# nor_bus_mc

nor_bus_mc, signal wires on met4:
(3 px per um) Cells faint in the background.
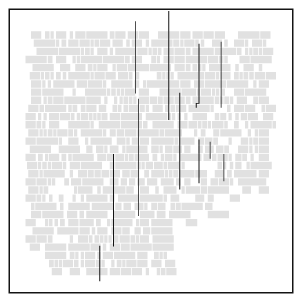

File: src/rtl/nor_bus_pkg.sv
`default_nettype none
// +----------------------------------------------------------------------------+
// | Module  : nor_bus_pkg                                                      |
// | Purpose : Shared definitions for the multi-chip NOR bus driver: FSM state  |
// |           encoding, default timing set and width helper functions.         |
// | Ports   : none (package)                                                   |
// | Rev     : 1.0  initial release                                             |
// +----------------------------------------------------------------------------+
package nor_bus_pkg;

  localparam int STATE_W = 3;
  typedef logic [STATE_W-1:0] state_t;

  localparam state_t IDLE   = 3'd0;
  localparam state_t RYWAIT = 3'd1;
  localparam state_t SETUP  = 3'd2;
  localparam state_t RDSTB  = 3'd3;
  localparam state_t WRSTB  = 3'd4;
  localparam state_t WRHOLD = 3'd5;
  localparam state_t DONE   = 3'd6;
  localparam state_t ERR    = 3'd7;

  // Default timing set, in clock cycles.
  localparam int DEF_TSETUP = 2;
  localparam int DEF_TRD    = 8;
  localparam int DEF_TWP    = 4;
  localparam int DEF_THOLD  = 2;
  localparam int DEF_RYTO   = 65535;

  // Chip-select field width; a single chip still gets a 1-bit field.
  function automatic int cs_bits(input int nchips);
    return (nchips <= 2) ? 1 : $clog2(nchips);
  endfunction

  function automatic int max_of5(input int a, input int b, input int c,
                                 input int d, input int e);
    int m;
    m = a;
    if (b > m) m = b;
    if (c > m) m = c;
    if (d > m) m = d;
    if (e > m) m = e;
    return m;
  endfunction

endpackage
`default_nettype wire

File: src/rtl/nor_timer.sv
`default_nettype none
// +----------------------------------------------------------------------------+
// | Module  : nor_timer                                                        |
// | Purpose : Loadable down-counter with terminal-count flag. Stops at zero.   |
// | Ports   : clk    - clock                                                   |
// |           rst_n  - synchronous reset, active-low                           |
// |           load   - load 'value' this edge (wins over counting)             |
// |           value  - reload value (count of remaining cycles minus one)      |
// |           tc     - high while the count is zero                            |
// | Rev     : 1.0  initial release                                             |
// +----------------------------------------------------------------------------+
module nor_timer #(
  parameter int WIDTH = 16
) (
  input  logic             clk,
  input  logic             rst_n,
  input  logic             load,
  input  logic [WIDTH-1:0] value,
  output logic             tc
);

  logic [WIDTH-1:0] count;

  always_ff @(posedge clk) begin
    if (!rst_n)
      count <= '0;
    else if (load)
      count <= value;
    else if (count != '0)
      count <= count - 1'b1;
  end

  assign tc = (count == '0);

endmodule
`default_nettype wire

File: src/rtl/nor_bus_mc.sv
`default_nettype none
// +----------------------------------------------------------------------------+
// | Module  : nor_bus_mc                                                       |
// | Purpose : Pipelined Wishbone slave driving up to NCHIPS parallel NOR       |
// |           devices with shared address/data/WE#/OE# and per-chip CE#/RY.    |
// |           Waits on the selected chip's RY with a timeout reported as err.  |
// | Ports   : wb_clk_i/wb_rst_i     - clock, sync active-low reset            |
// |           wb_adr_i             - {chip index, word address}               |
// |           wb_dat_i/wb_we_i     - write data / write enable                |
// |           wb_stb_i/wb_cyc_i    - strobe / cycle                           |
// |           wb_ack_o/wb_err_o    - one-cycle completion / error pulses      |
// |           wb_stall_o           - high whenever a request is outstanding   |
// |           wb_dat_o             - last captured read data                  |
// |           nor_ry_i             - per-chip RY/BY# (1 = ready)              |
// |           nor_data_i/_o/_oe    - NOR data bus in, out, drive enable       |
// |           nor_addr_o           - shared word address                      |
// |           nor_ce_o/we_o/oe_o   - active-low chip enables and strobes      |
// |           timeout_o            - sticky RY timeout flag                   |
// | Rev     : 1.0  initial release                                             |
// +----------------------------------------------------------------------------+
module nor_bus_mc
  import nor_bus_pkg::*;
#(
  parameter int ADDRBITS = 26,
  parameter int DATABITS = 16,
  parameter int NCHIPS   = 2,
  parameter int CSBITS   = cs_bits(NCHIPS),
  parameter int TSETUP   = DEF_TSETUP,
  parameter int TRD      = DEF_TRD,
  parameter int TWP      = DEF_TWP,
  parameter int THOLD    = DEF_THOLD,
  parameter int RYTO     = DEF_RYTO
) (
  input  logic                       wb_clk_i,
  input  logic                       wb_rst_i,
  input  logic [ADDRBITS+CSBITS-1:0] wb_adr_i,
  input  logic [DATABITS-1:0]        wb_dat_i,
  input  logic                       wb_we_i,
  input  logic                       wb_stb_i,
  input  logic                       wb_cyc_i,
  output logic                       wb_ack_o,
  output logic                       wb_err_o,
  output logic                       wb_stall_o,
  output logic [DATABITS-1:0]        wb_dat_o,
  input  logic [NCHIPS-1:0]          nor_ry_i,
  input  logic [DATABITS-1:0]        nor_data_i,
  output logic [DATABITS-1:0]        nor_data_o,
  output logic [ADDRBITS-1:0]        nor_addr_o,
  output logic [NCHIPS-1:0]          nor_ce_o,
  output logic                       nor_we_o,
  output logic                       nor_oe_o,
  output logic                       nor_data_oe,
  output logic                       timeout_o
);

  localparam int CNTW = $clog2(max_of5(TSETUP, TRD, TWP, THOLD, RYTO) + 1);

  state_t              state;
  state_t              next_state;
  logic [CSBITS-1:0]   req_sel;
  logic [ADDRBITS-1:0] req_addr;
  logic [DATABITS-1:0] req_data;
  logic                req_we;
  logic                accept;
  logic                bad_chip;
  logic                ry_sel;
  logic [2**CSBITS-1:0] ry_pad;
  logic                tmr_load;
  logic [CNTW-1:0]     tmr_value;
  logic                tmr_tc;
  logic                busy;

  assign accept   = wb_cyc_i & wb_stb_i & (state == IDLE);
  assign bad_chip = (32'(wb_adr_i[ADDRBITS +: CSBITS]) >= NCHIPS);

  // Pad RY out to the full select range so an index never leaves the vector.
  always_comb begin
    ry_pad             = '0;
    ry_pad[NCHIPS-1:0] = nor_ry_i;
  end
  assign ry_sel = ry_pad[req_sel];

  // One timer serves every phase: it is reloaded on each state change with
  // the length of the phase being entered (RY timeout while in RYWAIT).
  assign tmr_load = (next_state != state);

  always_comb begin
    tmr_value = '0;
    case (next_state)
      RYWAIT:  tmr_value = CNTW'(RYTO - 1);
      SETUP:   tmr_value = CNTW'(TSETUP - 1);
      RDSTB:   tmr_value = CNTW'(TRD - 1);
      WRSTB:   tmr_value = CNTW'(TWP - 1);
      WRHOLD:  tmr_value = CNTW'(THOLD - 1);
      default: tmr_value = '0;
    endcase
  end

  nor_timer #(
    .WIDTH (CNTW)
  ) u_timer (
    .clk   (wb_clk_i),
    .rst_n (wb_rst_i),
    .load  (tmr_load),
    .value (tmr_value),
    .tc    (tmr_tc)
  );

  // State register.
  always_ff @(posedge wb_clk_i) begin
    if (!wb_rst_i)
      state <= IDLE;
    else
      state <= next_state;
  end

  // Next-state logic.
  always_comb begin
    next_state = state;
    case (state)
      IDLE:    if (accept) next_state = bad_chip ? ERR : RYWAIT;
      RYWAIT:  if (ry_sel) next_state = SETUP;
               else if (tmr_tc) next_state = ERR;
      SETUP:   if (tmr_tc) next_state = req_we ? WRSTB : RDSTB;
      RDSTB:   if (tmr_tc) next_state = DONE;
      WRSTB:   if (tmr_tc) next_state = WRHOLD;
      WRHOLD:  if (tmr_tc) next_state = DONE;
      DONE:    next_state = IDLE;
      ERR:     next_state = IDLE;
      default: next_state = IDLE;
    endcase
    // Master abandoned the cycle: release everything, no response.
    if ((state != IDLE) && !wb_cyc_i)
      next_state = IDLE;
  end

  // Outputs decoded from the current state.
  always_comb begin
    busy        = (state == RYWAIT) || (state == SETUP) || (state == RDSTB) ||
                  (state == WRSTB)  || (state == WRHOLD);
    wb_stall_o  = (state != IDLE);
    wb_ack_o    = (state == DONE) && wb_cyc_i;
    wb_err_o    = (state == ERR)  && wb_cyc_i;
    nor_oe_o    = !(state == RDSTB);
    nor_we_o    = !(state == WRSTB);
    nor_data_oe = req_we && ((state == SETUP) || (state == WRSTB) || (state == WRHOLD));
    nor_addr_o  = req_addr;
    nor_data_o  = req_data;
    nor_ce_o    = '1;
    for (int i = 0; i < NCHIPS; i++)
      if (busy && (req_sel == CSBITS'(i)))
        nor_ce_o[i] = 1'b0;
  end

  // Request latch, read-data capture and sticky timeout flag.
  always_ff @(posedge wb_clk_i) begin
    if (!wb_rst_i) begin
      req_sel   <= '0;
      req_addr  <= '0;
      req_data  <= '0;
      req_we    <= 1'b0;
      wb_dat_o  <= '0;
      timeout_o <= 1'b0;
    end else begin
      // A bad chip index never reaches the pins, so leave the latches alone.
      if (accept && !bad_chip) begin
        req_sel  <= wb_adr_i[ADDRBITS +: CSBITS];
        req_addr <= wb_adr_i[ADDRBITS-1:0];
        req_data <= wb_dat_i;
        req_we   <= wb_we_i;
      end
      if ((state == RDSTB) && tmr_tc)
        wb_dat_o <= nor_data_i;
      if ((state == RYWAIT) && !ry_sel && tmr_tc)
        timeout_o <= 1'b1;
    end
  end

endmodule
`default_nettype wire

File: config.mk
export PLATFORM = sky130hd
export DESIGN_NAME = nor_bus_mc
export DESIGN_NICKNAME = d
export VERILOG_FILES = /design/src/rtl/nor_bus_pkg.sv /design/src/rtl/nor_timer.sv /design/src/rtl/nor_bus_mc.sv
export SDC_FILE = /design/constraint.sdc
export NUM_CORES = 1
export LEC_CHECK = 0
export ABC_CLOCK_PERIOD_IN_PS = 4800
export CAP_MARGIN = 20
export CORE_MARGIN = 5
export CORE_UTILIZATION = 49
export CTS_BUF_LIST = sky130_fd_sc_hd__clkbuf_8
export DETAILED_ROUTE_END_ITERATION = 10
export GPL_TIMING_DRIVEN = 0
export PLACE_DENSITY = 0.95
export RECOVER_POWER = 25
export SYNTH_ARGS = -nofsm -noshare
export SYNTH_HDL_FRONTEND = slang
export SYNTH_SLANG_ARGS = --single-unit
File: constraint.sdc
create_clock -name wb_clk_i -period 4.8 [get_ports wb_clk_i]
set_input_delay 1.2 -clock wb_clk_i [delete_from_list [all_inputs] [get_ports wb_clk_i]]
set_output_delay 1.2 -clock wb_clk_i [all_outputs]
set_load 0.02 [all_outputs]
# mfcc_feature_streamer

==> src/rtl/mfcc_feature_streamer.sv <==
// MFCC feature streamer: captures 640-bit feature vectors into a
// two-slot ping-pong buffer and serialises them as a coefficient stream.
module mfcc_feature_streamer #(
  parameter int NUM_COEFFS  = 40,
  parameter int COEFF_WIDTH = 16,
  parameter int IDX_WIDTH   = 6
) (
  input  logic                              clk,
  input  logic                              rst,
  input  logic [NUM_COEFFS*COEFF_WIDTH-1:0] feature_in,
  input  logic                              feature_valid,
  output logic [COEFF_WIDTH-1:0]            coeff_out,
  output logic                              coeff_valid,
  input  logic                              coeff_ready,
  output logic                              coeff_last,
  output logic [IDX_WIDTH-1:0]              coeff_index,
  output logic [1:0]                        buf_count,
  output logic                              overflow,
  input  logic                              clear_overflow
);

  typedef enum logic {
    EMPTY,
    STREAM
  } state_t;

  localparam logic [IDX_WIDTH-1:0] LAST_IDX =
    IDX_WIDTH'(NUM_COEFFS - 1);

  state_t                 state;
  logic [COEFF_WIDTH-1:0] slot [2][NUM_COEFFS];
  logic [1:0]             slot_valid;
  logic [1:0]             valid_nxt;
  logic                   wr_ptr;
  logic                   rd_ptr;
  logic [IDX_WIDTH-1:0]   idx;

  logic streaming;
  logic fire;
  logic done;
  logic accept;
  logic drop;

  assign streaming = (state == STREAM);
  assign fire      = streaming && coeff_ready;
  assign done      = fire && (idx == LAST_IDX);

  // A slot freed by the final handshake is reusable in the same cycle.
  assign accept = feature_valid && (!slot_valid[wr_ptr] || done);
  assign drop   = feature_valid && !accept;

  always_comb begin
    valid_nxt = slot_valid;
    if (done)
      valid_nxt[rd_ptr] = 1'b0;
    if (accept)
      valid_nxt[wr_ptr] = 1'b1;
  end

  always_ff @(posedge clk or posedge rst) begin
    if (rst) begin
      state      <= EMPTY;
      slot_valid <= 2'b00;
      wr_ptr     <= 1'b0;
      rd_ptr     <= 1'b0;
      idx        <= '0;
      overflow   <= 1'b0;
    end else begin
      slot_valid <= valid_nxt;

      if (accept)
        wr_ptr <= ~wr_ptr;

      if (fire) begin
        if (done) begin
          idx    <= '0;
          rd_ptr <= ~rd_ptr;
        end else begin
          idx <= idx + 1'b1;
        end
      end

      unique case (state)
        EMPTY: begin
          if (accept)
            state <= STREAM;
        end
        STREAM: begin
          if (done && !valid_nxt[~rd_ptr])
            state <= EMPTY;
        end
        default: state <= EMPTY;
      endcase

      if (drop)
        overflow <= 1'b1;
      else if (clear_overflow)
        overflow <= 1'b0;
    end
  end

  // Payload storage carries no reset; validity lives in slot_valid.
  always_ff @(posedge clk) begin
    if (accept) begin
      for (int k = 0; k < NUM_COEFFS; k++)
        slot[wr_ptr][k] <=
          feature_in[k*COEFF_WIDTH +: COEFF_WIDTH];
    end
  end

  assign coeff_valid = streaming;
  assign coeff_index = idx;
  assign coeff_last  = streaming && (idx == LAST_IDX);
  assign coeff_out   = streaming ? slot[rd_ptr][idx] : '0;
  assign buf_count   = {slot_valid[0] & slot_valid[1],
                        slot_valid[0] ^ slot_valid[1]};

endmodule

==> config.mk <==
export PLATFORM = sky130hd
export DESIGN_NAME = mfcc_feature_streamer
export DESIGN_NICKNAME = d
export VERILOG_FILES = /design/src/rtl/mfcc_feature_streamer.sv
export SDC_FILE = /design/constraint.sdc
export NUM_CORES = 1
export LEC_CHECK = 0
export ABC_AREA = 1
export CORE_ASPECT_RATIO = 1.75
export CORE_UTILIZATION = 40
export CTS_CLUSTER_SIZE = 20
export DETAILED_ROUTE_END_ITERATION = 6
export PLACE_DENSITY = 0.63
export SLEW_MARGIN = 15
export SYNTH_ARGS = -nofsm -noshare
export SYNTH_HDL_FRONTEND = slang
export SYNTH_SLANG_ARGS = --single-unit
export TNS_END_PERCENT = 10
==> constraint.sdc <==
create_clock -name clk -period 40.8 [get_ports clk]
set_input_delay 8.16 -clock clk [delete_from_list [all_inputs] [get_ports clk]]
set_output_delay 8.16 -clock clk [all_outputs]
set_load 0.1 [all_outputs]
# stack_driver_flat

## config.mk

```make
export PLATFORM = sky130hd
export DESIGN_NAME = stack_driver_flat
export DESIGN_NICKNAME = d
export VERILOG_FILES = /design/src/rtl/stack_driver_if.sv /design/src/rtl/stack_driver.sv /design/src/flat_wrapper.sv
export SDC_FILE = /design/constraint.sdc
export NUM_CORES = 1
export LEC_CHECK = 0
export CORE_ASPECT_RATIO = 1.2
export CORE_UTILIZATION = 47
export CTS_CLUSTER_SIZE = 30
export DETAILED_ROUTE_END_ITERATION = 10
export GPL_TIMING_DRIVEN = 0
export PLACE_DENSITY = 0.84
export REMOVE_ABC_BUFFERS = 1
export SYNTH_ARGS = -nofsm -noshare
export SYNTH_HDL_FRONTEND = slang
export SYNTH_SLANG_ARGS = --single-unit
```

## constraint.sdc

```tcl
create_clock -name clk -period 4.15 [get_ports clk]
set_clock_uncertainty 0.05 [all_clocks]
set_input_delay 0.6225 -clock clk [delete_from_list [all_inputs] [get_ports clk]]
set_output_delay 0.6225 -clock clk [all_outputs]
set_load 0.02 [all_outputs]
```

## src/rtl/stack_driver_if.sv

```systemverilog
// Handshake and buffer-port bundle for stack_driver.
//   slave  : the stack_driver side (consumes in_*, drives out_*, drives buf_* strobes)
//   master : the environment side (upstream source, downstream sink, attached buffer)
// CW is the width of the count field and must match the driver's CW.
interface stack_driver_if #(
    parameter int CW = 4
);
    // Upstream stream
    logic          in_valid;
    logic [7:0]    in_data;
    logic          in_ready;
    // Downstream stream
    logic          out_valid;
    logic [7:0]    out_data;
    logic          out_ready;
    // Attached buffer
    logic          buf_write;
    logic          buf_read;
    logic [7:0]    buf_wdata;
    logic [7:0]    buf_rdata;
    // Status
    logic [CW-1:0] count;
    logic          full;
    logic          empty;
    logic          error;

    modport slave (
        input  in_valid, in_data, out_ready, buf_rdata,
        output in_ready, out_valid, out_data,
        output buf_write, buf_read, buf_wdata,
        output count, full, empty, error
    );

    modport master (
        output in_valid, in_data, out_ready, buf_rdata,
        input  in_ready, out_valid, out_data,
        input  buf_write, buf_read, buf_wdata,
        input  count, full, empty, error
    );
endinterface

```

## src/rtl/stack_driver.sv

```systemverilog
// stack_driver: sequences one-cycle write/read strobes to an attached 8-bit
// buffer of DEPTH entries, feeding it from an upstream valid/ready stream and
// draining it into a registered downstream word. Reads take priority whenever
// the output register is empty, so the downstream side is kept fed.
//
// Optional feature: define STACK_DRV_ERR_EN to build the sticky protocol
// checker behind `error`; with it undefined `error` is tied low and no
// detection logic exists.
//
// CW must satisfy 2**(CW-1) == DEPTH so count can hold 0..DEPTH exactly.
module stack_driver #(
    parameter int DEPTH = 8,
    parameter int CW    = 4
) (
    input  logic            clk,
    input  logic            reset_n,
    stack_driver_if.slave   bus
);

    typedef enum logic [1:0] {
        IDLE    = 2'd0,
        WRITE   = 2'd1,
        READ    = 2'd2,
        CAPTURE = 2'd3
    } state_t;

    localparam logic [CW-1:0] DEPTH_C = CW'(DEPTH);
    localparam logic [CW-1:0] ONE_C   = CW'(1);

    state_t        state_q;
    logic [CW-1:0] count_q;
    logic          out_valid_q;
    logic [7:0]    out_data_q;
    logic [7:0]    buf_wdata_q;
    logic          buf_write_q;
    logic          buf_read_q;

    logic          full;
    logic          empty;
    logic          read_pending;
    logic          in_ready;

    // Occupancy flags and the combinational accept condition.
    assign full         = (count_q == DEPTH_C);
    assign empty        = (count_q == '0);
    assign read_pending = !empty && !out_valid_q;
    assign in_ready     = (state_q == IDLE) && !full && !read_pending;

    // Main sequencer: state, occupancy count, strobes and the output register.
    // NOTE: every register here, including the output data words, is cleared by
    // the asynchronous reset so an aborted operation leaves no stale strobe or
    // data behind; all updates are non-blocking so the whole FSM advances on
    // the same edge from the same pre-edge values.
    always_ff @(posedge clk or negedge reset_n) begin
        if (!reset_n) begin
            state_q     <= IDLE;
            count_q     <= '0;
            out_valid_q <= 1'b0;
            out_data_q  <= 8'h00;
            buf_wdata_q <= 8'h00;
            buf_write_q <= 1'b0;
            buf_read_q  <= 1'b0;
        end else begin
            // Strobes are single-cycle: they fall unless re-armed below.
            buf_write_q <= 1'b0;
            buf_read_q  <= 1'b0;

            // Downstream handshake; CAPTURE never coincides with a held word.
            if (out_valid_q && bus.out_ready) begin
                out_valid_q <= 1'b0;
            end

            case (state_q)
                IDLE: begin
                    if (read_pending) begin
                        state_q    <= READ;
                        buf_read_q <= 1'b1;
                    end else if (bus.in_valid && in_ready) begin
                        state_q     <= WRITE;
                        buf_write_q <= 1'b1;
                        buf_wdata_q <= bus.in_data;
                    end
                end

                WRITE: begin
                    if (!full) begin
                        count_q <= count_q + ONE_C;
                    end
                    state_q <= IDLE;
                end

                READ: begin
                    if (!empty) begin
                        count_q <= count_q - ONE_C;
                    end
                    state_q <= CAPTURE;
                end

                CAPTURE: begin
                    out_data_q  <= bus.buf_rdata;
                    out_valid_q <= 1'b1;
                    state_q     <= IDLE;
                end

                default: begin
                    state_q <= IDLE;
                end
            endcase
        end
    end

    assign bus.in_ready  = in_ready;
    assign bus.out_valid = out_valid_q;
    assign bus.out_data  = out_data_q;
    assign bus.buf_write = buf_write_q;
    assign bus.buf_read  = buf_read_q;
    assign bus.buf_wdata = buf_wdata_q;
    assign bus.count     = count_q;
    assign bus.full      = full;
    assign bus.empty     = empty;

`ifdef STACK_DRV_ERR_EN
    // Previous-edge snapshot of the handshake, used to spot illegal changes.
    logic       in_valid_p_q;
    logic       in_ready_p_q;
    logic [7:0] in_data_p_q;
    logic       out_ready_p_q;
    logic       error_q;
    logic       error_d;
    logic       violation;

    // Violation detect: a stalled upstream word must hold, and out_ready must
    // not rise while no word is offered.
    // NOTE: each always_comb output gets a default first so no path can
    // leave it unassigned and infer a latch.
    always_comb begin
        violation = 1'b0;
        if (in_valid_p_q && !in_ready_p_q &&
            (!bus.in_valid || (bus.in_data != in_data_p_q))) begin
            violation = 1'b1;
        end
        if (bus.out_ready && !out_ready_p_q && !out_valid_q) begin
            violation = 1'b1;
        end
        error_d = error_q | violation;
    end

    // Sticky error flag and handshake snapshot.
    always_ff @(posedge clk or negedge reset_n) begin
        if (!reset_n) begin
            in_valid_p_q  <= 1'b0;
            in_ready_p_q  <= 1'b0;
            in_data_p_q   <= 8'h00;
            out_ready_p_q <= 1'b0;
            error_q       <= 1'b0;
        end else begin
            in_valid_p_q  <= bus.in_valid;
            in_ready_p_q  <= in_ready;
            in_data_p_q   <= bus.in_data;
            out_ready_p_q <= bus.out_ready;
            error_q       <= error_d;
        end
    end

    assign bus.error = error_q;
`else
    assign bus.error = 1'b0;
`endif

endmodule

```

## src/flat_wrapper.sv

```systemverilog
// flat-port wrapper written by rule: the top's interface ports become plain ports
module stack_driver_flat 
#(
    parameter int DEPTH = 8,
    parameter int CW    = 4
)
  (clk, reset_n, bus_in_valid, bus_in_data, bus_out_ready, bus_buf_rdata, bus_in_ready, bus_out_valid, bus_out_data, bus_buf_write, bus_buf_read, bus_buf_wdata, bus_count, bus_full, bus_empty, bus_error);
  stack_driver_if #(.CW(CW)) bus_i ();
  input  logic clk;
  input  logic reset_n;
  input wire logic [$bits(bus_i.in_valid)-1:0] bus_in_valid;
  input wire logic [$bits(bus_i.in_data)-1:0] bus_in_data;
  input wire logic [$bits(bus_i.out_ready)-1:0] bus_out_ready;
  input wire logic [$bits(bus_i.buf_rdata)-1:0] bus_buf_rdata;
  output wire logic [$bits(bus_i.in_ready)-1:0] bus_in_ready;
  output wire logic [$bits(bus_i.out_valid)-1:0] bus_out_valid;
  output wire logic [$bits(bus_i.out_data)-1:0] bus_out_data;
  output wire logic [$bits(bus_i.buf_write)-1:0] bus_buf_write;
  output wire logic [$bits(bus_i.buf_read)-1:0] bus_buf_read;
  output wire logic [$bits(bus_i.buf_wdata)-1:0] bus_buf_wdata;
  output wire logic [$bits(bus_i.count)-1:0] bus_count;
  output wire logic [$bits(bus_i.full)-1:0] bus_full;
  output wire logic [$bits(bus_i.empty)-1:0] bus_empty;
  output wire logic [$bits(bus_i.error)-1:0] bus_error;
  assign bus_i.in_valid = bus_in_valid;
  assign bus_i.in_data = bus_in_data;
  assign bus_i.out_ready = bus_out_ready;
  assign bus_i.buf_rdata = bus_buf_rdata;
  assign bus_in_ready = bus_i.in_ready;
  assign bus_out_valid = bus_i.out_valid;
  assign bus_out_data = bus_i.out_data;
  assign bus_buf_write = bus_i.buf_write;
  assign bus_buf_read = bus_i.buf_read;
  assign bus_buf_wdata = bus_i.buf_wdata;
  assign bus_count = bus_i.count;
  assign bus_full = bus_i.full;
  assign bus_empty = bus_i.empty;
  assign bus_error = bus_i.error;
  stack_driver #(.DEPTH(DEPTH), .CW(CW)) u_core (.clk(clk), .reset_n(reset_n), .bus(bus_i));
endmodule
```

# conv_wb_loader

===== src/rtl/conv_wb_loader.sv =====
// Configuration sequencer that streams one conv layer's weights and biases into per-unit memories.
// Optional running checksum of accepted words: define CONV_WB_LOADER_CHECKSUM_EN.
module conv_wb_loader #(
    parameter int unsigned DATA_WIDTH        = 32,
    parameter int unsigned ADDRESS_BITS      = 15,
    parameter int unsigned IFM_DEPTH         = 3,
    parameter int unsigned KERNAL_SIZE       = 5,
    parameter int unsigned NUMBER_OF_FILTERS = 6,
    parameter int unsigned NUMBER_OF_UNITS   = 3,
    parameter int unsigned WORDS_PER_FILTER  = KERNAL_SIZE * KERNAL_SIZE * IFM_DEPTH
) (
    input  logic                       clk,
    input  logic                       reset,
    input  logic                       load_start,
    input  logic                       in_valid,
    input  logic [DATA_WIDTH-1:0]      in_data,
    output logic                       in_ready,
    output logic [DATA_WIDTH-1:0]      riscv_data,
    output logic [ADDRESS_BITS-1:0]    riscv_address,
    output logic [NUMBER_OF_UNITS-1:0] wm_enable_write,
    output logic [NUMBER_OF_UNITS-1:0] bm_enable_write,
    output logic                       conv_ready,
    output logic                       busy,
    output logic [DATA_WIDTH-1:0]      load_checksum
);

    localparam int unsigned SLOTS  = (NUMBER_OF_FILTERS + NUMBER_OF_UNITS - 1) / NUMBER_OF_UNITS;
    localparam int unsigned F_W    = (NUMBER_OF_FILTERS > 1) ? $clog2(NUMBER_OF_FILTERS) : 1;
    localparam int unsigned W_W    = (WORDS_PER_FILTER > 1) ? $clog2(WORDS_PER_FILTER) : 1;
    localparam int unsigned U_W    = (NUMBER_OF_UNITS > 1) ? $clog2(NUMBER_OF_UNITS) : 1;
    localparam int unsigned S_W    = (SLOTS > 1) ? $clog2(SLOTS) : 1;
    localparam int unsigned CALC_W = 32;

    localparam logic [1:0] IDLE   = 2'd0;
    localparam logic [1:0] LOAD_W = 2'd1;
    localparam logic [1:0] LOAD_B = 2'd2;
    localparam logic [1:0] READY  = 2'd3;

    logic [1:0]                 state, state_n;
    logic [F_W-1:0]             f, f_n;
    logic [W_W-1:0]             w, w_n;
    logic [U_W-1:0]             unit, unit_n;
    logic [S_W-1:0]             slot, slot_n;
    logic [CALC_W-1:0]          base, base_n;
    logic [DATA_WIDTH-1:0]      data_n;
    logic [ADDRESS_BITS-1:0]    addr_n;
    logic [NUMBER_OF_UNITS-1:0] wm_n, bm_n;
    logic                       in_ready_n, busy_n, conv_ready_n;
    logic                       accept;
    logic                       start_ok;

    assign accept   = in_valid & in_ready;
    assign start_ok = load_start & ((state == IDLE) | (state == READY));

    always_ff @(posedge clk or posedge reset) begin
        if (reset) begin
            state           <= IDLE;
            f               <= '0;
            w               <= '0;
            unit            <= '0;
            slot            <= '0;
            base            <= '0;
            riscv_data      <= '0;
            riscv_address   <= '0;
            wm_enable_write <= '0;
            bm_enable_write <= '0;
            in_ready        <= 1'b0;
            busy            <= 1'b0;
            conv_ready      <= 1'b0;
        end else begin
            state           <= state_n;
            f               <= f_n;
            w               <= w_n;
            unit            <= unit_n;
            slot            <= slot_n;
            base            <= base_n;
            riscv_data      <= data_n;
            riscv_address   <= addr_n;
            wm_enable_write <= wm_n;
            bm_enable_write <= bm_n;
            in_ready        <= in_ready_n;
            busy            <= busy_n;
            conv_ready      <= conv_ready_n;
        end
    end

    // Unit/slot/base track f % units, f / units and slot*WORDS_PER_FILTER without dividers.
    always_comb begin
        state_n = state;
        f_n     = f;
        w_n     = w;
        unit_n  = unit;
        slot_n  = slot;
        base_n  = base;
        data_n  = riscv_data;
        addr_n  = riscv_address;
        wm_n    = '0;
        bm_n    = '0;

        case (state)
            IDLE, READY: begin
                if (load_start) begin
                    state_n = LOAD_W;
                    f_n     = '0;
                    w_n     = '0;
                    unit_n  = '0;
                    slot_n  = '0;
                    base_n  = '0;
                end
            end
            LOAD_W: begin
                if (accept) begin
                    data_n = in_data;
                    addr_n = ADDRESS_BITS'(base + CALC_W'(w));
                    wm_n   = NUMBER_OF_UNITS'(1) << unit;
                    if (w == W_W'(WORDS_PER_FILTER - 1)) begin
                        w_n     = '0;
                        state_n = LOAD_B;
                    end else begin
                        w_n = w + W_W'(1);
                    end
                end
            end
            LOAD_B: begin
                if (accept) begin
                    data_n = in_data;
                    addr_n = ADDRESS_BITS'(slot);
                    bm_n   = NUMBER_OF_UNITS'(1) << unit;
                    if (f == F_W'(NUMBER_OF_FILTERS - 1)) begin
                        state_n = READY;
                    end else begin
                        state_n = LOAD_W;
                        f_n     = f + F_W'(1);
                        if (unit == U_W'(NUMBER_OF_UNITS - 1)) begin
                            unit_n = '0;
                            slot_n = slot + S_W'(1);
                            base_n = base + CALC_W'(WORDS_PER_FILTER);
                        end else begin
                            unit_n = unit + U_W'(1);
                        end
                    end
                end
            end
            default: state_n = IDLE;
        endcase

        in_ready_n   = (state_n == LOAD_W) || (state_n == LOAD_B);
        busy_n       = in_ready_n;
        conv_ready_n = (state == READY) && !load_start;
    end

`ifdef CONV_WB_LOADER_CHECKSUM_EN
    logic [DATA_WIDTH-1:0] sum_q;

    always_ff @(posedge clk or posedge reset) begin
        if (reset) begin
            sum_q <= '0;
        end else if (start_ok) begin
            sum_q <= '0;
        end else if (accept) begin
            sum_q <= sum_q + in_data;
        end
    end

    assign load_checksum = sum_q;
`else
    logic unused_start_ok;
    assign unused_start_ok = start_ok;
    assign load_checksum   = '0;
`endif

endmodule


===== config.mk =====
export PLATFORM = sky130hd
export DESIGN_NAME = conv_wb_loader
export DESIGN_NICKNAME = d
export VERILOG_FILES = /design/src/rtl/conv_wb_loader.sv
export SDC_FILE = /design/constraint.sdc
export NUM_CORES = 1
export LEC_CHECK = 0
export ABC_AREA = 0
export ABC_CLOCK_PERIOD_IN_PS = 5300
export CAP_MARGIN = 10
export CORE_ASPECT_RATIO = 0.7
export CORE_MARGIN = 2
export CORE_UTILIZATION = 35
export CTS_CLUSTER_SIZE = 40
export DETAILED_ROUTE_END_ITERATION = 12
export GPL_TIMING_DRIVEN = 0
export PLACE_DENSITY = 0.71
export SETUP_SLACK_MARGIN = 0.5
export SYNTH_ARGS = -nofsm -noshare
export SYNTH_HDL_FRONTEND = slang
export SYNTH_SLANG_ARGS = --single-unit

===== constraint.sdc =====
create_clock -name clk -period 5.3 [get_ports clk]
set_input_delay 0.795 -clock clk [delete_from_list [all_inputs] [get_ports clk]]
set_output_delay 0.795 -clock clk [all_outputs]
set_load 0.1 [all_outputs]

mfcc_feature_streamer, metal 2:
(1 px per um)
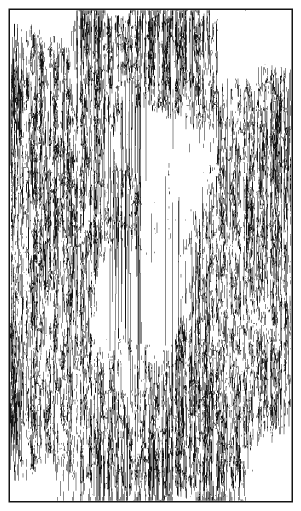
The layer holds 47% of the routed length. The longest straight run is 183 um.

==> job_summary.md, mfcc_feature_streamer <==
## PnR job results

| Metric | Value |
|---|---|
| Dominant comb cell | simple AND/OR/NAND/NOR gates |
| Number of detailed-routing iterations run before antenna repair | 6 |
| Crit Path Class | reg2out |
| Max stage delay cell, worst path | clkdlybuf4s50_1 |
| Critical path depth | 15 |
| Io pins | 672 |
| Cell Area, Synth | 54,650 um2 |
| DRC | 0 |
| Status | complete, but fails checks |
| Nets | ~6,300 |
| Routed Antenna Nets | 0 |
| Pins Over Slew Limit | roughly 86 |
| Htree depth | 3 |
| Highest-power group | combinational cells |
| R2R Path Start | coeff_index[0] |
| Dpl cells | 7,355 |
| Wire length of the first global-routing pass | between 200 and 250 mm |
| Pwr dens | 72.23 nW/um2 |
| CTS Hold Buffers Added | 0 |
| Worst-margin pin slew | 1609 ps |
| Comb pwr | 1.85 mW |
| VDD IR max | between 0.0001 and 0.00015 V |
| Initial antenna violation count | about 46 |
| Relative slew slack | -7.254% |
| Simple share | ~19% |
| OpenROAD warnings | 59 |
| Worst path bufs/invs | 5 |
| Die area | 138,200 um2 |
| CTS tree | built |
| Clk latency of the worst-skew pair | ~750 ps |
| Die width | 281.4 um |
| Failing checks | max-slew violations |
| Layout cells sized above 1 | 4.266% |
| Non-filler cells, final | around 7,600 |
| Minimum hold slack | ~550 ps |
| Post-Synthesis Cells | 5,091 |
| Seq/Total Area, Yosys | 70.88% |
| CP peak stage delay | 1240 ps |
mfcc_feature_streamer: layout make-up:
cell class | count | area (um2)
diodes | 31 | 77.57
clock buffers | 133 | 3052
clock inverters | 87 | 1051
fillers | 12060 | 68900
inverters | 627 | 2380
multi-input cells | 2911 | 12090
flip-flops and latches | 1292 | 38750
well taps | 1810 | 2265
repair buffers | 717 | 7162
mfcc_feature_streamer: per-layer routing:
| layer | part of all wire, % | vias to the layer above | global-route usage (%) |
|---|---|---|---|
| li1 | - | 17880 | - |
| met5 | 0.16 | - | 0 |
| met4 | 2.9 | 42 | 8.696 |
| met2 | 47 | 1515 | 38.79 |
| met3 | 8.2 | 218 | 4.973 |
| met1 | 41 | 18320 | 32.30 |
mfcc_feature_streamer: placed cells by master (no fill, tap or decap), types with 11 or more instances in the layout:
master	n
clkinv_2	27
o221ai_1	11
bufinv_16	21
o211ai_1	22
clkinv_1	25
clkbuf_1	13
o21ai_1	35
buf_4	38
diode_2	31
edfxtp_1	1280
o22ai_1	43
a21oi_1	19
clkbuf_16	120
nor2_1	205
nand3_1	490
clkdlybuf4s50_1	671
nand2_1	1926
inv_1	619
o21ai_0	149
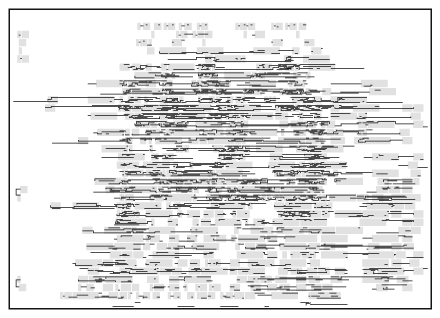
conv_wb_loader: metal 1
(3 px per um) Cells faint in the background.
The layer holds 45% of the routed length. The layer carries 5,070 um of wire. The wires run mostly horizontal. 545 nets have wire on it.
Routed WL: 11.25 mm
Via Count: 3,739

==> job_summary.md, conv_wb_loader <==
## PnR job results

| Metric | Value |
|---|---|
| Clock skew | roughly 5.6 ps |
| Pwr dens | 642.2 nW/um2 |
| Mux contribution to synthesized area | 9.259% |
| Seq/Total Area, Yosys | 46.84% |
| Crit path arrival time | 1940 ps |
| Floorplan core density | 36.18% |
| Placer Congestion | 0.8567 |
| Ys Warns | 0 |
| Max reg flops | 32 |
| Antenna Cells | 0 |
| Post-layout util | 48.73% |
| Final min period | 2732 ps |
| Buffers on Ports | approximately 90 |
| Hold_sp | slot |
| GRT Util Overall | 16.77% |
| FFs w/ async S/R, synth | 100.0% |
| Logic area | between 2000 and 2500 um2 |
| Fin area | 6116 um2 |
| Critical path fanouts, max | 3 |
| Setup TNS | 0 ps |
| Final period util | 51.55% |
| Site row count | 34 |
| Leakage power | about 2.7 nW |
| DRC | 5 |
| Clock buffer depth | 2 |
| R2R Path Start | w[0] |
| Drt wl/cell | 15.55 um |
| Worst path bufs/invs | 2 |
| Setup ws final | about 2600 ps |
| Routed met1 length | 5.071 mm |
| Routed Antenna Nets | 0 |
| Layout cells sized above 1 | 12.66% |
| CP peak stage delay | 1110 ps |
| Failing checks | design-rule violations |
| Max-cap viol count | 0 |
| Core area | 12,550 um2 |
| Pins Over Slew Limit | 0 |
| Number of detailed-routing iterations run before antenna repair | 9 |
| Hold Path End | slot |
| P&R area growth vs syn | 34.69% |
| WHS Path Cells | 1 |
| Status | complete, but fails checks |
| Ys cells | 423 |
| Htree depth | 3 |
-- conv_wb_loader: synthesized netlist by cell type (3+ instances only) --
cell type  number  share of area, %
nand3_1        14               1.5
a32oi_1         3              0.58
o21ai_1        15               1.7
mux2i_1         6               1.3
or3_1           9               1.2
o21a_1          4              0.66
a211oi_1        6              0.99
nand2b_1        3              0.41
or2_2           4              0.55
nor2_1         16               1.3
o31ai_1         7               1.2
o311ai_1        8               1.5
o21ai_0         6              0.66
a21o_1          5              0.83
a21oi_1        18               2.0
buf_4          35               5.8
nand4_1         4              0.55
xor2_1          3              0.58
clkbuf_1        6              0.50
a22o_1         13               2.5
inv_1          12              0.99
nand2_1        27               2.2
xnor2_1         4              0.77
buf_2           9              0.99
ha_1           15               4.1
o2111ai_1       4              0.77
dfrtp_1        85                47
a221oi_1        4              0.77
nor3_1          3              0.33
o211ai_1        7               1.2
nor2b_1         5              0.69
mux2_1         30               7.4
and3_1          4              0.55
-- conv_wb_loader: power breakdown --
group / total [mW] / internal [mW] / switching, mW
sequential: 0.961 / 0.834 / 0.127
clock: 0.683 / 0.425 / 0.259
combinational: 2.28 / 0.563 / 1.72
nor_bus_mc, metal 1:
(4 px per um) Cells faint in the background.
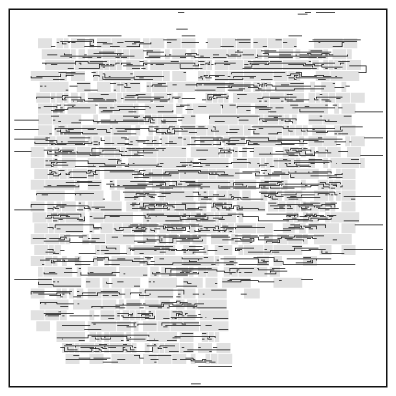
The wires run mostly horizontal. The longest straight run is 24.8 um. The layer holds 38% of the routed length.
global-route met1 utilization: 25.47%
Routed WL: 10.28 mm
Via Count: 3,446

nor_bus_mc, metal 2:
(4 px per um)
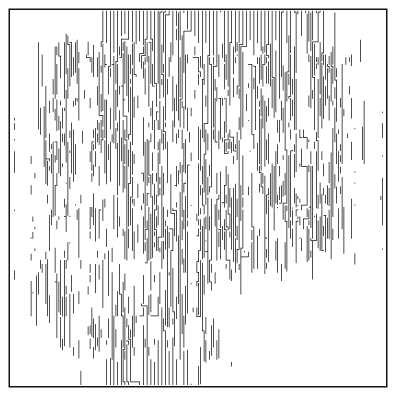
The layer holds 53% of the routed length. The wires run mostly vertical. The longest straight run is 41.8 um. The layer carries 5,450 um of wire. 541 nets have wire on it.
GRT met2 Usage: 41.69%

About 'signal wires on met4' of nor_bus_mc:
The wires run mostly vertical. The longest straight run is 38.8 um. The layer holds 2.4% of the routed length.

==> job_summary.md, nor_bus_mc <==
## PnR job results

| Metric | Value |
|---|---|
| Dominant comb cell | simple AND/OR/NAND/NOR gates |
| Count of cells resized by post-cts repair | 0 |
| Clock sink total | 80 |
| Site row count | 30 |
| Final period util | between 70 and 80% |
| EDFF count, synth | 0 |
| R2R Setup Slk | 2330 ps |
| Number of detailed-routing iterations run before antenna repair | 4 |
| Internal power | 1.099 mW |
| Crit Path Class | in2out |
| Final setup viols | 0 |
| Comb pwr | between 0.3 and 0.4 mW |
| Routed Antenna Nets | 0 |
| Met3 Wirelength | 648 um |
| CP peak stage delay | 630 ps |
| Status | completed |
| Max stage delay cell, worst path | clkdlybuf4s50_1 |
## nor_bus_mc: final timing paths
kind	from	to	cells after the start
worst max register to register	state[2]	nor_addr_o[20]	8
worst max-delay path	wb_cyc_i	wb_ack_o	4
worst min register to register	nor_addr_o[1]	nor_addr_o[1]	2
worst min-delay path	nor_addr_o[1]	nor_addr_o[1]	2
## nor_bus_mc: per-stage QoR
step	setup WS [ps]	std cells
after global placement	1130	652
after detailed placement	1077	652
final	1071	668
after floorplan	1522	425
after global routing	952.7	668
after CTS	1074	668
## nor_bus_mc: state kept, by name, indices dropped and copies added, names as in the netlist
signal         count
nor_addr_o        26
nor_data_o        16
u_timer.count     16
wb_dat_o          16
state              3
req_sel            1
req_we             1
timeout_o          1
## nor_bus_mc: final cells by class
cell class	instances	area [um2]
clock buffer	9	123.9
inverter	6	22.52
fill	500	1763
multi-input combinational	312	1699
buffer	27	135.1
sequential	80	1602
clock inverter	7	55.05
timing repair buffer	131	1311
tap	96	120.1
## nor_bus_mc: worst register-to-register path, stage by stage, from the launching register on
cell	delay, ps
dfxtp_1	320
clkbuf_1	200
or2_2	390
nor2_1	250
and3_1	200
clkbuf_1	380
clkbuf_1	420
nand2_1	110
a21oi_1	150
stack_driver_flat, metal 2:
(8 px per um)
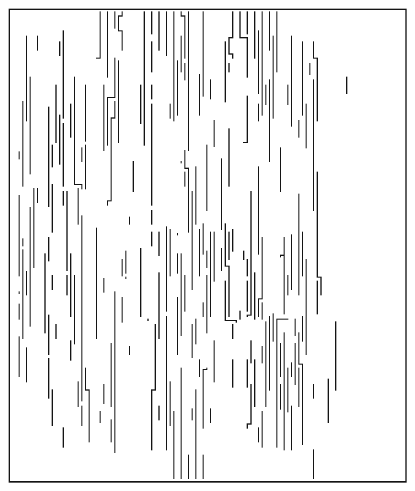
The wires run mostly vertical. The layer holds 52% of the routed length. 151 nets have wire on it.
GRT met2 Usage: 33.86%
Routed WL: 2.453 mm
Via Count: 868

==> job_summary.md, stack_driver_flat <==
## PnR job results

| Metric | Value |
|---|---|
| Status | completed |
| Layout cells sized above 1 | between 10% and 20% |
| Main flop type | dfrtp_1 |
| Leakage power | a little under 0.8 nW |
| Pre-CTS WS | around 1700 ps |
| Placer Congestion | approximately 0.74 |
| Die area | approximately 2900 um2 |
| Aoi share | under 10% |
| GRT Util Overall | 19.37% |
| Top cell area share | between 40 and 50% |
| Non-clk invs | 5 |
| Worst path bufs/invs | 1 |
| P&R area growth vs syn | 38.01% |
| Max-cap viol count | 0 |
| FILL cells | between 200 and 250 |
| Crit path arrival time | 2190 ps |
| Clk pin slew, worst setup/hold paths | 150 ps |
| Number of CTS-inserted buffers | 3 |
| Highest-power group | combinational cells |
| Setup ws final | 1288 ps |
| Nets | 164 |
| CP endpoint kind | output port |
| Floorplan core density | 49.66% |
-- stack_driver_flat: per-layer routing --
layer / up-vias / part of all wire [%] / GRT usage (%)
met5: - / 0 / 0
met4: 0 / 1.7 / 8.571
met3: 5 / 5.4 / 4.651
met2: 25 / 52 / 33.86
met1: 428 / 41 / 22.67
li1: 410 / - / -
-- stack_driver_flat: path summary, 6_finish.rpt --
check	start	endpoint	slack (ps)	depth (start not counted)
worst max-delay path	u_core.bus.count[0]	bus_in_ready	1290	3
worst min-delay path	u_core.bus.out_data[2]	u_core.bus.out_data[2]	470	1
worst max register to register	u_core.state_q[0]	u_core.bus.count[1]	2060	5
worst min register to register	u_core.bus.out_data[2]	u_core.bus.out_data[2]	470	1
max in group asynchronous	reset_n	u_core.bus.count[0]	2600	1
min in group asynchronous	reset_n	u_core.bus.out_data[0]	800	1
-- stack_driver_flat: sequential cells by signal, indices dropped and copies added, names as in the netlist --
register	flops
u_core.bus.buf_read	1
u_core.bus.buf_write	1
u_core.bus.out_data	8
u_core.bus.buf_wdata	8
u_core.bus.count	4
u_core.state_q	2
u_core.bus.out_valid	1

==> layout pictures side by side <==
Routing congestion.
image #1
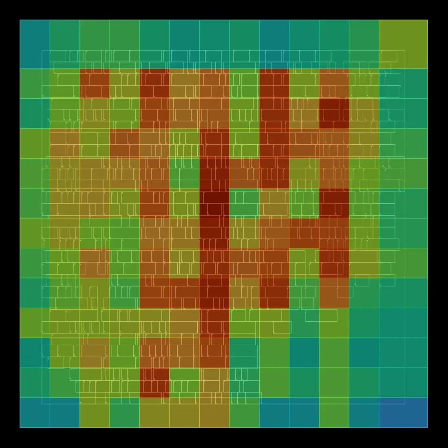
image #2
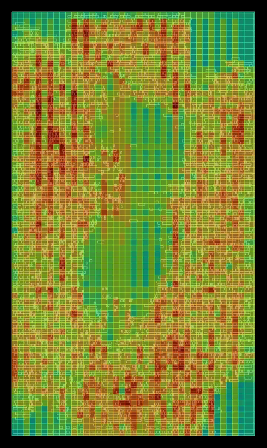
image #3
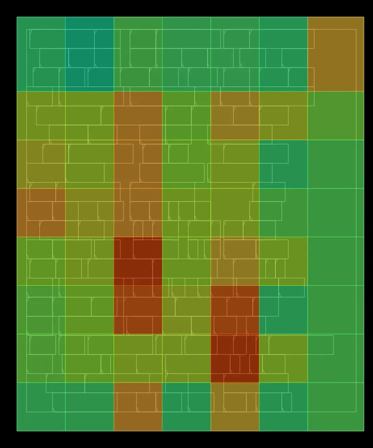
image #4
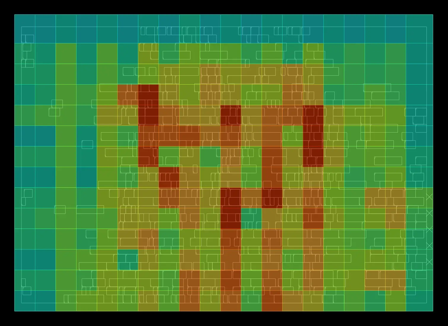
- most wire per cell: image #2
- lowest track usage: image #4
mfcc_feature_streamer: image #2
conv_wb_loader: image #4
stack_driver_flat: image #3
nor_bus_mc: image #1


# pl_ifid_haz_flat

pl_ifid_haz_flat, metal 2:
(4 px per um)
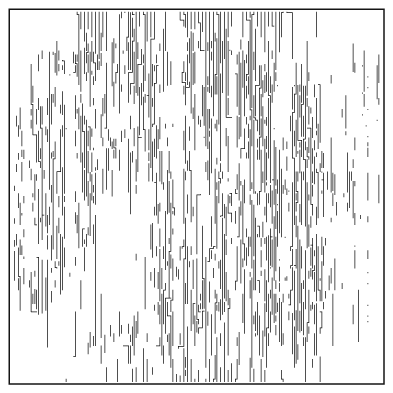

`config.mk`:
```
export PLATFORM = sky130hd
export DESIGN_NAME = pl_ifid_haz_flat
export DESIGN_NICKNAME = d
export VERILOG_FILES = /design/src/rtl/pl_ifid_haz_if.sv /design/src/rtl/pl_ifid_haz.sv /design/src/flat_wrapper.sv
export SDC_FILE = /design/constraint.sdc
export NUM_CORES = 1
export LEC_CHECK = 0
export CAP_MARGIN = 20
export CORE_UTILIZATION = 45
export DETAILED_ROUTE_END_ITERATION = 16
export HOLD_SLACK_MARGIN = 0.15
export PLACE_DENSITY = 0.81
export SKIP_LAST_GASP = 1
export SLEW_MARGIN = 20
export SYNTH_ARGS = -nofsm -noshare
export SYNTH_HDL_FRONTEND = slang
export SYNTH_SLANG_ARGS = --single-unit
```
`constraint.sdc`:
```
create_clock -name clk -period 2.4 [get_ports clk]
set_clock_uncertainty 0.2 [all_clocks]
set_input_delay 0.36 -clock clk [delete_from_list [all_inputs] [get_ports clk]]
set_output_delay 0.36 -clock clk [all_outputs]
set_load 0.03 [all_outputs]
```
`src/rtl/pl_ifid_haz_if.sv`:
```
// Fetch/decode bus of pl_ifid_haz: fetched instruction in,
// decoded IF/ID register and hazard hold out.
interface pl_ifid_haz_if #(
  parameter int DATA_WID     = 8,
  parameter int PROG_CTR_WID = 10
);
  logic [15:0]             instr_mem_out;
  logic                    instr_valid;
  logic [PROG_CTR_WID-1:0] fetch_pc;
  logic                    branch_taken_reg;
  logic                    stall_ex;
  logic [DATA_WID-1:0]     op1_data;
  logic [DATA_WID-1:0]     op2_data;

  logic [2:0]              op1_addr_IFID;
  logic [2:0]              op2_addr_IFID;
  logic                    pc_hold;
  logic                    IFID_valid;
  logic [20:0]             IFID_ctrl;
  logic [DATA_WID-1:0]     IFID_op1_data;
  logic [DATA_WID-1:0]     IFID_op2_data;
  logic [2:0]              IFID_op1_addr;
  logic [2:0]              IFID_op2_addr;
  logic [2:0]              IFID_res_addr;
  logic [7:0]              IFID_ld_addr;
  logic [7:0]              IFID_st_addr;
  logic [PROG_CTR_WID-1:0] IFID_br_target;
  logic [PROG_CTR_WID-1:0] IFID_pc;

  modport master (
    output instr_mem_out, instr_valid, fetch_pc,
    output branch_taken_reg, stall_ex,
    output op1_data, op2_data,
    input  op1_addr_IFID, op2_addr_IFID, pc_hold,
    input  IFID_valid, IFID_ctrl,
    input  IFID_op1_data, IFID_op2_data,
    input  IFID_op1_addr, IFID_op2_addr, IFID_res_addr,
    input  IFID_ld_addr, IFID_st_addr,
    input  IFID_br_target, IFID_pc
  );

  modport slave (
    input  instr_mem_out, instr_valid, fetch_pc,
    input  branch_taken_reg, stall_ex,
    input  op1_data, op2_data,
    output op1_addr_IFID, op2_addr_IFID, pc_hold,
    output IFID_valid, IFID_ctrl,
    output IFID_op1_data, IFID_op2_data,
    output IFID_op1_addr, IFID_op2_addr, IFID_res_addr,
    output IFID_ld_addr, IFID_st_addr,
    output IFID_br_target, IFID_pc
  );
endinterface

```
`src/rtl/pl_ifid_haz.sv`:
```
// Fetch (F) and decode (D) pipeline registers with branch flush,
// downstream stall and one-bubble load-use interlock.
module pl_ifid_haz #(
  parameter int DATA_WID     = 8,
  parameter int PROG_CTR_WID = 10
) (
  input  logic          clk,
  input  logic          rst,
  pl_ifid_haz_if.slave  bus
);
  if (PROG_CTR_WID < 10) begin : g_pcw_chk
    $error("PROG_CTR_WID must be at least 10");
  end

  localparam int C_ADD   = 0;
  localparam int C_AND   = 1;
  localparam int C_OR    = 2;
  localparam int C_NOT   = 3;
  localparam int C_ANDB  = 4;
  localparam int C_ORB   = 5;
  localparam int C_NOTB  = 6;
  localparam int C_CIN   = 7;
  localparam int C_OP2C  = 8;
  localparam int C_JMP   = 9;
  localparam int C_CMP   = 10;
  localparam int C_SHL   = 11;
  localparam int C_LGCL  = 12;
  localparam int C_LD    = 13;
  localparam int C_ST    = 14;
  localparam int C_WR    = 15;
  localparam int C_UNC   = 16;
  localparam int C_JGT   = 17;
  localparam int C_JLT   = 18;
  localparam int C_JEQ   = 19;
  localparam int C_JC    = 20;

  function automatic logic [20:0] decode(input logic [4:0] op);
    logic [20:0] c;
    c = '0;
    unique case (1'b1)
      (op == 5'h01): begin
        c[C_ADD] = 1'b1;
        c[C_WR]  = 1'b1;
      end
      (op == 5'h02): begin
        c[C_ADD]  = 1'b1;
        c[C_CIN]  = 1'b1;
        c[C_OP2C] = 1'b1;
        c[C_WR]   = 1'b1;
      end
      (op == 5'h03): begin
        c[C_AND]  = 1'b1;
        c[C_LGCL] = 1'b1;
        c[C_WR]   = 1'b1;
      end
      (op == 5'h04): begin
        c[C_OR]   = 1'b1;
        c[C_LGCL] = 1'b1;
        c[C_WR]   = 1'b1;
      end
      (op == 5'h05): begin
        c[C_NOT]  = 1'b1;
        c[C_LGCL] = 1'b1;
        c[C_WR]   = 1'b1;
      end
      (op == 5'h06): begin
        c[C_SHL] = 1'b1;
        c[C_WR]  = 1'b1;
      end
      (op == 5'h07): begin
        c[C_JMP] = 1'b1;
        c[C_UNC] = 1'b1;
      end
      (op == 5'h08): begin
        c[C_LD] = 1'b1;
        c[C_WR] = 1'b1;
      end
      (op == 5'h09): c[C_ST] = 1'b1;
      (op == 5'h0A): begin
        c[C_ANDB] = 1'b1;
        c[C_LGCL] = 1'b1;
        c[C_WR]   = 1'b1;
      end
      (op == 5'h0B): begin
        c[C_ORB]  = 1'b1;
        c[C_LGCL] = 1'b1;
        c[C_WR]   = 1'b1;
      end
      (op == 5'h0C): begin
        c[C_NOTB] = 1'b1;
        c[C_LGCL] = 1'b1;
        c[C_WR]   = 1'b1;
      end
      (op == 5'h0D): begin
        c[C_ADD]  = 1'b1;
        c[C_CMP]  = 1'b1;
        c[C_CIN]  = 1'b1;
        c[C_OP2C] = 1'b1;
      end
      (op == 5'h0E): begin
        c[C_JMP] = 1'b1;
        c[C_JGT] = 1'b1;
      end
      (op == 5'h0F): begin
        c[C_JMP] = 1'b1;
        c[C_JLT] = 1'b1;
      end
      (op == 5'h10): begin
        c[C_JMP] = 1'b1;
        c[C_JEQ] = 1'b1;
      end
      (op == 5'h11): begin
        c[C_JMP] = 1'b1;
        c[C_JC]  = 1'b1;
      end
      default: c = '0;
    endcase
    return c;
  endfunction

  logic [15:0]             f_instr;
  logic [PROG_CTR_WID-1:0] f_pc;
  logic                    f_valid;

  logic                    d_valid;
  logic [20:0]             d_ctrl;
  logic [DATA_WID-1:0]     d_op1_data;
  logic [DATA_WID-1:0]     d_op2_data;
  logic [2:0]              d_op1_addr;
  logic [2:0]              d_op2_addr;
  logic [2:0]              d_res_addr;
  logic [7:0]              d_ld_addr;
  logic [7:0]              d_st_addr;
  logic [PROG_CTR_WID-1:0] d_br_target;
  logic [PROG_CTR_WID-1:0] d_pc;

  logic [4:0] f_op;
  logic [2:0] f_op1;
  logic [2:0] f_op2;
  logic       f_reads;
  logic       load_use;

  assign f_op  = f_instr[15:11];
  assign f_op1 = f_instr[2:0];
  assign f_op2 = f_instr[6:4];

  // only ALU/logic ops and store read the register file
  assign f_reads = (f_op >= 5'h01 && f_op <= 5'h06)
                 | (f_op >= 5'h09 && f_op <= 5'h0D);

  assign load_use = d_valid & d_ctrl[C_LD] & f_valid & f_reads
                  & ((d_res_addr == f_op1) | (d_res_addr == f_op2));

  always_ff @(posedge clk) begin
    if (rst) begin
      f_instr     <= '0;
      f_pc        <= '0;
      f_valid     <= 1'b0;
      d_valid     <= 1'b0;
      d_ctrl      <= '0;
      d_op1_data  <= '0;
      d_op2_data  <= '0;
      d_op1_addr  <= '0;
      d_op2_addr  <= '0;
      d_res_addr  <= '0;
      d_ld_addr   <= '0;
      d_st_addr   <= '0;
      d_br_target <= '0;
      d_pc        <= '0;
    end else if (bus.branch_taken_reg) begin
      f_valid <= 1'b0;
      d_valid <= 1'b0;
      d_ctrl  <= '0;
    end else if (bus.stall_ex) begin
      f_valid <= f_valid;
    end else if (load_use) begin
      d_valid <= 1'b0;
      d_ctrl  <= '0;
    end else begin
      f_instr     <= bus.instr_mem_out;
      f_pc        <= bus.fetch_pc;
      f_valid     <= bus.instr_valid;
      d_valid     <= f_valid;
      d_ctrl      <= f_valid ? decode(f_op) : '0;
      d_op1_data  <= bus.op1_data;
      d_op2_data  <= bus.op2_data;
      d_op1_addr  <= f_op1;
      d_op2_addr  <= f_op2;
      d_res_addr  <= f_instr[10:8];
      d_ld_addr   <= f_instr[7:0];
      d_st_addr   <= f_instr[10:3];
      d_br_target <= PROG_CTR_WID'(f_instr[9:0]);
      d_pc        <= f_pc;
    end
  end

  assign bus.pc_hold = ~rst & ~bus.branch_taken_reg
                     & (bus.stall_ex | load_use);

  assign bus.op1_addr_IFID  = f_op1;
  assign bus.op2_addr_IFID  = f_op2;
  assign bus.IFID_valid     = d_valid;
  assign bus.IFID_ctrl      = d_ctrl;
  assign bus.IFID_op1_data  = d_op1_data;
  assign bus.IFID_op2_data  = d_op2_data;
  assign bus.IFID_op1_addr  = d_op1_addr;
  assign bus.IFID_op2_addr  = d_op2_addr;
  assign bus.IFID_res_addr  = d_res_addr;
  assign bus.IFID_ld_addr   = d_ld_addr;
  assign bus.IFID_st_addr   = d_st_addr;
  assign bus.IFID_br_target = d_br_target;
  assign bus.IFID_pc        = d_pc;
endmodule

```
`src/flat_wrapper.sv`:
```
// flat-port wrapper written by rule: the top's interface ports become plain ports
module pl_ifid_haz_flat 
#(
  parameter int DATA_WID     = 8,
  parameter int PROG_CTR_WID = 10
)
  (clk, rst, bus_instr_mem_out, bus_instr_valid, bus_fetch_pc, bus_branch_taken_reg, bus_stall_ex, bus_op1_data, bus_op2_data, bus_op1_addr_IFID, bus_op2_addr_IFID, bus_pc_hold, bus_IFID_valid, bus_IFID_ctrl, bus_IFID_op1_data, bus_IFID_op2_data, bus_IFID_op1_addr, bus_IFID_op2_addr, bus_IFID_res_addr, bus_IFID_ld_addr, bus_IFID_st_addr, bus_IFID_br_target, bus_IFID_pc);
  pl_ifid_haz_if #(.DATA_WID(DATA_WID), .PROG_CTR_WID(PROG_CTR_WID)) bus_i ();
  input  logic clk;
  input  logic rst;
  input wire logic [$bits(bus_i.instr_mem_out)-1:0] bus_instr_mem_out;
  input wire logic [$bits(bus_i.instr_valid)-1:0] bus_instr_valid;
  input wire logic [$bits(bus_i.fetch_pc)-1:0] bus_fetch_pc;
  input wire logic [$bits(bus_i.branch_taken_reg)-1:0] bus_branch_taken_reg;
  input wire logic [$bits(bus_i.stall_ex)-1:0] bus_stall_ex;
  input wire logic [$bits(bus_i.op1_data)-1:0] bus_op1_data;
  input wire logic [$bits(bus_i.op2_data)-1:0] bus_op2_data;
  output wire logic [$bits(bus_i.op1_addr_IFID)-1:0] bus_op1_addr_IFID;
  output wire logic [$bits(bus_i.op2_addr_IFID)-1:0] bus_op2_addr_IFID;
  output wire logic [$bits(bus_i.pc_hold)-1:0] bus_pc_hold;
  output wire logic [$bits(bus_i.IFID_valid)-1:0] bus_IFID_valid;
  output wire logic [$bits(bus_i.IFID_ctrl)-1:0] bus_IFID_ctrl;
  output wire logic [$bits(bus_i.IFID_op1_data)-1:0] bus_IFID_op1_data;
  output wire logic [$bits(bus_i.IFID_op2_data)-1:0] bus_IFID_op2_data;
  output wire logic [$bits(bus_i.IFID_op1_addr)-1:0] bus_IFID_op1_addr;
  output wire logic [$bits(bus_i.IFID_op2_addr)-1:0] bus_IFID_op2_addr;
  output wire logic [$bits(bus_i.IFID_res_addr)-1:0] bus_IFID_res_addr;
  output wire logic [$bits(bus_i.IFID_ld_addr)-1:0] bus_IFID_ld_addr;
  output wire logic [$bits(bus_i.IFID_st_addr)-1:0] bus_IFID_st_addr;
  output wire logic [$bits(bus_i.IFID_br_target)-1:0] bus_IFID_br_target;
  output wire logic [$bits(bus_i.IFID_pc)-1:0] bus_IFID_pc;
  assign bus_i.instr_mem_out = bus_instr_mem_out;
  assign bus_i.instr_valid = bus_instr_valid;
  assign bus_i.fetch_pc = bus_fetch_pc;
  assign bus_i.branch_taken_reg = bus_branch_taken_reg;
  assign bus_i.stall_ex = bus_stall_ex;
  assign bus_i.op1_data = bus_op1_data;
  assign bus_i.op2_data = bus_op2_data;
  assign bus_op1_addr_IFID = bus_i.op1_addr_IFID;
  assign bus_op2_addr_IFID = bus_i.op2_addr_IFID;
  assign bus_pc_hold = bus_i.pc_hold;
  assign bus_IFID_valid = bus_i.IFID_valid;
  assign bus_IFID_ctrl = bus_i.IFID_ctrl;
  assign bus_IFID_op1_data = bus_i.IFID_op1_data;
  assign bus_IFID_op2_data = bus_i.IFID_op2_data;
  assign bus_IFID_op1_addr = bus_i.IFID_op1_addr;
  assign bus_IFID_op2_addr = bus_i.IFID_op2_addr;
  assign bus_IFID_res_addr = bus_i.IFID_res_addr;
  assign bus_IFID_ld_addr = bus_i.IFID_ld_addr;
  assign bus_IFID_st_addr = bus_i.IFID_st_addr;
  assign bus_IFID_br_target = bus_i.IFID_br_target;
  assign bus_IFID_pc = bus_i.IFID_pc;
  pl_ifid_haz #(.DATA_WID(DATA_WID), .PROG_CTR_WID(PROG_CTR_WID)) u_core (.clk(clk), .rst(rst), .bus(bus_i));
endmodule
```
# param_updown_counter

<file path="config.mk">
export PLATFORM = sky130hd
export DESIGN_NAME = param_updown_counter
export DESIGN_NICKNAME = d
export VERILOG_FILES = /design/src/rtl/param_updown_counter.sv
export SDC_FILE = /design/constraint.sdc
export NUM_CORES = 1
export LEC_CHECK = 0
export ABC_CLOCK_PERIOD_IN_PS = 2000
export CAP_MARGIN = 40
export CORE_AREA = 2 2 39 41
export CTS_CLUSTER_DIAMETER = 200
export DETAILED_ROUTE_END_ITERATION = 6
export DIE_AREA = 0 0 41 43
export SLEW_MARGIN = 15
export SYNTH_ARGS = -nofsm -noshare
export SYNTH_HDL_FRONTEND = slang
export SYNTH_SLANG_ARGS = --single-unit
</file>
<file path="constraint.sdc">
create_clock -name clk -period 2 [get_ports clk]
set_clock_uncertainty 0.1 [all_clocks]
set_input_delay 0.4 -clock clk [delete_from_list [all_inputs] [get_ports clk]]
set_output_delay 0.4 -clock clk [all_outputs]
set_load 0.02 [all_outputs]
</file>
<file path="src/rtl/param_updown_counter.sv">
// -----------------------------------------------------------------------------
// param_updown_counter
//   Parametrised synchronous up/down event/timebase counter. Counts over
//   0..MODULO-1 (any MODULO, not only powers of two), either wrapping or
//   saturating at the range ends. Supports synchronous clear, parallel load
//   with clamping, count enable and per-edge direction control. Reports
//   wrap/saturation events as a one-cycle pulse and as a sticky flag.
//
// Parameters
//   WIDTH      counter width in bits (>= 1)
//   MODULO     count range 0..MODULO-1 (2 <= MODULO <= 2**WIDTH)
//   SATURATE   0: wrap at range ends, 1: hold at range ends
//   RESET_VAL  count_out value after reset (< MODULO)
//
// Ports
//   clk        in   1      rising-edge clock
//   reset      in   1      asynchronous active-high reset
//   clr        in   1      synchronous clear of count and sticky flag
//   load       in   1      synchronous parallel load of load_val (clamped)
//   load_val   in   WIDTH  value to load
//   en         in   1      count enable
//   up_dn      in   1      1: count up, 0: count down
//   count_out  out  WIDTH  registered count
//   tc         out  1      combinational: next edge produces a wrap/sat event
//   wrap_pulse out  1      registered one-cycle event pulse
//   sticky_evt out  1      registered sticky event flag
// -----------------------------------------------------------------------------
module param_updown_counter #(
  parameter int unsigned WIDTH     = 3,
  parameter int unsigned MODULO    = 2**WIDTH,
  parameter bit          SATURATE  = 1'b0,
  parameter int unsigned RESET_VAL = 0
) (
  input  logic             clk,
  input  logic             reset,
  input  logic             clr,
  input  logic             load,
  input  logic [WIDTH-1:0] load_val,
  input  logic             en,
  input  logic             up_dn,
  output logic [WIDTH-1:0] count_out,
  output logic             tc,
  output logic             wrap_pulse,
  output logic             sticky_evt
);

  localparam logic [WIDTH-1:0] MAX_VAL = WIDTH'(MODULO - 1);
  localparam logic [WIDTH:0]   MOD_EXT = (WIDTH + 1)'(MODULO);
  localparam logic [WIDTH-1:0] RST_VAL = WIDTH'(RESET_VAL);

  logic [WIDTH-1:0] count_q, count_d;
  logic             wrap_q, wrap_d;
  logic             sticky_q, sticky_d;

  logic at_max;
  logic at_zero;
  logic event_hit;

  always_comb begin
    at_max    = (count_q == MAX_VAL);
    at_zero   = (count_q == '0);
    // A step at a range end is the only source of wrap/saturation events.
    event_hit = en & ((up_dn & at_max) | (~up_dn & at_zero));
    tc        = event_hit & ~clr & ~load;

    count_d  = count_q;
    wrap_d   = 1'b0;
    sticky_d = sticky_q;

    if (clr) begin
      count_d  = '0;
      sticky_d = 1'b0;
    end else if (load) begin
      // Widen before comparing so MODULO == 2**WIDTH does not overflow.
      if ({1'b0, load_val} >= MOD_EXT) begin
        count_d = MAX_VAL;
      end else begin
        count_d = load_val;
      end
    end else if (en) begin
      if (event_hit) begin
        wrap_d   = 1'b1;
        sticky_d = 1'b1;
        if (!SATURATE) begin
          count_d = up_dn ? '0 : MAX_VAL;
        end
      end else if (up_dn) begin
        count_d = count_q + WIDTH'(1);
      end else begin
        count_d = count_q - WIDTH'(1);
      end
    end
  end

  always_ff @(posedge clk or posedge reset) begin
    if (reset) begin
      count_q  <= RST_VAL;
      wrap_q   <= 1'b0;
      sticky_q <= 1'b0;
    end else begin
      count_q  <= count_d;
      wrap_q   <= wrap_d;
      sticky_q <= sticky_d;
    end
  end

  assign count_out  = count_q;
  assign wrap_pulse = wrap_q;
  assign sticky_evt = sticky_q;

endmodule
</file>
# io_serial_tx

[config.mk]
export PLATFORM = sky130hd
export DESIGN_NAME = io_serial_tx
export DESIGN_NICKNAME = d
export VERILOG_FILES = /design/src/rtl/io_serial_tx.sv
export SDC_FILE = /design/constraint.sdc
export NUM_CORES = 1
export LEC_CHECK = 0
export CAP_MARGIN = 25
export CORE_UTILIZATION = 40
export CTS_CLUSTER_DIAMETER = 120
export CTS_CLUSTER_SIZE = 14
export DETAILED_ROUTE_END_ITERATION = 6
export PLACE_DENSITY = 0.77
export SETUP_SLACK_MARGIN = 0.5
export SLEW_MARGIN = 20
export SYNTH_ARGS = -nofsm -noshare
export SYNTH_HDL_FRONTEND = slang
export SYNTH_SLANG_ARGS = --single-unit
export TNS_END_PERCENT = 20
[constraint.sdc]
create_clock -name clock -period 3 [get_ports clock]
set_clock_uncertainty 0.05 [all_clocks]
set_input_delay 0.6 -clock clock [delete_from_list [all_inputs] [get_ports clock]]
set_output_delay 0.6 -clock clock [all_outputs]
set_load 0.02 [all_outputs]
[src/rtl/io_serial_tx.sv]
// Memory-mapped serial transmitter: toggle-triggered 4-entry byte FIFO feeding an async 8N1 framer.
// Define IO_TX_PARITY_EN to add an even-parity bit (8E1 frame) and advertise it in in_port0[6].
module io_serial_tx #(
    parameter int CLKS_PER_BIT = 16
) (
    input  logic        clock,
    input  logic        clrn,
    input  logic [31:0] out_port0,
    input  logic [31:0] out_port1,
    output logic [31:0] in_port0,
    output logic        tx
);

    localparam int FIFO_DEPTH = 4;
    localparam int BAUD_W = $clog2(CLKS_PER_BIT);
    localparam logic [BAUD_W-1:0] BAUD_LAST = BAUD_W'(CLKS_PER_BIT - 1);
`ifdef IO_TX_PARITY_EN
    localparam logic PARITY_EN = 1'b1;
`else
    localparam logic PARITY_EN = 1'b0;
`endif

    typedef enum logic [2:0] {
        ST_IDLE   = 3'd0,
        ST_START  = 3'd1,
        ST_DATA   = 3'd2,
        ST_PARITY = 3'd3,
        ST_STOP   = 3'd4
    } state_t;

    state_t              state_r, next_state_s;
    logic [BAUD_W-1:0]   baud_r, baud_next_s;
    logic [2:0]          bit_r, bit_next_s;
    logic [7:0]          data_r, data_next_s;
    logic                tx_r, tx_next_s;
    logic [7:0]          fifo_r [FIFO_DEPTH];
    logic [1:0]          wr_ptr_r, rd_ptr_r;
    logic [2:0]          count_r, count_next_s;
    logic                tog_r;
    logic                overflow_r, overflow_next_s;
    logic [7:0]          frames_r;
    logic [31:0]         status_r;
    logic                req_s, push_s, pop_s, full_s, busy_s, baud_end_s, frame_done_s;
    logic                unused_bits_s;

    function automatic logic even_parity(input logic [7:0] d);
        return ^d;
    endfunction

    assign unused_bits_s = ^{out_port0[31:8], out_port1[31:2]};
    assign full_s        = (count_r == 3'(FIFO_DEPTH));
    assign req_s         = out_port1[0] ^ tog_r;
    // A pop on the same edge frees a slot, so a push into a full FIFO is still accepted.
    assign push_s        = req_s & (~full_s | pop_s);
    assign baud_end_s    = (baud_r == BAUD_LAST);
    assign busy_s        = (state_r != ST_IDLE) | (count_r != 3'd0);

    // Frame sequencer: next state, baud/bit counters, FIFO pop and registered tx value.
    always_comb begin
        next_state_s = state_r;
        baud_next_s  = baud_r + {{(BAUD_W-1){1'b0}}, 1'b1};
        bit_next_s   = bit_r;
        pop_s        = 1'b0;
        frame_done_s = 1'b0;
        case (state_r)
            ST_IDLE: begin
                baud_next_s = '0;
                if (count_r != 3'd0) begin
                    pop_s        = 1'b1;
                    next_state_s = ST_START;
                end else begin
                    next_state_s = ST_IDLE;
                end
            end
            ST_START: begin
                if (baud_end_s) begin
                    baud_next_s  = '0;
                    bit_next_s   = 3'd0;
                    next_state_s = ST_DATA;
                end else begin
                    next_state_s = ST_START;
                end
            end
            ST_DATA: begin
                if (baud_end_s) begin
                    baud_next_s = '0;
                    if (bit_r == 3'd7) begin
                        next_state_s = PARITY_EN ? ST_PARITY : ST_STOP;
                    end else begin
                        bit_next_s = bit_r + 3'd1;
                    end
                end else begin
                    next_state_s = ST_DATA;
                end
            end
            ST_PARITY: begin
                if (baud_end_s) begin
                    baud_next_s  = '0;
                    next_state_s = ST_STOP;
                end else begin
                    next_state_s = ST_PARITY;
                end
            end
            ST_STOP: begin
                if (baud_end_s) begin
                    baud_next_s  = '0;
                    frame_done_s = 1'b1;
                    if (count_r != 3'd0) begin
                        pop_s        = 1'b1;
                        next_state_s = ST_START;
                    end else begin
                        next_state_s = ST_IDLE;
                    end
                end else begin
                    next_state_s = ST_STOP;
                end
            end
            default: begin
                baud_next_s  = '0;
                next_state_s = ST_IDLE;
            end
        endcase

        if (pop_s) begin
            data_next_s = fifo_r[rd_ptr_r];
        end else begin
            data_next_s = data_r;
        end

        case (next_state_s)
            ST_IDLE:   tx_next_s = 1'b1;
            ST_START:  tx_next_s = 1'b0;
            ST_DATA:   tx_next_s = data_r[bit_next_s];
            ST_PARITY: tx_next_s = even_parity(data_r);
            ST_STOP:   tx_next_s = 1'b1;
            default:   tx_next_s = 1'b1;
        endcase
    end

    // FIFO occupancy and sticky overflow; a set wins over a same-edge clear.
    always_comb begin
        count_next_s    = count_r;
        overflow_next_s = overflow_r;
        if (push_s && !pop_s) begin
            count_next_s = count_r + 3'd1;
        end else if (pop_s && !push_s) begin
            count_next_s = count_r - 3'd1;
        end else begin
            count_next_s = count_r;
        end
        if (req_s && full_s && !pop_s) begin
            overflow_next_s = 1'b1;
        end else if (out_port1[1]) begin
            overflow_next_s = 1'b0;
        end else begin
            overflow_next_s = overflow_r;
        end
    end

    // Sequencer, FIFO storage and status registers.
    always_ff @(posedge clock or negedge clrn) begin
        if (!clrn) begin
            state_r    <= ST_IDLE;
            baud_r     <= '0;
            bit_r      <= 3'd0;
            data_r     <= 8'd0;
            tx_r       <= 1'b1;
            wr_ptr_r   <= 2'd0;
            rd_ptr_r   <= 2'd0;
            count_r    <= 3'd0;
            tog_r      <= 1'b0;
            overflow_r <= 1'b0;
            frames_r   <= 8'd0;
            status_r   <= 32'd0;
            for (int i = 0; i < FIFO_DEPTH; i++) begin
                fifo_r[i] <= 8'd0;
            end
        end else begin
            state_r    <= next_state_s;
            baud_r     <= baud_next_s;
            bit_r      <= bit_next_s;
            data_r     <= data_next_s;
            tx_r       <= tx_next_s;
            count_r    <= count_next_s;
            tog_r      <= out_port1[0];
            overflow_r <= overflow_next_s;
            if (push_s) begin
                fifo_r[wr_ptr_r] <= out_port0[7:0];
                wr_ptr_r         <= wr_ptr_r + 2'd1;
            end
            if (pop_s) begin
                rd_ptr_r <= rd_ptr_r + 2'd1;
            end
            if (frame_done_s) begin
                frames_r <= frames_r + 8'd1;
            end
            status_r <= {16'd0, frames_r, 1'b0, PARITY_EN, overflow_r, count_r, full_s, busy_s};
        end
    end

    assign in_port0 = status_r;
    assign tx       = tx_r;

endmodule

# spi_master_tx32

File: src/rtl/spi_master_tx32.sv
// Mode-0 SPI master: pops one 32-bit word per chip-select frame from the TX FIFO,
// shifts it out MSB-first and returns the 32 captured MISO bits with a 1-cycle strobe.
module spi_master_tx32 #(
   parameter int CLK_DIV = 4,
   parameter int CS_GAP  = 2
) (
   input  logic        clk,
   input  logic        reset,
   input  logic        i_fifo_empty,
   output logic        o_fifo_rd_en,
   input  logic [31:0] i_fifo_dout,
   input  logic        i_rx_full,
   output logic [31:0] o_rx_data,
   output logic        o_rx_valid,
   output logic        o_busy,
   output logic        o_spi_sclk,
   output logic        o_spi_cs_n,
   output logic        o_spi_mosi,
   input  logic        i_spi_miso
);

   localparam int CNT_MAX = (CLK_DIV > CS_GAP) ? ((CLK_DIV > 2) ? CLK_DIV : 2)
                                               : ((CS_GAP > 2) ? CS_GAP : 2);
   localparam int CW = $clog2(CNT_MAX);
   localparam logic [CW-1:0] DIV_TC = CW'(CLK_DIV - 1);
   localparam logic [CW-1:0] GAP_TC = CW'((CS_GAP > 0) ? CS_GAP - 1 : 0);

   typedef enum logic [2:0] {
      S_IDLE, S_POP, S_LOAD, S_SHIFT, S_DONE, S_GAP
   } state_t;

   state_t        r_state;
   state_t        w_next;
   logic [31:0]   r_tx_sr;
   logic [31:0]   r_rx_sr;
   logic [31:0]   r_rx_data;
   logic [4:0]    r_bit_cnt;
   logic [CW-1:0] r_div_cnt;
   logic [CW-1:0] r_gap_cnt;
   logic          r_sclk;
   logic          r_cs_n;
   logic          r_rd_en;
   logic          r_rx_valid;
   logic          r_busy;
   logic          w_tick;
   logic          w_last_fall;

   assign w_tick      = (r_div_cnt == DIV_TC);
   assign w_last_fall = w_tick && r_sclk && (r_bit_cnt == 5'd31);

   always_ff @(posedge clk or posedge reset) begin
      if (reset) r_state <= S_IDLE;
      else       r_state <= w_next;
   end

   always_comb begin
      w_next = r_state;
      case (r_state)
         S_IDLE:  if (!i_fifo_empty && !i_rx_full) w_next = S_POP;
         S_POP:   w_next = S_LOAD;
         S_LOAD:  w_next = S_SHIFT;
         S_SHIFT: if (w_last_fall) w_next = S_DONE;
         S_DONE:  w_next = (CS_GAP > 0) ? S_GAP : S_IDLE;
         S_GAP:   if (r_gap_cnt == GAP_TC) w_next = S_IDLE;
         default: w_next = S_IDLE;
      endcase
   end

   // Strobes and busy are registered from the next state so they line up with the state itself.
   always_ff @(posedge clk or posedge reset) begin
      if (reset) begin
         r_tx_sr    <= '0;
         r_rx_sr    <= '0;
         r_rx_data  <= '0;
         r_bit_cnt  <= '0;
         r_div_cnt  <= '0;
         r_gap_cnt  <= '0;
         r_sclk     <= 1'b0;
         r_cs_n     <= 1'b1;
         r_rd_en    <= 1'b0;
         r_rx_valid <= 1'b0;
         r_busy     <= 1'b0;
      end else begin
         r_rd_en    <= (w_next == S_POP);
         r_rx_valid <= (w_next == S_DONE);
         r_busy     <= (w_next != S_IDLE);
         if (w_next == S_DONE && r_state == S_SHIFT) r_rx_data <= r_rx_sr;
         case (r_state)
            S_LOAD: begin
               r_tx_sr   <= i_fifo_dout;
               r_rx_sr   <= '0;
               r_bit_cnt <= '0;
               r_div_cnt <= '0;
               r_sclk    <= 1'b0;
               r_cs_n    <= 1'b0;
            end
            S_SHIFT: begin
               if (w_tick) begin
                  r_div_cnt <= '0;
                  r_sclk    <= ~r_sclk;
                  if (!r_sclk) begin
                     r_rx_sr <= {r_rx_sr[30:0], i_spi_miso};
                  end else if (r_bit_cnt != 5'd31) begin
                     r_tx_sr   <= {r_tx_sr[30:0], 1'b0};
                     r_bit_cnt <= r_bit_cnt + 5'd1;
                  end
               end else begin
                  r_div_cnt <= r_div_cnt + 1'b1;
               end
            end
            S_DONE: begin
               r_cs_n    <= 1'b1;
               r_tx_sr   <= '0;
               r_gap_cnt <= '0;
            end
            S_GAP: r_gap_cnt <= r_gap_cnt + 1'b1;
            default: ;
         endcase
      end
   end

   // MOSI comes straight off the shift-register MSB, so it is valid from the first SHIFT cycle.
   assign o_spi_mosi   = r_tx_sr[31];
   assign o_spi_sclk   = r_sclk;
   assign o_spi_cs_n   = r_cs_n;
   assign o_fifo_rd_en = r_rd_en;
   assign o_rx_valid   = r_rx_valid;
   assign o_rx_data    = r_rx_data;
   assign o_busy       = r_busy;

endmodule

File: config.mk
export PLATFORM = sky130hd
export DESIGN_NAME = spi_master_tx32
export DESIGN_NICKNAME = d
export VERILOG_FILES = /design/src/rtl/spi_master_tx32.sv
export SDC_FILE = /design/constraint.sdc
export NUM_CORES = 1
export LEC_CHECK = 0
export CAP_MARGIN = 15
export CORE_UTILIZATION = 30
export DETAILED_ROUTE_END_ITERATION = 12
export MAX_ROUTING_LAYER = met4
export SLEW_MARGIN = 0
export SYNTH_ARGS = -nofsm -noshare
export SYNTH_HDL_FRONTEND = slang
export SYNTH_SLANG_ARGS = --single-unit
File: constraint.sdc
create_clock -name clk -period 10.3 [get_ports clk]
set_input_delay 2.575 -clock clk [delete_from_list [all_inputs] [get_ports clk]]
set_output_delay 2.575 -clock clk [all_outputs]
set_load 0.005 [all_outputs]
io_serial_tx, metal 2:
(4 px per um)
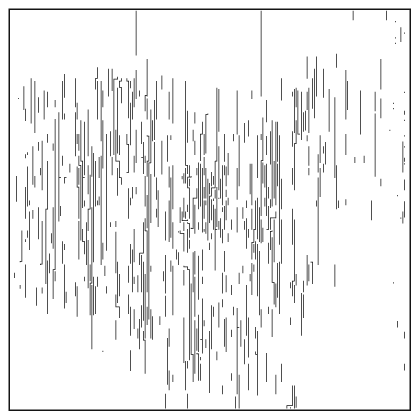
The layer holds 51% of the routed length. The wires run mostly vertical. The layer carries 3,200 um of wire. 304 nets have wire on it.
GRT met2 Usage: 22.39%
Via Count: 2,229
Routed WL: 6.279 mm

==> job_summary.md, io_serial_tx <==
## PnR job results

| Metric | Value |
|---|---|
| CP endpoint kind | flop |
| Max-cap viol count | 0 |
| P&R area growth vs syn | 14.59% |
| Sw Pwr | between 1.5 and 2 mW |
| Number of global-route vias before repair | 2,284 |
| R2R Path Start | bit_r[0] |
| RSZ-0062 raised after global routing | yes |
| Critical Path RT | approximately 3200 ps |
| Layout cells sized above 1 | 23.62% |
| Site row count | 35 |
| Starting DRT DRC Count | 93 |
| Status | completed |
| Worst Reg-to-Reg Cells | 7 |
| Comb pwr | about 1.6 mW |
| Clock Tree Root | clkbuf_8 |
[io_serial_tx: synthesized netlist by cell type, types with 2 or more instances]
cell      instances  area [um2]
o21ai_0           7       35.03
mux2_2           27       304.0
a22oi_1           2       15.01
a21oi_2           2       17.52
o211a_1           2       20.02
nand4_1           3       18.77
nand2_4           4       45.04
o211ai_1          2       15.01
clkbuf_1          4       15.01
nor3_1            2       10.01
inv_1            11       41.29
and3_1            4       25.02
nand2b_1          3       18.77
a211oi_1          2       15.01
xnor2_1          17       148.9
a31oi_1           3       18.77
dfrtp_1          81        2027
buf_4            19       142.6
mux2_1           13       146.4
a21oi_1           3       15.01
nor2_1            9       33.78
nand3_1           6       30.03
mux4_2            8       180.2
xor2_1            6       52.55
a311oi_1          2       17.52
nand2_1          11       41.29
ha_1              8       100.1
o32ai_1           2       17.52
[io_serial_tx: repair_timing]
item                                    4_1_cts  5_1_grt
endpoints found under the setup margin        0        2
resized                                       0        4
buffers inserted                              0        1
[io_serial_tx: worst max-delay path: stages, from the launching register on]
cell,delay [ps]
dfrtp_1,400
ha_1,260
a21oi_2,280
a21oi_2,150
o32ai_1,260
a22oi_1,130
o221a_1,250
or4_1,550
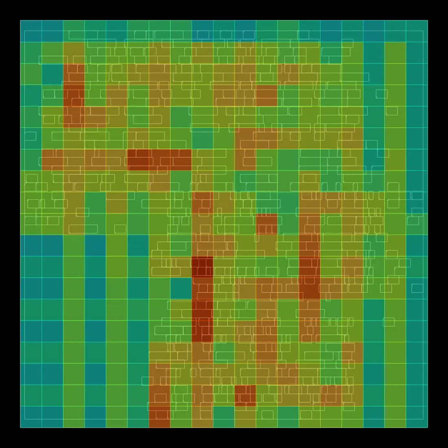
spi_master_tx32: routing congestion
post-layout util: 40.52%
GRT met2 Usage: 20.48%
M3 GR Usage: 4.745%

==> job_summary.md, spi_master_tx32 <==
## PnR job results

| Metric | Value |
|---|---|
| Status | completed |
| Die Y | 131.2 um |
| Ys Warns | 0 |
| Crit path arrival time | about 1500 ps |
| Hold Path End | o_rx_data[10] |
| Seq/Total Area, Yosys | 56.53% |
| Flops after synth | 113 |
| Routed Antenna Nets | 0 |
| Core area | 16,060 um2 |
| Critical Path RT | 7730 ps |
| Largest net degree at the start of global routing | 69 |
| Startpoint Class | flop |
| Routed WL | ~11 mm |
| Worst-margin pin slew | 1148 ps |
| Top cell category | sequential cells |
| Tapcells | approximately 220 |
| Clk pin slew, worst setup/hold paths | 50 ps |
| DRC | 0 |
| Sequential cell area share | 43.48% |
| CP Capture Point | o_spi_sclk |
==> spi_master_tx32: per-stage QoR <==
| stage | hold WS, ps | area [um2] | total power, mW | instances | utilization, % |
|---|---|---|---|---|---|
| global placement | 462.2 | 5912 | 0.4987 | 671 | 36.82 |
| global route | 501.2 | 6506 | 1.089 | 703 | 40.52 |
| finish | 480.5 | 6506 | 1.043 | 703 | 40.52 |
| CTS | 486.5 | 6479 | 1.059 | 702 | 40.35 |
| floorplan | 449.8 | 5005 | 0.4790 | 411 | - |
| detailed placement | 473.8 | 5912 | 0.5002 | 671 | 36.82 |
==> spi_master_tx32: power by group <==
group / switching, mW / internal (mW)
clock network: 0.197 / 0.354
logic: 0.0169 / 0.0202
registers: 0.00345 / 0.451
==> spi_master_tx32: metal layers <==
metal | wire length [um] | vias up | track usage [%]
li1 | - | 1654 | -
met1 | 5460 | 1826 | 18.84
met2 | 5307 | 72 | 20.48
met3 | 494 | 22 | 4.745
met4 | 152 | 0 | 4.706
met5 | 0 | - | -
==> spi_master_tx32: cell families after synthesis <==
family	synth area share, %
buffers and inverters	6.175
muxes	7.425
DFF	56.53
adders and majority gates	1.000
and+or+nand+nor	11.40
AOI/OAI and AO/OA	17.47
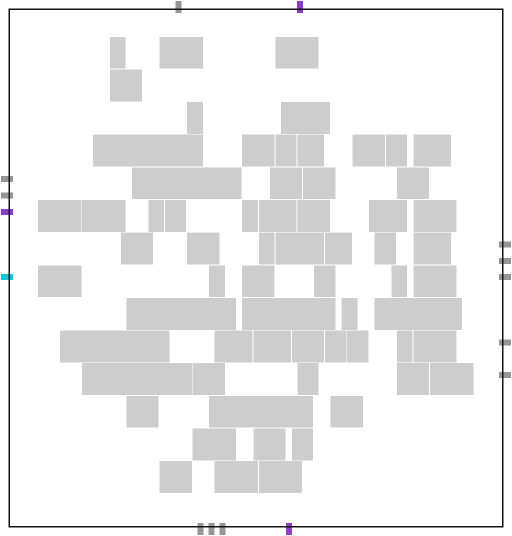
param_updown_counter: I/O pins on the die edge
(12 px per um) Pins as bars across the die edge, other pins in grey.
load_val: in purple, pins 3, direction input, edge 1 west, 1 south, 1 north. wrap_pulse: in cyan, pins 1, direction output, edge west.
die width: 41 um
Buffers on Ports: 14
Die Y: 43 um

==> job_summary.md, param_updown_counter <==
## PnR job results

| Metric | Value |
|---|---|
| Number of CTS-inserted buffers | 3 |
| Setup ws final | 39.92 ps |
| Startpoint Class | flop |
| Pins Over Slew Limit | 0 |
| R2R Path Start | count_out[0] |
| Final hold vios | 0 |
| Placer Congestion | ~0.74 |
| P&R area growth vs syn | 76.95% |
| Syn Nets | 48 |
| Status | completed |
| Routed Antenna Nets | 0 |
| Ys Warns | 0 |
| Most instantiated cells after synthesis | 5 x dfrtp_1, 5 x inv_1, 3 x a21oi_1, 3 x o21ai_0 |
| DRC | 0 |
| Clock share of power | approximately a third |
| Number of detailed-routing iterations run before antenna repair | 4 |
| Clock Power | 0.113 mW |
| Ys cells | 38 |
| Library cells used by synthesis | 24 |
| Aoi share | roughly 22% |
| Logic pwr share | 34.4% |
| Pre-CTS WS | -621.6 ps |
param_updown_counter: per-stage QoR:
stage	hold slack, ps	util (%)	TNS (ps)	cells
finish	263.3	45.12	0	81
global route	282.1	45.12	-40.66	81
detailed placement	376.6	42.22	-1097	77
CTS	259.7	44.85	0	81
global placement	377.5	42.22	-1050	77
floorplan	78.52	-	0	38
param_updown_counter: routing by layer:
layer	vias to the layer above	track usage, %
li1	190	-
met1	172	14.10
met2	9	18.44
met3	0	1.571
met4	0	10.00
met5	-	0
param_updown_counter: final cells by class:
| cell class | count | area, um2 |
|---|---|---|
| inverter | 5 | 18.77 |
| sequential | 5 | 125.1 |
| fill | 146 | 759.5 |
| timing repair buffer | 24 | 215.2 |
| clock buffer | 4 | 26.28 |
| tap | 16 | 20.02 |
| multi-input combinational | 27 | 219.0 |
param_updown_counter: state kept, by name, summed over array words and instances, names as in the netlist:
name,count
count_out,3
sticky_evt,1
wrap_pulse,1
param_updown_counter: timing repair:
item                       4_1_cts  5_1_grt
setup endpoints to repair        2        1
gates resized                    8        1
hold buffers                     0        0
param_updown_counter: critical path, cell delays in order, from the launching register on:
cell and delay, ps:
dfrtp_1 420, buf_6 130, and3_4 180, a21oi_2 70
nor4b_4 240, buf_4 180
pl_ifid_haz_flat, signal wires on met4:
(3 px per um) Cells faint in the background.
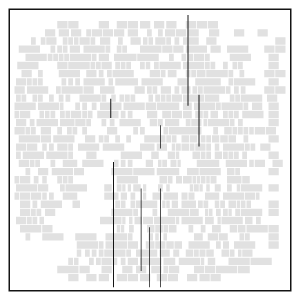
The wires run mostly vertical. The layer carries 182 um of wire. The longest straight run is 41.5 um. 7 nets have wire on it.

Notes on 'metal 2' of pl_ifid_haz_flat above:
510 nets have wire on it. The layer holds 49% of the routed length. The layer carries 5,030 um of wire. The wires run mostly vertical. The longest straight run is 34.3 um.
GRT met2 Usage: 37.99%
Via Count: 3,668
Routed WL: 10.24 mm

==> job_summary.md, pl_ifid_haz_flat <==
## PnR job results

| Metric | Value |
|---|---|
| Setup ws final | -14.68 ps |
| Io pins | 137 |
| Final setup viols | 1 |
| Post-Synthesis Cells | roughly 460 |
| Worst-margin pin slew | roughly 540 ps |
| Die Y | 93.30 um |
| Seq/Total Area, Yosys | 45.36% |
| Most frequent cells in the layout | 134 x clkdlybuf4s50_1, 81 x nand3_1, 79 x dfxtp_1, 76 x a21oi_1, 48 x o21ai_0 |
| Routed met1 length | 4.348 mm |
| Net Sw Frac | 25.34% |
| Final hold vios | 0 |
| Number of global-route vias before repair | 3,312 |
| Number of detailed-routing iterations run before antenna repair | 5 |
| Buffers on Ports | 136 |
| Clock buffer depth | 2 |
| CTS Hold Buffers Added | 0 |
| Logic pwr share | 13.9% |
| CP endpoint kind | output port |
| R2R Setup Slk | ~190 ps |
| Highest-power group | registers |
| R2R Path Start | u_core.f_instr[11] |
| Hold Path End | u_core.f_instr[11] |
| Logic area | roughly 1600 um2 |
| Simple share | 17.78% |
| Flop pwr share | 51.3% |
| Failing checks | negative setup slack |
| Die width | 93.30 um |
| Syn avg cell area | slightly above 8 um2 |
| WHS Path Cells | 2 |
| Status | complete, but fails checks |
==> pl_ifid_haz_flat: Yosys cell counts, drive strengths merged (5+ instances only) <==
master / count
a21oi: 76
buf: 46
clkbuf: 31
dfxtp: 85
nand2: 18
nand3: 81
nor2: 12
nor3: 5
o21ai: 65
xnor2: 6
==> pl_ifid_haz_flat: per-stage QoR <==
step           power, mW  cells  hold slack (ps)  setup TNS, ps  worst slack (ps)
4_1_cts            2.886    664            166.9         -27.65            -27.65
2_1_floorplan      1.719    464            240.3              0             93.99
6_report           2.871    665            179.6         -14.68            -14.68
3_5_place_dp       1.896    645            253.0              0             249.7
5_1_grt            2.980    665            182.2         -77.12            -77.12
3_3_place_gp       1.889    645            245.1              0             280.0
==> pl_ifid_haz_flat: critical path, stage by stage (launching register included) <==
cell and delay [ps]:
dfxtp_2 330, o211ai_1 250, nand4_1 180, a211o_2 390, nand2b_4 90, and2_4 140, buf_6 120
==> pl_ifid_haz_flat: cell type report <==
type                    instances  area share, %
clock buffers                  13          2.854
clock inverters                 3         0.8635
inverters                       4         0.2878
multi-input cells             298          30.77
flip-flops and latches         85          32.81
well taps                     102          2.447
repair buffers                160          29.96

# counter_reload_ctrl

counter_reload_ctrl, metal 1:
(4 px per um) Cells faint in the background.
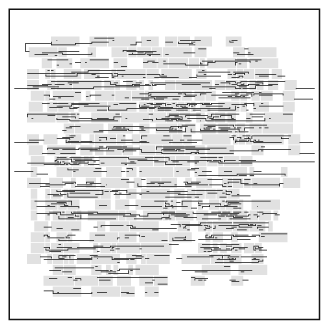

**config.mk**
```make
export PLATFORM = sky130hd
export DESIGN_NAME = counter_reload_ctrl
export DESIGN_NICKNAME = d
export VERILOG_FILES = /design/src/rtl/counter_reload_ctrl.sv
export SDC_FILE = /design/constraint.sdc
export NUM_CORES = 1
export LEC_CHECK = 0
export CORE_MARGIN = 4
export CORE_UTILIZATION = 45
export DETAILED_ROUTE_END_ITERATION = 6
export PLACE_DENSITY = 0.74
export SETUP_SLACK_MARGIN = 0.05
export SYNTH_ARGS = -nofsm -noshare
export SYNTH_HDL_FRONTEND = slang
export SYNTH_SLANG_ARGS = --single-unit
```
**constraint.sdc**
```tcl
create_clock -name clk -period 1.93 [get_ports clk]
set_clock_uncertainty 0.2 [all_clocks]
set_input_delay 0.4825 -clock clk [delete_from_list [all_inputs] [get_ports clk]]
set_output_delay 0.4825 -clock clk [all_outputs]
set_load 0.01 [all_outputs]
```
**src/rtl/counter_reload_ctrl.sv**
```systemverilog
// Write-side controller for a loadable counter: loads a start value, watches for
// the end value, pulses hit per match (optionally reloading) and flags a stuck counter.
module counter_reload_ctrl #(
  parameter int WIDTH = 8
) (
  input  logic             clk,
  input  logic             reset,
  input  logic             start,
  input  logic             stop,
  input  logic [WIDTH-1:0] start_val,
  input  logic [WIDTH-1:0] end_val,
  input  logic             auto_reload,
  input  logic [WIDTH-1:0] data_cnt,
  output logic [WIDTH-1:0] wdata,
  output logic             wr,
  output logic             busy,
  output logic             hit,
  output logic [7:0]       hit_count,
  output logic             err
);

  typedef enum logic [1:0] {
    IDLE = 2'd0,
    LOAD = 2'd1,
    RUN  = 2'd2
  } state_t;

  state_t           state_q, state_d;
  logic [WIDTH-1:0] sreg_q, sreg_d;
  logic [WIDTH-1:0] ereg_q, ereg_d;
  logic             areg_q, areg_d;
  logic [WIDTH-1:0] wdog_q, wdog_d;
  logic [WIDTH-1:0] wdata_q, wdata_d;
  logic             wr_q, wr_d;
  logic             busy_q, busy_d;
  logic             hit_q, hit_d;
  logic [7:0]       hit_count_q, hit_count_d;
  logic             err_q, err_d;

  function automatic logic [7:0] sat_inc(input logic [7:0] v);
    return (v == 8'hFF) ? v : v + 8'd1;
  endfunction

  always_comb begin
    state_d     = state_q;
    sreg_d      = sreg_q;
    ereg_d      = ereg_q;
    areg_d      = areg_q;
    wdog_d      = wdog_q;
    hit_d       = 1'b0;
    hit_count_d = hit_count_q;
    err_d       = err_q;

    case (state_q)
      IDLE: begin
        if (start && !stop) begin
          sreg_d      = start_val;
          ereg_d      = end_val;
          areg_d      = auto_reload;
          hit_count_d = 8'd0;
          err_d       = 1'b0;
          state_d     = LOAD;
        end
      end
      LOAD: begin
        if (stop) begin
          state_d = IDLE;
        end else begin
          state_d = RUN;
          wdog_d  = '0;
        end
      end
      RUN: begin
        // Stop wins over a match at the same edge.
        if (stop) begin
          state_d = IDLE;
        end else if (data_cnt == ereg_q) begin
          hit_d       = 1'b1;
          hit_count_d = sat_inc(hit_count_q);
          state_d     = areg_q ? LOAD : IDLE;
        end else if (wdog_q == {WIDTH{1'b1}}) begin
          err_d   = 1'b1;
          state_d = IDLE;
        end else begin
          wdog_d = wdog_q + WIDTH'(1);
        end
      end
      default: state_d = IDLE;
    endcase

    // Load strobe and busy follow the next state so they line up with LOAD/RUN.
    wr_d    = (state_d == LOAD);
    wdata_d = (state_d == LOAD) ? sreg_d : wdata_q;
    busy_d  = (state_d != IDLE);
  end

  always_ff @(posedge clk) begin
    if (!reset) begin
      state_q     <= IDLE;
      sreg_q      <= '0;
      ereg_q      <= '0;
      areg_q      <= 1'b0;
      wdog_q      <= '0;
      wdata_q     <= '0;
      wr_q        <= 1'b0;
      busy_q      <= 1'b0;
      hit_q       <= 1'b0;
      hit_count_q <= 8'd0;
      err_q       <= 1'b0;
    end else begin
      state_q     <= state_d;
      sreg_q      <= sreg_d;
      ereg_q      <= ereg_d;
      areg_q      <= areg_d;
      wdog_q      <= wdog_d;
      wdata_q     <= wdata_d;
      wr_q        <= wr_d;
      busy_q      <= busy_d;
      hit_q       <= hit_d;
      hit_count_q <= hit_count_d;
      err_q       <= err_d;
    end
  end

  assign wdata     = wdata_q;
  assign wr        = wr_q;
  assign busy      = busy_q;
  assign hit       = hit_q;
  assign hit_count = hit_count_q;
  assign err       = err_q;

endmodule

```
# pcs_tx_multilane

--- src/rtl/pcs_tx_multilane.sv ---
// pcs_tx_multilane: parametrised multi-lane 64b/66b TX PCS core.
// Scrambles NUM_LANES MAC blocks per cycle as one serial x^58+x^39+1 stream.
// Emits an alignment-marker cycle every AM_PERIOD cycles, with per-lane BIP3/BIP7.
// Fills cycles without MAC data with scrambled idle control blocks.
module pcs_tx_multilane #(
  parameter int                      NUM_LANES = 4,
  parameter int                      AM_PERIOD = 16384,
  parameter logic [NUM_LANES*24-1:0] AM_ENC    = '0
) (
  input  logic                    core_clk,
  input  logic                    core_reset,
  output logic                    tx_data_ready,
  input  logic                    tx_data_valid,
  input  logic [NUM_LANES*64-1:0] tx_data,
  input  logic [NUM_LANES-1:0]    tx_ctrl,
  output logic [NUM_LANES*66-1:0] tx_lane,
  output logic                    tx_lane_valid,
  output logic                    am_insert
);

  localparam int          W        = NUM_LANES * 64;
  localparam int          CW       = $clog2(AM_PERIOD);
  localparam logic [63:0] IDLE_BLK = 64'h0000_0000_0000_001E;
  localparam logic [57:0] SCR_SEED = 58'h3FF_FFFF_FFFF_FFFF;

  typedef enum logic [1:0] {S_INIT = 2'd0, S_AM = 2'd1, S_RUN = 2'd2} state_t;

  state_t                      r_state;
  state_t                      w_next;
  logic [CW-1:0]               r_cnt;
  logic [57:0]                 r_scr;
  logic [NUM_LANES-1:0][7:0]   r_bip;
  logic [W-1:0]                w_plain;
  logic [W-1:0]                w_scr_data;
  logic [57:0]                 w_scr_next;
  logic [NUM_LANES*66-1:0]     w_run_lane;
  logic [NUM_LANES*66-1:0]     w_am_lane;

  // Serial self-synchronous scrambler run over the whole cycle's payload stream.
  function automatic logic [W+57:0] scramble(input logic [W-1:0] d, input logic [57:0] s);
    logic [57:0] st;
    logic [W-1:0] q;
    logic b;
    st = s;
    q  = '0;
    for (int k = 0; k < W; k++) begin
      b    = d[k] ^ st[38] ^ st[57];
      q[k] = b;
      st   = {st[56:0], b};
    end
    return {st, q};
  endfunction

  // Interleaved parity of one 66-bit block: bit k covers block bits j with j mod 8 == k.
  function automatic logic [7:0] bip_fold(input logic [65:0] blk);
    logic [7:0] f;
    f = 8'h00;
    for (int k = 0; k < 8; k++) begin
      for (int m = 0; m < 9; m++) begin
        if (8 * m + k < 66) begin
          f[k] = f[k] ^ blk[8*m+k];
        end
      end
    end
    return f;
  endfunction

  // State register.
  always_ff @(posedge core_clk or posedge core_reset) begin
    if (core_reset) r_state <= S_INIT;
    else            r_state <= w_next;
  end

  // Next-state: one marker cycle, then AM_PERIOD-1 run cycles.
  always_comb begin
    w_next = r_state;
    case (r_state)
      S_INIT: w_next = S_AM;
      S_AM:   w_next = S_RUN;
      S_RUN: begin
        if (r_cnt == CW'(AM_PERIOD - 2)) w_next = S_AM;
        else                              w_next = S_RUN;
      end
      default: w_next = S_INIT;
    endcase
  end

  // Period counter: restarts on every marker cycle, counts run cycles.
  always_ff @(posedge core_clk or posedge core_reset) begin
    if (core_reset)            r_cnt <= '0;
    else if (r_state == S_AM)  r_cnt <= '0;
    else if (r_state == S_RUN) r_cnt <= r_cnt + CW'(1);
    else                       r_cnt <= r_cnt;
  end

  // Payload to scramble: accepted MAC blocks, or idle control blocks on every lane.
  always_comb begin
    w_plain = '0;
    for (int i = 0; i < NUM_LANES; i++) begin
      if (tx_data_valid) w_plain[i*64 +: 64] = tx_data[i*64 +: 64];
      else               w_plain[i*64 +: 64] = IDLE_BLK;
    end
  end

  assign {w_scr_next, w_scr_data} = scramble(w_plain, r_scr);

  // Assemble the run-cycle blocks and the marker blocks for every lane.
  always_comb begin
    w_run_lane = '0;
    w_am_lane  = '0;
    for (int i = 0; i < NUM_LANES; i++) begin
      w_run_lane[i*66 +: 66] = {w_scr_data[i*64 +: 64],
                                (tx_data_valid && !tx_ctrl[i]) ? 2'b10 : 2'b01};
      w_am_lane[i*66 +: 66]  = {~r_bip[i], ~AM_ENC[i*24+16 +: 8], ~AM_ENC[i*24+8 +: 8],
                                ~AM_ENC[i*24 +: 8], r_bip[i], AM_ENC[i*24+16 +: 8],
                                AM_ENC[i*24+8 +: 8], AM_ENC[i*24 +: 8], 2'b01};
    end
  end

  // Scrambler state advances only across run cycles; markers pass through unscrambled.
  always_ff @(posedge core_clk or posedge core_reset) begin
    if (core_reset)            r_scr <= SCR_SEED;
    else if (r_state == S_RUN) r_scr <= w_scr_next;
    else                       r_scr <= r_scr;
  end

  // Per-lane BIP accumulation over transmitted run blocks, cleared by each marker.
  always_ff @(posedge core_clk or posedge core_reset) begin
    if (core_reset) begin
      r_bip <= '0;
    end else if (r_state == S_AM) begin
      r_bip <= '0;
    end else if (r_state == S_RUN) begin
      for (int i = 0; i < NUM_LANES; i++) begin
        r_bip[i] <= r_bip[i] ^ bip_fold(w_run_lane[i*66 +: 66]);
      end
    end else begin
      r_bip <= r_bip;
    end
  end

  // Registered outputs: one cycle after the state that produced them.
  always_ff @(posedge core_clk or posedge core_reset) begin
    if (core_reset) begin
      tx_lane       <= '0;
      tx_lane_valid <= 1'b0;
      am_insert     <= 1'b0;
      tx_data_ready <= 1'b0;
    end else begin
      tx_data_ready <= (w_next == S_RUN);
      case (r_state)
        S_AM: begin
          tx_lane       <= w_am_lane;
          tx_lane_valid <= 1'b1;
          am_insert     <= 1'b1;
        end
        S_RUN: begin
          tx_lane       <= w_run_lane;
          tx_lane_valid <= 1'b1;
          am_insert     <= 1'b0;
        end
        default: begin
          tx_lane       <= '0;
          tx_lane_valid <= 1'b0;
          am_insert     <= 1'b0;
        end
      endcase
    end
  end

endmodule

--- config.mk ---
export PLATFORM = sky130hd
export DESIGN_NAME = pcs_tx_multilane
export DESIGN_NICKNAME = d
export VERILOG_FILES = /design/src/rtl/pcs_tx_multilane.sv
export SDC_FILE = /design/constraint.sdc
export NUM_CORES = 1
export LEC_CHECK = 0
export CORE_ASPECT_RATIO = 0.6
export CORE_MARGIN = 3
export CORE_UTILIZATION = 53
export CTS_BUF_LIST = sky130_fd_sc_hd__clkbuf_4 sky130_fd_sc_hd__clkbuf_8
export CTS_CLUSTER_DIAMETER = 150
export CTS_CLUSTER_SIZE = 10
export DETAILED_ROUTE_END_ITERATION = 8
export PLACE_DENSITY = 0.93
export SETUP_SLACK_MARGIN = 0.3
export SYNTH_ARGS = -nofsm -noshare
export SYNTH_HDL_FRONTEND = slang
export SYNTH_SLANG_ARGS = --single-unit
--- constraint.sdc ---
create_clock -name core_clk -period 17.15 [get_ports core_clk]
set_input_delay 4.2875 -clock core_clk [delete_from_list [all_inputs] [get_ports core_clk]]
set_output_delay 4.2875 -clock core_clk [all_outputs]
set_load 0.02 [all_outputs]
# dvi_rx_align_ctrl

===== src/rtl/dvi_pkg.sv =====
// Shared types and TMDS control-token constants for the DVI receive alignment path.
package dvi_pkg;

  localparam int NUM_CH = 3;

  typedef logic [9:0] tmds_word_t;

  localparam tmds_word_t TMDS_CTRL_00 = 10'b1101010100;
  localparam tmds_word_t TMDS_CTRL_01 = 10'b0010101011;
  localparam tmds_word_t TMDS_CTRL_10 = 10'b0101010100;
  localparam tmds_word_t TMDS_CTRL_11 = 10'b1010101011;

  typedef enum logic [1:0] {SEARCH, SLIP, WAIT, LOCKED} align_state_t;

  function automatic logic is_ctrl_token(input tmds_word_t w);
    return (w == TMDS_CTRL_00) || (w == TMDS_CTRL_01) ||
           (w == TMDS_CTRL_10) || (w == TMDS_CTRL_11);
  endfunction

endpackage


===== src/rtl/tmds_align_fsm.sv =====
// Single-channel word-alignment FSM: hunts for control tokens, bitslips on timeout.
// Loss-of-lock statistics counter built only when DVI_RX_ALIGN_STAT_EN is defined.
module tmds_align_fsm
  import dvi_pkg::*;
#(
  parameter int LOCK_CNT      = 64,
  parameter int TOKEN_TIMEOUT = 4096,
  parameter int SLIP_WAIT     = 16
) (
  input  logic        clk,
  input  logic        rst_n,
  input  logic        en,
  input  tmds_word_t  word,
  output logic        slip,
  output logic        locked,
  output logic [15:0] lol_cnt
);

  align_state_t state, state_nxt;
  logic [15:0]  tok_cnt, to_cnt;
  logic [7:0]   wait_cnt;
  logic [3:0]   slip_idx;
  logic         tok, lock_hit, timeout;

  assign tok      = is_ctrl_token(word);
  assign lock_hit = tok && (tok_cnt == 16'(LOCK_CNT - 1));
  assign timeout  = !tok && (to_cnt == 16'(TOKEN_TIMEOUT - 1));

  always_ff @(posedge clk or negedge rst_n) begin
    if (!rst_n) state <= SEARCH;
    else        state <= state_nxt;
  end

  always_comb begin
    state_nxt = state;
    case (state)
      SEARCH: begin
        if (lock_hit)     state_nxt = LOCKED;
        else if (timeout) state_nxt = SLIP;
      end
      SLIP:   state_nxt = WAIT;
      WAIT:   if (wait_cnt == 8'(SLIP_WAIT - 1)) state_nxt = SEARCH;
      LOCKED: if (timeout) state_nxt = SEARCH;
      default: state_nxt = SEARCH;
    endcase
    if (!en) state_nxt = SEARCH;
  end

  // Every state change starts the new state with fresh counters.
  always_ff @(posedge clk or negedge rst_n) begin
    if (!rst_n) begin
      tok_cnt  <= '0;
      to_cnt   <= '0;
      wait_cnt <= '0;
    end else if (!en || state_nxt != state) begin
      tok_cnt  <= '0;
      to_cnt   <= '0;
      wait_cnt <= '0;
    end else begin
      case (state)
        SEARCH: begin
          if (tok) begin
            tok_cnt <= tok_cnt + 16'd1;
            to_cnt  <= '0;
          end else begin
            to_cnt  <= to_cnt + 16'd1;
          end
        end
        WAIT:   wait_cnt <= wait_cnt + 8'd1;
        LOCKED: to_cnt   <= tok ? '0 : to_cnt + 16'd1;
        default: ;
      endcase
    end
  end

  always_ff @(posedge clk or negedge rst_n) begin
    if (!rst_n)              slip_idx <= '0;
    else if (state == SLIP)  slip_idx <= (slip_idx == 4'd9) ? 4'd0 : slip_idx + 4'd1;
  end

  always_comb begin
    slip   = (state == SLIP);
    locked = (state == LOCKED);
  end

`ifdef DVI_RX_ALIGN_STAT_EN
  always_ff @(posedge clk or negedge rst_n) begin
    if (!rst_n)
      lol_cnt <= '0;
    else if (en && state == LOCKED && timeout && lol_cnt != 16'hFFFF)
      lol_cnt <= lol_cnt + 16'd1;
  end
`else
  assign lol_cnt = '0;
`endif

endmodule


===== src/rtl/dvi_rx_align_ctrl.sv =====
// Three-channel TMDS word-alignment controller; one tmds_align_fsm per channel.
// Optional loss-of-lock counters: define DVI_RX_ALIGN_STAT_EN.
module dvi_rx_align_ctrl
  import dvi_pkg::*;
#(
  parameter int LOCK_CNT      = 64,
  parameter int TOKEN_TIMEOUT = 4096,
  parameter int SLIP_WAIT     = 16
) (
  input  logic                     clk_i,
  input  logic                     rst_n_i,
  input  logic                     en_i,
  input  logic [NUM_CH-1:0][9:0]   par_data_i,
  output logic [NUM_CH-1:0]        slip_o,
  output logic [NUM_CH-1:0]        locked_o,
  output logic                     aligned_o,
  output logic [NUM_CH-1:0][15:0]  lol_cnt_o
);

  for (genvar n = 0; n < NUM_CH; n++) begin : g_ch
    tmds_align_fsm #(
      .LOCK_CNT      (LOCK_CNT),
      .TOKEN_TIMEOUT (TOKEN_TIMEOUT),
      .SLIP_WAIT     (SLIP_WAIT)
    ) u_fsm (
      .clk     (clk_i),
      .rst_n   (rst_n_i),
      .en      (en_i),
      .word    (par_data_i[n]),
      .slip    (slip_o[n]),
      .locked  (locked_o[n]),
      .lol_cnt (lol_cnt_o[n])
    );
  end

  always_ff @(posedge clk_i or negedge rst_n_i) begin
    if (!rst_n_i) aligned_o <= 1'b0;
    else          aligned_o <= &locked_o;
  end

endmodule

===== config.mk =====
export PLATFORM = sky130hd
export DESIGN_NAME = dvi_rx_align_ctrl
export DESIGN_NICKNAME = d
export VERILOG_FILES = /design/src/rtl/dvi_pkg.sv /design/src/rtl/tmds_align_fsm.sv /design/src/rtl/dvi_rx_align_ctrl.sv
export SDC_FILE = /design/constraint.sdc
export NUM_CORES = 1
export LEC_CHECK = 0
export ABC_AREA = 1
export CORE_MARGIN = 2
export CORE_UTILIZATION = 24
export CTS_CLUSTER_DIAMETER = 150
export CTS_CLUSTER_SIZE = 20
export DETAILED_ROUTE_END_ITERATION = 7
export PLACE_DENSITY = 0.49
export RECOVER_POWER = 25
export SYNTH_ARGS = -nofsm -noshare
export SYNTH_HDL_FRONTEND = slang
export SYNTH_SLANG_ARGS = --single-unit

===== constraint.sdc =====
create_clock -name clk_i -period 3.05 [get_ports clk_i]
set_clock_uncertainty 0.1 [all_clocks]
set_input_delay 0.61 -clock clk_i [delete_from_list [all_inputs] [get_ports clk_i]]
set_output_delay 0.61 -clock clk_i [all_outputs]
set_load 0.02 [all_outputs]


==> screenshots <==
M3 wires.
shot_01.png
(1.5 px per um) Cells faint in the background.
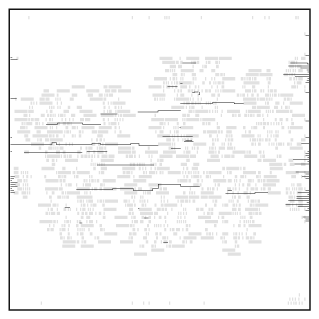
shot_02.png
(1 px per um) Cells faint in the background.
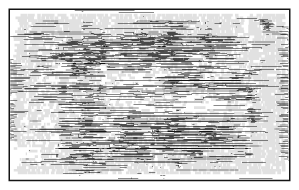
shot_03.png
(4 px per um) Cells faint in the background.
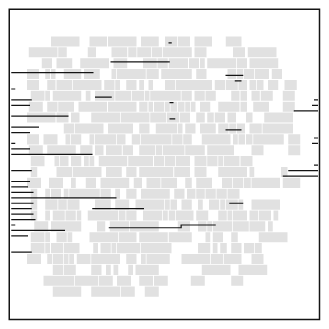
shot_02.png is pcs_tx_multilane.
shot_03.png is counter_reload_ctrl.
shot_01.png is dvi_rx_align_ctrl.

dvi_rx_align_ctrl, metal 1:
(2 px per um) Cells faint in the background.
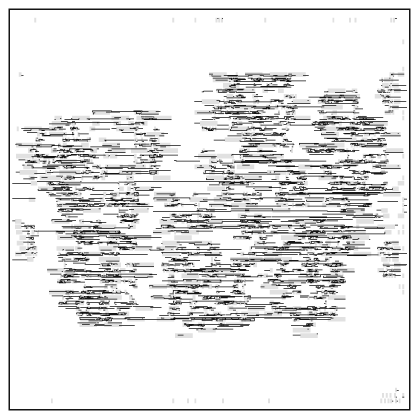
1,181 nets have wire on it. The longest straight run is 48.3 um. The layer carries 10,500 um of wire.
Routed WL: 20.55 mm
global-route met1 utilization: 14.98%
Via Count: 7,869

dvi_rx_align_ctrl, signal wires on met4:
(1.5 px per um) Cells faint in the background.
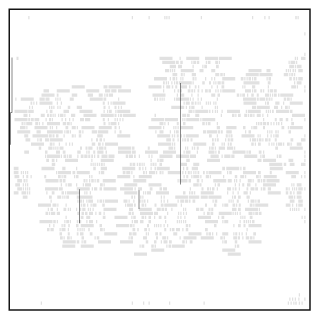
2 nets have wire on it. The wires run mostly vertical. The layer carries 161 um of wire. The longest straight run is 67.3 um.

==> job_summary.md, dvi_rx_align_ctrl <==
## PnR job results

| Metric | Value |
|---|---|
| Gr busiest metal | met2 |
| P&R area growth vs syn | 14.29% |
| CTS Hold Buffers Added | 0 |
| Placer Congestion | 0.8005 |
| Non-filler cells, final | 1,787 |
| Status | completed |
| Post-Synthesis Cells | around 1,200 |
| Logic area | about 5000 um2 |
| Die width | 199.5 um |
| Crit path arrival time | 1920 ps |
| Number of detailed-routing iterations run before antenna repair | 5 |
| Starting DRT DRC Count | 350 |
| Hold crit path type | in2async |
| Setup TNS | 0 ps |
| Crit Path Class | reg2out |
| Count of cells resized by post-cts repair | 0 |
| Clock Tree Root | clkbuf_16 |
| Htree depth | 4 |
| Adder Share, Synth | 2.864% |
| Simple share | 39.70% |
| Io pins | ~88 |
| Drt wl/cell | approximately 11 um |
| Main flop type | dfrtp_1 |
| Pre-CTS WS | 173.3 ps |
| Max stage delay cell, worst path | clkdlybuf4s50_1 |
| Nets | 1,317 |
| Die Y | 199.5 um |
| R2R Setup Slk | 620 ps |
| Minimum hold slack | 385.9 ps |
| Site row count | just over 70 |
| Clock sink total | 127 |
| Ys cells | 1,245 |
| Fin area | 10,490 um2 |
| Post-layout util | 27.84% |
| Cell Area, Synth | 9174 um2 |
| Seq/Total Area, Yosys | between 30% and 40% |
| FFs w/ async S/R, synth | 100.0% |
| Syn avg cell area | 7.369 um2 |
| Yosys chip area | roughly 9000 um2 |
| Floorplan core density | roughly a quarter |
| Critical Path RT | roughly 2300 ps |
==> dvi_rx_align_ctrl: layout make-up <==
cell class | instances | share of cell area [%]
well taps | 511 | 6.098
clock inverters | 12 | 1.575
clock buffers | 20 | 4.356
multi-input cells | 929 | 47.48
inverters | 127 | 4.547
flip-flops and latches | 127 | 30.31
repair buffers | 61 | 5.632
==> dvi_rx_align_ctrl: sequential cells by signal (all words and copies together), names as in the netlist <==
signal,cells
g_ch.u_fsm.state,6
g_ch.u_fsm.to_cnt,48
g_ch.u_fsm.tok_cnt,48
g_ch.u_fsm.wait_cnt,24
aligned_o,1
==> dvi_rx_align_ctrl: worst max-delay path, delay by kind of cell (launching register included) <==
kind	cells	cell delay, ps
adders and majority gates	1	250
buffers and inverters	2	780
DFF	1	460
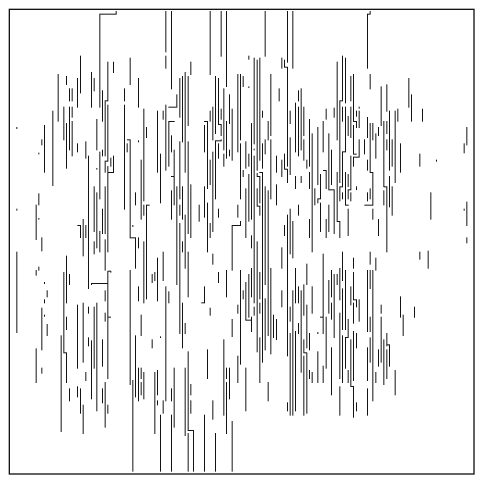
counter_reload_ctrl: metal 2
(6 px per um)
The layer holds 48% of the routed length. The longest straight run is 31.6 um. The layer carries 2,540 um of wire. The wires run mostly vertical. 302 nets have wire on it.

Notes on 'metal 1' of counter_reload_ctrl above:
319 nets have wire on it. The longest straight run is 20.7 um.

==> job_summary.md, counter_reload_ctrl <==
## PnR job results

| Metric | Value |
|---|---|
| Count of cells resized by post-cts repair | 41 |
| Synth area leader | dfxtp_1 |
| Htree depth | 2 |
| Status | complete, but fails checks |
| Yosys top cell by instances | dfxtp_1 |
| Setup TNS | -41.19 ps |
| Clock Tree Root | clkbuf_8 |
| CP endpoint kind | flop |
| Max stage delay cell, worst path | or4_1 |
| Routed Antenna Nets | 0 |
| Final setup viols | 3 |
| Die area | 5962 um2 |
| Setup ws final | -20.38 ps |
| Failing checks | negative setup slack |
| Final period util | 101.1% |
| Die Y | 77.22 um |
[counter_reload_ctrl: metrics by stage]
| stage | instances | instance area, um2 |
|---|---|---|
| 5_1_grt | 374 | 3217 |
| 2_1_floorplan | 235 | 2171 |
| 3_3_place_gp | 354 | 2861 |
| 3_5_place_dp | 354 | 2861 |
| 6_report | 374 | 3217 |
| 4_1_cts | 370 | 3049 |
[counter_reload_ctrl: per-layer routing]
metal	wire (um)	vias up	GRT usage, %	share of wire, %
met2	2544	47	27.81	48
li1	-	1006	-	-
met5	0	-	0	0
met3	266	8	4.684	5.1
met4	94	0	5.872	1.8
met1	2361	922	22.94	45
[counter_reload_ctrl: worst register-to-register path: stages, from the launching register on]
cell	delay, ps
dfxtp_2	340
ha_4	150
and4_4	190
a211oi_4	320
buf_4	190
nand2_4	50
or3_1	310
a21oi_1	130
[counter_reload_ctrl: flip-flops by register name, summed over array words and instances (netlist names)]
register and count:
areg_q 1, ereg_q 8, hit_count 8, err 1, hit 1, busy 1, wr 1, state_q 2
wdata 8, wdog_q 8, sreg_q 8
pcs_tx_multilane, metal 2:
(2 px per um)
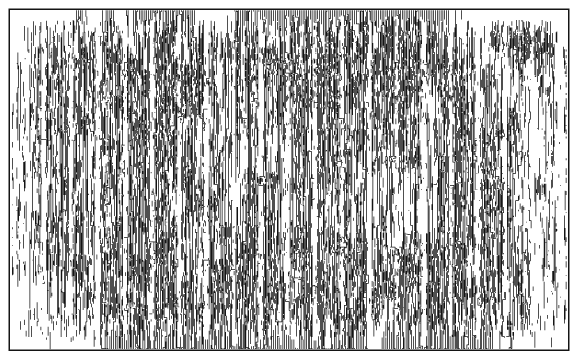
The layer carries 45.1 mm of wire. The longest straight run is 81.6 um. The layer holds 40% of the routed length.

==> job_summary.md, pcs_tx_multilane <==
## PnR job results

| Metric | Value |
|---|---|
| Clk pin slew, worst setup/hold paths | 100 ps |
| Comb gates | 1,745 |
| Post-Synthesis Cells | between 2,000 and 2,500 |
| Top delay family on crit path | XOR/XNOR gates |
| Vias/cell | 6.141 |
| Worst-margin pin slew | 1395 ps |
| Minimum hold slack | 492.3 ps |
| Via Count | 20,950 |
| Clock sink total | ~370 |
| Routed WL | about 110 mm |
| Htree depth | 2 |
| Core area | 43,700 um2 |
| Dominant comb cell | XOR/XNOR gates |
| Max reg flops | 264 |
| Most instantiated cells after synthesis | 513 x xnor2_1, 326 x nand2_1, 315 x dfrtp_1 |
| Nets | a little over 3,000 |
| Critical Path RT | 17,600 ps |
| Status | completed |
| Site row count | 59 |
| Post-CTS Setup Inserts | 0 |
| Logic area | 13,710 um2 |
| Final min period | 10,120 ps |
| Buffers on Ports | 529 |
| Top cell area share | 33.27% |
| Sequential cell area share | 30.75% |
| Flops after synth | 373 |
| Crit Path Class | in2reg |
| Hpwl dp | 88.42 mm |
| Main flop type | dfrtp_1 |
| EDFF count, synth | 0 |
pcs_tx_multilane: per-stage QoR:
| stage | cell area, um2 | cells |
|---|---|---|
| 2_1_floorplan | 23690 | 2278 |
| 3_3_place_gp | 29690 | 3329 |
| 3_5_place_dp | 29720 | 3330 |
| 4_1_cts | 30570 | 3407 |
| 5_1_grt | 30580 | 3408 |
| 6_report | 30590 | 3412 |
pcs_tx_multilane: worst min-delay path, delay by kind of cell, from the launching register on:
kind	cells	cell delay, ps
mux	1	60
buf+inv	1	40
flops	1	390
pcs_tx_multilane: worst paths after layout:
check / start / end / slack (ps) / depth (start not counted)
setup / recovery: tx_data_valid / r_bip[25] / 7030 / 13
hold / removal: r_scr[40] / r_scr[40] / 490 / 2
setup reg to reg: r_scr[13] / r_bip[25] / 11160 / 10
hold reg to reg: r_scr[40] / r_scr[40] / 490 / 2
max in group asynchronous: core_reset / tx_lane[209] / 10420 / 4
min in group asynchronous: core_reset / tx_lane[66] / 4260 / 2
pcs_tx_multilane: routing by layer:
layer,up-vias,share of wire (%),track usage (%)
met2,1824,40,64.93
met1,10450,39,63.60
met5,-,0.063,0
li1,8301,-,-
met3,372,16,19.90
met4,10,4.8,17.58

# icache_direct

icache_direct, signal wires on met4:
(1 px per um) Cells faint in the background.
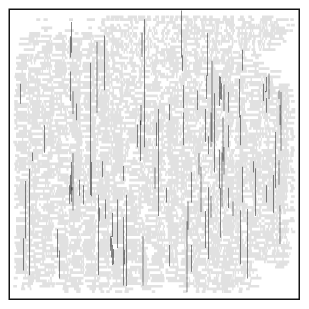

## src/rtl/icache_direct.sv

```systemverilog
// Direct-mapped, read-only instruction cache with one-word frames.
// Hits are served combinationally in IDLE. A miss latches the address and
// moves to FILL, which requests the word from the memory controller until
// iwait drops. Saturating hit and miss counters are kept for performance checks.
module icache_direct #(
  parameter int SETS  = 16,
  parameter int IDX_W = 4,
  parameter int TAG_W = 26
) (
  input  logic        CLK,
  input  logic        nRST,
  input  logic        imemREN,
  input  logic [31:0] imemaddr,
  output logic        ihit,
  output logic [31:0] imemload,
  output logic        iREN,
  output logic [31:0] iaddr,
  input  logic        iwait,
  input  logic [31:0] iload,
  input  logic        flush,
  output logic [31:0] hit_count,
  output logic [31:0] miss_count
);

  typedef enum logic {IDLE, FILL} state_t;

  state_t             state, next_state;
  logic [SETS-1:0]    valid;
  logic [TAG_W-1:0]   tag_mem  [SETS];
  logic [31:0]        data_mem [SETS];
  logic [31:0]        latched_addr;

  logic [TAG_W-1:0]   req_tag, fill_tag;
  logic [IDX_W-1:0]   req_idx, fill_idx;
  logic               lookup_match;
  logic               accept;
  logic               hit, miss, fill_done;

  assign req_tag  = imemaddr[31:IDX_W+2];
  assign req_idx  = imemaddr[IDX_W+1:2];
  assign fill_tag = latched_addr[31:IDX_W+2];
  assign fill_idx = latched_addr[IDX_W+1:2];

  // A request is only looked up in IDLE and while no flush is in progress,
  // so a flushing cycle neither hits, misses, nor moves the counters.
  assign lookup_match = valid[req_idx] && (tag_mem[req_idx] == req_tag);
  assign accept       = (state == IDLE) && imemREN && !flush;
  assign hit          = accept && lookup_match;
  assign miss         = accept && !lookup_match;
  assign fill_done    = (state == FILL) && !iwait;

  // Next-state and output decode; outputs default to idle values first
  always_comb begin
    next_state = state;
    ihit       = 1'b0;
    imemload   = 32'h0;
    iREN       = 1'b0;
    iaddr      = latched_addr;
    case (state)
      IDLE: begin
        if (hit) begin
          ihit     = 1'b1;
          imemload = data_mem[req_idx];
        end else if (miss) begin
          next_state = FILL;
        end
      end
      FILL: begin
        iREN = 1'b1;
        if (!iwait) next_state = IDLE;
      end
      default: next_state = IDLE;
    endcase
  end

  // State register; reset drops out of FILL immediately, which also drops iREN
  always_ff @(posedge CLK or negedge nRST) begin
    if (!nRST) state <= IDLE;
    else       state <= next_state;
  end

  // Capture the missing address; it stays fixed for the whole fill
  always_ff @(posedge CLK or negedge nRST) begin
    if (!nRST)     latched_addr <= 32'h0;
    else if (miss) latched_addr <= imemaddr;
  end

  // Valid bits: flush wins over a same-cycle fill so the frame ends invalid
  always_ff @(posedge CLK or negedge nRST) begin
    if (!nRST)          valid <= '0;
    else if (flush)     valid <= '0;
    else if (fill_done) valid[fill_idx] <= 1'b1;
  end

  // Tag and data arrays need no reset; they are ignored while valid is low
  always_ff @(posedge CLK) begin
    if (fill_done) begin
      tag_mem[fill_idx]  <= fill_tag;
      data_mem[fill_idx] <= iload;
    end
  end

  // Saturating hit counter
  always_ff @(posedge CLK or negedge nRST) begin
    if (!nRST)                          hit_count <= 32'h0;
    else if (hit && hit_count != '1)    hit_count <= hit_count + 32'd1;
  end

  // Saturating miss counter
  always_ff @(posedge CLK or negedge nRST) begin
    if (!nRST)                          miss_count <= 32'h0;
    else if (miss && miss_count != '1)  miss_count <= miss_count + 32'd1;
  end

endmodule

```

## config.mk

```make
export PLATFORM = sky130hd
export DESIGN_NAME = icache_direct
export DESIGN_NICKNAME = d
export VERILOG_FILES = /design/src/rtl/icache_direct.sv
export SDC_FILE = /design/constraint.sdc
export NUM_CORES = 1
export LEC_CHECK = 0
export ABC_AREA = 1
export CAP_MARGIN = 30
export CORE_MARGIN = 3
export CORE_UTILIZATION = 55
export DETAILED_ROUTE_END_ITERATION = 10
export PLACE_DENSITY_LB_ADDON = 0.12
export SYNTH_ARGS = -nofsm -noshare
export SYNTH_HDL_FRONTEND = slang
export SYNTH_SLANG_ARGS = --single-unit
```

## constraint.sdc

```tcl
create_clock -name CLK -period 3.9 [get_ports CLK]
set_input_delay 0.78 -clock CLK [delete_from_list [all_inputs] [get_ports CLK]]
set_output_delay 0.78 -clock CLK [all_outputs]
set_load 0.02 [all_outputs]
```

# rob_alloc_flat

File: config.mk
export PLATFORM = sky130hd
export DESIGN_NAME = rob_alloc_flat
export DESIGN_NICKNAME = d
export VERILOG_FILES = /design/src/rtl/proc.sv /design/src/rtl/rob_alloc_if.sv /design/src/rtl/rob_pending_bits.sv /design/src/rtl/rob_alloc.sv /design/src/flat_wrapper.sv
export SDC_FILE = /design/constraint.sdc
export NUM_CORES = 1
export LEC_CHECK = 0
export ABC_CLOCK_PERIOD_IN_PS = 2820
export CAP_MARGIN = 20
export CELL_PAD_IN_SITES_DETAIL_PLACEMENT = 1
export CELL_PAD_IN_SITES_GLOBAL_PLACEMENT = 2
export CORE_ASPECT_RATIO = 1.2
export CORE_MARGIN = 4
export CORE_UTILIZATION = 30
export DETAILED_ROUTE_END_ITERATION = 7
export PLACE_DENSITY_LB_ADDON = 0.1
export SYNTH_ARGS = -nofsm -noshare
export SYNTH_HDL_FRONTEND = slang
export SYNTH_SLANG_ARGS = --single-unit
File: constraint.sdc
create_clock -name clk -period 2.82 [get_ports clk]
set_input_delay 0.282 -clock clk [delete_from_list [all_inputs] [get_ports clk]]
set_output_delay 0.282 -clock clk [all_outputs]
set_load 0.02 [all_outputs]
File: src/rtl/proc.sv
// Shared processor constants for the reorder-buffer slice: ROB geometry and
// the slot index / occupancy types used by issue-side logic.
package proc;

  localparam int ROB_SLOTS    = 16;
  localparam int ROB_IDX_BITS = 4;
  localparam int NUM_CMP      = 3;

  typedef logic [ROB_IDX_BITS-1:0] rob_idx_t;
  typedef logic [ROB_IDX_BITS:0]   rob_cnt_t;

endpackage

File: src/rtl/rob_alloc_if.sv
// Decode-to-allocator handshake: one slot request per cycle, answered
// combinationally with a grant and the slot index.
interface rob_alloc_if #(
  parameter int IDX_BITS = proc::ROB_IDX_BITS
);
  import proc::*;

  logic                allocReq;
  logic                allocGrant;
  logic [IDX_BITS-1:0] allocIdx;

  modport master (output allocReq, input allocGrant, input allocIdx);
  modport slave  (input allocReq, output allocGrant, output allocIdx);

endinterface

File: src/rtl/rob_pending_bits.sv
// Per-slot "allocated but not completed" bitmap with one set port and
// NUM_CLR clear ports; flags illegal or duplicate clears combinationally.
module rob_pending_bits #(
  parameter int ROB_SLOTS    = proc::ROB_SLOTS,
  parameter int ROB_IDX_BITS = proc::ROB_IDX_BITS,
  parameter int NUM_CLR      = proc::NUM_CMP
) (
  input  logic                                 clk,
  input  logic                                 flush,
  input  logic                                 set_en,
  input  logic [ROB_IDX_BITS-1:0]              set_idx,
  input  logic [NUM_CLR-1:0]                   clr_en,
  input  logic [NUM_CLR-1:0][ROB_IDX_BITS-1:0] clr_idx,
  output logic [ROB_SLOTS-1:0]                 pending,
  output logic                                 err
);
  import proc::*;

  logic [ROB_SLOTS-1:0] r_pending;
  logic [ROB_SLOTS-1:0] w_next;
  logic                 w_err;

  // NOTE: every variable gets a default before any branch so no latch is inferred.
  always_comb begin
    w_next = r_pending;
    w_err  = 1'b0;
    for (int k = 0; k < NUM_CLR; k++) begin
      if (clr_en[k]) begin
        w_next[clr_idx[k]] = 1'b0;
        if (!r_pending[clr_idx[k]]) w_err = 1'b1;
        // A completion cannot legally land on the slot being allocated now.
        if (set_en && (set_idx == clr_idx[k])) w_err = 1'b1;
        for (int j = k + 1; j < NUM_CLR; j++) begin
          if (clr_en[j] && (clr_idx[j] == clr_idx[k])) w_err = 1'b1;
        end
      end
    end
    // Set after the clears so a same-cycle grant wins.
    if (set_en) w_next[set_idx] = 1'b1;
  end

  // NOTE: this bitmap is reset (unlike a data RAM) because a flush must drop every pending slot.
  always_ff @(posedge clk) begin
    if (flush) r_pending <= '0;
    else       r_pending <= w_next;
  end

  assign pending = r_pending;
  assign err     = w_err;

endmodule

File: src/rtl/rob_alloc.sv
// Issue-side ROB slot allocator: hands out tail indices in program order,
// tracks occupancy and pending completions, stalls on full, flushes on clear.
module rob_alloc #(
  parameter int ROB_SLOTS    = proc::ROB_SLOTS,
  parameter int ROB_IDX_BITS = proc::ROB_IDX_BITS
) (
  input  logic                    clk,
  input  logic                    rst,
  input  logic                    clear,
  rob_alloc_if.slave              alloc,
  input  logic                    cmpValid1,
  input  logic                    cmpValid2,
  input  logic                    cmpValid3,
  input  logic [ROB_IDX_BITS-1:0] cmpIdx1,
  input  logic [ROB_IDX_BITS-1:0] cmpIdx2,
  input  logic [ROB_IDX_BITS-1:0] cmpIdx3,
  input  logic                    retire,
  output logic                    full,
  output logic                    empty,
  output logic [ROB_IDX_BITS:0]   count,
  output logic [ROB_SLOTS-1:0]    pending,
  output logic                    protoErr
);
  import proc::*;

  localparam int                  CW         = ROB_IDX_BITS + 1;
  localparam logic [CW-1:0]       FULL_COUNT = CW'(ROB_SLOTS);

  logic [ROB_IDX_BITS-1:0] r_tail;
  logic [ROB_IDX_BITS-1:0] r_head;
  logic [CW-1:0]           r_count;
  logic                    r_proto_err;

  logic w_flush;
  logic w_full;
  logic w_grant;
  logic w_retire_ok;
  logic w_retire_err;
  logic w_pend_err;

  assign w_flush      = rst || clear;
  assign w_full       = (r_count == FULL_COUNT);
  // Grant looks only at registered occupancy: a retire this cycle frees a slot next cycle.
  assign w_grant      = alloc.allocReq && !w_full && !w_flush;
  assign w_retire_ok  = retire && (r_count != '0);
  assign w_retire_err = retire && (r_count == '0);

  rob_pending_bits #(
    .ROB_SLOTS    (ROB_SLOTS),
    .ROB_IDX_BITS (ROB_IDX_BITS),
    .NUM_CLR      (3)
  ) u_pending (
    .clk     (clk),
    .flush   (w_flush),
    .set_en  (w_grant),
    .set_idx (r_tail),
    .clr_en  ({cmpValid3, cmpValid2, cmpValid1}),
    .clr_idx ({cmpIdx3, cmpIdx2, cmpIdx1}),
    .pending (pending),
    .err     (w_pend_err)
  );

  // NOTE: sequential state uses non-blocking assignments so all registers update from pre-edge values.
  always_ff @(posedge clk) begin
    if (w_flush) begin
      r_tail  <= '0;
      r_head  <= '0;
      r_count <= '0;
      // The error flag survives a pipeline flush; only a true reset clears it.
      if (rst) r_proto_err <= 1'b0;
    end else begin
      if (w_grant)     r_tail <= r_tail + 1'b1;
      if (w_retire_ok) r_head <= r_head + 1'b1;
      r_count <= r_count + CW'(w_grant) - CW'(w_retire_ok);
      if (w_retire_err || w_pend_err) r_proto_err <= 1'b1;
    end
  end

  assign alloc.allocGrant = w_grant;
  assign alloc.allocIdx   = r_tail;
  assign full             = w_full;
  assign empty            = (r_count == '0);
  assign count            = r_count;
  assign protoErr         = r_proto_err;

endmodule

File: src/flat_wrapper.sv
// flat-port wrapper written by rule: the top's interface ports become plain ports
module rob_alloc_flat import proc::*;
#(
  parameter int ROB_SLOTS    = proc::ROB_SLOTS,
  parameter int ROB_IDX_BITS = proc::ROB_IDX_BITS
)
  (clk, rst, clear, cmpValid1, cmpValid2, cmpValid3, cmpIdx1, cmpIdx2, cmpIdx3, retire, full, empty, count, pending, protoErr, alloc_allocReq, alloc_allocGrant, alloc_allocIdx);
  rob_alloc_if alloc_i ();
  input  logic clk;
  input  logic rst;
  input  logic clear;
  input  logic cmpValid1;
  input  logic cmpValid2;
  input  logic cmpValid3;
  input  logic [ROB_IDX_BITS-1:0] cmpIdx1;
  input  logic [ROB_IDX_BITS-1:0] cmpIdx2;
  input  logic [ROB_IDX_BITS-1:0] cmpIdx3;
  input  logic retire;
  output logic full;
  output logic empty;
  output logic [ROB_IDX_BITS:0] count;
  output logic [ROB_SLOTS-1:0] pending;
  output logic protoErr;
  input wire logic [$bits(alloc_i.allocReq)-1:0] alloc_allocReq;
  output wire logic [$bits(alloc_i.allocGrant)-1:0] alloc_allocGrant;
  output wire logic [$bits(alloc_i.allocIdx)-1:0] alloc_allocIdx;
  assign alloc_i.allocReq = alloc_allocReq;
  assign alloc_allocGrant = alloc_i.allocGrant;
  assign alloc_allocIdx = alloc_i.allocIdx;
  rob_alloc #(.ROB_SLOTS(ROB_SLOTS), .ROB_IDX_BITS(ROB_IDX_BITS)) u_core (.clk(clk), .rst(rst), .clear(clear), .alloc(alloc_i), .cmpValid1(cmpValid1), .cmpValid2(cmpValid2), .cmpValid3(cmpValid3), .cmpIdx1(cmpIdx1), .cmpIdx2(cmpIdx2), .cmpIdx3(cmpIdx3), .retire(retire), .full(full), .empty(empty), .count(count), .pending(pending), .protoErr(protoErr));
endmodule
# yrv_key_conditioner

## config.mk

```make
export PLATFORM = sky130hd
export DESIGN_NAME = yrv_key_conditioner
export DESIGN_NICKNAME = d
export VERILOG_FILES = /design/src/rtl/yrv_board_pkg.sv /design/src/rtl/yrv_key_conditioner_debounce.sv /design/src/rtl/yrv_key_conditioner.sv
export SDC_FILE = /design/constraint.sdc
export NUM_CORES = 1
export LEC_CHECK = 0
export CORE_UTILIZATION = 64
export DETAILED_ROUTE_END_ITERATION = 6
export MAX_ROUTING_LAYER = met4
export PLACE_DENSITY_LB_ADDON = 0.25
export SYNTH_ARGS = -nofsm -noshare
export SYNTH_HDL_FRONTEND = slang
export SYNTH_SLANG_ARGS = --single-unit
```

## constraint.sdc

```tcl
create_clock -name clk -period 6 [get_ports clk]
set_clock_uncertainty 0.05 [all_clocks]
set_input_delay 1.2 -clock clk [delete_from_list [all_inputs] [get_ports clk]]
set_output_delay 1.2 -clock clk [all_outputs]
set_load 0.02 [all_outputs]
```

## src/rtl/yrv_board_pkg.sv

```systemverilog
// Board-level constants shared by the key conditioner and the board top (timer limits).
package yrv_board_pkg;

  localparam int CLK_HZ_DEFAULT = 50000000;

  // Number of clk cycles spanning ms milliseconds.
  function automatic int db_cycles(input int clk_hz, input int ms);
    return clk_hz / 1000 * ms;
  endfunction

endpackage

```

## src/rtl/yrv_key_conditioner_debounce.sv

```systemverilog
// One key channel: 2-flop synchroniser, saturating stability counter, debounced level
// and single-cycle rise/fall indications aligned with the key_state update edge.
module key_debounce_ch #(
  parameter int DB_CYCLES      = 8,
  parameter bit KEY_ACTIVE_LOW = 1'b1
) (
  input  logic clk,
  input  logic resetb,
  input  logic key_raw,
  output logic key_state,
  output logic rise,
  output logic fall
);

  localparam int                CNT_W   = $clog2(DB_CYCLES);
  localparam logic [CNT_W-1:0]  CNT_MAX = CNT_W'(DB_CYCLES - 1);
  localparam logic              REL_LVL = KEY_ACTIVE_LOW;

  logic             sync_p0;
  logic             sync_p1;
  logic             s;
  logic [CNT_W-1:0] cnt;
  logic             settle;

  // Stage p0/p1: synchroniser, reset to the released raw level so reset release is silent
  always_ff @(posedge clk or negedge resetb) begin
    if (!resetb) begin
      sync_p0 <= REL_LVL;
      sync_p1 <= REL_LVL;
    end else begin
      sync_p0 <= key_raw;
      sync_p1 <= sync_p0;
    end
  end

  assign s      = sync_p1 ^ KEY_ACTIVE_LOW;
  assign settle = (s != key_state) && (cnt == CNT_MAX);

  // Stability stage: counter only advances while s disagrees, so it stops at CNT_MAX
  always_ff @(posedge clk or negedge resetb) begin
    if (!resetb) begin
      cnt       <= '0;
      key_state <= 1'b0;
    end else if (s == key_state) begin
      cnt <= '0;
    end else if (settle) begin
      cnt       <= '0;
      key_state <= s;
    end else begin
      cnt <= cnt + 1'b1;
    end
  end

  assign rise = settle & s;
  assign fall = settle & ~s;

endmodule

```

## src/rtl/yrv_key_conditioner.sv

```systemverilog
// Push-button input stage: per-key debounce, sticky press/release events and a
// registered level interrupt request for the MCU external interrupt.
module yrv_key_conditioner
  import yrv_board_pkg::*;
#(
  parameter int N_KEYS         = 4,
  parameter int CLK_HZ         = CLK_HZ_DEFAULT,
  parameter int DEBOUNCE_MS    = 10,
  parameter int DB_CYCLES      = db_cycles(CLK_HZ, DEBOUNCE_MS),
  parameter bit KEY_ACTIVE_LOW = 1'b1
) (
  input  logic              clk,
  input  logic              resetb,
  input  logic [N_KEYS-1:0] key_raw,
  input  logic [N_KEYS-1:0] evt_clr,
  input  logic [N_KEYS-1:0] irq_en,
  output logic [N_KEYS-1:0] key_state,
  output logic [N_KEYS-1:0] press_evt,
  output logic [N_KEYS-1:0] release_evt,
  output logic              ei_req
);

  logic [N_KEYS-1:0] rise;
  logic [N_KEYS-1:0] fall;

  for (genvar i = 0; i < N_KEYS; i++) begin : g_ch
    key_debounce_ch #(
      .DB_CYCLES      (DB_CYCLES),
      .KEY_ACTIVE_LOW (KEY_ACTIVE_LOW)
    ) u_ch (
      .clk       (clk),
      .resetb    (resetb),
      .key_raw   (key_raw[i]),
      .key_state (key_state[i]),
      .rise      (rise[i]),
      .fall      (fall[i])
    );
  end

  // Event stage: a set on the clear edge wins so no transition is ever lost
  always_ff @(posedge clk or negedge resetb) begin
    if (!resetb) begin
      press_evt   <= '0;
      release_evt <= '0;
    end else begin
      press_evt   <= (press_evt & ~evt_clr) | rise;
      release_evt <= (release_evt & ~evt_clr) | fall;
    end
  end

  // Interrupt stage: one cycle behind the sticky bits
  always_ff @(posedge clk or negedge resetb) begin
    if (!resetb) begin
      ei_req <= 1'b0;
    end else begin
      ei_req <= |(irq_en & (press_evt | release_evt));
    end
  end

endmodule

```

# mptw_req_arbiter

[config.mk]
export PLATFORM = sky130hd
export DESIGN_NAME = mptw_req_arbiter
export DESIGN_NICKNAME = d
export VERILOG_FILES = /design/src/rtl/mptw_req_arbiter_pkg.sv /design/src/rtl/mptw_req_arbiter_rr.sv /design/src/rtl/mptw_req_arbiter.sv
export SDC_FILE = /design/constraint.sdc
export NUM_CORES = 1
export LEC_CHECK = 0
export ABC_AREA = 1
export CELL_PAD_IN_SITES_DETAIL_PLACEMENT = 1
export CELL_PAD_IN_SITES_GLOBAL_PLACEMENT = 2
export CORE_MARGIN = 2
export CORE_UTILIZATION = 21
export CTS_BUF_LIST = sky130_fd_sc_hd__clkbuf_2 sky130_fd_sc_hd__clkbuf_4 sky130_fd_sc_hd__clkbuf_8
export CTS_CLUSTER_DIAMETER = 80
export DETAILED_ROUTE_END_ITERATION = 8
export PLACE_DENSITY = 0.95
export SLEW_MARGIN = 20
export SYNTH_ARGS = -nofsm -noshare
export SYNTH_HDL_FRONTEND = slang
export SYNTH_SLANG_ARGS = --single-unit
[constraint.sdc]
create_clock -name clk_i -period 3.7 [get_ports clk_i]
set_input_delay 0.74 -clock clk_i [delete_from_list [all_inputs] [get_ports clk_i]]
set_output_delay 0.74 -clock clk_i [all_outputs]
set_load 0.02 [all_outputs]
[src/rtl/mptw_req_arbiter_pkg.sv]
// Shared MPT walker types: mmpt CSR layout, walk transaction, access types and
// the per-requester arbitration states.
package mptw_req_arbiter_pkg;

  localparam int MPTW_NUM_REQ = 2;
  localparam int MPTW_ID_W    = $clog2(MPTW_NUM_REQ);

  localparam logic [2:0] PERM_ALL = 3'b111;

  localparam logic [3:0] BARE_MODE    = 4'd0;
  localparam logic [3:0] SMMPT43_MODE = 4'd1;
  localparam logic [3:0] SMMPT52_MODE = 4'd2;
  localparam logic [3:0] SMMPT64_MODE = 4'd3;

  typedef logic [63:0]          spa_t;
  typedef logic [MPTW_ID_W-1:0] mptw_id_t;

  typedef enum logic [1:0] {
    ACC_R = 2'd0,
    ACC_W = 2'd1,
    ACC_X = 2'd2
  } access_t;

  typedef enum logic [1:0] {
    IDLE    = 2'd0,
    SLOT    = 2'd1,
    PENDING = 2'd2,
    BYPASS  = 2'd3
  } arb_state_e;

  typedef struct packed {
    logic [3:0]  mode;
    logic [5:0]  sdid;
    logic [9:0]  reserved;
    logic [43:0] ppn;
  } mmpt_reg_t;

  typedef struct packed {
    spa_t      spa;
    mmpt_reg_t mmpt;
    access_t   access;
  } mptw_transaction_t;

  function automatic logic is_bare(input mmpt_reg_t m);
    return m.mode == BARE_MODE;
  endfunction

endpackage

[src/rtl/mptw_req_arbiter_rr.sv]
// Round-robin arbiter: one-hot grant to the first requester found at or after
// ptr, wrapping around; also reports the granted index.
module rr_arbiter #(
  parameter  int N     = 2,
  localparam int IDX_W = (N > 1) ? $clog2(N) : 1
) (
  input  logic [N-1:0]     req,
  input  logic [IDX_W-1:0] ptr,
  output logic [N-1:0]     grant,
  output logic [IDX_W-1:0] grant_idx,
  output logic             grant_valid
);

  always_comb begin
    grant       = '0;
    grant_idx   = '0;
    grant_valid = 1'b0;
    for (int k = 0; k < N; k++) begin
      for (int i = 0; i < N; i++) begin
        if (!grant_valid && req[i] && (i == (int'(ptr) + k) % N)) begin
          grant[i]    = 1'b1;
          grant_idx   = IDX_W'(i);
          grant_valid = 1'b1;
        end
      end
    end
  end

endmodule

[src/rtl/mptw_req_arbiter.sv]
// Shares the MPT walker between NUM_REQ requesters: round-robin issue into a
// registered slot, responses routed back by walk ID, BARE mode answered locally.
module mptw_req_arbiter
  import mptw_req_arbiter_pkg::*;
#(
  parameter  int NUM_REQ = MPTW_NUM_REQ,
  localparam int ID_W    = $clog2(NUM_REQ)
) (
  input  logic                      clk_i,
  input  logic                      rst_i,
  input  logic                      flush_i,
  input  mmpt_reg_t                 mmpt_i,
  input  logic [NUM_REQ-1:0]        req_valid_i,
  input  spa_t [NUM_REQ-1:0]        req_spa_i,
  input  access_t [NUM_REQ-1:0]     req_access_i,
  output logic [NUM_REQ-1:0]        req_ready_o,
  output logic                      walk_valid_o,
  input  logic                      walk_ready_i,
  output mptw_transaction_t         walk_transaction_o,
  output logic [ID_W-1:0]           walk_id_o,
  input  logic                      rsp_valid_i,
  input  logic [ID_W-1:0]           rsp_id_i,
  input  logic                      rsp_fault_i,
  input  logic [2:0]                rsp_perm_i,
  output logic [NUM_REQ-1:0]        rsp_valid_o,
  output logic [NUM_REQ-1:0]        rsp_fault_o,
  output logic [NUM_REQ-1:0][2:0]   rsp_perm_o
);

  arb_state_e                state_q [NUM_REQ];
  logic                      walk_valid_q;
  mptw_transaction_t         walk_trans_q;
  logic [ID_W-1:0]           walk_id_q;
  logic [ID_W-1:0]           rr_q;
  logic [NUM_REQ-1:0]        rsp_valid_q;
  logic [NUM_REQ-1:0]        rsp_fault_q;
  logic [NUM_REQ-1:0][2:0]   rsp_perm_q;

  logic                      bare;
  logic                      slot_free;
  logic                      issue;
  logic                      grant_valid;
  logic [ID_W-1:0]           grant_idx;
  logic [NUM_REQ-1:0]        idle;
  logic [NUM_REQ-1:0]        rsp_hit;
  logic [NUM_REQ-1:0]        arb_req;
  logic [NUM_REQ-1:0]        grant;
  logic [NUM_REQ-1:0]        req_ready;
  logic [NUM_REQ-1:0]        accept;

  assign bare      = is_bare(mmpt_i);
  assign slot_free = ~walk_valid_q | walk_ready_i;

  // Out-of-range or non-PENDING response IDs never match, so they drop out here.
  always_comb begin
    idle    = '0;
    rsp_hit = '0;
    for (int i = 0; i < NUM_REQ; i++) begin
      idle[i]    = (state_q[i] == IDLE);
      rsp_hit[i] = rsp_valid_i && (state_q[i] == PENDING) && (rsp_id_i == ID_W'(i));
    end
  end

  assign arb_req = req_valid_i & idle & {NUM_REQ{~bare}};

  rr_arbiter #(.N(NUM_REQ)) u_rr (
    .req         (arb_req),
    .ptr         (rr_q),
    .grant       (grant),
    .grant_idx   (grant_idx),
    .grant_valid (grant_valid)
  );

  assign req_ready = bare ? idle : (grant & {NUM_REQ{slot_free}});
  assign accept    = req_valid_i & req_ready;
  assign issue     = ~bare & grant_valid & slot_free;

  // Flush clears everything reset does except the fairness pointer.
  always_ff @(posedge clk_i) begin
    if (rst_i || flush_i) begin
      for (int i = 0; i < NUM_REQ; i++) begin
        state_q[i] <= IDLE;
      end
      walk_valid_q <= 1'b0;
      walk_trans_q <= '0;
      walk_id_q    <= '0;
      rsp_valid_q  <= '0;
      rsp_fault_q  <= '0;
      rsp_perm_q   <= '0;
      if (rst_i) begin
        rr_q <= '0;
      end
    end else begin
      rsp_valid_q <= '0;
      for (int i = 0; i < NUM_REQ; i++) begin
        case (state_q[i])
          IDLE: begin
            if (accept[i]) begin
              if (bare) begin
                state_q[i]     <= BYPASS;
                rsp_valid_q[i] <= 1'b1;
                rsp_fault_q[i] <= 1'b0;
                rsp_perm_q[i]  <= PERM_ALL;
              end else begin
                state_q[i] <= SLOT;
              end
            end
          end
          SLOT: begin
            if (walk_valid_q && walk_ready_i) begin
              state_q[i] <= PENDING;
            end
          end
          PENDING: begin
            if (rsp_hit[i]) begin
              state_q[i]     <= IDLE;
              rsp_valid_q[i] <= 1'b1;
              rsp_fault_q[i] <= rsp_fault_i;
              rsp_perm_q[i]  <= rsp_perm_i;
            end
          end
          BYPASS: state_q[i] <= IDLE;
          default: state_q[i] <= IDLE;
        endcase
      end

      if (issue) begin
        walk_valid_q <= 1'b1;
        walk_trans_q <= '{spa: req_spa_i[grant_idx], mmpt: mmpt_i,
                          access: req_access_i[grant_idx]};
        walk_id_q    <= grant_idx;
        rr_q         <= (grant_idx == ID_W'(NUM_REQ - 1)) ? '0 : grant_idx + 1'b1;
      end else if (walk_ready_i) begin
        walk_valid_q <= 1'b0;
      end
    end
  end

  assign walk_valid_o       = walk_valid_q;
  assign walk_transaction_o = walk_trans_q;
  assign walk_id_o          = walk_id_q;
  assign req_ready_o        = req_ready;
  assign rsp_valid_o        = rsp_valid_q;
  assign rsp_fault_o        = rsp_fault_q;
  assign rsp_perm_o         = rsp_perm_q;

endmodule


## Gallery

Metal 2.
(a)
(3 px per um)
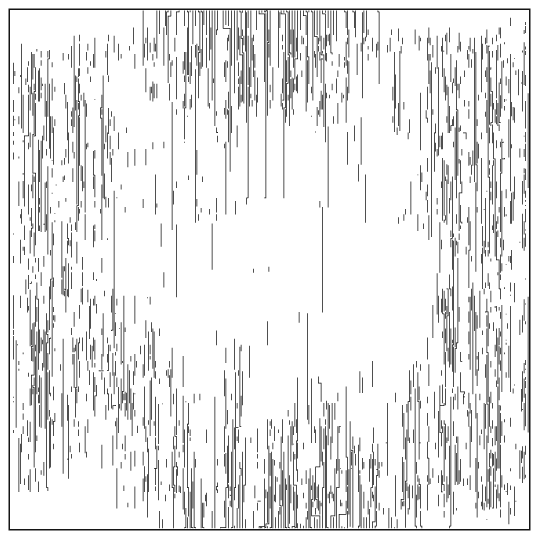
(b)
(6 px per um)
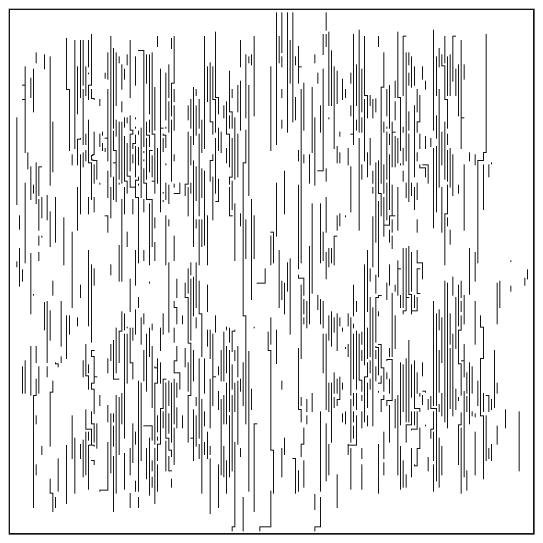
(c)
(1.5 px per um)
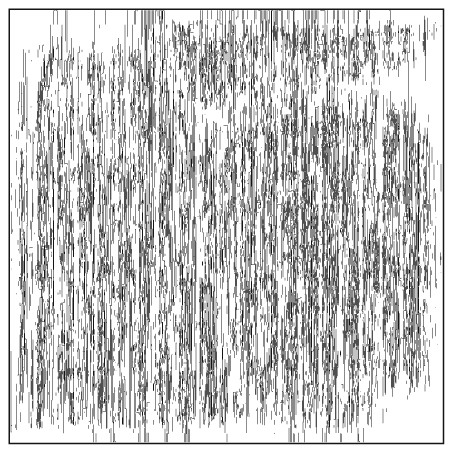
(d)
(4 px per um)
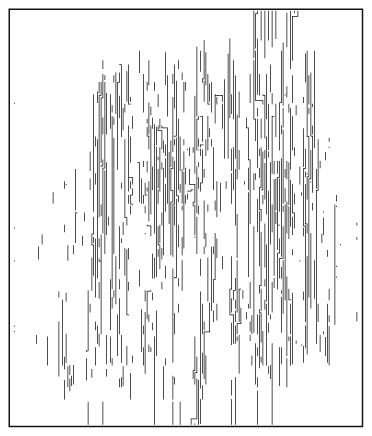
Of these, largest die: (c)
Of these, smallest die: (b)
(c): icache_direct
(d): rob_alloc_flat
(b): yrv_key_conditioner
(a): mptw_req_arbiter

yrv_key_conditioner, routing congestion:
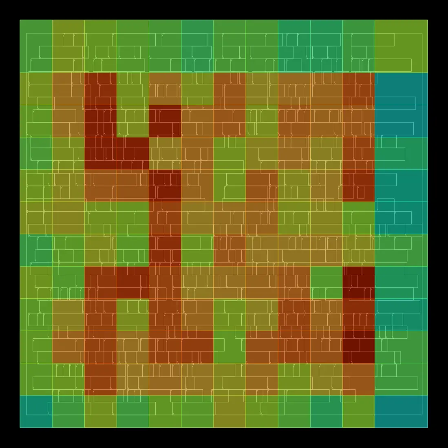
GRT met2 Usage: 44.17%
gr busiest metal: met2
drt wl/cell: 15.79 um
M3 GR Usage: 4.360%

yrv_key_conditioner, M3 wires:
(3 px per um) Cells faint in the background.
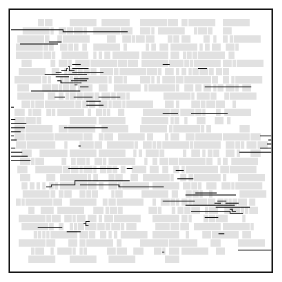
54 nets have wire on it. The longest straight run is 21.4 um. The wires run mostly horizontal.

==> job_summary.md, yrv_key_conditioner <==
## PnR job results

| Metric | Value |
|---|---|
| Clock buffer count | 10 |
| Hpwl dp | 6.255 mm |
| R2R Path End | g_ch[1].u_ch.cnt[11] |
| Setup ws final | 3290 ps |
| Layout cells sized above 1 | 7.566% |
| Count of cells resized by post-cts repair | 0 |
| CP peak stage delay | 640 ps |
| Reg area | 2437 um2 |
| Routed wl met2 | between 4 and 5 mm |
| DP Area | between 4000 and 5000 um2 |
| Non-clk invs | 20 |
| CTS tree | built |
| Site row count | 30 |
| Relative slew slack | 17.93% |
| Critical-path cell list | clkdlybuf4s50_1 |
| Yosys chip area | approximately 4600 um2 |
| Worst path bufs/invs | 1 |
| Critical Path Start | g_ch[3].u_ch.key_state |
| Aoi share | 6.548% |
| Syn Nets | slightly below 500 |
| Top Layer Used | met4 |
| Non-CTS buffers | 27 |
| Seq/Total Area, Yosys | 52.49% |
| Crit Path Class | reg2out |
| Nets | between 500 and 600 |
| Clock Network Area Fraction | 3.987% |
| Post-Synthesis Cells | 463 |
| Mux contribution to synthesized area | 0.9431% |
| Htree depth | 3 |
| Final setup viols | 0 |
| DRC | 0 |
| Main flop type | dfrtp_1 |
| Non-filler cells, final | around 590 |
| Io pins | 27 |
| Initial antenna violation count | 0 |
| Status | completed |
| P&R area growth vs syn | 10.83% |
| Routed WL | 9.237 mm |
| Worst Reg-to-Reg Cells | 5 |
## yrv_key_conditioner: worst min-delay path by stage
| stage | start | end | slack [ps] |
|---|---|---|---|
| 6_report | g_ch[2].u_ch.sync_p0 | g_ch[2].u_ch.sync_p1 | 310 |
| 5_1_grt | g_ch[2].u_ch.sync_p0 | g_ch[2].u_ch.sync_p1 | 310 |
| 4_1_cts | g_ch[2].u_ch.sync_p0 | g_ch[2].u_ch.sync_p1 | 310 |
| 3_5_place_dp | g_ch[3].u_ch.sync_p0 | g_ch[3].u_ch.sync_p1 | 300 |
| 3_3_place_gp | g_ch[0].u_ch.sync_p0 | g_ch[0].u_ch.sync_p1 | 300 |
| 2_1_floorplan | g_ch[0].u_ch.sync_p0 | g_ch[0].u_ch.sync_p1 | 300 |
## yrv_key_conditioner: report_power, final
part	switching, mW	total [mW]	internal, mW
Combinational	0.0307	0.0471	0.0165
Sequential	0.0101	0.675	0.665
Clock	0.229	0.434	0.205
## yrv_key_conditioner: registers in the layout, summed over array words and instances, names as in the netlist
register             flops
ei_req                   1
press_evt                4
release_evt              4
g_ch.u_ch.sync_p0        4
g_ch.u_ch.cnt           76
g_ch.u_ch.key_state      4
g_ch.u_ch.sync_p1        4
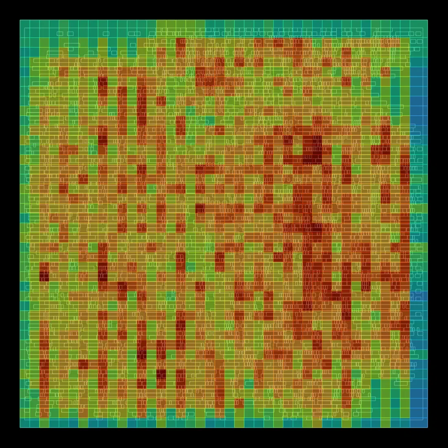
icache_direct: routing congestion
post-layout util: 68.58%
drt wl/cell: 22.51 um
M3 GR Usage: 4.491%

About 'signal wires on met4' of icache_direct:
58 nets have wire on it. The layer holds 3.0% of the routed length. The layer carries 3,650 um of wire.

==> job_summary.md, icache_direct <==
## PnR job results

| Metric | Value |
|---|---|
| Status | complete, but fails checks |
| Failing checks | negative setup slack |
| Yosys top cell by instances | nand2_1 |
| Critical Path Start | imemaddr[2] |
| Worst-margin pin slew | 1025 ps |
| DRC | 0 |
| WHS Path Cells | 2 |
| Htree depth | 3 |
| Antenna Cells | 2 |
| EDFF count, synth | 928 |
| CTS Hold Buffers Added | 1 |
| Seq/Total Area, Yosys | a little over two thirds |
| Number of CTS-inserted buffers | approximately 100 |
| Die Y | 288.5 um |
| Logic area | 12,040 um2 |
| Crit Path Class | in2out |
| RSZ-0062 raised after global routing | yes |
| Flops after synth | 1,041 |
| FFs w/ async S/R, synth | 10.85% |
| Startpoint Class | input port |
| GRT Util Overall | 29.23% |
| Most instantiated cells after synthesis | 1,142 x nand2_1, 928 x edfxtp_1, 314 x nand3_1 |
| CP Capture Point | imemload[15] |
| Logic share of the area | 22.44% |
| Final setup viols | 32 |
| Setup ws final | -243.2 ps |
| Internal power | 18.80 mW |
| Die area | 83,240 um2 |
| CP dominant cell by count | nand2_1 |
==> icache_direct: routing by layer <==
layer,track usage [%],vias up,share of wire [%]
met5,0,-,0
met4,8.802,0,3.0
met3,4.491,244,8.1
met2,48.05,1381,49
met1,40.72,15410,40
li1,-,14560,-
==> icache_direct: critical path, delay by kind of cell <==
family                 cells  cell delay [ps]
AOI/OAI and AO/OA          1              120
buffers and inverters      8             1090
and+or+nand+nor           13             1330
==> icache_direct: registers in the layout (all words and copies together) (netlist names) <==
signal and flops:
iaddr 32, state 1, hit_count 32, data_mem 512
tag_mem 416, valid 16, miss_count 32
==> icache_direct: power by group through the flow <==
stage	clock [mW]	combinational, mW	sequential [mW]
2_1_floorplan	0	0.919	13.1
3_3_place_gp	0	2.01	13.1
3_5_place_dp	0	2.03	13.1
4_1_cts	9.67	2.23	12.9
5_1_grt	10.2	2.46	12.9
6_report	9.56	2.28	12.9
==> icache_direct: cell families after synthesis <==
| family | Yosys count | share of synthesized area (%) |
|---|---|---|
| simple gates | 1816 | 17.11 |
| flops | 1041 | 69.93 |
| compound gates | 568 | 7.753 |
| buf+inv | 488 | 4.541 |
| xor+xnor | 31 | 0.6185 |
| fa+ha+maj | 2 | 0.05700 |
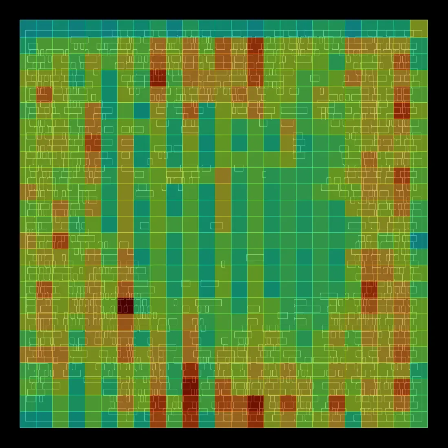
mptw_req_arbiter: routing congestion
global-route met1 utilization: 18.24%
gr busiest metal: met2

==> job_summary.md, mptw_req_arbiter <==
## PnR job results

| Metric | Value |
|---|---|
| Status | completed |
| CTS Hold Buffers Added | 0 |
| Dpl cells | around 1,500 |
| Ys Warns | 0 |
| R2R Path End | walk_transaction_o[63] |
| Internal power | 2.941 mW |
| FFs w/ async S/R, synth | 0% |
| Crit path arrival time | 2560 ps |
| CTS tree | built |
| CP peak stage delay | 640 ps |
| Most instantiated cells after synthesis | 147 x nor2_1, 142 x dfxtp_1, 133 x a21oi_1 |
| Adder Share, Synth | 0% |
| Logic pwr share | 28.1% |
| RSZ-0062 raised after global routing | no |
| Final setup viols | 0 |
| Routed wl met2 | 11.51 mm |
| GRT Util Overall | 15.95% |
| Die Y | 173.0 um |
| EDFF count, synth | 5 |
| Mux contribution to synthesized area | 0% |
| Clk latency of the worst-skew pair | roughly 460 ps |
| Seq/Total Area, Yosys | 49.89% |
| Starting DRT DRC Count | around 250 |
| Post-Synthesis Cells | 776 |
| GRT met2 Usage | 27.30% |
| Yosys chip area | 6000 um2 |
| Fin area | 10,270 um2 |
| Ys cells | slightly below 800 |
| Routed Antenna Nets | 0 |
| Seq pwr | 1.78 mW |
| Number of CTS-inserted buffers | 17 |
| Pre-CTS WS | 400.9 ps |
| Relative slew slack | 54.32% |
==> mptw_req_arbiter: worst register-to-register path: stages, from the launching register on <==
cell	delay [ps]
edfxtp_1	470
nor2_2	190
nand2_1	100
inv_2	100
nand2_1	100
nand2_1	140
nand2_4	320
buf_12	320
o21ai_0	290
nor2_1	90
==> mptw_req_arbiter: state kept, by name, indices dropped and copies added (netlist names) <==
register and cells:
rsp_valid_o 2, walk_valid_o 1, walk_id_o 1, walk_transaction_o 130
rsp_fault_o 2, rsp_perm_o 6, rr_q 1, state_q 4
==> mptw_req_arbiter: final cells by class <==
type | instances | area [um2]
Inverter | 31 | 116.4
Clock inverter | 14 | 177.7
Tap cell | 378 | 473.0
Timing Repair Buffer | 360 | 3643
Clock buffer | 18 | 247.7
Fill cell | 3347 | 17660
Sequential cell | 147 | 2993
Multi-Input combinational cell | 541 | 2623
==> mptw_req_arbiter: through the flow <==
stage | util, % | hold WS (ps) | total power, mW
6_report | 36.78 | 482.4 | 4.448
2_1_floorplan | - | 547.4 | 2.448
3_5_place_dp | 35.25 | 466.9 | 3.093
4_1_cts | 36.78 | 486.0 | 4.555
3_3_place_gp | 35.25 | 460.1 | 3.074
5_1_grt | 36.78 | 509.5 | 4.718
rob_alloc_flat, I/O pins on the die edge:
(4 px per um) Pins as bars across the die edge, other pins in grey.
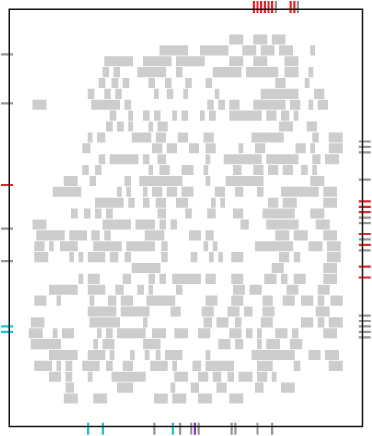
alloc_allocReq: in purple, pins 1, direction input, edge south. pending: in red, pins 16, direction output, edge 8 north, 7 east, 1 west. count: in cyan, pins 5, direction output, edge 3 south, 2 west.

==> job_summary.md, rob_alloc_flat <==
## PnR job results

| Metric | Value |
|---|---|
| Dominant logic cell type in the layout | clkdlybuf4s50_1 |
| Logic share of the area | roughly 54% |
| Met3 Wirelength | 272 um |
| FFs w/ async S/R, synth | 0% |
| Vias/cell | roughly 5.6 |
| Logic pwr share | 48.1% |
| Final setup viols | 0 |
| RSZ-0062 raised after global routing | no |
| Final period util | 90.62% |
| Number of detailed-routing iterations run before antenna repair | 4 |
| Top Layer Used | met4 |
| Top cell category | logic gates |
| Number of global-route vias before repair | between 2,000 and 2,500 |
| Library cells used by synthesis | 40 |
| Clock sink total | 26 |
| Largest net degree at the start of global routing | 26 |
| Gr busiest metal | met2 |
| Htree depth | 1 |
| Clock buffer depth | 2 |
| Site row count | 34 |
| Clock buffer count | 3 |
| Die width | just under 90 um |
| Routed wl met2 | about 3.8 mm |
| Nets | 352 |
| Placer Congestion | 0.8352 |
| GRT met2 Usage | around 28% |
| CP dominant cell by count | inv_1 |
| R2R Path Start | u_core.count[2] |
| Post-layout util | roughly two fifths |
| FILL cells | 891 |
| Max stage delay cell, worst path | clkdlybuf4s50_1 |
| CP peak stage delay | 420 ps |
| Status | completed |
| Dpl cells | ~410 |
| Comb pwr | 0.709 mW |
| Hpwl dp | between 6 and 7 mm |
| Top cell area share | between 20% and 30% |
| Via Count | 2,290 |
| Fin area | about 3000 um2 |
| Routed met1 length | slightly below 4 mm |
| Setup ws final | 264.4 ps |
| Internal power | around 0.94 mW |
| Floorplan core density | between 30% and 40% |
| Count of cells resized by post-cts repair | 0 |
| NonClk Buf Share | 20.02% |
-- rob_alloc_flat: logic make-up after synthesis --
kind of cell / count (synthesis) / share of synthesized area (%)
adders and majority gates: 11 / 6.308
muxes: 15 / 13.87
and+or+nand+nor: 111 / 24.09
AOI/OAI and AO/OA: 46 / 13.21
DFF: 26 / 23.06
buffers and inverters: 36 / 8.048
xor gates and xnor gates: 30 / 11.42
-- rob_alloc_flat: how the worst min path moves through the flow --
stage	start	endpoint	slack, ps	cells past startpoint
6_report	u_core.u_pending.pending[3]	u_core.u_pending.pending[3]	550	2
5_1_grt	u_core.u_pending.pending[3]	u_core.u_pending.pending[3]	560	2
4_1_cts	u_core.u_pending.pending[3]	u_core.u_pending.pending[3]	550	2
3_5_place_dp	u_core.u_pending.pending[3]	u_core.u_pending.pending[3]	540	2
3_3_place_gp	u_core.u_pending.pending[3]	u_core.u_pending.pending[3]	530	2
2_1_floorplan	rst	u_core.protoErr	520	1
-- rob_alloc_flat: registers in the layout, summed over array words and instances, names as in the netlist --
name,count
u_core.protoErr,1
u_core.alloc.allocIdx,4
u_core.u_pending.pending,16
u_core.count,5


==> notes/layouts.md <==
Pictures saved along the way, in no particular order.

I/O pins on the die edge.
panel A
(6 px per um) Pins as bars across the die edge, other pins in grey.
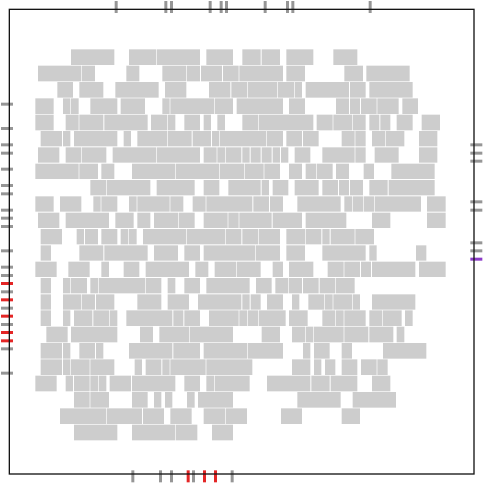
panel B
(8 px per um) Pins as bars across the die edge, other pins in grey.
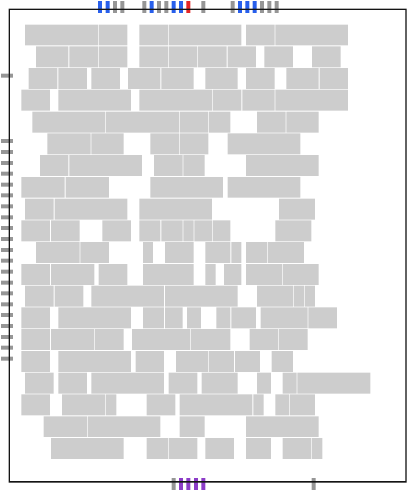
panel C
(4 px per um) Pins as bars across the die edge, other pins in grey.
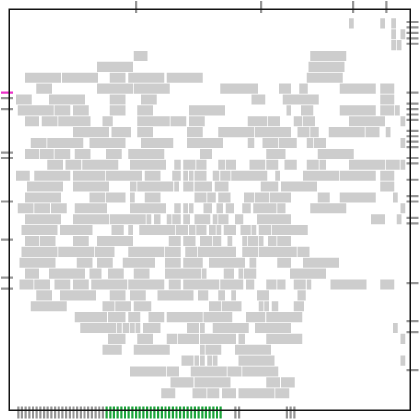
counter_reload_ctrl -> panel A
io_serial_tx -> panel C
stack_driver_flat -> panel B
Of these, most pins: panel C
Of these, smallest die: panel B

Key to panel C:
clock: in magenta, pins 1, direction input, edge west. out_port1: in green, pins 32, direction input, edge south.


## Gallery

M3 wires.
picture 1
(1 px per um) Cells faint in the background.
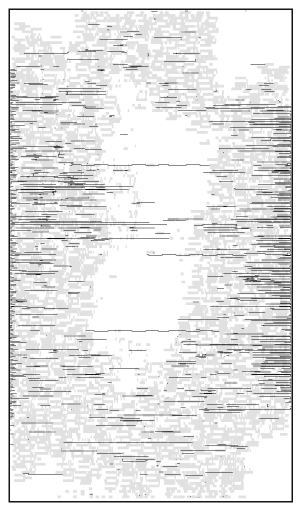
picture 2
(2 px per um) Cells faint in the background.
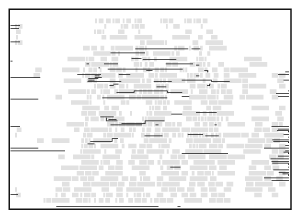
picture 3
(3 px per um) Cells faint in the background.
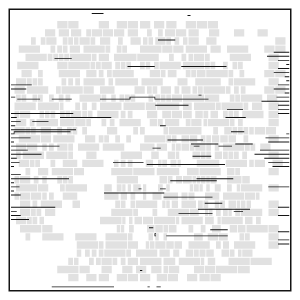
picture 4
(3 px per um) Cells faint in the background.
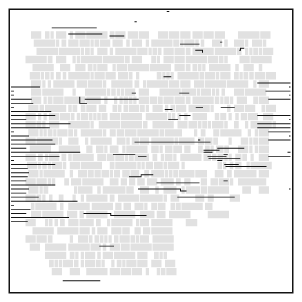
picture 5
(6 px per um) Cells faint in the background.
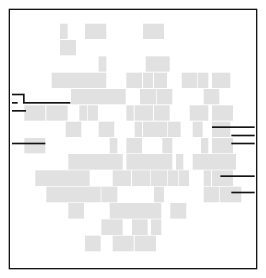
picture 6
(2 px per um) Cells faint in the background.
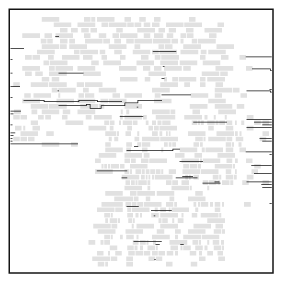
| from | picture |
|---|---|
| conv_wb_loader | picture 2 |
| nor_bus_mc | picture 4 |
| spi_master_tx32 | picture 6 |
| param_updown_counter | picture 5 |
| mfcc_feature_streamer | picture 1 |
| pl_ifid_haz_flat | picture 3 |
Of these, largest die: picture 1
Of these, smallest die: picture 5

Power figures rest on the tool's default switching activity, not on a simulated workload.
